# ---- serdesphy_prbs_engine ----
==> serdesphy_prbs_engine/layer_met1.png <==
Scale bar: 50 um. Supply wires on this layer in grey. Cells faint in the background.
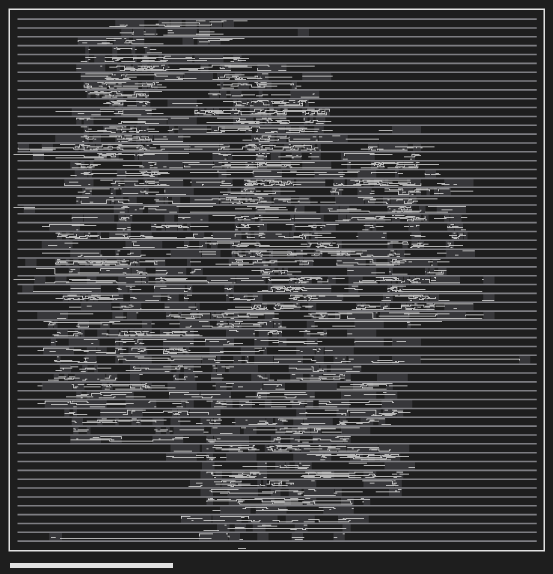

$ cat src/rtl/serdesphy_pkg.sv
// Shared encodings, polynomial constants and small helper functions for the
// PRBS generator/checker.
package serdesphy_pkg;

    typedef enum logic [1:0] {
        SEL_PRBS7  = 2'b00,
        SEL_PRBS15 = 2'b01,
        SEL_PRBS31 = 2'b10,
        SEL_RSVD   = 2'b11
    } prbs_sel_e;

    typedef enum logic [1:0] {
        CHK_IDLE   = 2'b00,
        CHK_SEED   = 2'b01,
        CHK_CHECK  = 2'b10,
        CHK_LOCKED = 2'b11
    } chk_state_e;

    // State register is sized for the longest polynomial; shorter ones only
    // look at their low bits.
    localparam int LFSR_W = 31;

    localparam int PRBS7_ORDER   = 7;
    localparam int PRBS7_TAP_HI  = 6;
    localparam int PRBS7_TAP_LO  = 5;
    localparam int PRBS15_ORDER  = 15;
    localparam int PRBS15_TAP_HI = 14;
    localparam int PRBS15_TAP_LO = 13;
    localparam int PRBS31_ORDER  = 31;
    localparam int PRBS31_TAP_HI = 30;
    localparam int PRBS31_TAP_LO = 27;

    function automatic int poly_order(logic [1:0] sel);
        case (sel)
            SEL_PRBS15: return PRBS15_ORDER;
            SEL_PRBS31: return PRBS31_ORDER;
            default:    return PRBS7_ORDER;
        endcase
    endfunction

    // Fibonacci feedback: XOR of the two tap bits; reserved code acts as PRBS7.
    function automatic logic feedback_bit(logic [LFSR_W-1:0] st, logic [1:0] sel);
        case (sel)
            SEL_PRBS15: return st[PRBS15_TAP_HI] ^ st[PRBS15_TAP_LO];
            SEL_PRBS31: return st[PRBS31_TAP_HI] ^ st[PRBS31_TAP_LO];
            default:    return st[PRBS7_TAP_HI] ^ st[PRBS7_TAP_LO];
        endcase
    endfunction

    // Number of words needed to fill the checker LFSR: ceil(order / data_w).
    function automatic logic [4:0] seed_words(logic [1:0] sel, int data_w);
        return 5'((poly_order(sel) + data_w - 1) / data_w);
    endfunction

    function automatic logic [4:0] popcount16(logic [15:0] v);
        logic [4:0] cnt;
        cnt = 5'd0;
        for (int i = 0; i < 16; i++) begin
            cnt = cnt + {4'd0, v[i]};
        end
        return cnt;
    endfunction

endpackage

$ cat src/rtl/serdesphy_lfsr_step.sv
// Combinational advance of the PRBS LFSR by DATA_W bits. The first bit
// produced lands in the MSB of the output word.
module serdesphy_lfsr_step
    import serdesphy_pkg::*;
#(
    parameter int DATA_W = 4
) (
    input  logic [LFSR_W-1:0] state_in,
    input  logic [1:0]        sel,
    output logic [LFSR_W-1:0] state_out,
    output logic [DATA_W-1:0] word_out
);

    // Shift DATA_W feedback bits in, collecting each as an output bit.
    always_comb begin
        logic [LFSR_W-1:0] st_v;
        logic              nb_v;
        st_v     = state_in;
        nb_v     = 1'b0;
        word_out = '0;
        for (int i = 0; i < DATA_W; i++) begin
            nb_v                  = feedback_bit(st_v, sel);
            st_v                  = {st_v[LFSR_W-2:0], nb_v};
            word_out[DATA_W-1-i]  = nb_v;
        end
        state_out = st_v;
    end

endmodule

$ cat src/rtl/serdesphy_prbs_engine.sv
// PRBS7/15/31 pattern generator plus self-synchronising checker with lock
// tracking and a saturating bit-error counter.
module serdesphy_prbs_engine
    import serdesphy_pkg::*;
#(
    parameter int DATA_W     = 4,
    parameter int ERR_CNT_W  = 16,
    parameter int LOCK_CNT   = 8,
    parameter int UNLOCK_CNT = 4
) (
    input  logic                 clk_ref_24m,
    input  logic                 rst_n,
    input  logic [1:0]           prbs_sel,
    input  logic                 gen_en,
    output logic [DATA_W-1:0]    gen_data,
    output logic                 gen_valid,
    input  logic                 chk_en,
    input  logic [DATA_W-1:0]    chk_data,
    input  logic                 chk_valid,
    input  logic                 err_clr,
    output logic                 prbs_lock,
    output logic                 prbs_err,
    output logic [ERR_CNT_W-1:0] err_cnt,
    output logic [1:0]           chk_state
);

    localparam int RUN_W = 16;
    localparam int SUM_W = ERR_CNT_W + 6;

    logic [1:0]           sel_r;
    logic                 sel_chg_s;
    logic [LFSR_W-1:0]    gen_lfsr_r;
    logic [LFSR_W-1:0]    gen_seed_s;
    logic [LFSR_W-1:0]    gen_next_s;
    logic [DATA_W-1:0]    gen_word_s;
    logic [DATA_W-1:0]    gen_data_r;
    logic                 gen_valid_r;

    chk_state_e           state_r;
    chk_state_e           state_nxt_s;
    logic [LFSR_W-1:0]    chk_lfsr_r;
    logic [LFSR_W-1:0]    chk_lfsr_nxt_s;
    logic [LFSR_W-1:0]    chk_next_s;
    logic [DATA_W-1:0]    chk_word_s;
    logic [4:0]           seed_cnt_r;
    logic [4:0]           seed_cnt_nxt_s;
    logic [RUN_W-1:0]     good_run_r;
    logic [RUN_W-1:0]     good_run_nxt_s;
    logic [RUN_W-1:0]     bad_run_r;
    logic [RUN_W-1:0]     bad_run_nxt_s;
    logic [4:0]           pop_s;
    logic [4:0]           err_add_s;
    logic                 err_pulse_s;
    logic                 prbs_lock_r;
    logic                 prbs_err_r;
    logic [ERR_CNT_W-1:0] err_cnt_r;
    logic [SUM_W-1:0]     sum_s;

    assign sel_chg_s  = (prbs_sel != sel_r);
    // A polynomial change restarts the generator from all-ones immediately.
    assign gen_seed_s = sel_chg_s ? {LFSR_W{1'b1}} : gen_lfsr_r;
    assign pop_s      = popcount16(16'(chk_data ^ chk_word_s));
    assign sum_s      = SUM_W'(err_cnt_r) + SUM_W'(err_add_s);

    serdesphy_lfsr_step #(.DATA_W(DATA_W)) u_gen_step (
        .state_in  (gen_seed_s),
        .sel       (prbs_sel),
        .state_out (gen_next_s),
        .word_out  (gen_word_s)
    );

    serdesphy_lfsr_step #(.DATA_W(DATA_W)) u_chk_step (
        .state_in  (chk_lfsr_r),
        .sel       (prbs_sel),
        .state_out (chk_next_s),
        .word_out  (chk_word_s)
    );

    // Remember the previous polynomial select to detect changes.
    always_ff @(posedge clk_ref_24m or negedge rst_n) begin
        if (!rst_n) begin
            sel_r <= 2'b00;
        end else begin
            sel_r <= prbs_sel;
        end
    end

    // Generator: one word per enabled cycle, reseed on polynomial change.
    always_ff @(posedge clk_ref_24m or negedge rst_n) begin
        if (!rst_n) begin
            gen_lfsr_r  <= {LFSR_W{1'b1}};
            gen_data_r  <= '0;
            gen_valid_r <= 1'b0;
        end else if (gen_en) begin
            gen_lfsr_r  <= gen_next_s;
            gen_data_r  <= gen_word_s;
            gen_valid_r <= 1'b1;
        end else begin
            gen_lfsr_r  <= gen_seed_s;
            gen_valid_r <= 1'b0;
        end
    end

    // Checker next-state: seed from received data, then predict and compare.
    always_comb begin
        state_nxt_s    = state_r;
        chk_lfsr_nxt_s = chk_lfsr_r;
        seed_cnt_nxt_s = seed_cnt_r;
        good_run_nxt_s = good_run_r;
        bad_run_nxt_s  = bad_run_r;
        err_add_s      = 5'd0;
        err_pulse_s    = 1'b0;
        if (!chk_en || sel_chg_s) begin
            state_nxt_s    = chk_en ? CHK_SEED : CHK_IDLE;
            seed_cnt_nxt_s = 5'd0;
            good_run_nxt_s = '0;
            bad_run_nxt_s  = '0;
        end else if (!chk_valid) begin
            state_nxt_s = (state_r == CHK_IDLE) ? CHK_SEED : state_r;
        end else begin
            case (state_r)
                CHK_IDLE: begin
                    state_nxt_s    = CHK_SEED;
                    seed_cnt_nxt_s = 5'd0;
                    good_run_nxt_s = '0;
                    bad_run_nxt_s  = '0;
                end
                CHK_SEED: begin
                    chk_lfsr_nxt_s = LFSR_W'({chk_lfsr_r, chk_data});
                    if (seed_cnt_r + 5'd1 == seed_words(prbs_sel, DATA_W)) begin
                        state_nxt_s    = CHK_CHECK;
                        seed_cnt_nxt_s = 5'd0;
                        good_run_nxt_s = '0;
                    end else begin
                        seed_cnt_nxt_s = seed_cnt_r + 5'd1;
                    end
                end
                CHK_CHECK: begin
                    chk_lfsr_nxt_s = chk_next_s;
                    if (chk_data != chk_word_s) begin
                        state_nxt_s    = CHK_SEED;
                        seed_cnt_nxt_s = 5'd0;
                        good_run_nxt_s = '0;
                    end else if (good_run_r + 16'd1 == RUN_W'(LOCK_CNT)) begin
                        state_nxt_s    = CHK_LOCKED;
                        good_run_nxt_s = '0;
                        bad_run_nxt_s  = '0;
                    end else begin
                        good_run_nxt_s = good_run_r + 16'd1;
                    end
                end
                CHK_LOCKED: begin
                    chk_lfsr_nxt_s = chk_next_s;
                    err_add_s      = pop_s;
                    if (pop_s != 5'd0) begin
                        err_pulse_s = 1'b1;
                        if (bad_run_r + 16'd1 == RUN_W'(UNLOCK_CNT)) begin
                            state_nxt_s    = CHK_SEED;
                            seed_cnt_nxt_s = 5'd0;
                            bad_run_nxt_s  = '0;
                        end else begin
                            bad_run_nxt_s = bad_run_r + 16'd1;
                        end
                    end else begin
                        bad_run_nxt_s = '0;
                    end
                end
                default: begin
                    state_nxt_s = CHK_IDLE;
                end
            endcase
        end
    end

    // Checker state, run counters and registered lock/error flags.
    always_ff @(posedge clk_ref_24m or negedge rst_n) begin
        if (!rst_n) begin
            state_r     <= CHK_IDLE;
            chk_lfsr_r  <= {LFSR_W{1'b1}};
            seed_cnt_r  <= 5'd0;
            good_run_r  <= '0;
            bad_run_r   <= '0;
            prbs_lock_r <= 1'b0;
            prbs_err_r  <= 1'b0;
        end else begin
            state_r     <= state_nxt_s;
            chk_lfsr_r  <= chk_lfsr_nxt_s;
            seed_cnt_r  <= seed_cnt_nxt_s;
            good_run_r  <= good_run_nxt_s;
            bad_run_r   <= bad_run_nxt_s;
            prbs_lock_r <= (state_nxt_s == CHK_LOCKED);
            prbs_err_r  <= err_pulse_s;
        end
    end

    // Saturating bit-error accumulator; clear has priority over increment.
    always_ff @(posedge clk_ref_24m or negedge rst_n) begin
        if (!rst_n) begin
            err_cnt_r <= '0;
        end else if (err_clr) begin
            err_cnt_r <= '0;
        end else if (err_add_s != 5'd0) begin
            if (sum_s[SUM_W-1:ERR_CNT_W] != '0) begin
                err_cnt_r <= '1;
            end else begin
                err_cnt_r <= sum_s[ERR_CNT_W-1:0];
            end
        end else begin
            err_cnt_r <= err_cnt_r;
        end
    end

    assign gen_data  = gen_data_r;
    assign gen_valid = gen_valid_r;
    assign prbs_lock = prbs_lock_r;
    assign prbs_err  = prbs_err_r;
    assign err_cnt   = err_cnt_r;
    assign chk_state = state_r;

endmodule

$ cat config.mk
export PLATFORM = sky130hd
export DESIGN_NAME = serdesphy_prbs_engine
export DESIGN_NICKNAME = d
export VERILOG_FILES = /design/src/rtl/serdesphy_pkg.sv /design/src/rtl/serdesphy_lfsr_step.sv /design/src/rtl/serdesphy_prbs_engine.sv
export SDC_FILE = /design/constraint.sdc
export NUM_CORES = 1
export LEC_CHECK = 0
export CAP_MARGIN = 20
export CORE_AREA = 2 2 162 164
export DETAILED_ROUTE_END_ITERATION = 8
export DIE_AREA = 0 0 164 166
export PLACE_DENSITY = 0.54
export SYNTH_ARGS = -nofsm -noshare
export SYNTH_HDL_FRONTEND = slang
export SYNTH_HIERARCHICAL = 1
export SYNTH_SLANG_ARGS = --single-unit
$ cat constraint.sdc
create_clock -name clk_ref_24m -period 5.4 [get_ports clk_ref_24m]
set_clock_uncertainty 0.05 [all_clocks]
set_input_delay 0.54 -clock clk_ref_24m [delete_from_list [all_inputs] [get_ports clk_ref_24m]]
set_output_delay 0.54 -clock clk_ref_24m [all_outputs]
set_load 0.05 [all_outputs]
# ---- low_to_high_flat ----
--- config.mk ---
export PLATFORM = sky130hd
export DESIGN_NAME = low_to_high_flat
export DESIGN_NICKNAME = d
export VERILOG_FILES = /design/src/rtl/low_to_high_if.sv /design/src/rtl/low_to_high.sv /design/src/flat_wrapper.sv
export SDC_FILE = /design/constraint.sdc
export NUM_CORES = 1
export LEC_CHECK = 0
export ABC_CLOCK_PERIOD_IN_PS = 1600
export CORE_ASPECT_RATIO = 0.75
export CORE_MARGIN = 3
export CORE_UTILIZATION = 47
export CTS_CLUSTER_SIZE = 28
export DETAILED_ROUTE_END_ITERATION = 7
export PLACE_DENSITY = 0.76
export SYNTH_ARGS = -nofsm -noshare
export SYNTH_HDL_FRONTEND = slang
export SYNTH_SLANG_ARGS = --single-unit
--- constraint.sdc ---
create_clock -name clk -period 1.6 [get_ports clk]
set_clock_uncertainty 0.1 [all_clocks]
set_input_delay 0.32 -clock clk [delete_from_list [all_inputs] [get_ports clk]]
set_output_delay 0.32 -clock clk [all_outputs]
set_load 0.005 [all_outputs]
--- src/rtl/low_to_high_if.sv ---
// Narrow-producer / wide-consumer handshake bundle for the low_to_high width-up converter.
// The slave modport is the converter's view; master is the producer/consumer side.
interface low_to_high_if #(
    parameter int unsigned LOW_DATA_WIDTH = 32,
    parameter int unsigned BRUST_SIZE_LOG = 2
);
    localparam int unsigned HIGH_DATA_WIDTH = LOW_DATA_WIDTH << BRUST_SIZE_LOG;

    logic [LOW_DATA_WIDTH-1:0]  low_read_data;
    logic                       low_read_valid;
    logic                       low_read_finish;
    logic                       high_write_valid;
    logic                       high_write_finish;
    logic [HIGH_DATA_WIDTH-1:0] high_write_data;

    modport slave (
        input  low_read_data,
        input  low_read_valid,
        output low_read_finish,
        output high_write_valid,
        input  high_write_finish,
        output high_write_data
    );

    modport master (
        output low_read_data,
        output low_read_valid,
        input  low_read_finish,
        input  high_write_valid,
        output high_write_finish,
        input  high_write_data
    );
endinterface

--- src/rtl/low_to_high.sv ---
// Width-up converter: packs 2**BRUST_SIZE_LOG low-bus words (first word in the LSBs)
// into one wide word and holds it on the high bus until the consumer acknowledges.
module low_to_high #(
    parameter int unsigned LOW_DATA_WIDTH = 32,
    parameter int unsigned BRUST_SIZE_LOG = 2
) (
    input logic           clk,
    input logic           rst_n,
    low_to_high_if.slave  bus
);
    localparam int unsigned N  = 1 << BRUST_SIZE_LOG;
    localparam int unsigned HW = LOW_DATA_WIDTH * N;

    typedef enum logic {
        COLLECT = 1'b0,
        SEND    = 1'b1
    } state_t;

    state_t                    state_q,  state_d;
    logic [BRUST_SIZE_LOG-1:0] cnt_q,    cnt_d;
    logic [HW-1:0]             asm_q,    asm_d;
    logic [HW-1:0]             hdata_q,  hdata_d;
    logic                      finish_q, finish_d;
    logic                      hvalid_q, hvalid_d;

    always_ff @(posedge clk) begin
        if (!rst_n) begin
            state_q  <= COLLECT;
            cnt_q    <= '0;
            asm_q    <= '0;
            hdata_q  <= '0;
            finish_q <= 1'b0;
            hvalid_q <= 1'b0;
        end else begin
            state_q  <= state_d;
            cnt_q    <= cnt_d;
            asm_q    <= asm_d;
            hdata_q  <= hdata_d;
            finish_q <= finish_d;
            hvalid_q <= hvalid_d;
        end
    end

    always_comb begin
        state_d  = state_q;
        cnt_d    = cnt_q;
        asm_d    = asm_q;
        hdata_d  = hdata_q;
        finish_d = 1'b0;
        hvalid_d = hvalid_q;

        unique case (state_q)
            COLLECT: begin
                // A pending finish pulse means the producer still shows the word just taken.
                if (bus.low_read_valid && !finish_q) begin
                    for (int unsigned k = 0; k < N; k++) begin
                        if (cnt_q == BRUST_SIZE_LOG'(k)) begin
                            asm_d[k*LOW_DATA_WIDTH +: LOW_DATA_WIDTH] = bus.low_read_data;
                        end
                    end
                    finish_d = 1'b1;
                    if (cnt_q == '1) begin
                        cnt_d    = '0;
                        state_d  = SEND;
                        hvalid_d = 1'b1;
                        hdata_d  = asm_d;
                    end else begin
                        cnt_d = cnt_q + 1'b1;
                    end
                end
            end
            SEND: begin
                if (bus.high_write_finish) begin
                    hvalid_d = 1'b0;
                    state_d  = COLLECT;
                end
            end
            default: state_d = COLLECT;
        endcase
    end

    assign bus.low_read_finish  = finish_q;
    assign bus.high_write_valid = hvalid_q;
    assign bus.high_write_data  = hdata_q;
endmodule

--- src/flat_wrapper.sv ---
// flat-port wrapper written by rule: the top's interface ports become plain ports
module low_to_high_flat 
#(
    parameter int unsigned LOW_DATA_WIDTH = 32,
    parameter int unsigned BRUST_SIZE_LOG = 2
)
  (clk, rst_n, bus_low_read_data, bus_low_read_valid, bus_low_read_finish, bus_high_write_valid, bus_high_write_finish, bus_high_write_data);
  low_to_high_if #(.LOW_DATA_WIDTH(LOW_DATA_WIDTH), .BRUST_SIZE_LOG(BRUST_SIZE_LOG)) bus_i ();
  input logic clk;
  input logic rst_n;
  input wire logic [$bits(bus_i.low_read_data)-1:0] bus_low_read_data;
  input wire logic [$bits(bus_i.low_read_valid)-1:0] bus_low_read_valid;
  output wire logic [$bits(bus_i.low_read_finish)-1:0] bus_low_read_finish;
  output wire logic [$bits(bus_i.high_write_valid)-1:0] bus_high_write_valid;
  input wire logic [$bits(bus_i.high_write_finish)-1:0] bus_high_write_finish;
  output wire logic [$bits(bus_i.high_write_data)-1:0] bus_high_write_data;
  assign bus_i.low_read_data = bus_low_read_data;
  assign bus_i.low_read_valid = bus_low_read_valid;
  assign bus_low_read_finish = bus_i.low_read_finish;
  assign bus_high_write_valid = bus_i.high_write_valid;
  assign bus_i.high_write_finish = bus_high_write_finish;
  assign bus_high_write_data = bus_i.high_write_data;
  low_to_high #(.LOW_DATA_WIDTH(LOW_DATA_WIDTH), .BRUST_SIZE_LOG(BRUST_SIZE_LOG)) u_core (.clk(clk), .rst_n(rst_n), .bus(bus_i));
endmodule
# ---- axi4lite_slave_regs ----
===== src/rtl/axi4lite_slave_regs.sv =====
// rtl/axi4lite_slave_regs.sv - AXI4-Lite register file slave; optional AXI4LITE_SLV_ERR_RESP_EN macro selects SLVERR for out-of-range accesses
module axi4lite_slave_regs #(
    parameter int AXI_ADDR_WIDTH = 32,
    parameter int AXI_DATA_WIDTH = 32,
    parameter int NUM_REGS       = 8
) (
    input  logic                               A_CLK,
    input  logic                               A_RST,
    input  logic                               AW_VALID,
    output logic                               AW_READY,
    input  logic [AXI_ADDR_WIDTH-1:0]          AW_ADDR,
    input  logic                               W_VALID,
    output logic                               W_READY,
    input  logic [AXI_DATA_WIDTH-1:0]          W_DATA,
    output logic                               B_VALID,
    input  logic                               B_READY,
    output logic [1:0]                         B_RESP,
    input  logic                               AR_VALID,
    output logic                               AR_READY,
    input  logic [AXI_ADDR_WIDTH-1:0]          AR_ADDR,
    output logic                               R_VALID,
    input  logic                               R_READY,
    output logic [AXI_DATA_WIDTH-1:0]          R_DATA,
    output logic [1:0]                         R_RESP,
    output logic [NUM_REGS*AXI_DATA_WIDTH-1:0] REGS_OUT
);
    localparam int IDX_W = $clog2(NUM_REGS);
    localparam logic [1:0] RESP_OKAY = 2'b00;
`ifdef AXI4LITE_SLV_ERR_RESP_EN
    localparam logic [1:0] RESP_OOR = 2'b10;
`else
    localparam logic [1:0] RESP_OOR = 2'b00;
`endif

    typedef enum logic {WR_IDLE, WR_RESP} wr_state_t;
    typedef enum logic {RD_IDLE, RD_DATA} rd_state_t;

    wr_state_t wr_state, wr_state_next;
    rd_state_t rd_state, rd_state_next;

    logic                      aw_captured, w_captured;
    logic [AXI_ADDR_WIDTH-1:0] aw_addr_q;
    logic [AXI_DATA_WIDTH-1:0] w_data_q;
    logic                      aw_hs, w_hs, ar_hs, wr_commit;
    logic [AXI_ADDR_WIDTH-1:0] wr_addr;
    logic [AXI_DATA_WIDTH-1:0] wr_data;
    logic                      wr_in_range, rd_in_range;
    logic [IDX_W-1:0]          wr_idx, rd_idx;
    logic [1:0]                b_resp_q, r_resp_q;
    logic [AXI_DATA_WIDTH-1:0] r_data_q;
    logic [AXI_DATA_WIDTH-1:0] regs [NUM_REGS];

    assign aw_hs = AW_VALID && AW_READY;
    assign w_hs  = W_VALID && W_READY;
    assign ar_hs = AR_VALID && AR_READY;

    // A piece arriving in the commit cycle is used directly, otherwise the captured copy
    assign wr_addr     = aw_captured ? aw_addr_q : AW_ADDR;
    assign wr_data     = w_captured  ? w_data_q  : W_DATA;
    assign wr_idx      = wr_addr[IDX_W+1:2];
    assign rd_idx      = AR_ADDR[IDX_W+1:2];
    assign wr_in_range = (wr_addr >> (IDX_W + 2)) == '0;
    assign rd_in_range = (AR_ADDR >> (IDX_W + 2)) == '0;

    assign B_RESP = b_resp_q;
    assign R_RESP = r_resp_q;
    assign R_DATA = r_data_q;

    for (genvar g = 0; g < NUM_REGS; g++) begin : g_regs_out
        assign REGS_OUT[g*AXI_DATA_WIDTH +: AXI_DATA_WIDTH] = regs[g];
    end

    // Write FSM state register
    always_ff @(posedge A_CLK) begin
        if (A_RST) wr_state <= WR_IDLE;
        else       wr_state <= wr_state_next;
    end

    // Write FSM: ready per channel until captured, commit once both address and data are held
    always_comb begin
        wr_state_next = wr_state;
        AW_READY      = 1'b0;
        W_READY       = 1'b0;
        B_VALID       = 1'b0;
        wr_commit     = 1'b0;
        case (wr_state)
            WR_IDLE: begin
                AW_READY = !aw_captured;
                W_READY  = !w_captured;
                if ((aw_captured || AW_VALID) && (w_captured || W_VALID)) begin
                    wr_commit     = 1'b1;
                    wr_state_next = WR_RESP;
                end
            end
            WR_RESP: begin
                B_VALID = 1'b1;
                if (B_READY) wr_state_next = WR_IDLE;
            end
            default: wr_state_next = WR_IDLE;
        endcase
    end

    // Capture address and data independently; flags clear when the write commits
    always_ff @(posedge A_CLK) begin
        if (A_RST) begin
            aw_captured <= 1'b0;
            w_captured  <= 1'b0;
            aw_addr_q   <= '0;
            w_data_q    <= '0;
            b_resp_q    <= RESP_OKAY;
        end else if (wr_commit) begin
            aw_captured <= 1'b0;
            w_captured  <= 1'b0;
            b_resp_q    <= wr_in_range ? RESP_OKAY : RESP_OOR;
        end else begin
            if (aw_hs) begin
                aw_captured <= 1'b1;
                aw_addr_q   <= AW_ADDR;
            end
            if (w_hs) begin
                w_captured <= 1'b1;
                w_data_q   <= W_DATA;
            end
        end
    end

    // Register file; out-of-range writes are dropped
    always_ff @(posedge A_CLK) begin
        if (A_RST) begin
            for (int i = 0; i < NUM_REGS; i++) regs[i] <= '0;
        end else if (wr_commit && wr_in_range) begin
            regs[wr_idx] <= wr_data;
        end
    end

    // Read FSM state register
    always_ff @(posedge A_CLK) begin
        if (A_RST) rd_state <= RD_IDLE;
        else       rd_state <= rd_state_next;
    end

    // Read FSM: accept one address, then hold the data beat until taken
    always_comb begin
        rd_state_next = rd_state;
        AR_READY      = 1'b0;
        R_VALID       = 1'b0;
        case (rd_state)
            RD_IDLE: begin
                AR_READY = 1'b1;
                if (AR_VALID) rd_state_next = RD_DATA;
            end
            RD_DATA: begin
                R_VALID = 1'b1;
                if (R_READY) rd_state_next = RD_IDLE;
            end
            default: rd_state_next = RD_IDLE;
        endcase
    end

    // Read data sampled at the address handshake, so a same-edge write is not visible
    always_ff @(posedge A_CLK) begin
        if (A_RST) begin
            r_data_q <= '0;
            r_resp_q <= RESP_OKAY;
        end else if (ar_hs) begin
            r_data_q <= rd_in_range ? regs[rd_idx] : '0;
            r_resp_q <= rd_in_range ? RESP_OKAY : RESP_OOR;
        end
    end
endmodule


===== config.mk =====
export PLATFORM = sky130hd
export DESIGN_NAME = axi4lite_slave_regs
export DESIGN_NICKNAME = d
export VERILOG_FILES = /design/src/rtl/axi4lite_slave_regs.sv
export SDC_FILE = /design/constraint.sdc
export NUM_CORES = 1
export LEC_CHECK = 0
export ABC_AREA = 1
export CAP_MARGIN = 10
export CORE_ASPECT_RATIO = 1.5
export CORE_MARGIN = 2
export CORE_UTILIZATION = 40
export DETAILED_ROUTE_END_ITERATION = 12
export GPL_TIMING_DRIVEN = 1
export PLACE_DENSITY = 0.78
export SETUP_SLACK_MARGIN = 0.1
export SYNTH_ARGS = -nofsm -noshare
export SYNTH_HDL_FRONTEND = slang
export SYNTH_SLANG_ARGS = --single-unit

===== constraint.sdc =====
create_clock -name A_CLK -period 4.75 [get_ports A_CLK]
set_input_delay 0.95 -clock A_CLK [delete_from_list [all_inputs] [get_ports A_CLK]]
set_output_delay 0.95 -clock A_CLK [all_outputs]
set_load 0.01 [all_outputs]

==> axi4lite_slave_regs/sizes.png <==
Scale bar: 50 um.
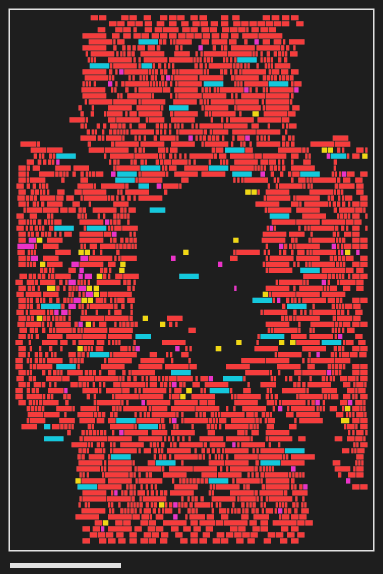
size	colour	cells
_2 cells	magenta	66
_3 and _4 cells	yellow	39
_0 and _1 cells	red	1,918
_6 and larger	cyan	44
design area: 20,900 um^2
P&R area growth vs syn: 35.5%
Final WS setup: 1.54 ns
bufs w/o clock: 427

==> flow_summary.yaml, axi4lite_slave_regs <==
# flow metrics
pwr:
  clock_power_share_pct: 38.0
final_layout:
  largest_reg_flops: 256
  nClkBuffers: 43
  n_fill_cell: 3248
  seq_area_um2: 9650
  clock_area_share_pct: 5.27
critical_path:
  r2r-start: "aw_captured"
  critPathMaxStageDelay_ns: 0.51
  worstPathCellList: "clkdlybuf4s50_1 > nor2_1 > nor3_2 > nand3_1 > nor2_4 > nand3_2 > buf_4 > nand2_2 > buf_12"
  cp_slowest_cell: "clkdlybuf4s50_1"
  cp_num_cells: 9
  path_buffers: 3
logic_synthesis:
  synthArstFlopShare_pct: 0
  syn_area_per_cell_um2: 9.12
  synth_warnings: 0
global_routing:
  antenna_found_initial: 3
  first_global_vias: 13700
  overflow: 0
final_timing:
  fin_tns_setup_ns: 0
  rsz0062_at_grt: "no"
  min_period_ns: 3.21
  setup_viol: 0
drt:
  wire_per_inst_um: 22.0
  route.layer.met1.wl_um: 19300
clocking:
  cts_setup_buffers: 0
  cts_root_buf: "clkbuf_16"
  cts.path.max_buffers: 3
  cts-buffers-inserted: 35
worst_hold_path:
  hold_depth: 2
run_status:
  status: "completed"
-- axi4lite_slave_regs: worst reg2reg max path: stages (launching register included) --
cell	delay (ns)
dfxtp_1	0.72
nor2_1	0.19
nor3_2	0.18
nand3_1	0.15
nor2_4	0.30
nand3_2	0.11
buf_4	0.34
nand2_2	0.51
buf_12	0.29
-- axi4lite_slave_regs: cells by family after synthesis --
logic type | count (synthesis) | synth area share, %
and+or+nand+nor | 858 | 22.8
DFF | 354 | 62.7
AOI/OAI and AO/OA | 288 | 9.39
buffers and inverters | 187 | 5.07
other | 1 | 0.0244
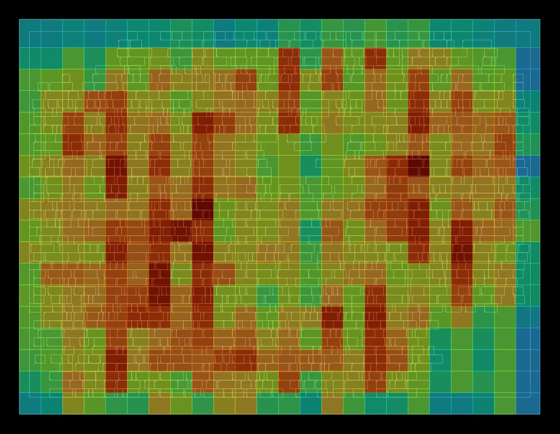
(low_to_high_flat/congestion.png)
routed len/inst: 21.1 um
GR Util met3: 4.64%
met1 Resource Use GR: 30.5%

==> flow_summary.yaml, low_to_high_flat <==
# flow metrics
final_timing:
  setup_viol: 202
  tightest_slew_ns: 0.388
  final_max_slew_viol_count: 0
  final.setup.worst_slack_ns: -0.188
critical_path:
  cp_num_cells: 6
  worstSetupEndpoint: "u_core.asm_q[56]"
  critPathArrivalTime_ns: 2.09
final_layout:
  comb_share_pct: 35.1
  layout-drive-gt1-share_pct: 29.0
  logic_area_um2: 4950
run_status:
  status: "finished, violations left"
  violations: "setup timing"
clocking:
  cts_sinks: 229
logic_synthesis:
  top_cell_area_share_pct: 50.6
  synthTopCellsByCount: "dfxtp_1, nand2_1, mux2i_1"
  syn-cell-area_um2: 9070
  simple_gate_area_share_pct: 14.4
placed_design:
  place_congestion: 0.773
worst_hold_path:
  min_to: "u_core.bus.high_write_data[50]"
[low_to_high_flat: power by group through the flow]
stage / Sequential, mW / Clock [mW] / Combinational [mW]
final: 5.95 / 5.28 / 1.73
after global routing: 5.97 / 5.52 / 1.81
after CTS: 5.93 / 5.29 / 1.29
after detailed placement: 6.05 / 0 / 1.24
after global placement: 6.05 / 0 / 1.23
after floorplan: 6.04 / 0 / 0.666
[low_to_high_flat: registers in the layout, summed over array words and instances (netlist names)]
name,flops
u_core.cnt_q,2
u_core.bus.high_write_data,128
u_core.state_q,1
u_core.asm_q,96
u_core.bus.low_read_finish,1
u_core.bus.high_write_valid,1
==> serdesphy_prbs_engine/detail.png <==
Scale bar: 10 um. Region (62, 30) to (102, 70) um. Cells in grey, sequential cells in the stronger grey; small squares are vias.
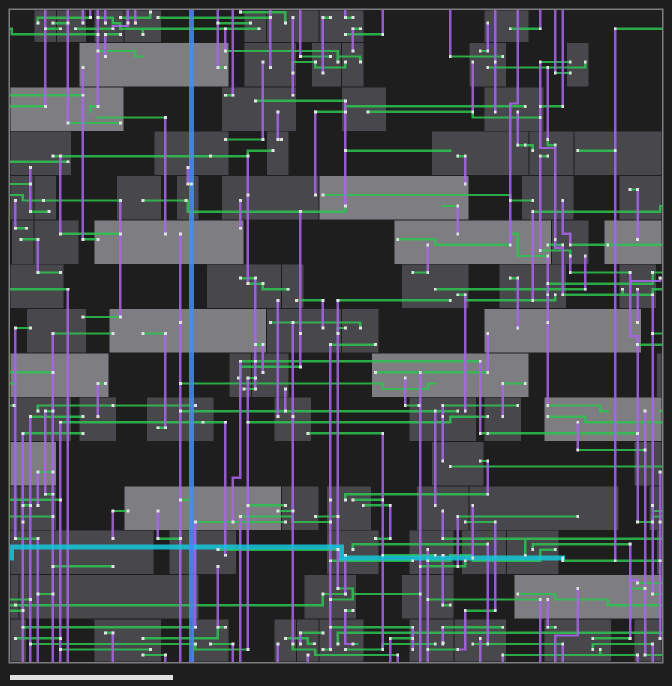
layer	colour
metal 3	cyan
metal 4	blue
metal 2	purple
metal 1	green
netlist names of flops here include	gen_lfsr_r (8), seed_cnt_r (2), sel_r (2)
cells with their middle in the window	84
most frequent	mux2_2 (9)
sequential cells in the window	12

About serdesphy_prbs_engine/layer_met1.png:
wire length on this layer	8,060 um
nets with wire on the layer	789
longest straight run	46.5 um
share of all routed wire	49%
total wire length: 16,500 um
met1 Resource Use GR: 18.1%
via count: 5,652

==> flow_summary.yaml, serdesphy_prbs_engine <==
# flow metrics
run_status:
  status: "completed"
critical_path:
  r2r_end: "err_cnt[5]"
  critPathArrivalTime_ns: 4.97
final_timing:
  max_slew_margin_pct: 38.4
  min_period_ns: 4.70
  setup_viol: 0
global_routing:
  grt_max_degree: 99
  overflow: 0
  grt_pass1_wl_um: 28800
placed_design:
  place_congestion: 0.815
  dp.cells: 1127
logic_synthesis:
  yosysMostFrequentCell: "nand2_1"
  yosysTopAreaCell: "dfstp_2"
  ys_sh_adder_pct: 2.84
  simple_gate_area_share_pct: 19.5
  enable_flop_cells: 0
  syn_area_per_cell_um2: 9.46
pwr:
  pwr_density_cell_nw_per_um2: 284
  powerComb_uw: 276
  clock_power_share_pct: 47.7
final_layout:
  n_fill_cell: 2611
  fin_cells: 1159
  area_delta_synth_final_pct: 10.8
clocking:
  clkTransAtPathRegs_ns: 0.06
  holdBufCountCts: 0
  cts_root_buf: "clkbuf_16"
floorplanning:
  core.rowCount: 59
  io_pins: 37
flow_run:
  openroad.warnings: 30
drt:
  drtIter0Drc: 375
[serdesphy_prbs_engine: cell type report]
cell class              instances  area share, %
well taps                     335           4.72
multi-input cells             590           45.4
clock buffers                  19           5.35
inverters                      24           1.01
flip-flops and latches        126           36.4
repair buffers                 52           5.42
clock inverters                13           1.68
[serdesphy_prbs_engine: layer usage]
| layer | track usage, % | vias to the layer above |
|---|---|---|
| met4 | 5.03 | 0 |
| met3 | 2.55 | 12 |
| met5 | 0 | - |
| met2 | 19.7 | 75 |
| li1 | - | 2849 |
| met1 | 18.1 | 2716 |

# ---- data_memory_controller ----
--- src/rtl/data_memory_controller.sv ---
// MEM-stage data memory access controller: alignment check, strobe/lane generation and a
// valid/ready request plus read-return handshake, stalling the pipeline until completion.
module data_memory_controller #(
   parameter int unsigned TIMEOUT_CYCLES = 255
) (
   input  logic        clock_in,
   input  logic        reset_in,
   input  logic        req_in,
   input  logic        write_in,
   input  logic [31:0] addr_in,
   input  logic [31:0] wdata_in,
   input  logic [1:0]  size_in,
   input  logic        signed_in,
   output logic        stall_out,
   output logic        done_out,
   output logic        error_out,
   output logic [31:0] rdata_out,
   output logic [1:0]  offset_out,
   output logic [1:0]  size_out,
   output logic        signed_out,
   output logic        mem_valid_out,
   input  logic        mem_ready_in,
   output logic        mem_write_out,
   output logic [31:0] mem_addr_out,
   output logic [31:0] mem_wdata_out,
   output logic [3:0]  mem_strobe_out,
   input  logic        mem_rvalid_in,
   input  logic [31:0] mem_rdata_in
);

   typedef enum logic [1:0] {StIdle, StReq, StWait, StDone} state_e;

   state_e      state_q, state_d;
   logic [31:0] count_q, count_d;
   logic        done_q, done_d;
   logic        error_q, error_d;
   logic [31:0] rdata_q, rdata_d;
   logic [1:0]  offset_q, offset_d;
   logic [1:0]  size_q, size_d;
   logic        signed_q, signed_d;
   logic        mem_valid_q, mem_valid_d;
   logic        mem_write_q, mem_write_d;
   logic [31:0] mem_addr_q, mem_addr_d;
   logic [31:0] mem_wdata_q, mem_wdata_d;
   logic [3:0]  mem_strobe_q, mem_strobe_d;

   logic        misaligned;
   logic [3:0]  req_strobe;
   logic [31:0] req_wdata;
   logic        timeout_hit;
   logic        sampling;

   // Decode the incoming request: alignment, byte lanes and replicated store data.
   always_comb begin
      misaligned = 1'b0;
      req_strobe = 4'b0000;
      req_wdata  = wdata_in;
      unique case (size_in)
         2'b00: begin
            req_strobe = 4'b0001 << addr_in[1:0];
            req_wdata  = {4{wdata_in[7:0]}};
         end
         2'b01: begin
            misaligned = addr_in[0];
            req_strobe = addr_in[1] ? 4'b1100 : 4'b0011;
            req_wdata  = {2{wdata_in[15:0]}};
         end
         2'b11: begin
            misaligned = |addr_in[1:0];
            req_strobe = 4'b1111;
         end
         default: misaligned = 1'b1;
      endcase
   end

   // Fires on the last permitted REQ/WAIT cycle, so at most TIMEOUT_CYCLES are spent there.
   assign timeout_hit = (TIMEOUT_CYCLES != 0) && (count_q >= (TIMEOUT_CYCLES - 32'd1));
   assign sampling    = (state_q == StIdle) || (state_q == StDone);
   assign stall_out   = (state_q == StReq) || (state_q == StWait) || (sampling && req_in);

   always_comb begin
      state_d      = state_q;
      count_d      = count_q;
      done_d       = 1'b0;
      error_d      = 1'b0;
      rdata_d      = 32'd0;
      offset_d     = offset_q;
      size_d       = size_q;
      signed_d     = signed_q;
      mem_valid_d  = 1'b0;
      mem_write_d  = mem_write_q;
      mem_addr_d   = mem_addr_q;
      mem_wdata_d  = mem_wdata_q;
      mem_strobe_d = mem_strobe_q;
      unique case (state_q)
         StIdle, StDone: begin
            state_d = StIdle;
            if (req_in) begin
               offset_d = addr_in[1:0];
               size_d   = size_in;
               signed_d = signed_in;
               if (misaligned) begin
                  state_d = StDone;
                  done_d  = 1'b1;
                  error_d = 1'b1;
               end else begin
                  state_d      = StReq;
                  count_d      = 32'd0;
                  mem_valid_d  = 1'b1;
                  mem_write_d  = write_in;
                  mem_addr_d   = {addr_in[31:2], 2'b00};
                  mem_wdata_d  = req_wdata;
                  mem_strobe_d = req_strobe;
               end
            end
         end
         StReq: begin
            count_d = count_q + 32'd1;
            if (mem_ready_in) begin
               if (mem_write_q) begin
                  state_d = StDone;
                  done_d  = 1'b1;
               end else begin
                  state_d = StWait;
               end
            end else if (timeout_hit) begin
               state_d = StDone;
               done_d  = 1'b1;
               error_d = 1'b1;
            end else begin
               mem_valid_d = 1'b1;
            end
         end
         StWait: begin
            count_d = count_q + 32'd1;
            if (mem_rvalid_in) begin
               state_d = StDone;
               done_d  = 1'b1;
               rdata_d = mem_rdata_in;
            end else if (timeout_hit) begin
               state_d = StDone;
               done_d  = 1'b1;
               error_d = 1'b1;
            end
         end
         default: state_d = StIdle;
      endcase
   end

   always_ff @(posedge clock_in or posedge reset_in) begin
      if (reset_in) begin
         state_q      <= StIdle;
         count_q      <= 32'd0;
         done_q       <= 1'b0;
         error_q      <= 1'b0;
         rdata_q      <= 32'd0;
         offset_q     <= 2'b00;
         size_q       <= 2'b00;
         signed_q     <= 1'b0;
         mem_valid_q  <= 1'b0;
         mem_write_q  <= 1'b0;
         mem_addr_q   <= 32'd0;
         mem_wdata_q  <= 32'd0;
         mem_strobe_q <= 4'b0000;
      end else begin
         state_q      <= state_d;
         count_q      <= count_d;
         done_q       <= done_d;
         error_q      <= error_d;
         rdata_q      <= rdata_d;
         offset_q     <= offset_d;
         size_q       <= size_d;
         signed_q     <= signed_d;
         mem_valid_q  <= mem_valid_d;
         mem_write_q  <= mem_write_d;
         mem_addr_q   <= mem_addr_d;
         mem_wdata_q  <= mem_wdata_d;
         mem_strobe_q <= mem_strobe_d;
      end
   end

   assign done_out       = done_q;
   assign error_out      = error_q;
   assign rdata_out      = rdata_q;
   assign offset_out     = offset_q;
   assign size_out       = size_q;
   assign signed_out     = signed_q;
   assign mem_valid_out  = mem_valid_q;
   assign mem_write_out  = mem_write_q;
   assign mem_addr_out   = mem_addr_q;
   assign mem_wdata_out  = mem_wdata_q;
   assign mem_strobe_out = mem_strobe_q;

endmodule
--- config.mk ---
export PLATFORM = sky130hd
export DESIGN_NAME = data_memory_controller
export DESIGN_NICKNAME = d
export VERILOG_FILES = /design/src/rtl/data_memory_controller.sv
export SDC_FILE = /design/constraint.sdc
export NUM_CORES = 1
export LEC_CHECK = 0
export ABC_AREA = 1
export CAP_MARGIN = 20
export CORE_MARGIN = 4
export CORE_UTILIZATION = 50
export DETAILED_ROUTE_END_ITERATION = 6
export HOLD_SLACK_MARGIN = 0.1
export PLACE_DENSITY = 0.86
export SLEW_MARGIN = 0
export SYNTH_ARGS = -nofsm -noshare
export SYNTH_HDL_FRONTEND = slang
export SYNTH_SLANG_ARGS = --single-unit
--- constraint.sdc ---
create_clock -name clock_in -period 6.7 [get_ports clock_in]
set_input_delay 1.005 -clock clock_in [delete_from_list [all_inputs] [get_ports clock_in]]
set_output_delay 1.005 -clock clock_in [all_outputs]
set_load 0.005 [all_outputs]
# ---- pipeline_ctrl ----
<file path="src/rtl/kgp_pkg.sv">
// Shared encodings for the KGP-RISC pipeline controller.
// This package holds opcodes, ALU codes, FSM states, instruction fields and the control bundle.
package kgp_pkg;

  localparam logic [5:0] OP_R    = 6'b000000;
  localparam logic [5:0] OP_ADDI = 6'b000001;
  localparam logic [5:0] OP_LW   = 6'b000010;
  localparam logic [5:0] OP_SW   = 6'b000011;
  localparam logic [5:0] OP_BZ   = 6'b000100;
  localparam logic [5:0] OP_BNZ  = 6'b000101;
  localparam logic [5:0] OP_J    = 6'b000110;
  localparam logic [5:0] OP_HALT = 6'b111111;

  localparam logic [3:0] ALU_ADD = 4'b0000;
  localparam logic [3:0] ALU_SUB = 4'b0001;
  localparam logic [3:0] ALU_AND = 4'b0010;
  localparam logic [3:0] ALU_OR  = 4'b0011;

  localparam logic [1:0] ST_RUN    = 2'd0;
  localparam logic [1:0] ST_DRAIN  = 2'd1;
  localparam logic [1:0] ST_HALTED = 2'd2;

  localparam int unsigned OPC_LSB = 26;
  localparam int unsigned OPC_W   = 6;
  localparam int unsigned RS_LSB  = 21;
  localparam int unsigned RT_LSB  = 16;
  localparam int unsigned RD_LSB  = 11;
  localparam int unsigned REG_W   = 5;
  localparam int unsigned FN_LSB  = 0;
  localparam int unsigned FN_W    = 4;

  typedef struct packed {
    logic [3:0] alufunc;
    logic       alusrc;
    logic       regdest;
    logic       address;
    logic       branch;
    logic       brcond;
    logic       readdmem;
    logic       writedmem;
    logic       memtoreg;
    logic       regwrite;
  } ctrl_t;

  function automatic logic [OPC_W-1:0] opcode_of(input logic [31:0] ir);
    return ir[OPC_LSB +: OPC_W];
  endfunction

endpackage

</file>
<file path="src/rtl/ctrl_decode.sv">
// Pure opcode-to-control decode for the ID stage, plus register-source usage and illegal flag.
module ctrl_decode
  import kgp_pkg::*;
(
  input  logic [31:0] ir,
  output ctrl_t       ctrl,
  output logic        rs_used,
  output logic        rt_used,
  output logic        is_halt,
  output logic        illegal
);

  logic [OPC_W-1:0] opc;
  logic             unused_bits;

  assign opc         = opcode_of(ir);
  assign unused_bits = ^ir[OPC_LSB-1:FN_LSB+FN_W];

  always_comb begin
    ctrl    = '0;
    rs_used = 1'b0;
    rt_used = 1'b0;
    is_halt = 1'b0;
    illegal = 1'b0;
    // An all-zero word is the NOP bubble, even though its opcode field matches R-type.
    if (ir != 32'd0) begin
      unique case (opc)
        OP_R: begin
          ctrl.alufunc  = ir[FN_LSB +: FN_W];
          ctrl.regdest  = 1'b1;
          ctrl.regwrite = 1'b1;
          rs_used       = 1'b1;
          rt_used       = 1'b1;
        end
        OP_ADDI: begin
          ctrl.alufunc  = ALU_ADD;
          ctrl.alusrc   = 1'b1;
          ctrl.regwrite = 1'b1;
          rs_used       = 1'b1;
        end
        OP_LW: begin
          ctrl.alufunc  = ALU_ADD;
          ctrl.alusrc   = 1'b1;
          ctrl.readdmem = 1'b1;
          ctrl.memtoreg = 1'b1;
          ctrl.regwrite = 1'b1;
          rs_used       = 1'b1;
        end
        OP_SW: begin
          ctrl.alufunc   = ALU_ADD;
          ctrl.alusrc    = 1'b1;
          ctrl.writedmem = 1'b1;
          rs_used        = 1'b1;
          rt_used        = 1'b1;
        end
        OP_BZ, OP_BNZ: begin
          ctrl.branch = 1'b1;
          ctrl.brcond = opc[0];
          rs_used     = 1'b1;
        end
        OP_J: begin
          ctrl.branch  = 1'b1;
          ctrl.address = 1'b1;
        end
        OP_HALT: is_halt = 1'b1;
        default: illegal = 1'b1;
      endcase
    end
  end

endmodule

</file>
<file path="src/rtl/pipeline_ctrl.sv">
// KGP-RISC pipeline controller: ID decode plus load-use stall, branch squash and HALT drain.
module pipeline_ctrl
  import kgp_pkg::*;
#(
  parameter int unsigned DRAIN_CYC = 3
) (
  input  logic        clk,
  input  logic        reset,
  input  logic [31:0] ir_id,
  input  logic        br_taken,
  output logic [3:0]  alufunc,
  output logic        alusrc,
  output logic        regdest,
  output logic        address,
  output logic        branch,
  output logic        brcond,
  output logic        readdmem,
  output logic        writedmem,
  output logic        memtoreg,
  output logic        regwrite,
  output logic        ldpc,
  output logic        ldir,
  output logic        flush_ifid,
  output logic        halted,
  output logic        illegal_op
);

  localparam int unsigned CNT_W = (DRAIN_CYC > 1) ? $clog2(DRAIN_CYC) : 1;

  ctrl_t             dec_ctrl, out_ctrl;
  logic              rs_used, rt_used, is_halt, dec_illegal;
  logic [1:0]        state_q, state_d;
  logic [CNT_W-1:0]  cnt_q, cnt_d;
  logic              lu_valid_q;
  logic [REG_W-1:0]  lu_rt_q;
  logic              illegal_q;
  logic              stall;
  logic [REG_W-1:0]  rs, rt;

  ctrl_decode u_decode (
    .ir      (ir_id),
    .ctrl    (dec_ctrl),
    .rs_used (rs_used),
    .rt_used (rt_used),
    .is_halt (is_halt),
    .illegal (dec_illegal)
  );

  assign rs = ir_id[RS_LSB +: REG_W];
  assign rt = ir_id[RT_LSB +: REG_W];

  // r0 is hardwired, so a load targeting it never creates a real dependency.
  assign stall = lu_valid_q && (lu_rt_q != '0) &&
                 ((rs_used && (rs == lu_rt_q)) || (rt_used && (rt == lu_rt_q)));

  always_comb begin
    out_ctrl   = '0;
    ldpc       = 1'b0;
    ldir       = 1'b0;
    flush_ifid = 1'b0;
    state_d    = state_q;
    cnt_d      = cnt_q;
    case (state_q)
      ST_RUN: begin
        if (br_taken) begin
          ldpc       = 1'b1;
          ldir       = 1'b1;
          flush_ifid = 1'b1;
        end else if (stall) begin
          // Bubble only; holding PC and IF/ID replays the dependent instruction.
        end else if (is_halt) begin
          state_d = ST_DRAIN;
          cnt_d   = CNT_W'(DRAIN_CYC - 1);
        end else begin
          ldpc     = 1'b1;
          ldir     = 1'b1;
          out_ctrl = dec_ctrl;
        end
      end
      ST_DRAIN: begin
        if (cnt_q == '0) state_d = ST_HALTED;
        else             cnt_d   = cnt_q - 1'b1;
      end
      ST_HALTED: ;
      default: state_d = ST_RUN;
    endcase
  end

  always_ff @(posedge clk or negedge reset) begin
    if (!reset) begin
      state_q    <= ST_RUN;
      cnt_q      <= '0;
      lu_valid_q <= 1'b0;
      lu_rt_q    <= '0;
      illegal_q  <= 1'b0;
    end else begin
      state_q <= state_d;
      cnt_q   <= cnt_d;
      if (state_q != ST_HALTED) begin
        lu_valid_q <= out_ctrl.readdmem;
        lu_rt_q    <= rt;
      end
      // A squashed wrong-path word is not a real instruction and must not raise the flag.
      if (state_q == ST_RUN && !br_taken && dec_illegal) illegal_q <= 1'b1;
    end
  end

  assign alufunc    = out_ctrl.alufunc;
  assign alusrc     = out_ctrl.alusrc;
  assign regdest    = out_ctrl.regdest;
  assign address    = out_ctrl.address;
  assign branch     = out_ctrl.branch;
  assign brcond     = out_ctrl.brcond;
  assign readdmem   = out_ctrl.readdmem;
  assign writedmem  = out_ctrl.writedmem;
  assign memtoreg   = out_ctrl.memtoreg;
  assign regwrite   = out_ctrl.regwrite;
  assign halted     = (state_q == ST_HALTED);
  assign illegal_op = illegal_q;

endmodule

</file>
<file path="config.mk">
export PLATFORM = sky130hd
export DESIGN_NAME = pipeline_ctrl
export DESIGN_NICKNAME = d
export VERILOG_FILES = /design/src/rtl/kgp_pkg.sv /design/src/rtl/ctrl_decode.sv /design/src/rtl/pipeline_ctrl.sv
export SDC_FILE = /design/constraint.sdc
export NUM_CORES = 1
export LEC_CHECK = 0
export CORE_MARGIN = 2
export CORE_UTILIZATION = 38
export CTS_CLUSTER_SIZE = 25
export DETAILED_ROUTE_END_ITERATION = 8
export PLACE_DENSITY = 0.8
export SYNTH_ARGS = -nofsm -noshare
export SYNTH_HDL_FRONTEND = slang
export SYNTH_SLANG_ARGS = --single-unit
</file>
<file path="constraint.sdc">
create_clock -name clk -period 2.5 [get_ports clk]
set_input_delay 0.5 -clock clk [delete_from_list [all_inputs] [get_ports clk]]
set_output_delay 0.5 -clock clk [all_outputs]
set_load 0.03 [all_outputs]
</file>
# ---- matrix_loader ----
## src/rtl/matrix_pkg.sv

```systemverilog
// Shared definitions for the matrix coprocessor memory map and the loader FSM.
package matrix_pkg;
  localparam int DIM_MAX     = 5;
  localparam int ELEMS       = DIM_MAX * DIM_MAX;
  localparam int DATA_W      = 8;
  // Coprocessor results start right after the 25 operand words.
  localparam int RESULT_BASE = ELEMS;

  localparam logic [1:0] SZ_2X2 = 2'b00;
  localparam logic [1:0] SZ_3X3 = 2'b01;
  localparam logic [1:0] SZ_4X4 = 2'b10;
  localparam logic [1:0] SZ_5X5 = 2'b11;

  typedef enum logic [2:0] {
    ST_IDLE   = 3'd0,
    ST_RECV_A = 3'd1,
    ST_RECV_B = 3'd2,
    ST_WRITE  = 3'd3,
    ST_DONE   = 3'd4
  } state_t;

  function automatic logic [2:0] size_to_n(input logic [1:0] code);
    return {1'b0, code} + 3'd2;
  endfunction
endpackage

```

## src/rtl/matrix_index_counter.sv

```systemverilog
// Row/column walker over an NxN sub-block of the fixed DIM_MAX-wide row-major layout.
module matrix_index_counter #(
  parameter int DIM_MAX = matrix_pkg::DIM_MAX,
  parameter int IDX_W   = 5
) (
  input  logic             clk,
  input  logic             rst_n,
  input  logic             i_clear,
  input  logic             i_adv,
  input  logic [2:0]       i_n,
  output logic [IDX_W-1:0] o_idx,
  output logic             o_last
);
  logic [2:0] r_row;
  logic [2:0] r_col;
  logic       w_col_end;
  logic       w_row_end;

  assign w_col_end = (r_col == i_n - 3'd1);
  assign w_row_end = (r_row == i_n - 3'd1);
  assign o_last    = w_col_end && w_row_end;
  assign o_idx     = IDX_W'(r_row) * IDX_W'(DIM_MAX) + IDX_W'(r_col);

  // Wraps back to (0,0) after the last element, ready for the next matrix.
  always_ff @(posedge clk or negedge rst_n) begin
    if (!rst_n) begin
      r_row <= '0;
      r_col <= '0;
    end else if (i_clear) begin
      r_row <= '0;
      r_col <= '0;
    end else if (i_adv) begin
      if (w_col_end) begin
        r_col <= '0;
        r_row <= w_row_end ? 3'd0 : r_row + 3'd1;
      end else begin
        r_col <= r_col + 3'd1;
      end
    end
  end
endmodule

```

## src/rtl/matrix_loader.sv

```systemverilog
// Streams matrix A then B into padded 5x5 buffers and writes 25 packed {B,A} words to memory.
module matrix_loader #(
  parameter int DATA_W    = 8,
  parameter int ADDR_W    = 7,
  parameter int DIM_MAX   = 5,
  parameter int BASE_ADDR = 0
) (
  input  logic                     clk,
  input  logic                     reset,
  input  logic                     start,
  input  logic [1:0]               matrix_size,
  input  logic signed [DATA_W-1:0] in_data,
  input  logic                     in_valid,
  output logic                     in_ready,
  output logic [ADDR_W-1:0]        mem_addr,
  output logic [2*DATA_W-1:0]      mem_data,
  output logic                     mem_we,
  output logic                     busy,
  output logic                     load_done
);
  import matrix_pkg::*;

  localparam int NEL   = DIM_MAX * DIM_MAX;
  localparam int IDX_W = $clog2(NEL + 1);

  state_t                    r_state;
  logic [2:0]                r_n;
  logic signed [DATA_W-1:0]  r_buf_a [NEL];
  logic signed [DATA_W-1:0]  r_buf_b [NEL];
  logic [IDX_W-1:0]          r_wi;
  logic                      r_in_ready;
  logic                      r_mem_we;
  logic                      r_busy;
  logic                      r_load_done;
  logic [ADDR_W-1:0]         r_mem_addr;
  logic [2*DATA_W-1:0]       r_mem_data;

  logic                      w_start;
  logic                      w_xfer;
  logic                      w_last;
  logic [IDX_W-1:0]          w_idx;

  assign w_start = (r_state == ST_IDLE) && start;
  assign w_xfer  = in_valid && r_in_ready;

  matrix_index_counter #(
    .DIM_MAX (DIM_MAX),
    .IDX_W   (IDX_W)
  ) u_idx (
    .clk     (clk),
    .rst_n   (reset),
    .i_clear (w_start),
    .i_adv   (w_xfer),
    .i_n     (r_n),
    .o_idx   (w_idx),
    .o_last  (w_last)
  );

  always_ff @(posedge clk or negedge reset) begin
    if (!reset) begin
      r_state     <= ST_IDLE;
      r_n         <= '0;
      r_wi        <= '0;
      r_in_ready  <= 1'b0;
      r_mem_we    <= 1'b0;
      r_busy      <= 1'b0;
      r_load_done <= 1'b0;
      r_mem_addr  <= '0;
      r_mem_data  <= '0;
      for (int i = 0; i < NEL; i++) begin
        r_buf_a[i] <= '0;
        r_buf_b[i] <= '0;
      end
    end else begin
      r_load_done <= 1'b0;
      case (r_state)
        ST_IDLE: begin
          if (start) begin
            r_n        <= size_to_n(matrix_size);
            r_busy     <= 1'b1;
            r_in_ready <= 1'b1;
            r_state    <= ST_RECV_A;
            for (int i = 0; i < NEL; i++) begin
              r_buf_a[i] <= '0;
              r_buf_b[i] <= '0;
            end
          end
        end
        ST_RECV_A: begin
          if (w_xfer) begin
            r_buf_a[w_idx] <= in_data;
            if (w_last) r_state <= ST_RECV_B;
          end
        end
        ST_RECV_B: begin
          if (w_xfer) begin
            r_buf_b[w_idx] <= in_data;
            // Word 0 is issued on the same edge; the final B element never lands at index 0.
            if (w_last) begin
              r_in_ready <= 1'b0;
              r_mem_we   <= 1'b1;
              r_mem_addr <= ADDR_W'(BASE_ADDR);
              r_mem_data <= {r_buf_b[0], r_buf_a[0]};
              r_wi       <= IDX_W'(1);
              r_state    <= ST_WRITE;
            end
          end
        end
        ST_WRITE: begin
          if (r_wi == IDX_W'(NEL)) begin
            r_mem_we    <= 1'b0;
            r_mem_addr  <= '0;
            r_mem_data  <= '0;
            r_busy      <= 1'b0;
            r_load_done <= 1'b1;
            r_state     <= ST_DONE;
          end else begin
            r_mem_addr <= ADDR_W'(BASE_ADDR) + ADDR_W'(r_wi);
            r_mem_data <= {r_buf_b[r_wi], r_buf_a[r_wi]};
            r_wi       <= r_wi + 1'b1;
          end
        end
        ST_DONE: r_state <= ST_IDLE;
        default: r_state <= ST_IDLE;
      endcase
    end
  end

  assign in_ready  = r_in_ready;
  assign mem_addr  = r_mem_addr;
  assign mem_data  = r_mem_data;
  assign mem_we    = r_mem_we;
  assign busy      = r_busy;
  assign load_done = r_load_done;
endmodule
```

## config.mk

```make
export PLATFORM = sky130hd
export DESIGN_NAME = matrix_loader
export DESIGN_NICKNAME = d
export VERILOG_FILES = /design/src/rtl/matrix_pkg.sv /design/src/rtl/matrix_index_counter.sv /design/src/rtl/matrix_loader.sv
export SDC_FILE = /design/constraint.sdc
export NUM_CORES = 1
export LEC_CHECK = 0
export CAP_MARGIN = 10
export CORE_ASPECT_RATIO = 0.75
export CORE_MARGIN = 10
export CORE_UTILIZATION = 29
export CTS_BUF_LIST = sky130_fd_sc_hd__clkbuf_8
export DETAILED_ROUTE_END_ITERATION = 10
export GPL_ROUTABILITY_DRIVEN = 0
export PLACE_DENSITY = 0.51
export SLEW_MARGIN = 10
export SYNTH_ARGS = -nofsm -noshare
export SYNTH_HDL_FRONTEND = slang
export SYNTH_SLANG_ARGS = --single-unit
```

## constraint.sdc

```tcl
create_clock -name clk -period 4 [get_ports clk]
set_clock_uncertainty 0.05 [all_clocks]
set_input_delay 0.8 -clock clk [delete_from_list [all_inputs] [get_ports clk]]
set_output_delay 0.8 -clock clk [all_outputs]
set_load 0.005 [all_outputs]
```

# ---- stack_fetch_sequencer ----
`src/rtl/stack_cpu_pkg.sv`:
```
// Shared definitions for the stack-based multi-cycle processor.
package stack_cpu_pkg;

    localparam int STACK_ADDR_WIDTH  = 4;
    localparam int STACK_INSTR_WIDTH = 8;

    typedef enum logic [2:0] {
        ST_IDLE    = 3'd0,
        ST_FETCH   = 3'd1,
        ST_EXEC    = 3'd2,
        ST_ADVANCE = 3'd3,
        ST_HALTED  = 3'd4
    } fetch_state_t;

endpackage

```
`src/rtl/stack_fetch_sequencer.sv`:
```
// Fetch-side sequencer: reads the instruction at the current PC, holds it in
// the instruction register while the execute controller works on it, then
// strobes the external PC register with the sequential or branch address.
module stack_fetch_sequencer
    import stack_cpu_pkg::*;
#(
    parameter int ADDR_WIDTH  = STACK_ADDR_WIDTH,
    parameter int INSTR_WIDTH = STACK_INSTR_WIDTH
) (
    input  logic                   clk,
    input  logic                   reset,
    input  logic [ADDR_WIDTH-1:0]  pc_in,
    output logic                   pc_enable,
    output logic [ADDR_WIDTH-1:0]  next_pc,
    output logic                   mem_req,
    output logic [ADDR_WIDTH-1:0]  mem_addr,
    input  logic                   mem_ready,
    input  logic [INSTR_WIDTH-1:0] mem_rdata,
    output logic [INSTR_WIDTH-1:0] ir,
    output logic                   ir_valid,
    input  logic                   exec_done,
    input  logic                   branch_taken,
    input  logic [ADDR_WIDTH-1:0]  branch_target,
    input  logic                   halt,
    output logic                   halted
);

    fetch_state_t state, state_next;

    // The memory always reads at the address the PC register presents.
    assign mem_addr = pc_in;

    // State register.
    always_ff @(posedge clk or posedge reset) begin
        if (reset) begin
            state <= ST_IDLE;
        end else begin
            state <= state_next;
        end
    end

    // Next-state logic and Moore output decodes.
    always_comb begin
        state_next = state;
        mem_req    = 1'b0;
        ir_valid   = 1'b0;
        pc_enable  = 1'b0;
        halted     = 1'b0;
        case (state)
            ST_IDLE: begin
                state_next = ST_FETCH;
            end
            ST_FETCH: begin
                mem_req = 1'b1;
                if (mem_ready) begin
                    state_next = ST_EXEC;
                end
            end
            ST_EXEC: begin
                ir_valid = 1'b1;
                if (exec_done) begin
                    state_next = halt ? ST_HALTED : ST_ADVANCE;
                end
            end
            ST_ADVANCE: begin
                pc_enable  = 1'b1;
                state_next = ST_FETCH;
            end
            ST_HALTED: begin
                halted = 1'b1;
            end
            default: begin
                state_next = ST_IDLE;
            end
        endcase
    end

    // Instruction register and next-PC register; each loads only at its
    // accepting edge and otherwise holds until reset.
    always_ff @(posedge clk or posedge reset) begin
        if (reset) begin
            ir      <= '0;
            next_pc <= '0;
        end else begin
            if (state == ST_FETCH && mem_ready) begin
                ir <= mem_rdata;
            end
            if (state == ST_EXEC && exec_done && !halt) begin
                // Sequential advance wraps naturally at the register width.
                next_pc <= branch_taken ? branch_target : pc_in + ADDR_WIDTH'(1);
            end
        end
    end

endmodule
```
`config.mk`:
```
export PLATFORM = sky130hd
export DESIGN_NAME = stack_fetch_sequencer
export DESIGN_NICKNAME = d
export VERILOG_FILES = /design/src/rtl/stack_cpu_pkg.sv /design/src/rtl/stack_fetch_sequencer.sv
export SDC_FILE = /design/constraint.sdc
export NUM_CORES = 1
export LEC_CHECK = 0
export CORE_MARGIN = 8
export CORE_UTILIZATION = 38
export DETAILED_ROUTE_END_ITERATION = 8
export PLACE_DENSITY = 0.78
export SLEW_MARGIN = 20
export SYNTH_ARGS = -nofsm -noshare
export SYNTH_HDL_FRONTEND = slang
export SYNTH_SLANG_ARGS = --single-unit
```
`constraint.sdc`:
```
create_clock -name clk -period 1.9 [get_ports clk]
set_input_delay 0.57 -clock clk [delete_from_list [all_inputs] [get_ports clk]]
set_output_delay 0.57 -clock clk [all_outputs]
set_load 0.005 [all_outputs]
```
==> pipeline_ctrl/wires.png <==
Only two layers are drawn.
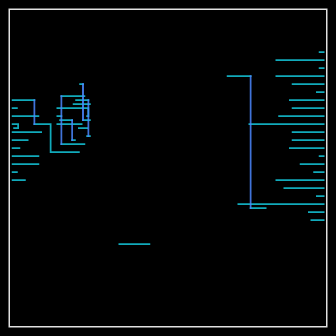
layer	colour	wire length
metal 4	blue	50.3 um
metal 3	cyan	197 um

==> flow_summary.yaml, pipeline_ctrl <==
# flow metrics
final_layout:
  layout_top_cells: "buf_4, clkdlybuf4s50_1, dfrtp_1, nand2_1"
  multi_input_comb_cells: 82
run_status:
  status: "finished, violations left"
  violations: "setup timing"
logic_synthesis:
  synth.mux.area_fraction_pct: 7.18
  synthTopCellsByCount: "dfrtp_1, nand2_1, xnor2_1"
final_timing:
  final.setup.worst_slack_ns: -0.0887
  setup_viol: 14
  whs_ns: 0.506
clocking:
  holdBufCountCts: 0
drt:
  ant_nets: 0
  wirelength_um: 3480
floorplanning:
  fp_util_pct: 39.0
global_routing:
  first_global_vias: 1188
pwr:
  clock_power_share_pct: 26.9
## pipeline_ctrl: path summary, 6_finish.rpt
kind	from	endpoint	cells after the start
setup / recovery	lu_rt_q[2]	alufunc[0]	6
hold / removal	illegal_op	illegal_op	1
setup reg to reg	lu_rt_q[2]	lu_valid_q	5
hold reg to reg	illegal_op	illegal_op	1
max in group asynchronous	reset	lu_rt_q[0]	1
min in group asynchronous	reset	lu_valid_q	1
## pipeline_ctrl: sequential cells by signal (all words and copies together) (netlist names)
name / flops
state_q: 2
illegal_op: 1
lu_rt_q: 5
cnt_q: 2
lu_valid_q: 1
==> matrix_loader/layer_met2.png <==
Scale bar: 100 um. Cells faint in the background.
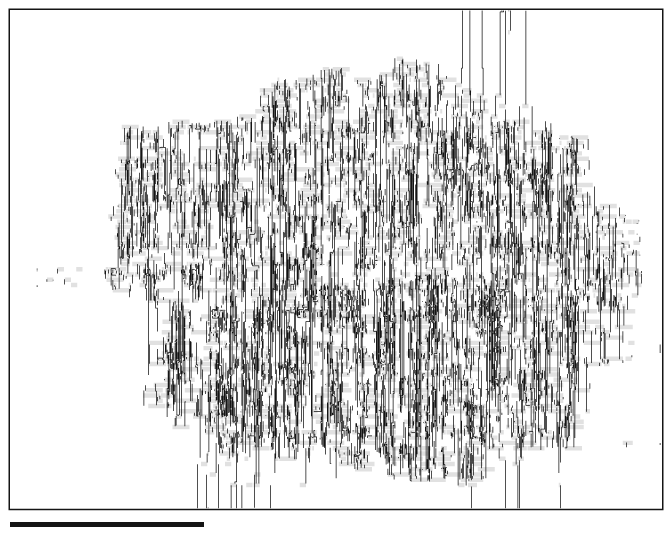
wire length on this layer	29.9 mm
longest straight run	88.7 um
nets with wire on the layer	1,653

==> flow_summary.yaml, matrix_loader <==
# flow metrics
critical_path:
  worstRegToRegCells: 7
  cp_num_cells: 7
  start_kind: "register"
  cp_slowest_cell: "nor3_4"
clocking:
  clock_latency_ns: 0.70
  cts-buffers-inserted: 77
final_timing:
  max_slew_margin_pct: 16.6
  finalHoldViolCount: 0
logic_synthesis:
  netlist_instances: 1870
  yosysMostFrequentCell: "dfrtp_1"
pwr:
  irDropWorstVdd_v: 0.000565
run_status:
  status: "completed"
global_routing:
  grtUsageTotal_pct: 16.8
  overflow: 0
  grt_max_degree: 97
  use_met3_pct: 5.63
  gr-usage-met2_pct: 22.7
final_layout:
  clock_area_share_pct: 5.99
floorplanning:
  n_tap_cell: 979
  die_x_um: 337
drt:
  ant_nets: 0
  first_pass_iters: 5
worst_hold_path:
  hp-class: "input pin to async pin"
placed_design:
  dp.final_hpwl_um: 49000
matrix_loader: cell families after synthesis:
| family | count (synthesis) | synth area share, % |
|---|---|---|
| AOI/OAI and AO/OA | 359 | 12.8 |
| DFF | 442 | 50.6 |
| adders and majority gates | 14 | 0.836 |
| muxes | 361 | 20.0 |
| and+or+nand+nor | 507 | 11.8 |
| xor gates and xnor gates | 13 | 0.624 |
| buffers and inverters | 173 | 3.32 |
| other | 1 | 0.0172 |
matrix_loader: power by group:
group | switching (mW) | total [mW] | internal [mW]
combinational | 5.62 | 8.72 | 3.10
sequential | 1.08 | 6.75 | 5.67
clock | 1.96 | 4.14 | 2.18
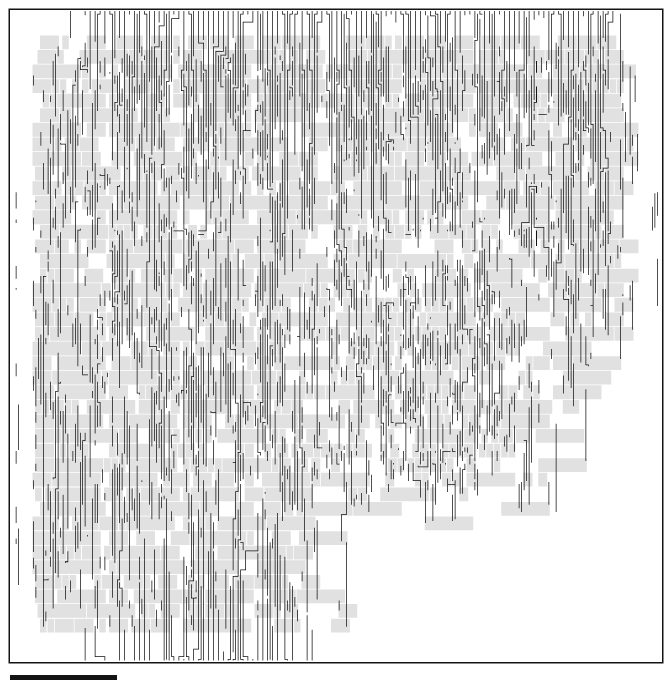
(data_memory_controller/layer_met2.png)
Scale bar: 20 um. Cells faint in the background.
longest straight run	65.3 um
nets with wire on the layer	914
via count: 5,911
GR Layer Usage met2: 42.4%
total wire length: 18,200 um

==> data_memory_controller/detail.png <==
Scale bar: 10 um. Region (41, 16) to (81, 56) um. Cells in grey, sequential cells in the stronger grey; small squares are vias.
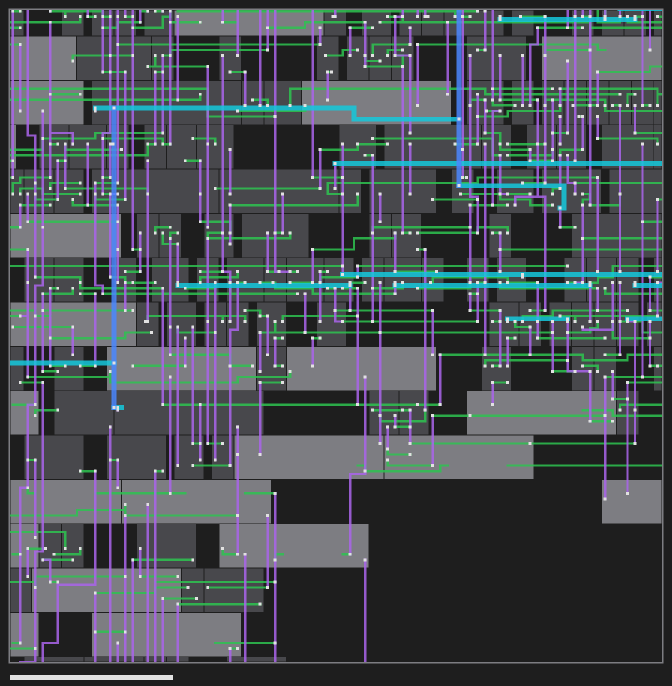
layer	colour
metal 4	blue
metal 3	cyan
metal 1	green
metal 2	purple
most frequent	nand2_1 (27), nor2_1 (15), dfrtp_1 (15)
netlist names of flops here include	count_q (10), rdata_out (4)
sequential cells in the window	15
cells with their middle in the window	126

==> flow_summary.yaml, data_memory_controller <==
# flow metrics
run_status:
  status: "completed"
placed_design:
  io_buffers: 212
  dp.final_hpwl_um: 12700
logic_synthesis:
  netlist_instances: 780
  simple_gate_area_share_pct: 27.8
  syn_area_per_cell_um2: 8.28
  top_cells_by_area: "dfrtp_1, nand2_1, inv_1"
final_layout:
  layout_top_cell: "nand2_1"
  comb_share_pct: 26.2
  nets: 1095
  signal_buffers: 215
critical_path:
  worstPathCellList: "inv_1 > ha_1 > nand2_1 > nand2_1 > clkdlybuf4s50_1"
  r2r_setup_slack_ns: 3.25
  critical_path_class: "register to primary output"
  worstSetupEndpoint: "stall_out"
  endpoint_kind: "primary output"
  critPathTopFamily: "adder cells"
floorplanning:
  die_x_um: 122
  fp_util_pct: 51.2
drt:
  wire_per_inst_um: 15.6
  met3_wirelength_um: 1290
  highest_layer: "met4"
  met2WireLength_um: 9460
global_routing:
  first_global_vias: 5810
  grt_pass1_wl_um: 28500
clocking:
  cts_root_buf: "clkbuf_16"
worst_hold_path:
  min_to: "mem_wdata_out[23]"
pwr:
  combinationalPowerShare_pct: 35.9
final_timing:
  setup_viol: 0
==> data_memory_controller: per-stage QoR <==
| stage | setup slack [ns] | power, mW | hold WS, ns |
|---|---|---|---|
| after floorplan | 1.91 | 1.79 | 0.472 |
| final | 3.02 | 3.37 | 0.479 |
| after global placement | 2.71 | 2.42 | 0.461 |
| after CTS | 2.90 | 3.38 | 0.481 |
| after detailed placement | 2.68 | 2.47 | 0.465 |
| after global routing | 2.86 | 3.57 | 0.510 |
==> stack_fetch_sequencer/layer_met2.png <==
Scale bar: 20 um. Cells faint in the background.
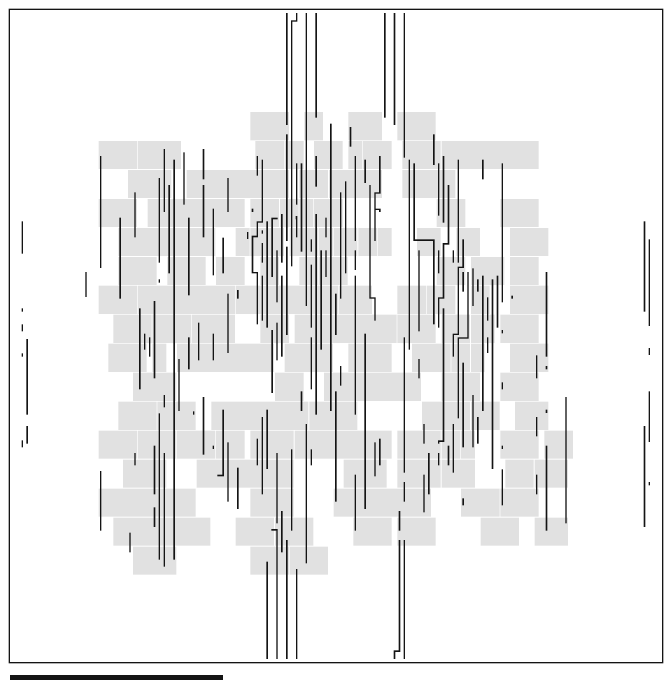
share of all routed wire	50%
nets with wire on the layer	130
main direction	vertical
longest straight run	37.4 um
wire length on this layer	1,020 um

==> stack_fetch_sequencer/sizes.png <==
Scale bar: 20 um.
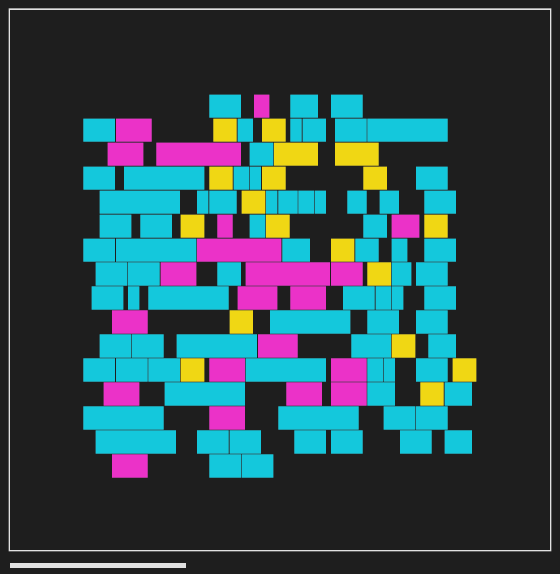
size	colour	cells
_3 and _4 cells	yellow	18
_0 and _1 cells	cyan	78
_2 cells	magenta	21

==> flow_summary.yaml, stack_fetch_sequencer <==
# flow metrics
run_status:
  status: "completed"
clocking:
  cts.path.max_buffers: 2
  postCtsResizedCells: 11
  cts_tree: "built"
  holdBufCountCts: 0
floorplanning:
  n_tap_cell: 27
  core.rowCount: 16
  fp_util_pct: 40.0
  fp.coreArea_um2: 1940
placed_design:
  place_ws_ns: -0.241
final_layout:
  layout-drive-gt1-share_pct: 33.3
  comb_share_pct: 27.0
  logic_area_um2: 349
  fin_area_um2: 1290
global_routing:
  overflow: 0
  grt_pass1_wl_um: 3370
final_timing:
  clock.fmax_mhz: 538
  final.setup.worst_slack_ns: 0.0396
  setup_viol: 0
flow_run:
  maxCapViolCount: 0
pwr:
  p_total_mw: 1.53
  p_sw_share_pct: 29.2
logic_synthesis:
  syn_area_per_cell_um2: 12.0
critical_path:
  endpoint_kind: "primary output"
  worstPathCellList: "clkdlybuf4s50_1 > dlygate4sd2_1"
  critPathTopFamily: "buffers and inverters"
  r2r_setup_slack_ns: 0.40
drt:
  route.detailed.drc: 0
-- stack_fetch_sequencer: placed cells by master, fill, tap and decap left out, drive strengths merged, types with 2 or more instances in the layout --
cell | Yosys | routed
o31ai | 2 | 2
a21oi | 4 | 4
clkdlybuf4s50 | 0 | 33
dfrtp | 15 | 15
nor3b | 3 | 3
mux2 | 12 | 12
dlygate4sd2 | 0 | 5
clkbuf | 0 | 6
nand2 | 3 | 3
or3 | 2 | 2
o21ai | 2 | 2
inv | 3 | 3
buf | 6 | 13
nand2b | 2 | 2

==> screenshots <==
Routing congestion map.
(a)
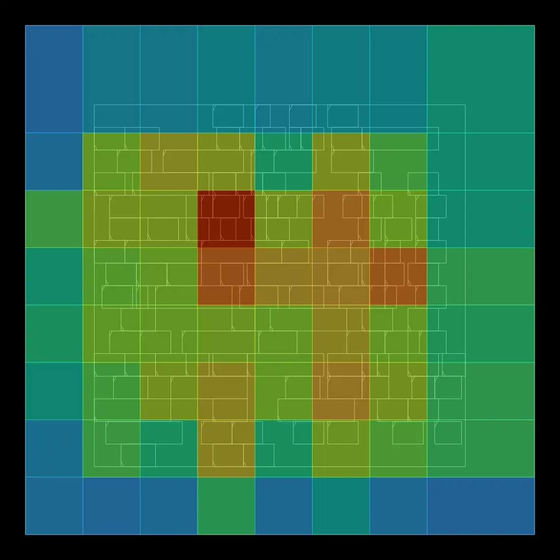
(b)
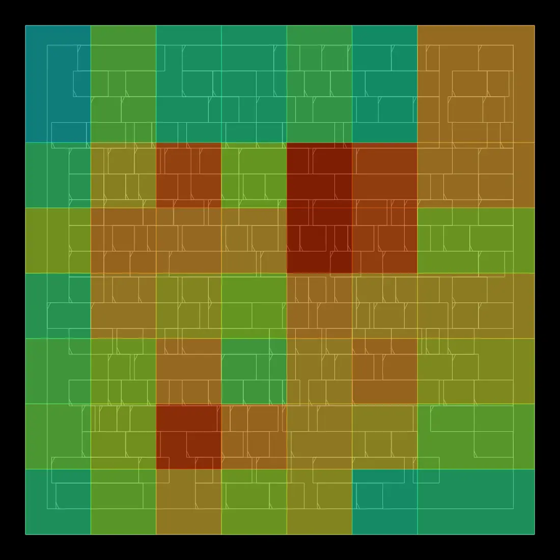
(c)
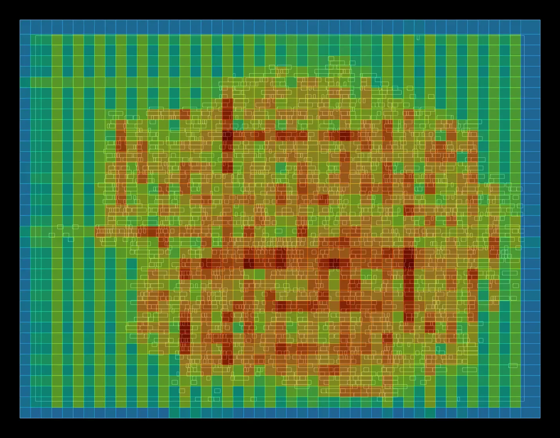
(d)
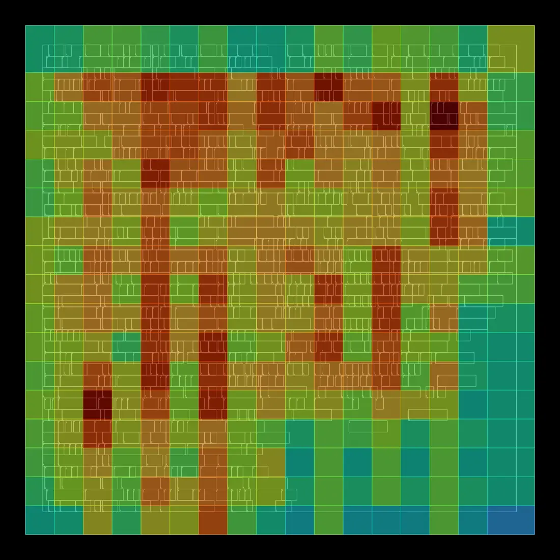
pipeline_ctrl: (b)
data_memory_controller: (d)
matrix_loader: (c)
stack_fetch_sequencer: (a)
- most wire per cell: (c)


# ---- alu_bcd_seq ----
==> alu_bcd_seq/layer_met2.png <==
Scale bar: 20 um. Cells faint in the background.
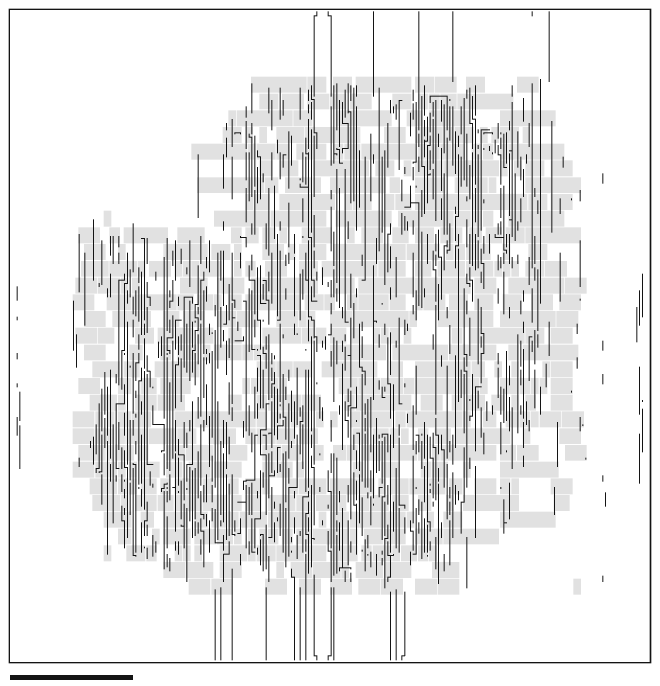

[src/rtl/alu_pkg.sv]
// alu_pkg
//   Shared definitions for the sequential BCD display ALU:
//   opcode encodings (OP_ADD..OP_ILL), screen select codes (SCR_RES/SCR_A/SCR_B/SCR_ILL),
//   FSM state encoding (ST_IDLE/ST_CONV/ST_DONE) and a constant power-of-ten helper
//   used for the elaboration-time digit-count check.
package alu_pkg;

  typedef enum logic [2:0] {
    OP_ADD = 3'b000,
    OP_SUB = 3'b001,
    OP_AND = 3'b010,
    OP_OR  = 3'b011,
    OP_XOR = 3'b100,
    OP_NOT = 3'b101,
    OP_SHL = 3'b110,
    OP_ILL = 3'b111
  } opcode_e;

  localparam logic [1:0] SCR_RES = 2'b00;
  localparam logic [1:0] SCR_A   = 2'b01;
  localparam logic [1:0] SCR_B   = 2'b10;
  localparam logic [1:0] SCR_ILL = 2'b11;

  typedef enum logic [1:0] {
    ST_IDLE = 2'b00,
    ST_CONV = 2'b01,
    ST_DONE = 2'b10
  } state_e;

  // 10**n as a 64-bit constant, evaluated at elaboration time only
  function automatic longint unsigned pow10(input int n);
    longint unsigned p;
    p = 64'd1;
    for (int i = 0; i < n; i++) begin
      p = p * 64'd10;
    end
    return p;
  endfunction

endpackage

[src/rtl/alu_bcd_seq_bcd_dabble.sv]
// bcd_dabble
//   Sequential double-dabble binary-to-BCD converter, one input bit per cycle.
//   A start pulse loads 'value' and clears the accumulator; the following WIDTH
//   cycles each perform "add 3 to every digit >= 5, then shift in the next MSB".
//   Ports:
//     clk, rst_n   clock, asynchronous active-low reset
//     start        load a new value (ignored semantics while busy are "restart")
//     value        WIDTH-bit unsigned value to convert
//     busy         conversion in progress
//     done         high during the final conversion cycle
//     bcd          conversion result; equals the finished BCD value while done=1
module bcd_dabble
  import alu_pkg::*;
#(
  parameter int WIDTH  = 8,
  parameter int DIGITS = 3
) (
  input  logic                  clk,
  input  logic                  rst_n,
  input  logic                  start,
  input  logic [WIDTH-1:0]      value,
  output logic                  busy,
  output logic                  done,
  output logic [4*DIGITS-1:0]   bcd
);

  localparam int CNT_W = $clog2(WIDTH);

  logic [4*DIGITS-1:0] acc;
  logic [4*DIGITS-1:0] adj;
  logic [4*DIGITS-1:0] acc_next;
  logic [WIDTH-1:0]    shreg;
  logic [CNT_W-1:0]    cnt;

  // One dabble step: digit correction followed by a left shift that pulls in
  // the current MSB of the shift register.
  always_comb begin
    adj = acc;
    for (int d = 0; d < DIGITS; d++) begin
      if (acc[4*d +: 4] >= 4'd5) begin
        adj[4*d +: 4] = acc[4*d +: 4] + 4'd3;
      end
    end
    acc_next = {adj[4*DIGITS-2:0], shreg[WIDTH-1]};
  end

  // The result is exposed combinationally so the caller can capture it on the
  // same edge that finishes the conversion, without an extra latency cycle.
  assign done = busy && (cnt == CNT_W'(WIDTH - 1));
  assign bcd  = acc_next;

  always_ff @(posedge clk or negedge rst_n) begin
    if (!rst_n) begin
      acc   <= '0;
      shreg <= '0;
      cnt   <= '0;
      busy  <= 1'b0;
    end else if (start) begin
      acc   <= '0;
      shreg <= value;
      cnt   <= '0;
      busy  <= 1'b1;
    end else if (busy) begin
      acc   <= acc_next;
      shreg <= {shreg[WIDTH-2:0], 1'b0};
      cnt   <= cnt + 1'b1;
      if (done) begin
        busy <= 1'b0;
      end
    end
  end

endmodule

[src/rtl/alu_bcd_seq.sv]
// alu_bcd_seq
//   Handshaked display ALU: accepts one operation, computes a WIDTH-bit result and
//   flags, then converts the screen-selected value to DIGITS BCD digits with the
//   bcd_dabble sub-module (1 bit/cycle). Response is held until out_ready.
//   Optional feature macro: ALU_SIGNED_BCD_EN -- when defined, an ADD/SUB result
//   with MSB set shown on screen 00 is converted as its two's-complement magnitude
//   and 'negative' is raised. When undefined, conversion is unsigned and negative=0.
//   Ports:
//     clk, rst_n            clock, asynchronous active-low reset
//     in_valid/in_ready     request handshake
//     opcode, screen        operation and display select
//     a, b, carry_in        operands and carry/borrow in
//     out_valid/out_ready   response handshake
//     result, carry_out, overflow, bcd, negative, error   registered response
module alu_bcd_seq
  import alu_pkg::*;
#(
  parameter int WIDTH  = 8,
  parameter int DIGITS = 3
) (
  input  logic                  clk,
  input  logic                  rst_n,
  input  logic                  in_valid,
  output logic                  in_ready,
  input  logic [2:0]            opcode,
  input  logic [1:0]            screen,
  input  logic [WIDTH-1:0]      a,
  input  logic [WIDTH-1:0]      b,
  input  logic                  carry_in,
  output logic                  out_valid,
  input  logic                  out_ready,
  output logic [WIDTH-1:0]      result,
  output logic                  carry_out,
  output logic                  overflow,
  output logic [4*DIGITS-1:0]   bcd,
  output logic                  negative,
  output logic                  error
);

  localparam int MSB = WIDTH - 1;
  localparam longint unsigned MAX_VAL = (64'd1 << WIDTH) - 64'd1;

  generate
    if (WIDTH < 2) begin : g_bad_width
      $error("alu_bcd_seq: WIDTH must be at least 2");
    end
    if (pow10(DIGITS) <= MAX_VAL) begin : g_bad_digits
      $error("alu_bcd_seq: DIGITS too small to represent 2**WIDTH-1");
    end
  endgenerate

  state_e              state;
  logic [WIDTH-1:0]    alu_res;
  logic [WIDTH:0]      sum_ext;
  logic                alu_c;
  logic                alu_v;
  logic                op_err;
  logic                req_err;
  logic [WIDTH-1:0]    sel_val;
  logic [WIDTH-1:0]    conv_val;
  logic                accept;
  logic                dab_start;
  logic                dab_busy;
  logic                dab_done;
  logic                conv_last;
  logic [4*DIGITS-1:0] dab_bcd;

  // ALU datapath. Carry and signed overflow come from a WIDTH+1 bit sum/difference;
  // for SUB the extra bit is the borrow.
  always_comb begin
    alu_res = '0;
    sum_ext = '0;
    alu_c   = 1'b0;
    alu_v   = 1'b0;
    op_err  = 1'b0;
    case (opcode_e'(opcode))
      OP_ADD: begin
        sum_ext = {1'b0, a} + {1'b0, b} + {{WIDTH{1'b0}}, carry_in};
        alu_res = sum_ext[WIDTH-1:0];
        alu_c   = sum_ext[WIDTH];
        alu_v   = (a[MSB] == b[MSB]) && (alu_res[MSB] != a[MSB]);
      end
      OP_SUB: begin
        sum_ext = {1'b0, a} - {1'b0, b} - {{WIDTH{1'b0}}, carry_in};
        alu_res = sum_ext[WIDTH-1:0];
        alu_c   = sum_ext[WIDTH];
        alu_v   = (a[MSB] != b[MSB]) && (alu_res[MSB] != a[MSB]);
      end
      OP_AND: alu_res = a & b;
      OP_OR:  alu_res = a | b;
      OP_XOR: alu_res = a ^ b;
      OP_NOT: alu_res = ~a;
      OP_SHL: begin
        alu_res = {a[WIDTH-2:0], 1'b0};
        alu_c   = a[MSB];
      end
      OP_ILL:  op_err = 1'b1;
      default: op_err = 1'b1;
    endcase
  end

  // Screen selection feeding the converter; an illegal screen is folded into
  // the same error path as an illegal opcode.
  always_comb begin
    case (screen)
      SCR_A:   sel_val = a;
      SCR_B:   sel_val = b;
      default: sel_val = alu_res;
    endcase
  end

  assign req_err = op_err || (screen == SCR_ILL);

`ifdef ALU_SIGNED_BCD_EN
  logic neg_now;

  // Only an arithmetic result on the result screen is treated as signed.
  assign neg_now  = (screen == SCR_RES) && alu_res[MSB] &&
                    ((opcode_e'(opcode) == OP_ADD) || (opcode_e'(opcode) == OP_SUB));
  assign conv_val = neg_now ? (-alu_res) : sel_val;
`else
  assign conv_val = sel_val;
  assign negative = 1'b0;
`endif

  assign accept    = in_valid && in_ready;
  assign dab_start = accept && !req_err;
  assign conv_last = dab_busy && dab_done;

  bcd_dabble #(
    .WIDTH  (WIDTH),
    .DIGITS (DIGITS)
  ) u_dabble (
    .clk   (clk),
    .rst_n (rst_n),
    .start (dab_start),
    .value (conv_val),
    .busy  (dab_busy),
    .done  (dab_done),
    .bcd   (dab_bcd)
  );

  // Control FSM with registered handshake and response outputs. Errors skip the
  // conversion entirely and present the all-F digit pattern straight away.
  always_ff @(posedge clk or negedge rst_n) begin
    if (!rst_n) begin
      state     <= ST_IDLE;
      in_ready  <= 1'b1;
      out_valid <= 1'b0;
      result    <= '0;
      carry_out <= 1'b0;
      overflow  <= 1'b0;
      bcd       <= '0;
      error     <= 1'b0;
`ifdef ALU_SIGNED_BCD_EN
      negative  <= 1'b0;
`endif
    end else begin
      case (state)
        ST_IDLE: begin
          if (accept) begin
            in_ready <= 1'b0;
            if (req_err) begin
              result    <= '0;
              carry_out <= 1'b0;
              overflow  <= 1'b0;
              bcd       <= {DIGITS{4'hF}};
              error     <= 1'b1;
`ifdef ALU_SIGNED_BCD_EN
              negative  <= 1'b0;
`endif
              out_valid <= 1'b1;
              state     <= ST_DONE;
            end else begin
              result    <= alu_res;
              carry_out <= alu_c;
              overflow  <= alu_v;
              error     <= 1'b0;
`ifdef ALU_SIGNED_BCD_EN
              negative  <= neg_now;
`endif
              state     <= ST_CONV;
            end
          end
        end
        ST_CONV: begin
          if (conv_last) begin
            bcd       <= dab_bcd;
            out_valid <= 1'b1;
            state     <= ST_DONE;
          end
        end
        ST_DONE: begin
          if (out_ready) begin
            out_valid <= 1'b0;
            in_ready  <= 1'b1;
            state     <= ST_IDLE;
          end
        end
        default: state <= ST_IDLE;
      endcase
    end
  end

endmodule

[config.mk]
export PLATFORM = sky130hd
export DESIGN_NAME = alu_bcd_seq
export DESIGN_NICKNAME = d
export VERILOG_FILES = /design/src/rtl/alu_pkg.sv /design/src/rtl/alu_bcd_seq_bcd_dabble.sv /design/src/rtl/alu_bcd_seq.sv
export SDC_FILE = /design/constraint.sdc
export NUM_CORES = 1
export LEC_CHECK = 0
export CORE_AREA = 10 10 94 96
export DETAILED_ROUTE_END_ITERATION = 12
export DIE_AREA = 0 0 104 106
export PLACE_DENSITY = 0.89
export SETUP_SLACK_MARGIN = 0.5
export SLEW_MARGIN = 30
export SYNTH_ARGS = -nofsm -noshare
export SYNTH_HDL_FRONTEND = slang
export SYNTH_HIERARCHICAL = 1
export SYNTH_SLANG_ARGS = --single-unit
[constraint.sdc]
create_clock -name clk -period 6 [get_ports clk]
set_clock_uncertainty 0.15 [all_clocks]
set_input_delay 0.9 -clock clk [delete_from_list [all_inputs] [get_ports clk]]
set_output_delay 0.9 -clock clk [all_outputs]
set_load 0.02 [all_outputs]
# ---- mem_arbiter_rr ----
$ cat config.mk
export PLATFORM = sky130hd
export DESIGN_NAME = mem_arbiter_rr
export DESIGN_NICKNAME = d
export VERILOG_FILES = /design/src/rtl/arb_pkg.sv /design/src/rtl/rr_pick.sv /design/src/rtl/mem_arbiter_rr.sv
export SDC_FILE = /design/constraint.sdc
export NUM_CORES = 1
export LEC_CHECK = 0
export CAP_MARGIN = 10
export CORE_AREA = 3 3 131 133
export DETAILED_ROUTE_END_ITERATION = 10
export DIE_AREA = 0 0 134 136
export GPL_TIMING_DRIVEN = 0
export HOLD_SLACK_MARGIN = 0.05
export PLACE_DENSITY_LB_ADDON = 0.15
export SYNTH_ARGS = -nofsm -noshare
export SYNTH_HDL_FRONTEND = slang
export SYNTH_SLANG_ARGS = --single-unit
$ cat constraint.sdc
create_clock -name clk -period 5.74 [get_ports clk]
set_input_delay 1.435 -clock clk [delete_from_list [all_inputs] [get_ports clk]]
set_output_delay 1.435 -clock clk [all_outputs]
set_load 0.005 [all_outputs]
$ cat src/rtl/arb_pkg.sv
// arb_pkg: default widths and small helpers shared by the memory arbiter.
// Helpers operate on fixed maximum-width vectors; callers zero-extend.
package arb_pkg;

    localparam int DEF_NUM_CLIENTS = 4;
    localparam int DEF_ADDR_W      = 17;
    localparam int DEF_DATA_W      = 32;
    localparam int DEF_WBEN_W      = 4;
    localparam int DEF_PRI_PERIOD  = 2;
    localparam int DEF_RD_LATENCY  = 2;

    localparam int MAX_CLIENTS = 32;
    localparam int IDX_W       = 5;
    localparam int MAX_WBEN_W  = 64;

    // True when the low 'width' bits of op are all ones (a full write).
    function automatic logic is_write(input logic [MAX_WBEN_W-1:0] op, input int width);
        logic all_ones;
        all_ones = 1'b1;
        for (int i = 0; i < MAX_WBEN_W; i++) begin
            if (i < width && !op[i]) all_ones = 1'b0;
        end
        return all_ones;
    endfunction

    // Index of the set bit in a one-hot vector (zero when the vector is zero).
    function automatic logic [IDX_W-1:0] onehot_to_idx(input logic [MAX_CLIENTS-1:0] oh);
        logic [IDX_W-1:0] idx;
        idx = '0;
        for (int i = 0; i < MAX_CLIENTS; i++) begin
            if (oh[i]) idx = idx | IDX_W'(i);
        end
        return idx;
    endfunction

    // One-hot vector with only bit 'idx' set.
    function automatic logic [MAX_CLIENTS-1:0] idx_to_onehot(input logic [IDX_W-1:0] idx);
        logic [MAX_CLIENTS-1:0] oh;
        oh      = '0;
        oh[idx] = 1'b1;
        return oh;
    endfunction

endpackage

$ cat src/rtl/rr_pick.sv
// rr_pick: combinational rotating-priority picker. Searches i_req starting
// at position i_ptr upward with wrap and returns a one-hot grant (or zero).
module rr_pick
    import arb_pkg::*;
#(
    parameter int M = 3
) (
    input  logic [M-1:0]     i_req,
    input  logic [IDX_W-1:0] i_ptr,
    output logic [M-1:0]     o_gnt
);

    logic [2*M-1:0]  w_dbl;
    logic [M-1:0]    w_rot;
    logic            w_hit;
    logic [IDX_W-1:0] w_off;
    logic [IDX_W:0]  w_sum;
    logic [IDX_W:0]  w_abs;

    // Rotating the doubled vector puts the pointer position at bit 0.
    assign w_dbl = {i_req, i_req};
    assign w_rot = M'(w_dbl >> i_ptr);

    // First requester at or after the pointer, as an offset from it.
    always_comb begin
        w_hit = 1'b0;
        w_off = '0;
        for (int j = 0; j < M; j++) begin
            if (!w_hit && w_rot[j]) begin
                w_hit = 1'b1;
                w_off = IDX_W'(j);
            end
        end
    end

    assign w_sum = {1'b0, i_ptr} + {1'b0, w_off};
    assign w_abs = (w_sum >= (IDX_W+1)'(M)) ? w_sum - (IDX_W+1)'(M) : w_sum;

    // Map the absolute winner position back to a one-hot grant.
    always_comb begin
        o_gnt = '0;
        for (int i = 0; i < M; i++) begin
            o_gnt[i] = w_hit && (w_abs == (IDX_W+1)'(i));
        end
    end

endmodule

$ cat src/rtl/mem_arbiter_rr.sv
// mem_arbiter_rr: multiplexes NUM_CLIENTS request ports onto one single-port
// RAM. Client 0 owns a guaranteed slot every PRI_PERIOD cycles; clients
// 1..N-1 share a work-conserving round-robin. Read returns are broadcast with
// a one-hot owner valid RD_LATENCY cycles after the RAM is driven.
// Optional macro ARB_STATS_EN adds per-client saturating grant counters.
module mem_arbiter_rr
    import arb_pkg::*;
#(
    parameter int NUM_CLIENTS = DEF_NUM_CLIENTS,
    parameter int ADDR_W      = DEF_ADDR_W,
    parameter int DATA_W      = DEF_DATA_W,
    parameter int WBEN_W      = DEF_WBEN_W,
    parameter int PRI_PERIOD  = DEF_PRI_PERIOD,
    parameter int RD_LATENCY  = DEF_RD_LATENCY
) (
    input  logic                          clk,
    input  logic                          rst_,
    input  logic [NUM_CLIENTS*ADDR_W-1:0] req_addr,
    input  logic [NUM_CLIENTS*DATA_W-1:0] req_wrdata,
    input  logic [NUM_CLIENTS*WBEN_W-1:0] req_op,
    input  logic [NUM_CLIENTS-1:0]        req_rts,
    output logic [NUM_CLIENTS-1:0]        req_rtr,
    output logic [WBEN_W-1:0]             mem_wben,
    output logic [ADDR_W-1:0]             mem_addr,
    output logic [DATA_W-1:0]             mem_data_out,
    input  logic [DATA_W-1:0]             mem_data_in,
    output logic [DATA_W-1:0]             bcast_data,
`ifdef ARB_STATS_EN
    input  logic                          stats_clr,
    output logic [NUM_CLIENTS*16-1:0]     grant_cnt,
`endif
    output logic [NUM_CLIENTS-1:0]        bcast_xfc
);

    localparam int PCW = (PRI_PERIOD > 1) ? $clog2(PRI_PERIOD) : 1;
    localparam int M   = NUM_CLIENTS - 1;

    logic [PCW-1:0]         r_pri_cnt;
    logic [IDX_W-1:0]       r_rr_ptr;
    logic [NUM_CLIENTS-1:0] r_tag_p [RD_LATENCY+1];

    logic [M-1:0]           w_rr_gnt;
    logic [NUM_CLIENTS-1:0] w_grant;
    logic [NUM_CLIENTS-1:0] w_xfc;
    logic [MAX_CLIENTS-1:0] w_xfc_ext;
    logic [IDX_W-1:0]       w_xfc_idx;
    logic [WBEN_W-1:0]      w_sel_op;
    logic [MAX_WBEN_W-1:0]  w_sel_op_ext;
    logic [ADDR_W-1:0]      w_sel_addr;
    logic [DATA_W-1:0]      w_sel_data;
    logic                   w_sel_rd;

    // Round-robin search over the drawing engines, pointer rebased to 0.
    rr_pick #(.M(M)) u_rr_pick (
        .i_req (req_rts[NUM_CLIENTS-1:1]),
        .i_ptr (r_rr_ptr - IDX_W'(1)),
        .o_gnt (w_rr_gnt)
    );

    // Grant: guaranteed client-0 slot, then round-robin, then client-0 fill.
    always_comb begin
        w_grant = '0;
        if (rst_) begin
            w_grant = '0;
        end else if (r_pri_cnt == '0 && req_rts[0]) begin
            w_grant[0] = 1'b1;
        end else if (|w_rr_gnt) begin
            w_grant[NUM_CLIENTS-1:1] = w_rr_gnt;
        end else if (req_rts[0]) begin
            w_grant[0] = 1'b1;
        end
    end

    assign req_rtr = w_grant;
    assign w_xfc   = req_rts & w_grant;

    // Select the transferring client's command fields.
    always_comb begin
        w_sel_op     = '0;
        w_sel_addr   = '0;
        w_sel_data   = '0;
        w_sel_op_ext = '0;
        w_xfc_ext    = '0;
        for (int i = 0; i < NUM_CLIENTS; i++) begin
            if (w_xfc[i]) begin
                w_sel_op   = req_op[i*WBEN_W +: WBEN_W];
                w_sel_addr = req_addr[i*ADDR_W +: ADDR_W];
                w_sel_data = req_wrdata[i*DATA_W +: DATA_W];
            end
        end
        w_sel_op_ext[WBEN_W-1:0]   = w_sel_op;
        w_xfc_ext[NUM_CLIENTS-1:0] = w_xfc;
    end

    assign w_xfc_idx = onehot_to_idx(w_xfc_ext);
    assign w_sel_rd  = (|w_xfc) && !is_write(w_sel_op_ext, WBEN_W);

    // Free-running priority-slot counter, wraps mod PRI_PERIOD.
    always_ff @(posedge clk) begin
        if (rst_) begin
            r_pri_cnt <= '0;
        end else if (r_pri_cnt == PCW'(PRI_PERIOD - 1)) begin
            r_pri_cnt <= '0;
        end else begin
            r_pri_cnt <= r_pri_cnt + 1'b1;
        end
    end

    // Round-robin pointer moves past the last served drawing engine.
    always_ff @(posedge clk) begin
        if (rst_) begin
            r_rr_ptr <= IDX_W'(1);
        end else if (|w_xfc[NUM_CLIENTS-1:1]) begin
            r_rr_ptr <= (w_xfc_idx == IDX_W'(NUM_CLIENTS - 1)) ? IDX_W'(1)
                                                                : w_xfc_idx + IDX_W'(1);
        end
    end

    // Issue stage: register the winner's command, or all-zero when idle.
    always_ff @(posedge clk) begin
        if (rst_ || !(|w_xfc)) begin
            mem_wben     <= '0;
            mem_addr     <= '0;
            mem_data_out <= '0;
        end else begin
            mem_wben     <= w_sel_op;
            mem_addr     <= w_sel_addr;
            mem_data_out <= w_sel_data;
        end
    end

    // Read-owner tag pipeline; one slot per cycle keeps returns in order.
    always_ff @(posedge clk) begin
        if (rst_) begin
            for (int i = 0; i <= RD_LATENCY; i++) r_tag_p[i] <= '0;
        end else begin
            r_tag_p[0] <= w_sel_rd ? w_xfc : '0;
            for (int i = 1; i <= RD_LATENCY; i++) r_tag_p[i] <= r_tag_p[i-1];
        end
    end

    assign bcast_xfc  = r_tag_p[RD_LATENCY];
    assign bcast_data = mem_data_in;

`ifdef ARB_STATS_EN
    logic [15:0] r_grant_cnt [NUM_CLIENTS];

    function automatic logic [15:0] sat_inc(input logic [15:0] v);
        return (&v) ? v : v + 16'd1;
    endfunction

    // Per-client saturating transfer counters; clear wins over a transfer.
    always_ff @(posedge clk) begin
        for (int i = 0; i < NUM_CLIENTS; i++) begin
            if (rst_ || stats_clr) begin
                r_grant_cnt[i] <= '0;
            end else if (w_xfc[i]) begin
                r_grant_cnt[i] <= sat_inc(r_grant_cnt[i]);
            end
        end
    end

    // Flatten counters onto the output bus.
    always_comb begin
        grant_cnt = '0;
        for (int i = 0; i < NUM_CLIENTS; i++) grant_cnt[i*16 +: 16] = r_grant_cnt[i];
    end
`endif

endmodule

# ---- fifo_uart_tx ----
### config.mk
export PLATFORM = sky130hd
export DESIGN_NAME = fifo_uart_tx
export DESIGN_NICKNAME = d
export VERILOG_FILES = /design/src/rtl/fifo_uart_tx_pkg.sv /design/src/rtl/fifo_uart_tx_baud_gen.sv /design/src/rtl/fifo_uart_tx.sv
export SDC_FILE = /design/constraint.sdc
export NUM_CORES = 1
export LEC_CHECK = 0
export CAP_MARGIN = 30
export CORE_ASPECT_RATIO = 1.4
export CORE_MARGIN = 3
export CORE_UTILIZATION = 40
export CTS_BUF_LIST = sky130_fd_sc_hd__clkbuf_16
export DETAILED_ROUTE_END_ITERATION = 8
export PLACE_DENSITY = 0.7
export SYNTH_ARGS = -nofsm -noshare
export SYNTH_HDL_FRONTEND = slang
export SYNTH_HIERARCHICAL = 1
export SYNTH_SLANG_ARGS = --single-unit
### constraint.sdc
create_clock -name clk -period 3.4 [get_ports clk]
set_input_delay 0.68 -clock clk [delete_from_list [all_inputs] [get_ports clk]]
set_output_delay 0.68 -clock clk [all_outputs]
set_load 0.02 [all_outputs]
### src/rtl/fifo_uart_tx_pkg.sv
// rtl/fifo_uart_tx_pkg.sv - shared FSM encoding and default constants for the FIFO-fed UART transmitter
package fifo_uart_tx_pkg;

    localparam int DEFAULT_DATA_WIDTH   = 8;
    localparam int DEFAULT_CLKS_PER_BIT = 434;

    typedef enum logic [2:0] {
        IDLE  = 3'd0,
        FETCH = 3'd1,
        LOAD  = 3'd2,
        START = 3'd3,
        DATA  = 3'd4,
        STOP  = 3'd5
    } tx_state_t;

endpackage

### src/rtl/fifo_uart_tx_baud_gen.sv
// rtl/fifo_uart_tx_baud_gen.sv - wrapping bit-period counter with synchronous clear and end-of-bit tick
module fifo_uart_tx_baud_gen
    import fifo_uart_tx_pkg::*;
#(
    parameter int CLKS_PER_BIT = DEFAULT_CLKS_PER_BIT,
    parameter int CNT_W        = $clog2(CLKS_PER_BIT)
) (
    input  logic             clk,
    input  logic             clr,
    output logic [CNT_W-1:0] count,
    output logic             bit_tick
);

    localparam logic [CNT_W-1:0] LAST = CNT_W'(CLKS_PER_BIT - 1);

    always_ff @(posedge clk) begin
        if (clr || count == LAST) begin
            count <= '0;
        end else begin
            count <= count + 1'b1;
        end
    end

    assign bit_tick = (count == LAST);

endmodule

### src/rtl/fifo_uart_tx.sv
// rtl/fifo_uart_tx.sv - pops FIFO words and serialises each as a UART frame (start, data LSB first, stop)
module fifo_uart_tx
    import fifo_uart_tx_pkg::*;
#(
    parameter int DATA_WIDTH   = DEFAULT_DATA_WIDTH,
    parameter int CLKS_PER_BIT = DEFAULT_CLKS_PER_BIT,
    parameter int STOP_BITS    = 1
) (
    input  logic                  clk,
    input  logic                  rst,
    input  logic                  txEn,
    input  logic                  empty,
    input  logic [DATA_WIDTH-1:0] inData,
    output logic                  rdEn,
    output logic                  tx,
    output logic                  busy,
    output logic                  frameDone
);

    localparam int                BAUD_W    = $clog2(CLKS_PER_BIT);
    localparam int                BIT_W     = $clog2(DATA_WIDTH) + 1;
    localparam logic [BIT_W-1:0]  LAST_BIT  = BIT_W'(DATA_WIDTH - 1);
    localparam logic [BAUD_W-1:0] PRE_TICK  = BAUD_W'(CLKS_PER_BIT - 2);
    localparam logic              LAST_STOP = 1'(STOP_BITS - 1);

    tx_state_t             state;
    logic [DATA_WIDTH-1:0] shift;
    logic [BIT_W-1:0]      bit_cnt;
    logic                  stop_cnt;
    logic                  baud_clr;
    logic [BAUD_W-1:0]     baud_cnt;
    logic                  bit_tick;

    // Holding the counter clear until START makes every bit period begin at count 0.
    assign baud_clr = rst || (state == IDLE) || (state == FETCH) || (state == LOAD);

    fifo_uart_tx_baud_gen #(
        .CLKS_PER_BIT (CLKS_PER_BIT),
        .CNT_W        (BAUD_W)
    ) u_baud_gen (
        .clk      (clk),
        .clr      (baud_clr),
        .count    (baud_cnt),
        .bit_tick (bit_tick)
    );

    // Outputs are registered, so each is loaded with the value for the state being entered.
    always_ff @(posedge clk) begin
        if (rst) begin
            state     <= IDLE;
            tx        <= 1'b1;
            rdEn      <= 1'b0;
            busy      <= 1'b0;
            frameDone <= 1'b0;
            shift     <= '0;
            bit_cnt   <= '0;
            stop_cnt  <= 1'b0;
        end else begin
            rdEn      <= 1'b0;
            frameDone <= 1'b0;
            case (state)
                IDLE: begin
                    if (txEn && !empty) begin
                        state <= FETCH;
                        rdEn  <= 1'b1;
                        busy  <= 1'b1;
                    end
                end
                FETCH: state <= LOAD;
                LOAD: begin
                    shift <= inData;
                    tx    <= 1'b0;
                    state <= START;
                end
                START: begin
                    if (bit_tick) begin
                        tx      <= shift[0];
                        bit_cnt <= '0;
                        state   <= DATA;
                    end
                end
                DATA: begin
                    if (bit_tick) begin
                        if (bit_cnt == LAST_BIT) begin
                            tx       <= 1'b1;
                            stop_cnt <= 1'b0;
                            state    <= STOP;
                        end else begin
                            tx      <= shift[1];
                            shift   <= shift >> 1;
                            bit_cnt <= bit_cnt + 1'b1;
                        end
                    end
                end
                STOP: begin
                    // Raised one cycle early so the registered pulse lands on the final stop cycle.
                    if (stop_cnt == LAST_STOP && baud_cnt == PRE_TICK) begin
                        frameDone <= 1'b1;
                    end
                    if (bit_tick) begin
                        if (stop_cnt == LAST_STOP) begin
                            state <= IDLE;
                            busy  <= 1'b0;
                        end else begin
                            stop_cnt <= stop_cnt + 1'b1;
                        end
                    end
                end
                default: begin
                    state <= IDLE;
                    tx    <= 1'b1;
                    busy  <= 1'b0;
                end
            endcase
        end
    end

endmodule

# ---- small_ram_copy_dma ----
--- config.mk ---
export PLATFORM = sky130hd
export DESIGN_NAME = small_ram_copy_dma
export DESIGN_NICKNAME = d
export VERILOG_FILES = /design/src/rtl/small_ram_copy_dma.sv
export SDC_FILE = /design/constraint.sdc
export NUM_CORES = 1
export LEC_CHECK = 0
export CAP_MARGIN = 30
export CORE_ASPECT_RATIO = 1.1
export CORE_MARGIN = 8
export CORE_UTILIZATION = 50
export DETAILED_ROUTE_END_ITERATION = 8
export GPL_TIMING_DRIVEN = 0
export PLACE_DENSITY_LB_ADDON = 0.08
export SYNTH_ARGS = -nofsm -noshare
export SYNTH_HDL_FRONTEND = slang
export SYNTH_SLANG_ARGS = --single-unit
--- constraint.sdc ---
create_clock -name clk -period 3.2 [get_ports clk]
set_input_delay 0.64 -clock clk [delete_from_list [all_inputs] [get_ports clk]]
set_output_delay 0.64 -clock clk [all_outputs]
set_load 0.1 [all_outputs]
--- src/rtl/small_ram_copy_dma.sv ---
// Single-channel RAM-to-RAM byte copier that drives a synchronous single-port RAM.
// Each byte takes three cycles: read, wait for the read data, then write.
module small_ram_copy_dma #(
    parameter int ADDR_W = 6,
    parameter int DATA_W = 8
) (
    input  logic              clk,
    input  logic              rst,
    input  logic              start,
    input  logic [ADDR_W-1:0] src_addr,
    input  logic [ADDR_W-1:0] dst_addr,
    input  logic [ADDR_W:0]   len,
    output logic              busy,
    output logic              done,
    output logic              ram_cs,
    output logic              ram_wr,
    output logic [ADDR_W-1:0] ram_addr,
    output logic [DATA_W-1:0] ram_di,
    input  logic [DATA_W-1:0] ram_do
);

    localparam logic [ADDR_W:0] MAX_LEN = {1'b1, {ADDR_W{1'b0}}};

    typedef enum logic [2:0] {IDLE, RD, RWAIT, WR, DONE} state_t;

    state_t              state, state_nxt;
    logic [ADDR_W-1:0]   src_ptr, dst_ptr;
    logic [ADDR_W:0]     cnt, cnt_dec;
    logic [DATA_W-1:0]   data_r;
    logic                cs_nxt, wr_nxt;
    logic [ADDR_W-1:0]   addr_nxt;

    // Requests longer than the RAM are clamped to one full pass.
    function automatic logic [ADDR_W:0] sat_len(input logic [ADDR_W:0] l);
        return (l > MAX_LEN) ? MAX_LEN : l;
    endfunction

    assign cnt_dec = cnt - (ADDR_W+1)'(1);

    always_ff @(posedge clk or posedge rst) begin
        if (rst) state <= IDLE;
        else     state <= state_nxt;
    end

    always_comb begin
        state_nxt = state;
        case (state)
            IDLE:    if (start) state_nxt = (sat_len(len) != '0) ? RD : DONE;
            RD:      state_nxt = RWAIT;
            RWAIT:   state_nxt = WR;
            WR:      state_nxt = (cnt_dec != '0) ? RD : DONE;
            DONE:    state_nxt = IDLE;
            default: state_nxt = IDLE;
        endcase
    end

    // The RAM strobes are registered from the next state so they line up
    // with the state they belong to; the read address of the next byte is
    // looked ahead because the pointers advance on the same edge.
    always_comb begin
        cs_nxt   = 1'b0;
        wr_nxt   = 1'b0;
        addr_nxt = ram_addr;
        case (state_nxt)
            RD: begin
                cs_nxt   = 1'b1;
                addr_nxt = (state == IDLE) ? src_addr : src_ptr + ADDR_W'(1);
            end
            WR: begin
                cs_nxt   = 1'b1;
                wr_nxt   = 1'b1;
                addr_nxt = dst_ptr;
            end
            default: ;
        endcase
    end

    always_ff @(posedge clk or posedge rst) begin
        if (rst) begin
            src_ptr <= '0;
            dst_ptr <= '0;
            cnt     <= '0;
            data_r  <= '0;
        end else begin
            case (state)
                IDLE: if (start) begin
                    src_ptr <= src_addr;
                    dst_ptr <= dst_addr;
                    cnt     <= sat_len(len);
                end
                RWAIT: data_r <= ram_do;
                WR: begin
                    src_ptr <= src_ptr + ADDR_W'(1);
                    dst_ptr <= dst_ptr + ADDR_W'(1);
                    cnt     <= cnt_dec;
                end
                default: ;
            endcase
        end
    end

    always_ff @(posedge clk or posedge rst) begin
        if (rst) begin
            ram_cs   <= 1'b0;
            ram_wr   <= 1'b0;
            ram_addr <= '0;
        end else begin
            ram_cs   <= cs_nxt;
            ram_wr   <= wr_nxt;
            ram_addr <= addr_nxt;
        end
    end

    // The data register only changes on entry to WR, so it doubles as the
    // write-data output and holds its value between writes.
    assign ram_di = data_r;
    assign busy   = (state == RD) || (state == RWAIT) || (state == WR);
    assign done   = (state == DONE);

endmodule

==> fifo_uart_tx/sizes.png <==
Scale bar: 20 um.
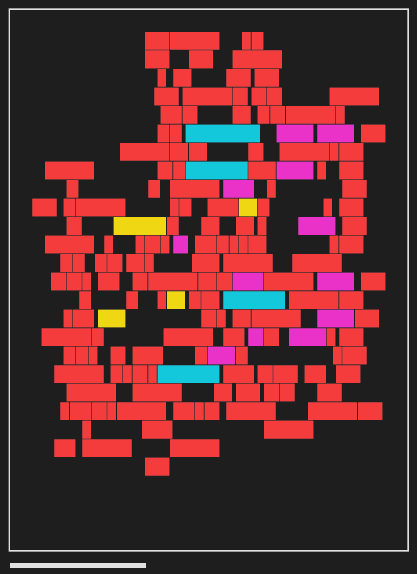
size	colour	cells
_2 cells	magenta	12
_0 and _1 cells	red	156
_6 and larger	cyan	4
_3 and _4 cells	yellow	4

==> fifo_uart_tx/wires.png <==
Only two layers are drawn.
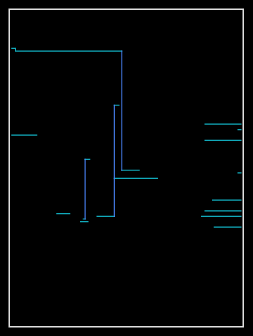
layer	colour	wire length
metal 4	blue	72.8 um
metal 3	cyan	114 um
via count: 1,261
routed len/inst: 14.2 um

==> flow_summary.yaml, fifo_uart_tx <==
# flow metrics
final_timing:
  clock.fmax_mhz: 467
  finalHoldViolCount: 0
final_layout:
  logic_area_um2: 886
  sh_seq_area_pct: 31.4
  layout_top_cell: "dfxtp_1"
  largest_class: "multi-input combinational cells"
  layout-drive-gt1-share_pct: 11.4
  nets: 192
  comb_share_pct: 49.6
placed_design:
  io_buffers: 15
  place_area_um2: 1680
logic_synthesis:
  enable_flop_cells: 0
  logic_family: "simple AND/OR/NAND/NOR gates"
  synthArstFlopShare_pct: 0
global_routing:
  overflow: 0
  grt-busiest-layer: "met2"
critical_path:
  r2r_setup_slack_ns: 1.26
  cp_slowest_cell: "or3_4"
  path_buffers: 1
  r2r_end: "shift[7]"
  critPathMaxStageDelay_ns: 0.44
  endpoint_kind: "register"
clocking:
  postCtsResizedCells: 0
drt:
  vias_per_cell: 5.78
floorplanning:
  fp.coreArea_um2: 3680
worst_hold_path:
  hold_depth: 2
run_status:
  status: "completed"
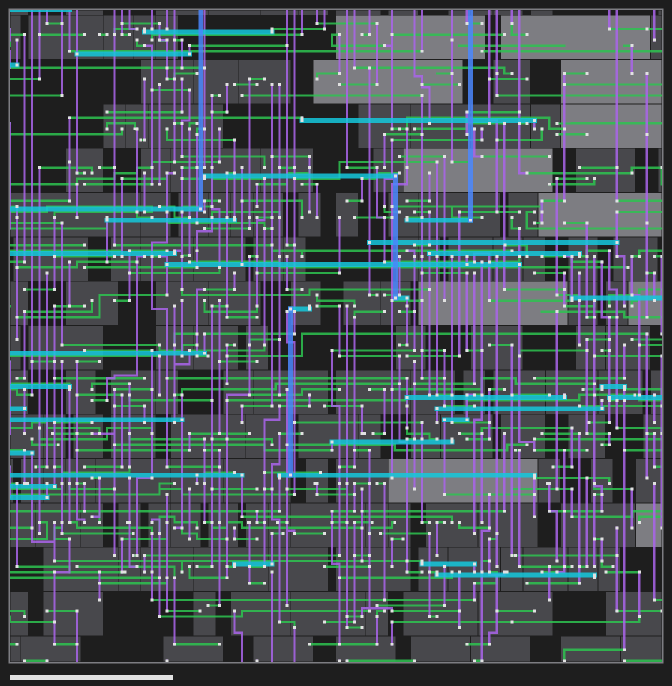
(alu_bcd_seq/detail.png)
Scale bar: 10 um. Region (32, 12) to (72, 52) um. Cells in grey, sequential cells in the stronger grey; small squares are vias.
layer	colour
metal 2	purple
metal 3	cyan
metal 1	green
metal 4	blue
sequential cells in the window	9
cells with their middle in the window	149
netlist names of flops here include	result (5), u_dabble/shreg (4)
most frequent	nand2_1 (19), o21ai_0 (17), ha_1 (16)

About alu_bcd_seq/layer_met2.png:
wire length on this layer	4,940 um
longest straight run	36.4 um
share of all routed wire	48%
nets with wire on the layer	482
main direction	vertical

==> flow_summary.yaml, alu_bcd_seq <==
# flow metrics
worst_hold_path:
  hp-class: "register to register"
  hold_depth: 1
critical_path:
  path_buffers: 1
  cp_num_cells: 11
  worstPathMaxFanout: 6
final_timing:
  final.setup.worst_slack_ns: 2.25
logic_synthesis:
  yosysUniqueCellTypes: 66
  top_cells_by_area: "dfrtp_1, ha_1, mux2i_1"
  syn_area_per_cell_um2: 8.89
placed_design:
  dp.final_hpwl_um: 7800
  place_congestion: 0.953
floorplanning:
  fp_util_pct: 58.4
  die_h_um: 106
run_status:
  status: "completed"
drt:
  first_pass_iters: 5
  wirelength_um: 10300
final_layout:
  logic_area_um2: 2570
global_routing:
  overflow: 0
==> alu_bcd_seq: layer usage <==
layer | up-vias | part of all wire (%) | GRT usage, %
li1 | 1723 | - | -
met4 | 0 | 1.7 | 6.46
met2 | 164 | 48 | 31.2
met5 | - | 0 | 0
met3 | 22 | 6.9 | 3.56
met1 | 1786 | 44 | 22.5
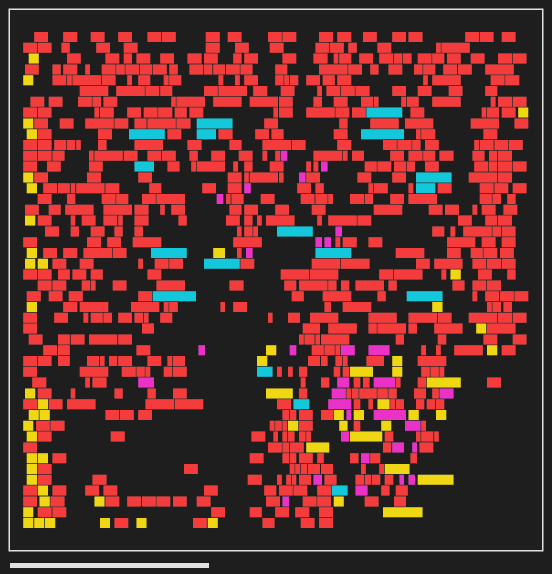
(mem_arbiter_rr/sizes.png)
Scale bar: 50 um.
size	colour	cells
_3 and _4 cells	yellow	58
_2 cells	magenta	31
_6 and larger	cyan	17
_0 and _1 cells	red	638
P&R area growth vs syn: 108%
design area: 7440 um^2

==> mem_arbiter_rr/layer_met1.png <==
Scale bar: 50 um. Supply wires on this layer in grey. Cells faint in the background.
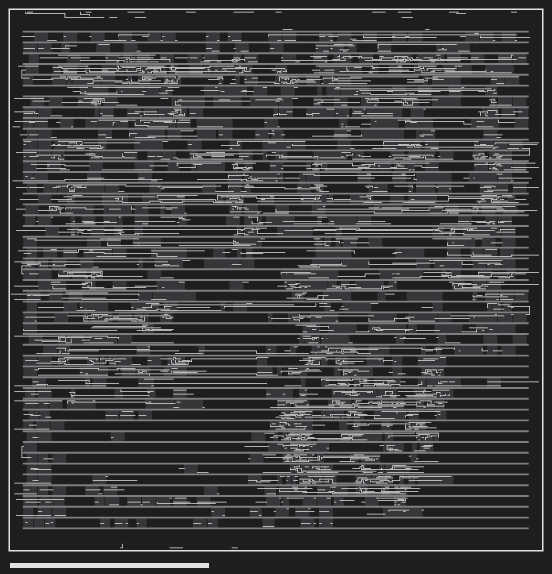
nets with wire on the layer	871
main direction	horizontal

==> flow_summary.yaml, mem_arbiter_rr <==
# flow metrics
run_status:
  status: "completed"
final_layout:
  num-nonclk-inverters: 18
  clock_area_share_pct: 4.51
  nClkBuffers: 12
  comb_share_pct: 24.4
  layout_top_cell: "clkdlybuf4s50_1"
  antenna_cells: 1
final_timing:
  clock.fmax_mhz: 178
  finalCritPeriodShare_pct: 98.1
  setup_viol: 0
  final.setup.worst_slack_ns: 0.109
logic_synthesis:
  top_cells_by_area: "dfxtp_1, a221oi_1, o22ai_1"
  ys_cells: 410
  synthArstFlopShare_pct: 0
placed_design:
  place_congestion: 0.867
  dp.cells: 936
global_routing:
  use_met3_pct: 5.59
  met1_usage_pct: 21.4
floorplanning:
  die_area_um2: 18200
critical_path:
  critPathArrivalTime_ns: 4.20
  cp_slowest_cell: "fa_2"
drt:
  route.detailed.drc: 0
  vias: 4489
worst_hold_path:
  min_to: "r_pri_cnt"
-- mem_arbiter_rr: cells by family (layout without fill, tap and decap cells) --
family	Yosys count	count (layout)	share of synthesized area, %
AOI/OAI and AO/OA	141	141	30.1
and+or+nand+nor	107	107	14.7
buffers and inverters	84	418	13.2
DFF	68	68	38.2
adders and majority gates	7	7	2.67
muxes	2	2	0.912
xor gates and xnor gates	1	1	0.246
other	0	1	0
-- mem_arbiter_rr: state kept, by name (all words and copies together) (netlist names) --
name / flops
mem_data_out: 32
mem_addr: 17
r_tag_p: 12
mem_wben: 4
r_rr_ptr: 2
r_pri_cnt: 1
==> small_ram_copy_dma/detail.png <==
Scale bar: 10 um. Region (19, 5) to (59, 45) um. Cells in grey, sequential cells in the stronger grey; small squares are vias.
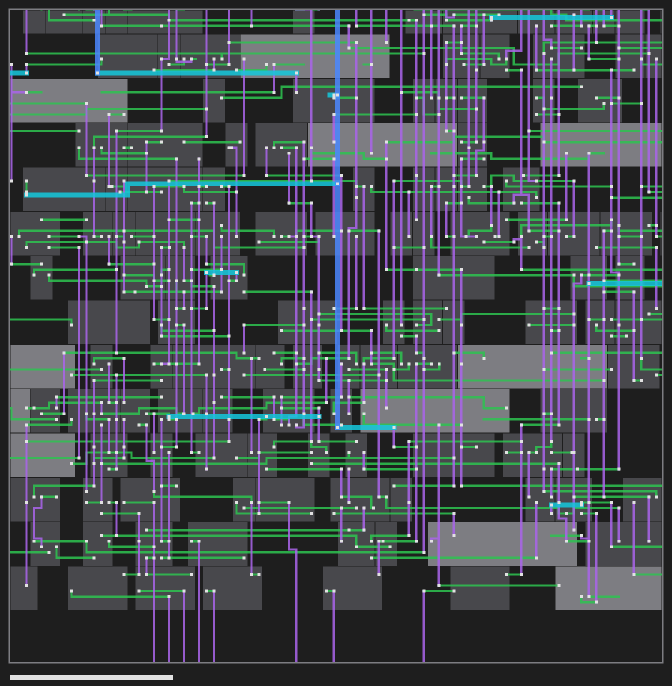
layer	colour
metal 1	green
metal 4	blue
metal 3	cyan
metal 2	purple
netlist names of flops here include	cnt (3), src_ptr (2), state (2)
sequential cells in the window	8
cells with their middle in the window	126
most frequent	nor2_1 (14)

==> flow_summary.yaml, small_ram_copy_dma <==
# flow metrics
drt:
  first_pass_iters: 4
  ant_nets: 0
  vias_per_cell: 5.70
  route.detailed.drc: 0
global_routing:
  grtUsageTotal_pct: 17.0
logic_synthesis:
  synthArstFlopShare_pct: 100
final_layout:
  n_fill_cell: 365
  sh_seq_area_pct: 34.1
  antenna_cells: 0
  seq_area_um2: 951
critical_path:
  critPathMaxStageDelay_ns: 1.15
run_status:
  status: "completed"
final_timing:
  final_max_slew_viol_count: 0
  setup_viol: 0
clocking:
  cts-buffers-inserted: 5
flow_run:
  openroad.warnings: 27
small_ram_copy_dma: cell families after synthesis:
group,count (synthesis)
and+or+nand+nor,71
AOI/OAI and AO/OA,60
DFF,38
buffers and inverters,20
muxes,15
xor gates and xnor gates,7
adders and majority gates,4
small_ram_copy_dma: sequential cells by signal, summed over array words and instances, names as in the netlist:
register	flops
state	3
src_ptr	6
ram_cs	1
ram_addr	6
cnt	7
ram_di	8
ram_wr	1
dst_ptr	6

==> screenshots <==
Routing congestion map.
panel A
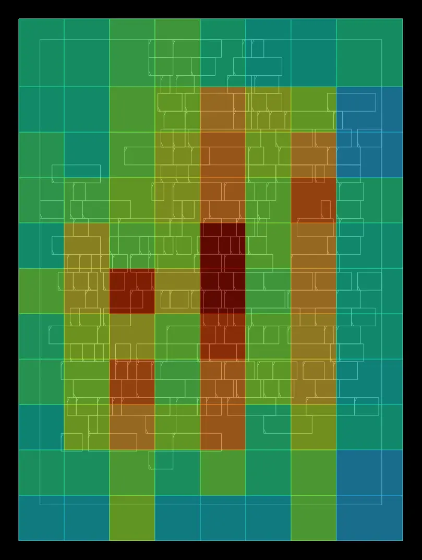
panel B
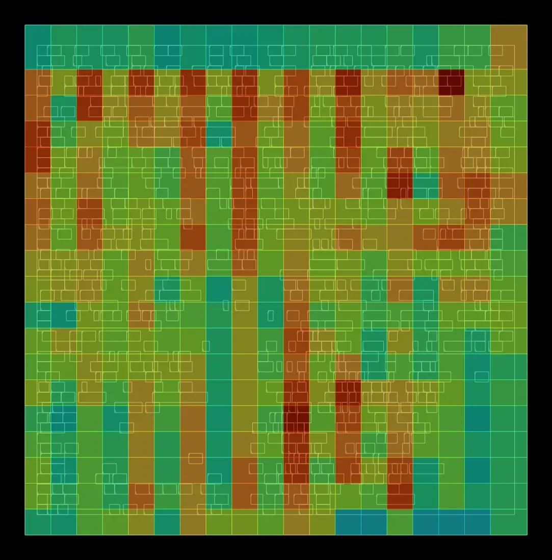
panel C
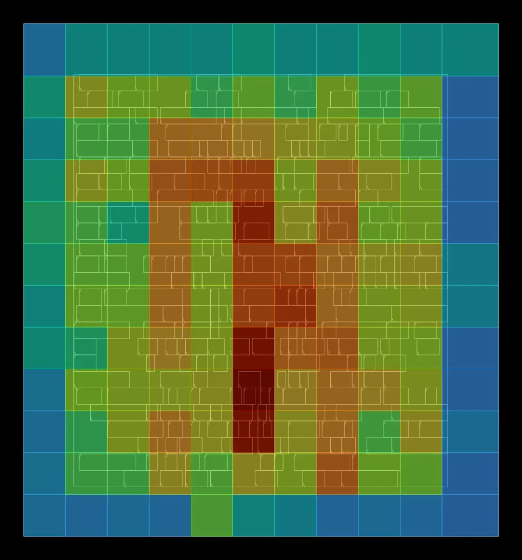
panel D
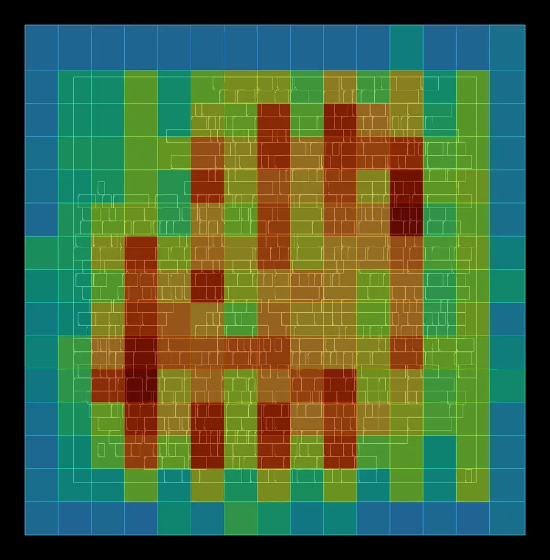
small_ram_copy_dma is panel C.
fifo_uart_tx is panel A.
mem_arbiter_rr is panel B.
alu_bcd_seq is panel D.
Of these, most wire per cell: panel B
Of these, lowest track usage: panel A



==> gallery <==
M2 wires.
image #1
Scale bar: 50 um. Cells faint in the background.
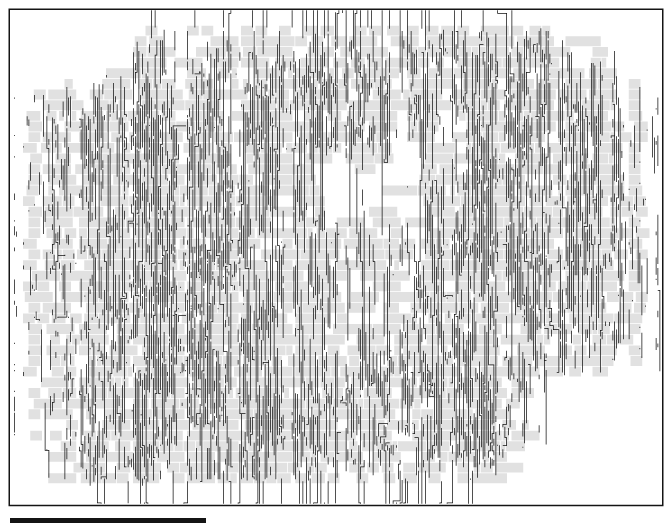
image #2
Scale bar: 50 um. Cells faint in the background.
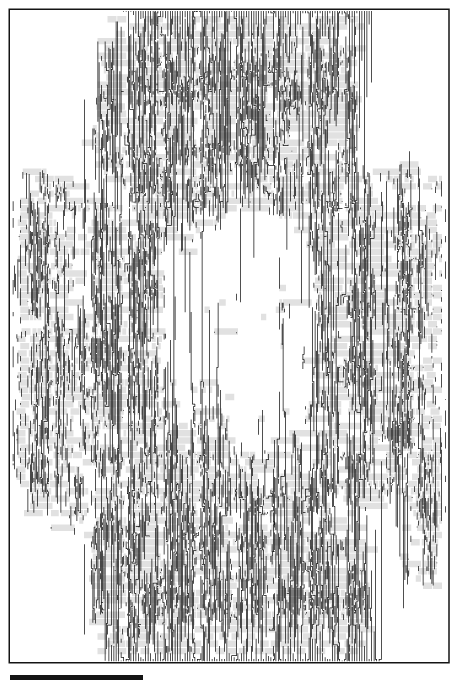
image #3
Scale bar: 20 um. Cells faint in the background.
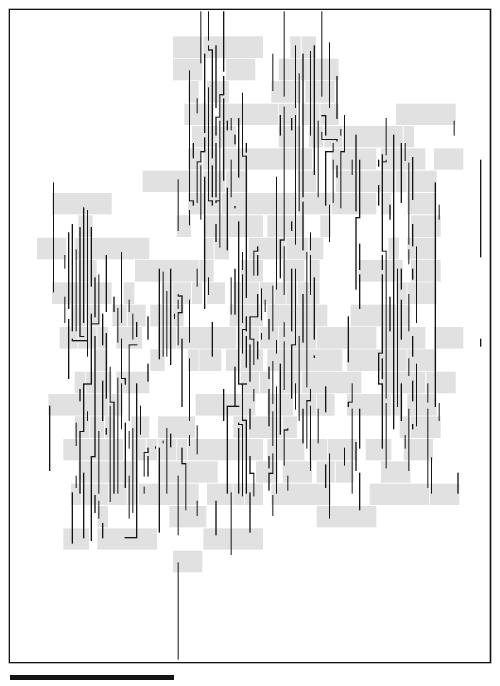
image #4
Scale bar: 50 um. Cells faint in the background.
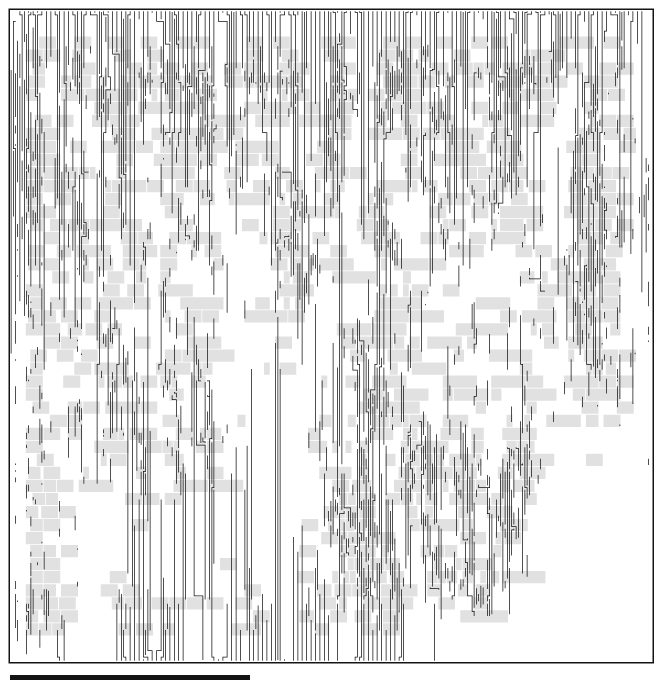
image #5
Scale bar: 20 um. Cells faint in the background.
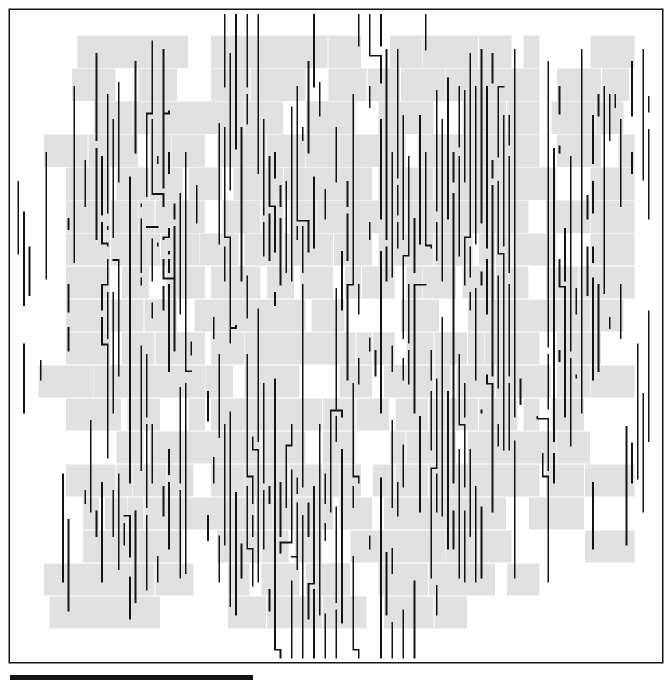
image #6
Scale bar: 50 um. Cells faint in the background.
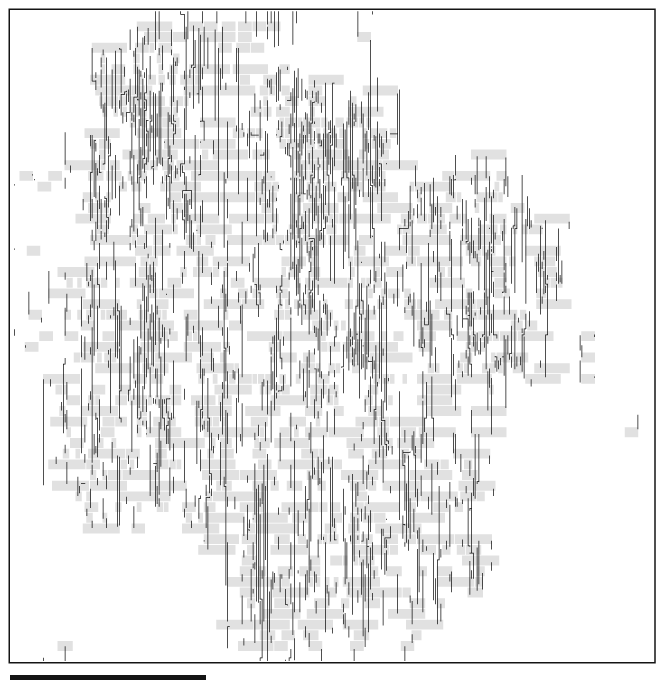
axi4lite_slave_regs is image #2.
mem_arbiter_rr is image #4.
low_to_high_flat is image #1.
fifo_uart_tx is image #3.
pipeline_ctrl is image #5.
serdesphy_prbs_engine is image #6.
- largest die: image #2
- smallest die: image #5

Key to image #4:
longest straight run	71.4 um
share of all routed wire	55%
wire length on this layer	10,600 um


==> screenshots <==
Close-up of the layout.
Plate I
Scale bar: 10 um. Region (148, 57) to (188, 97) um. Cells in grey, sequential cells in the stronger grey; small squares are vias.
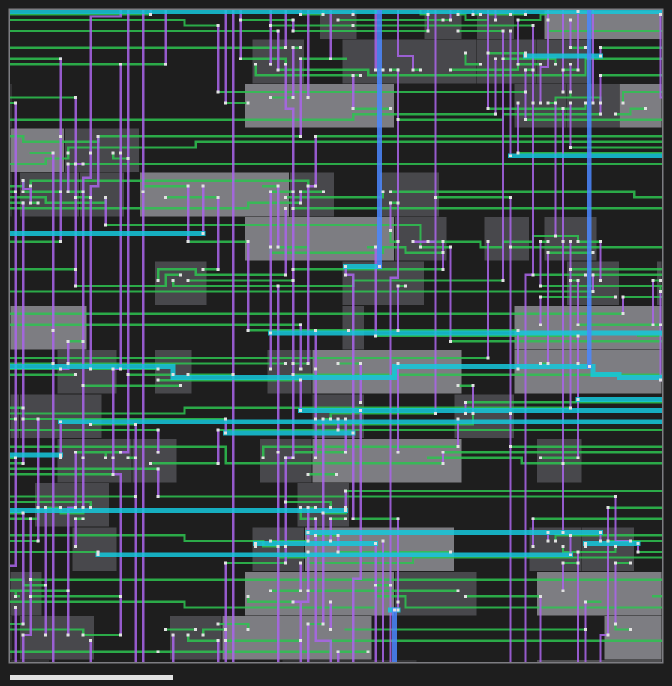
Plate II
Scale bar: 10 um. Region (62, 53) to (102, 93) um. Cells in grey, sequential cells in the stronger grey; small squares are vias.
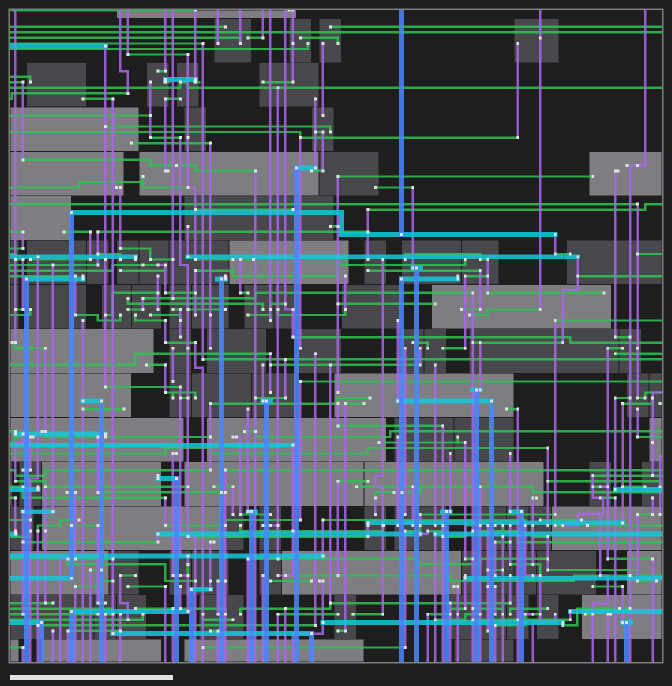
Plate III
Scale bar: 10 um. Region (11, 0) to (51, 40) um. Cells in grey, sequential cells in the stronger grey; small squares are vias.
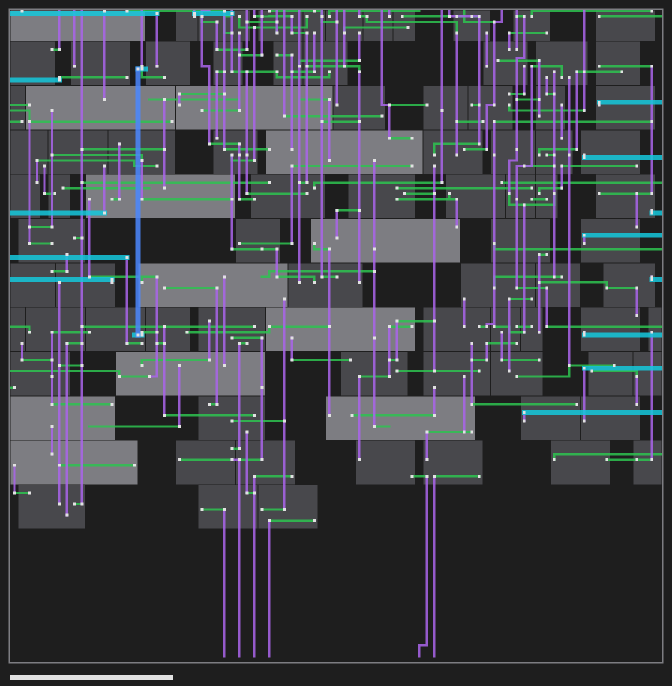
Plate IV
Scale bar: 10 um. Region (63, 18) to (103, 58) um. Cells in grey, sequential cells in the stronger grey; small squares are vias.
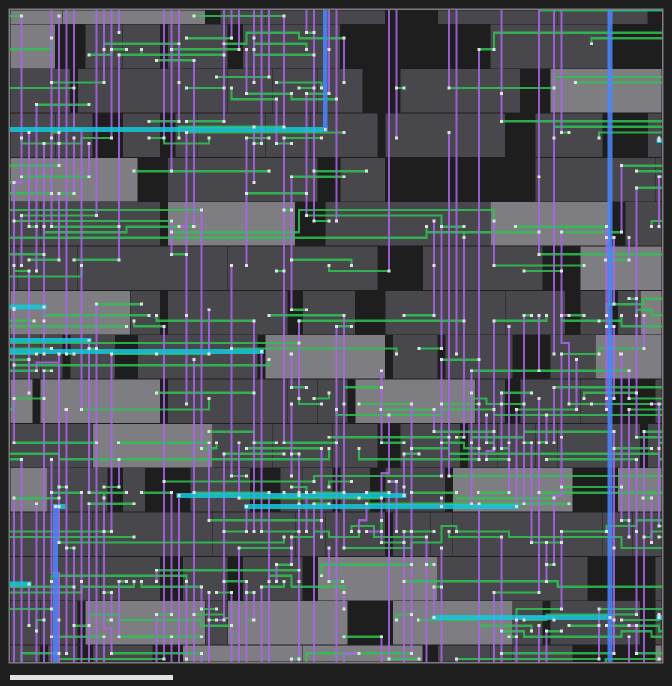
Plate V
Scale bar: 10 um. Region (47, 21) to (87, 61) um. Cells in grey, sequential cells in the stronger grey; small squares are vias.
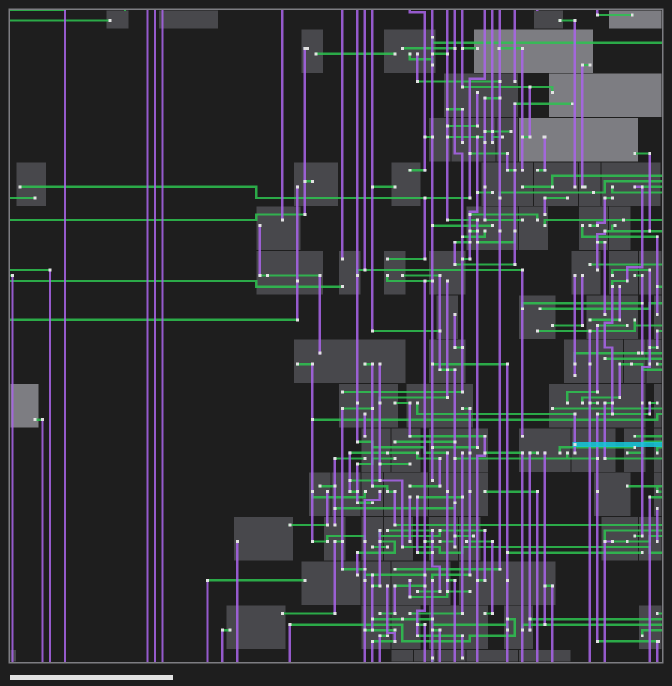
- Plate II = axi4lite_slave_regs
- Plate I = matrix_loader
- Plate III = stack_fetch_sequencer
- Plate V = mem_arbiter_rr
- Plate IV = low_to_high_flat
The one with the smallest die is Plate III.

Key to Plate III:
layer	colour
metal 2	purple
metal 4	blue
metal 1	green
metal 3	cyan
netlist names of flops here include	ir (7), next_pc (3), state (2)
sequential cells in the window	12
cells with their middle in the window	88
most frequent	clkdlybuf4s50_1 (25), mux2_2 (10), dfrtp_1 (10)

Power is estimated from default activity; no workload was simulated.
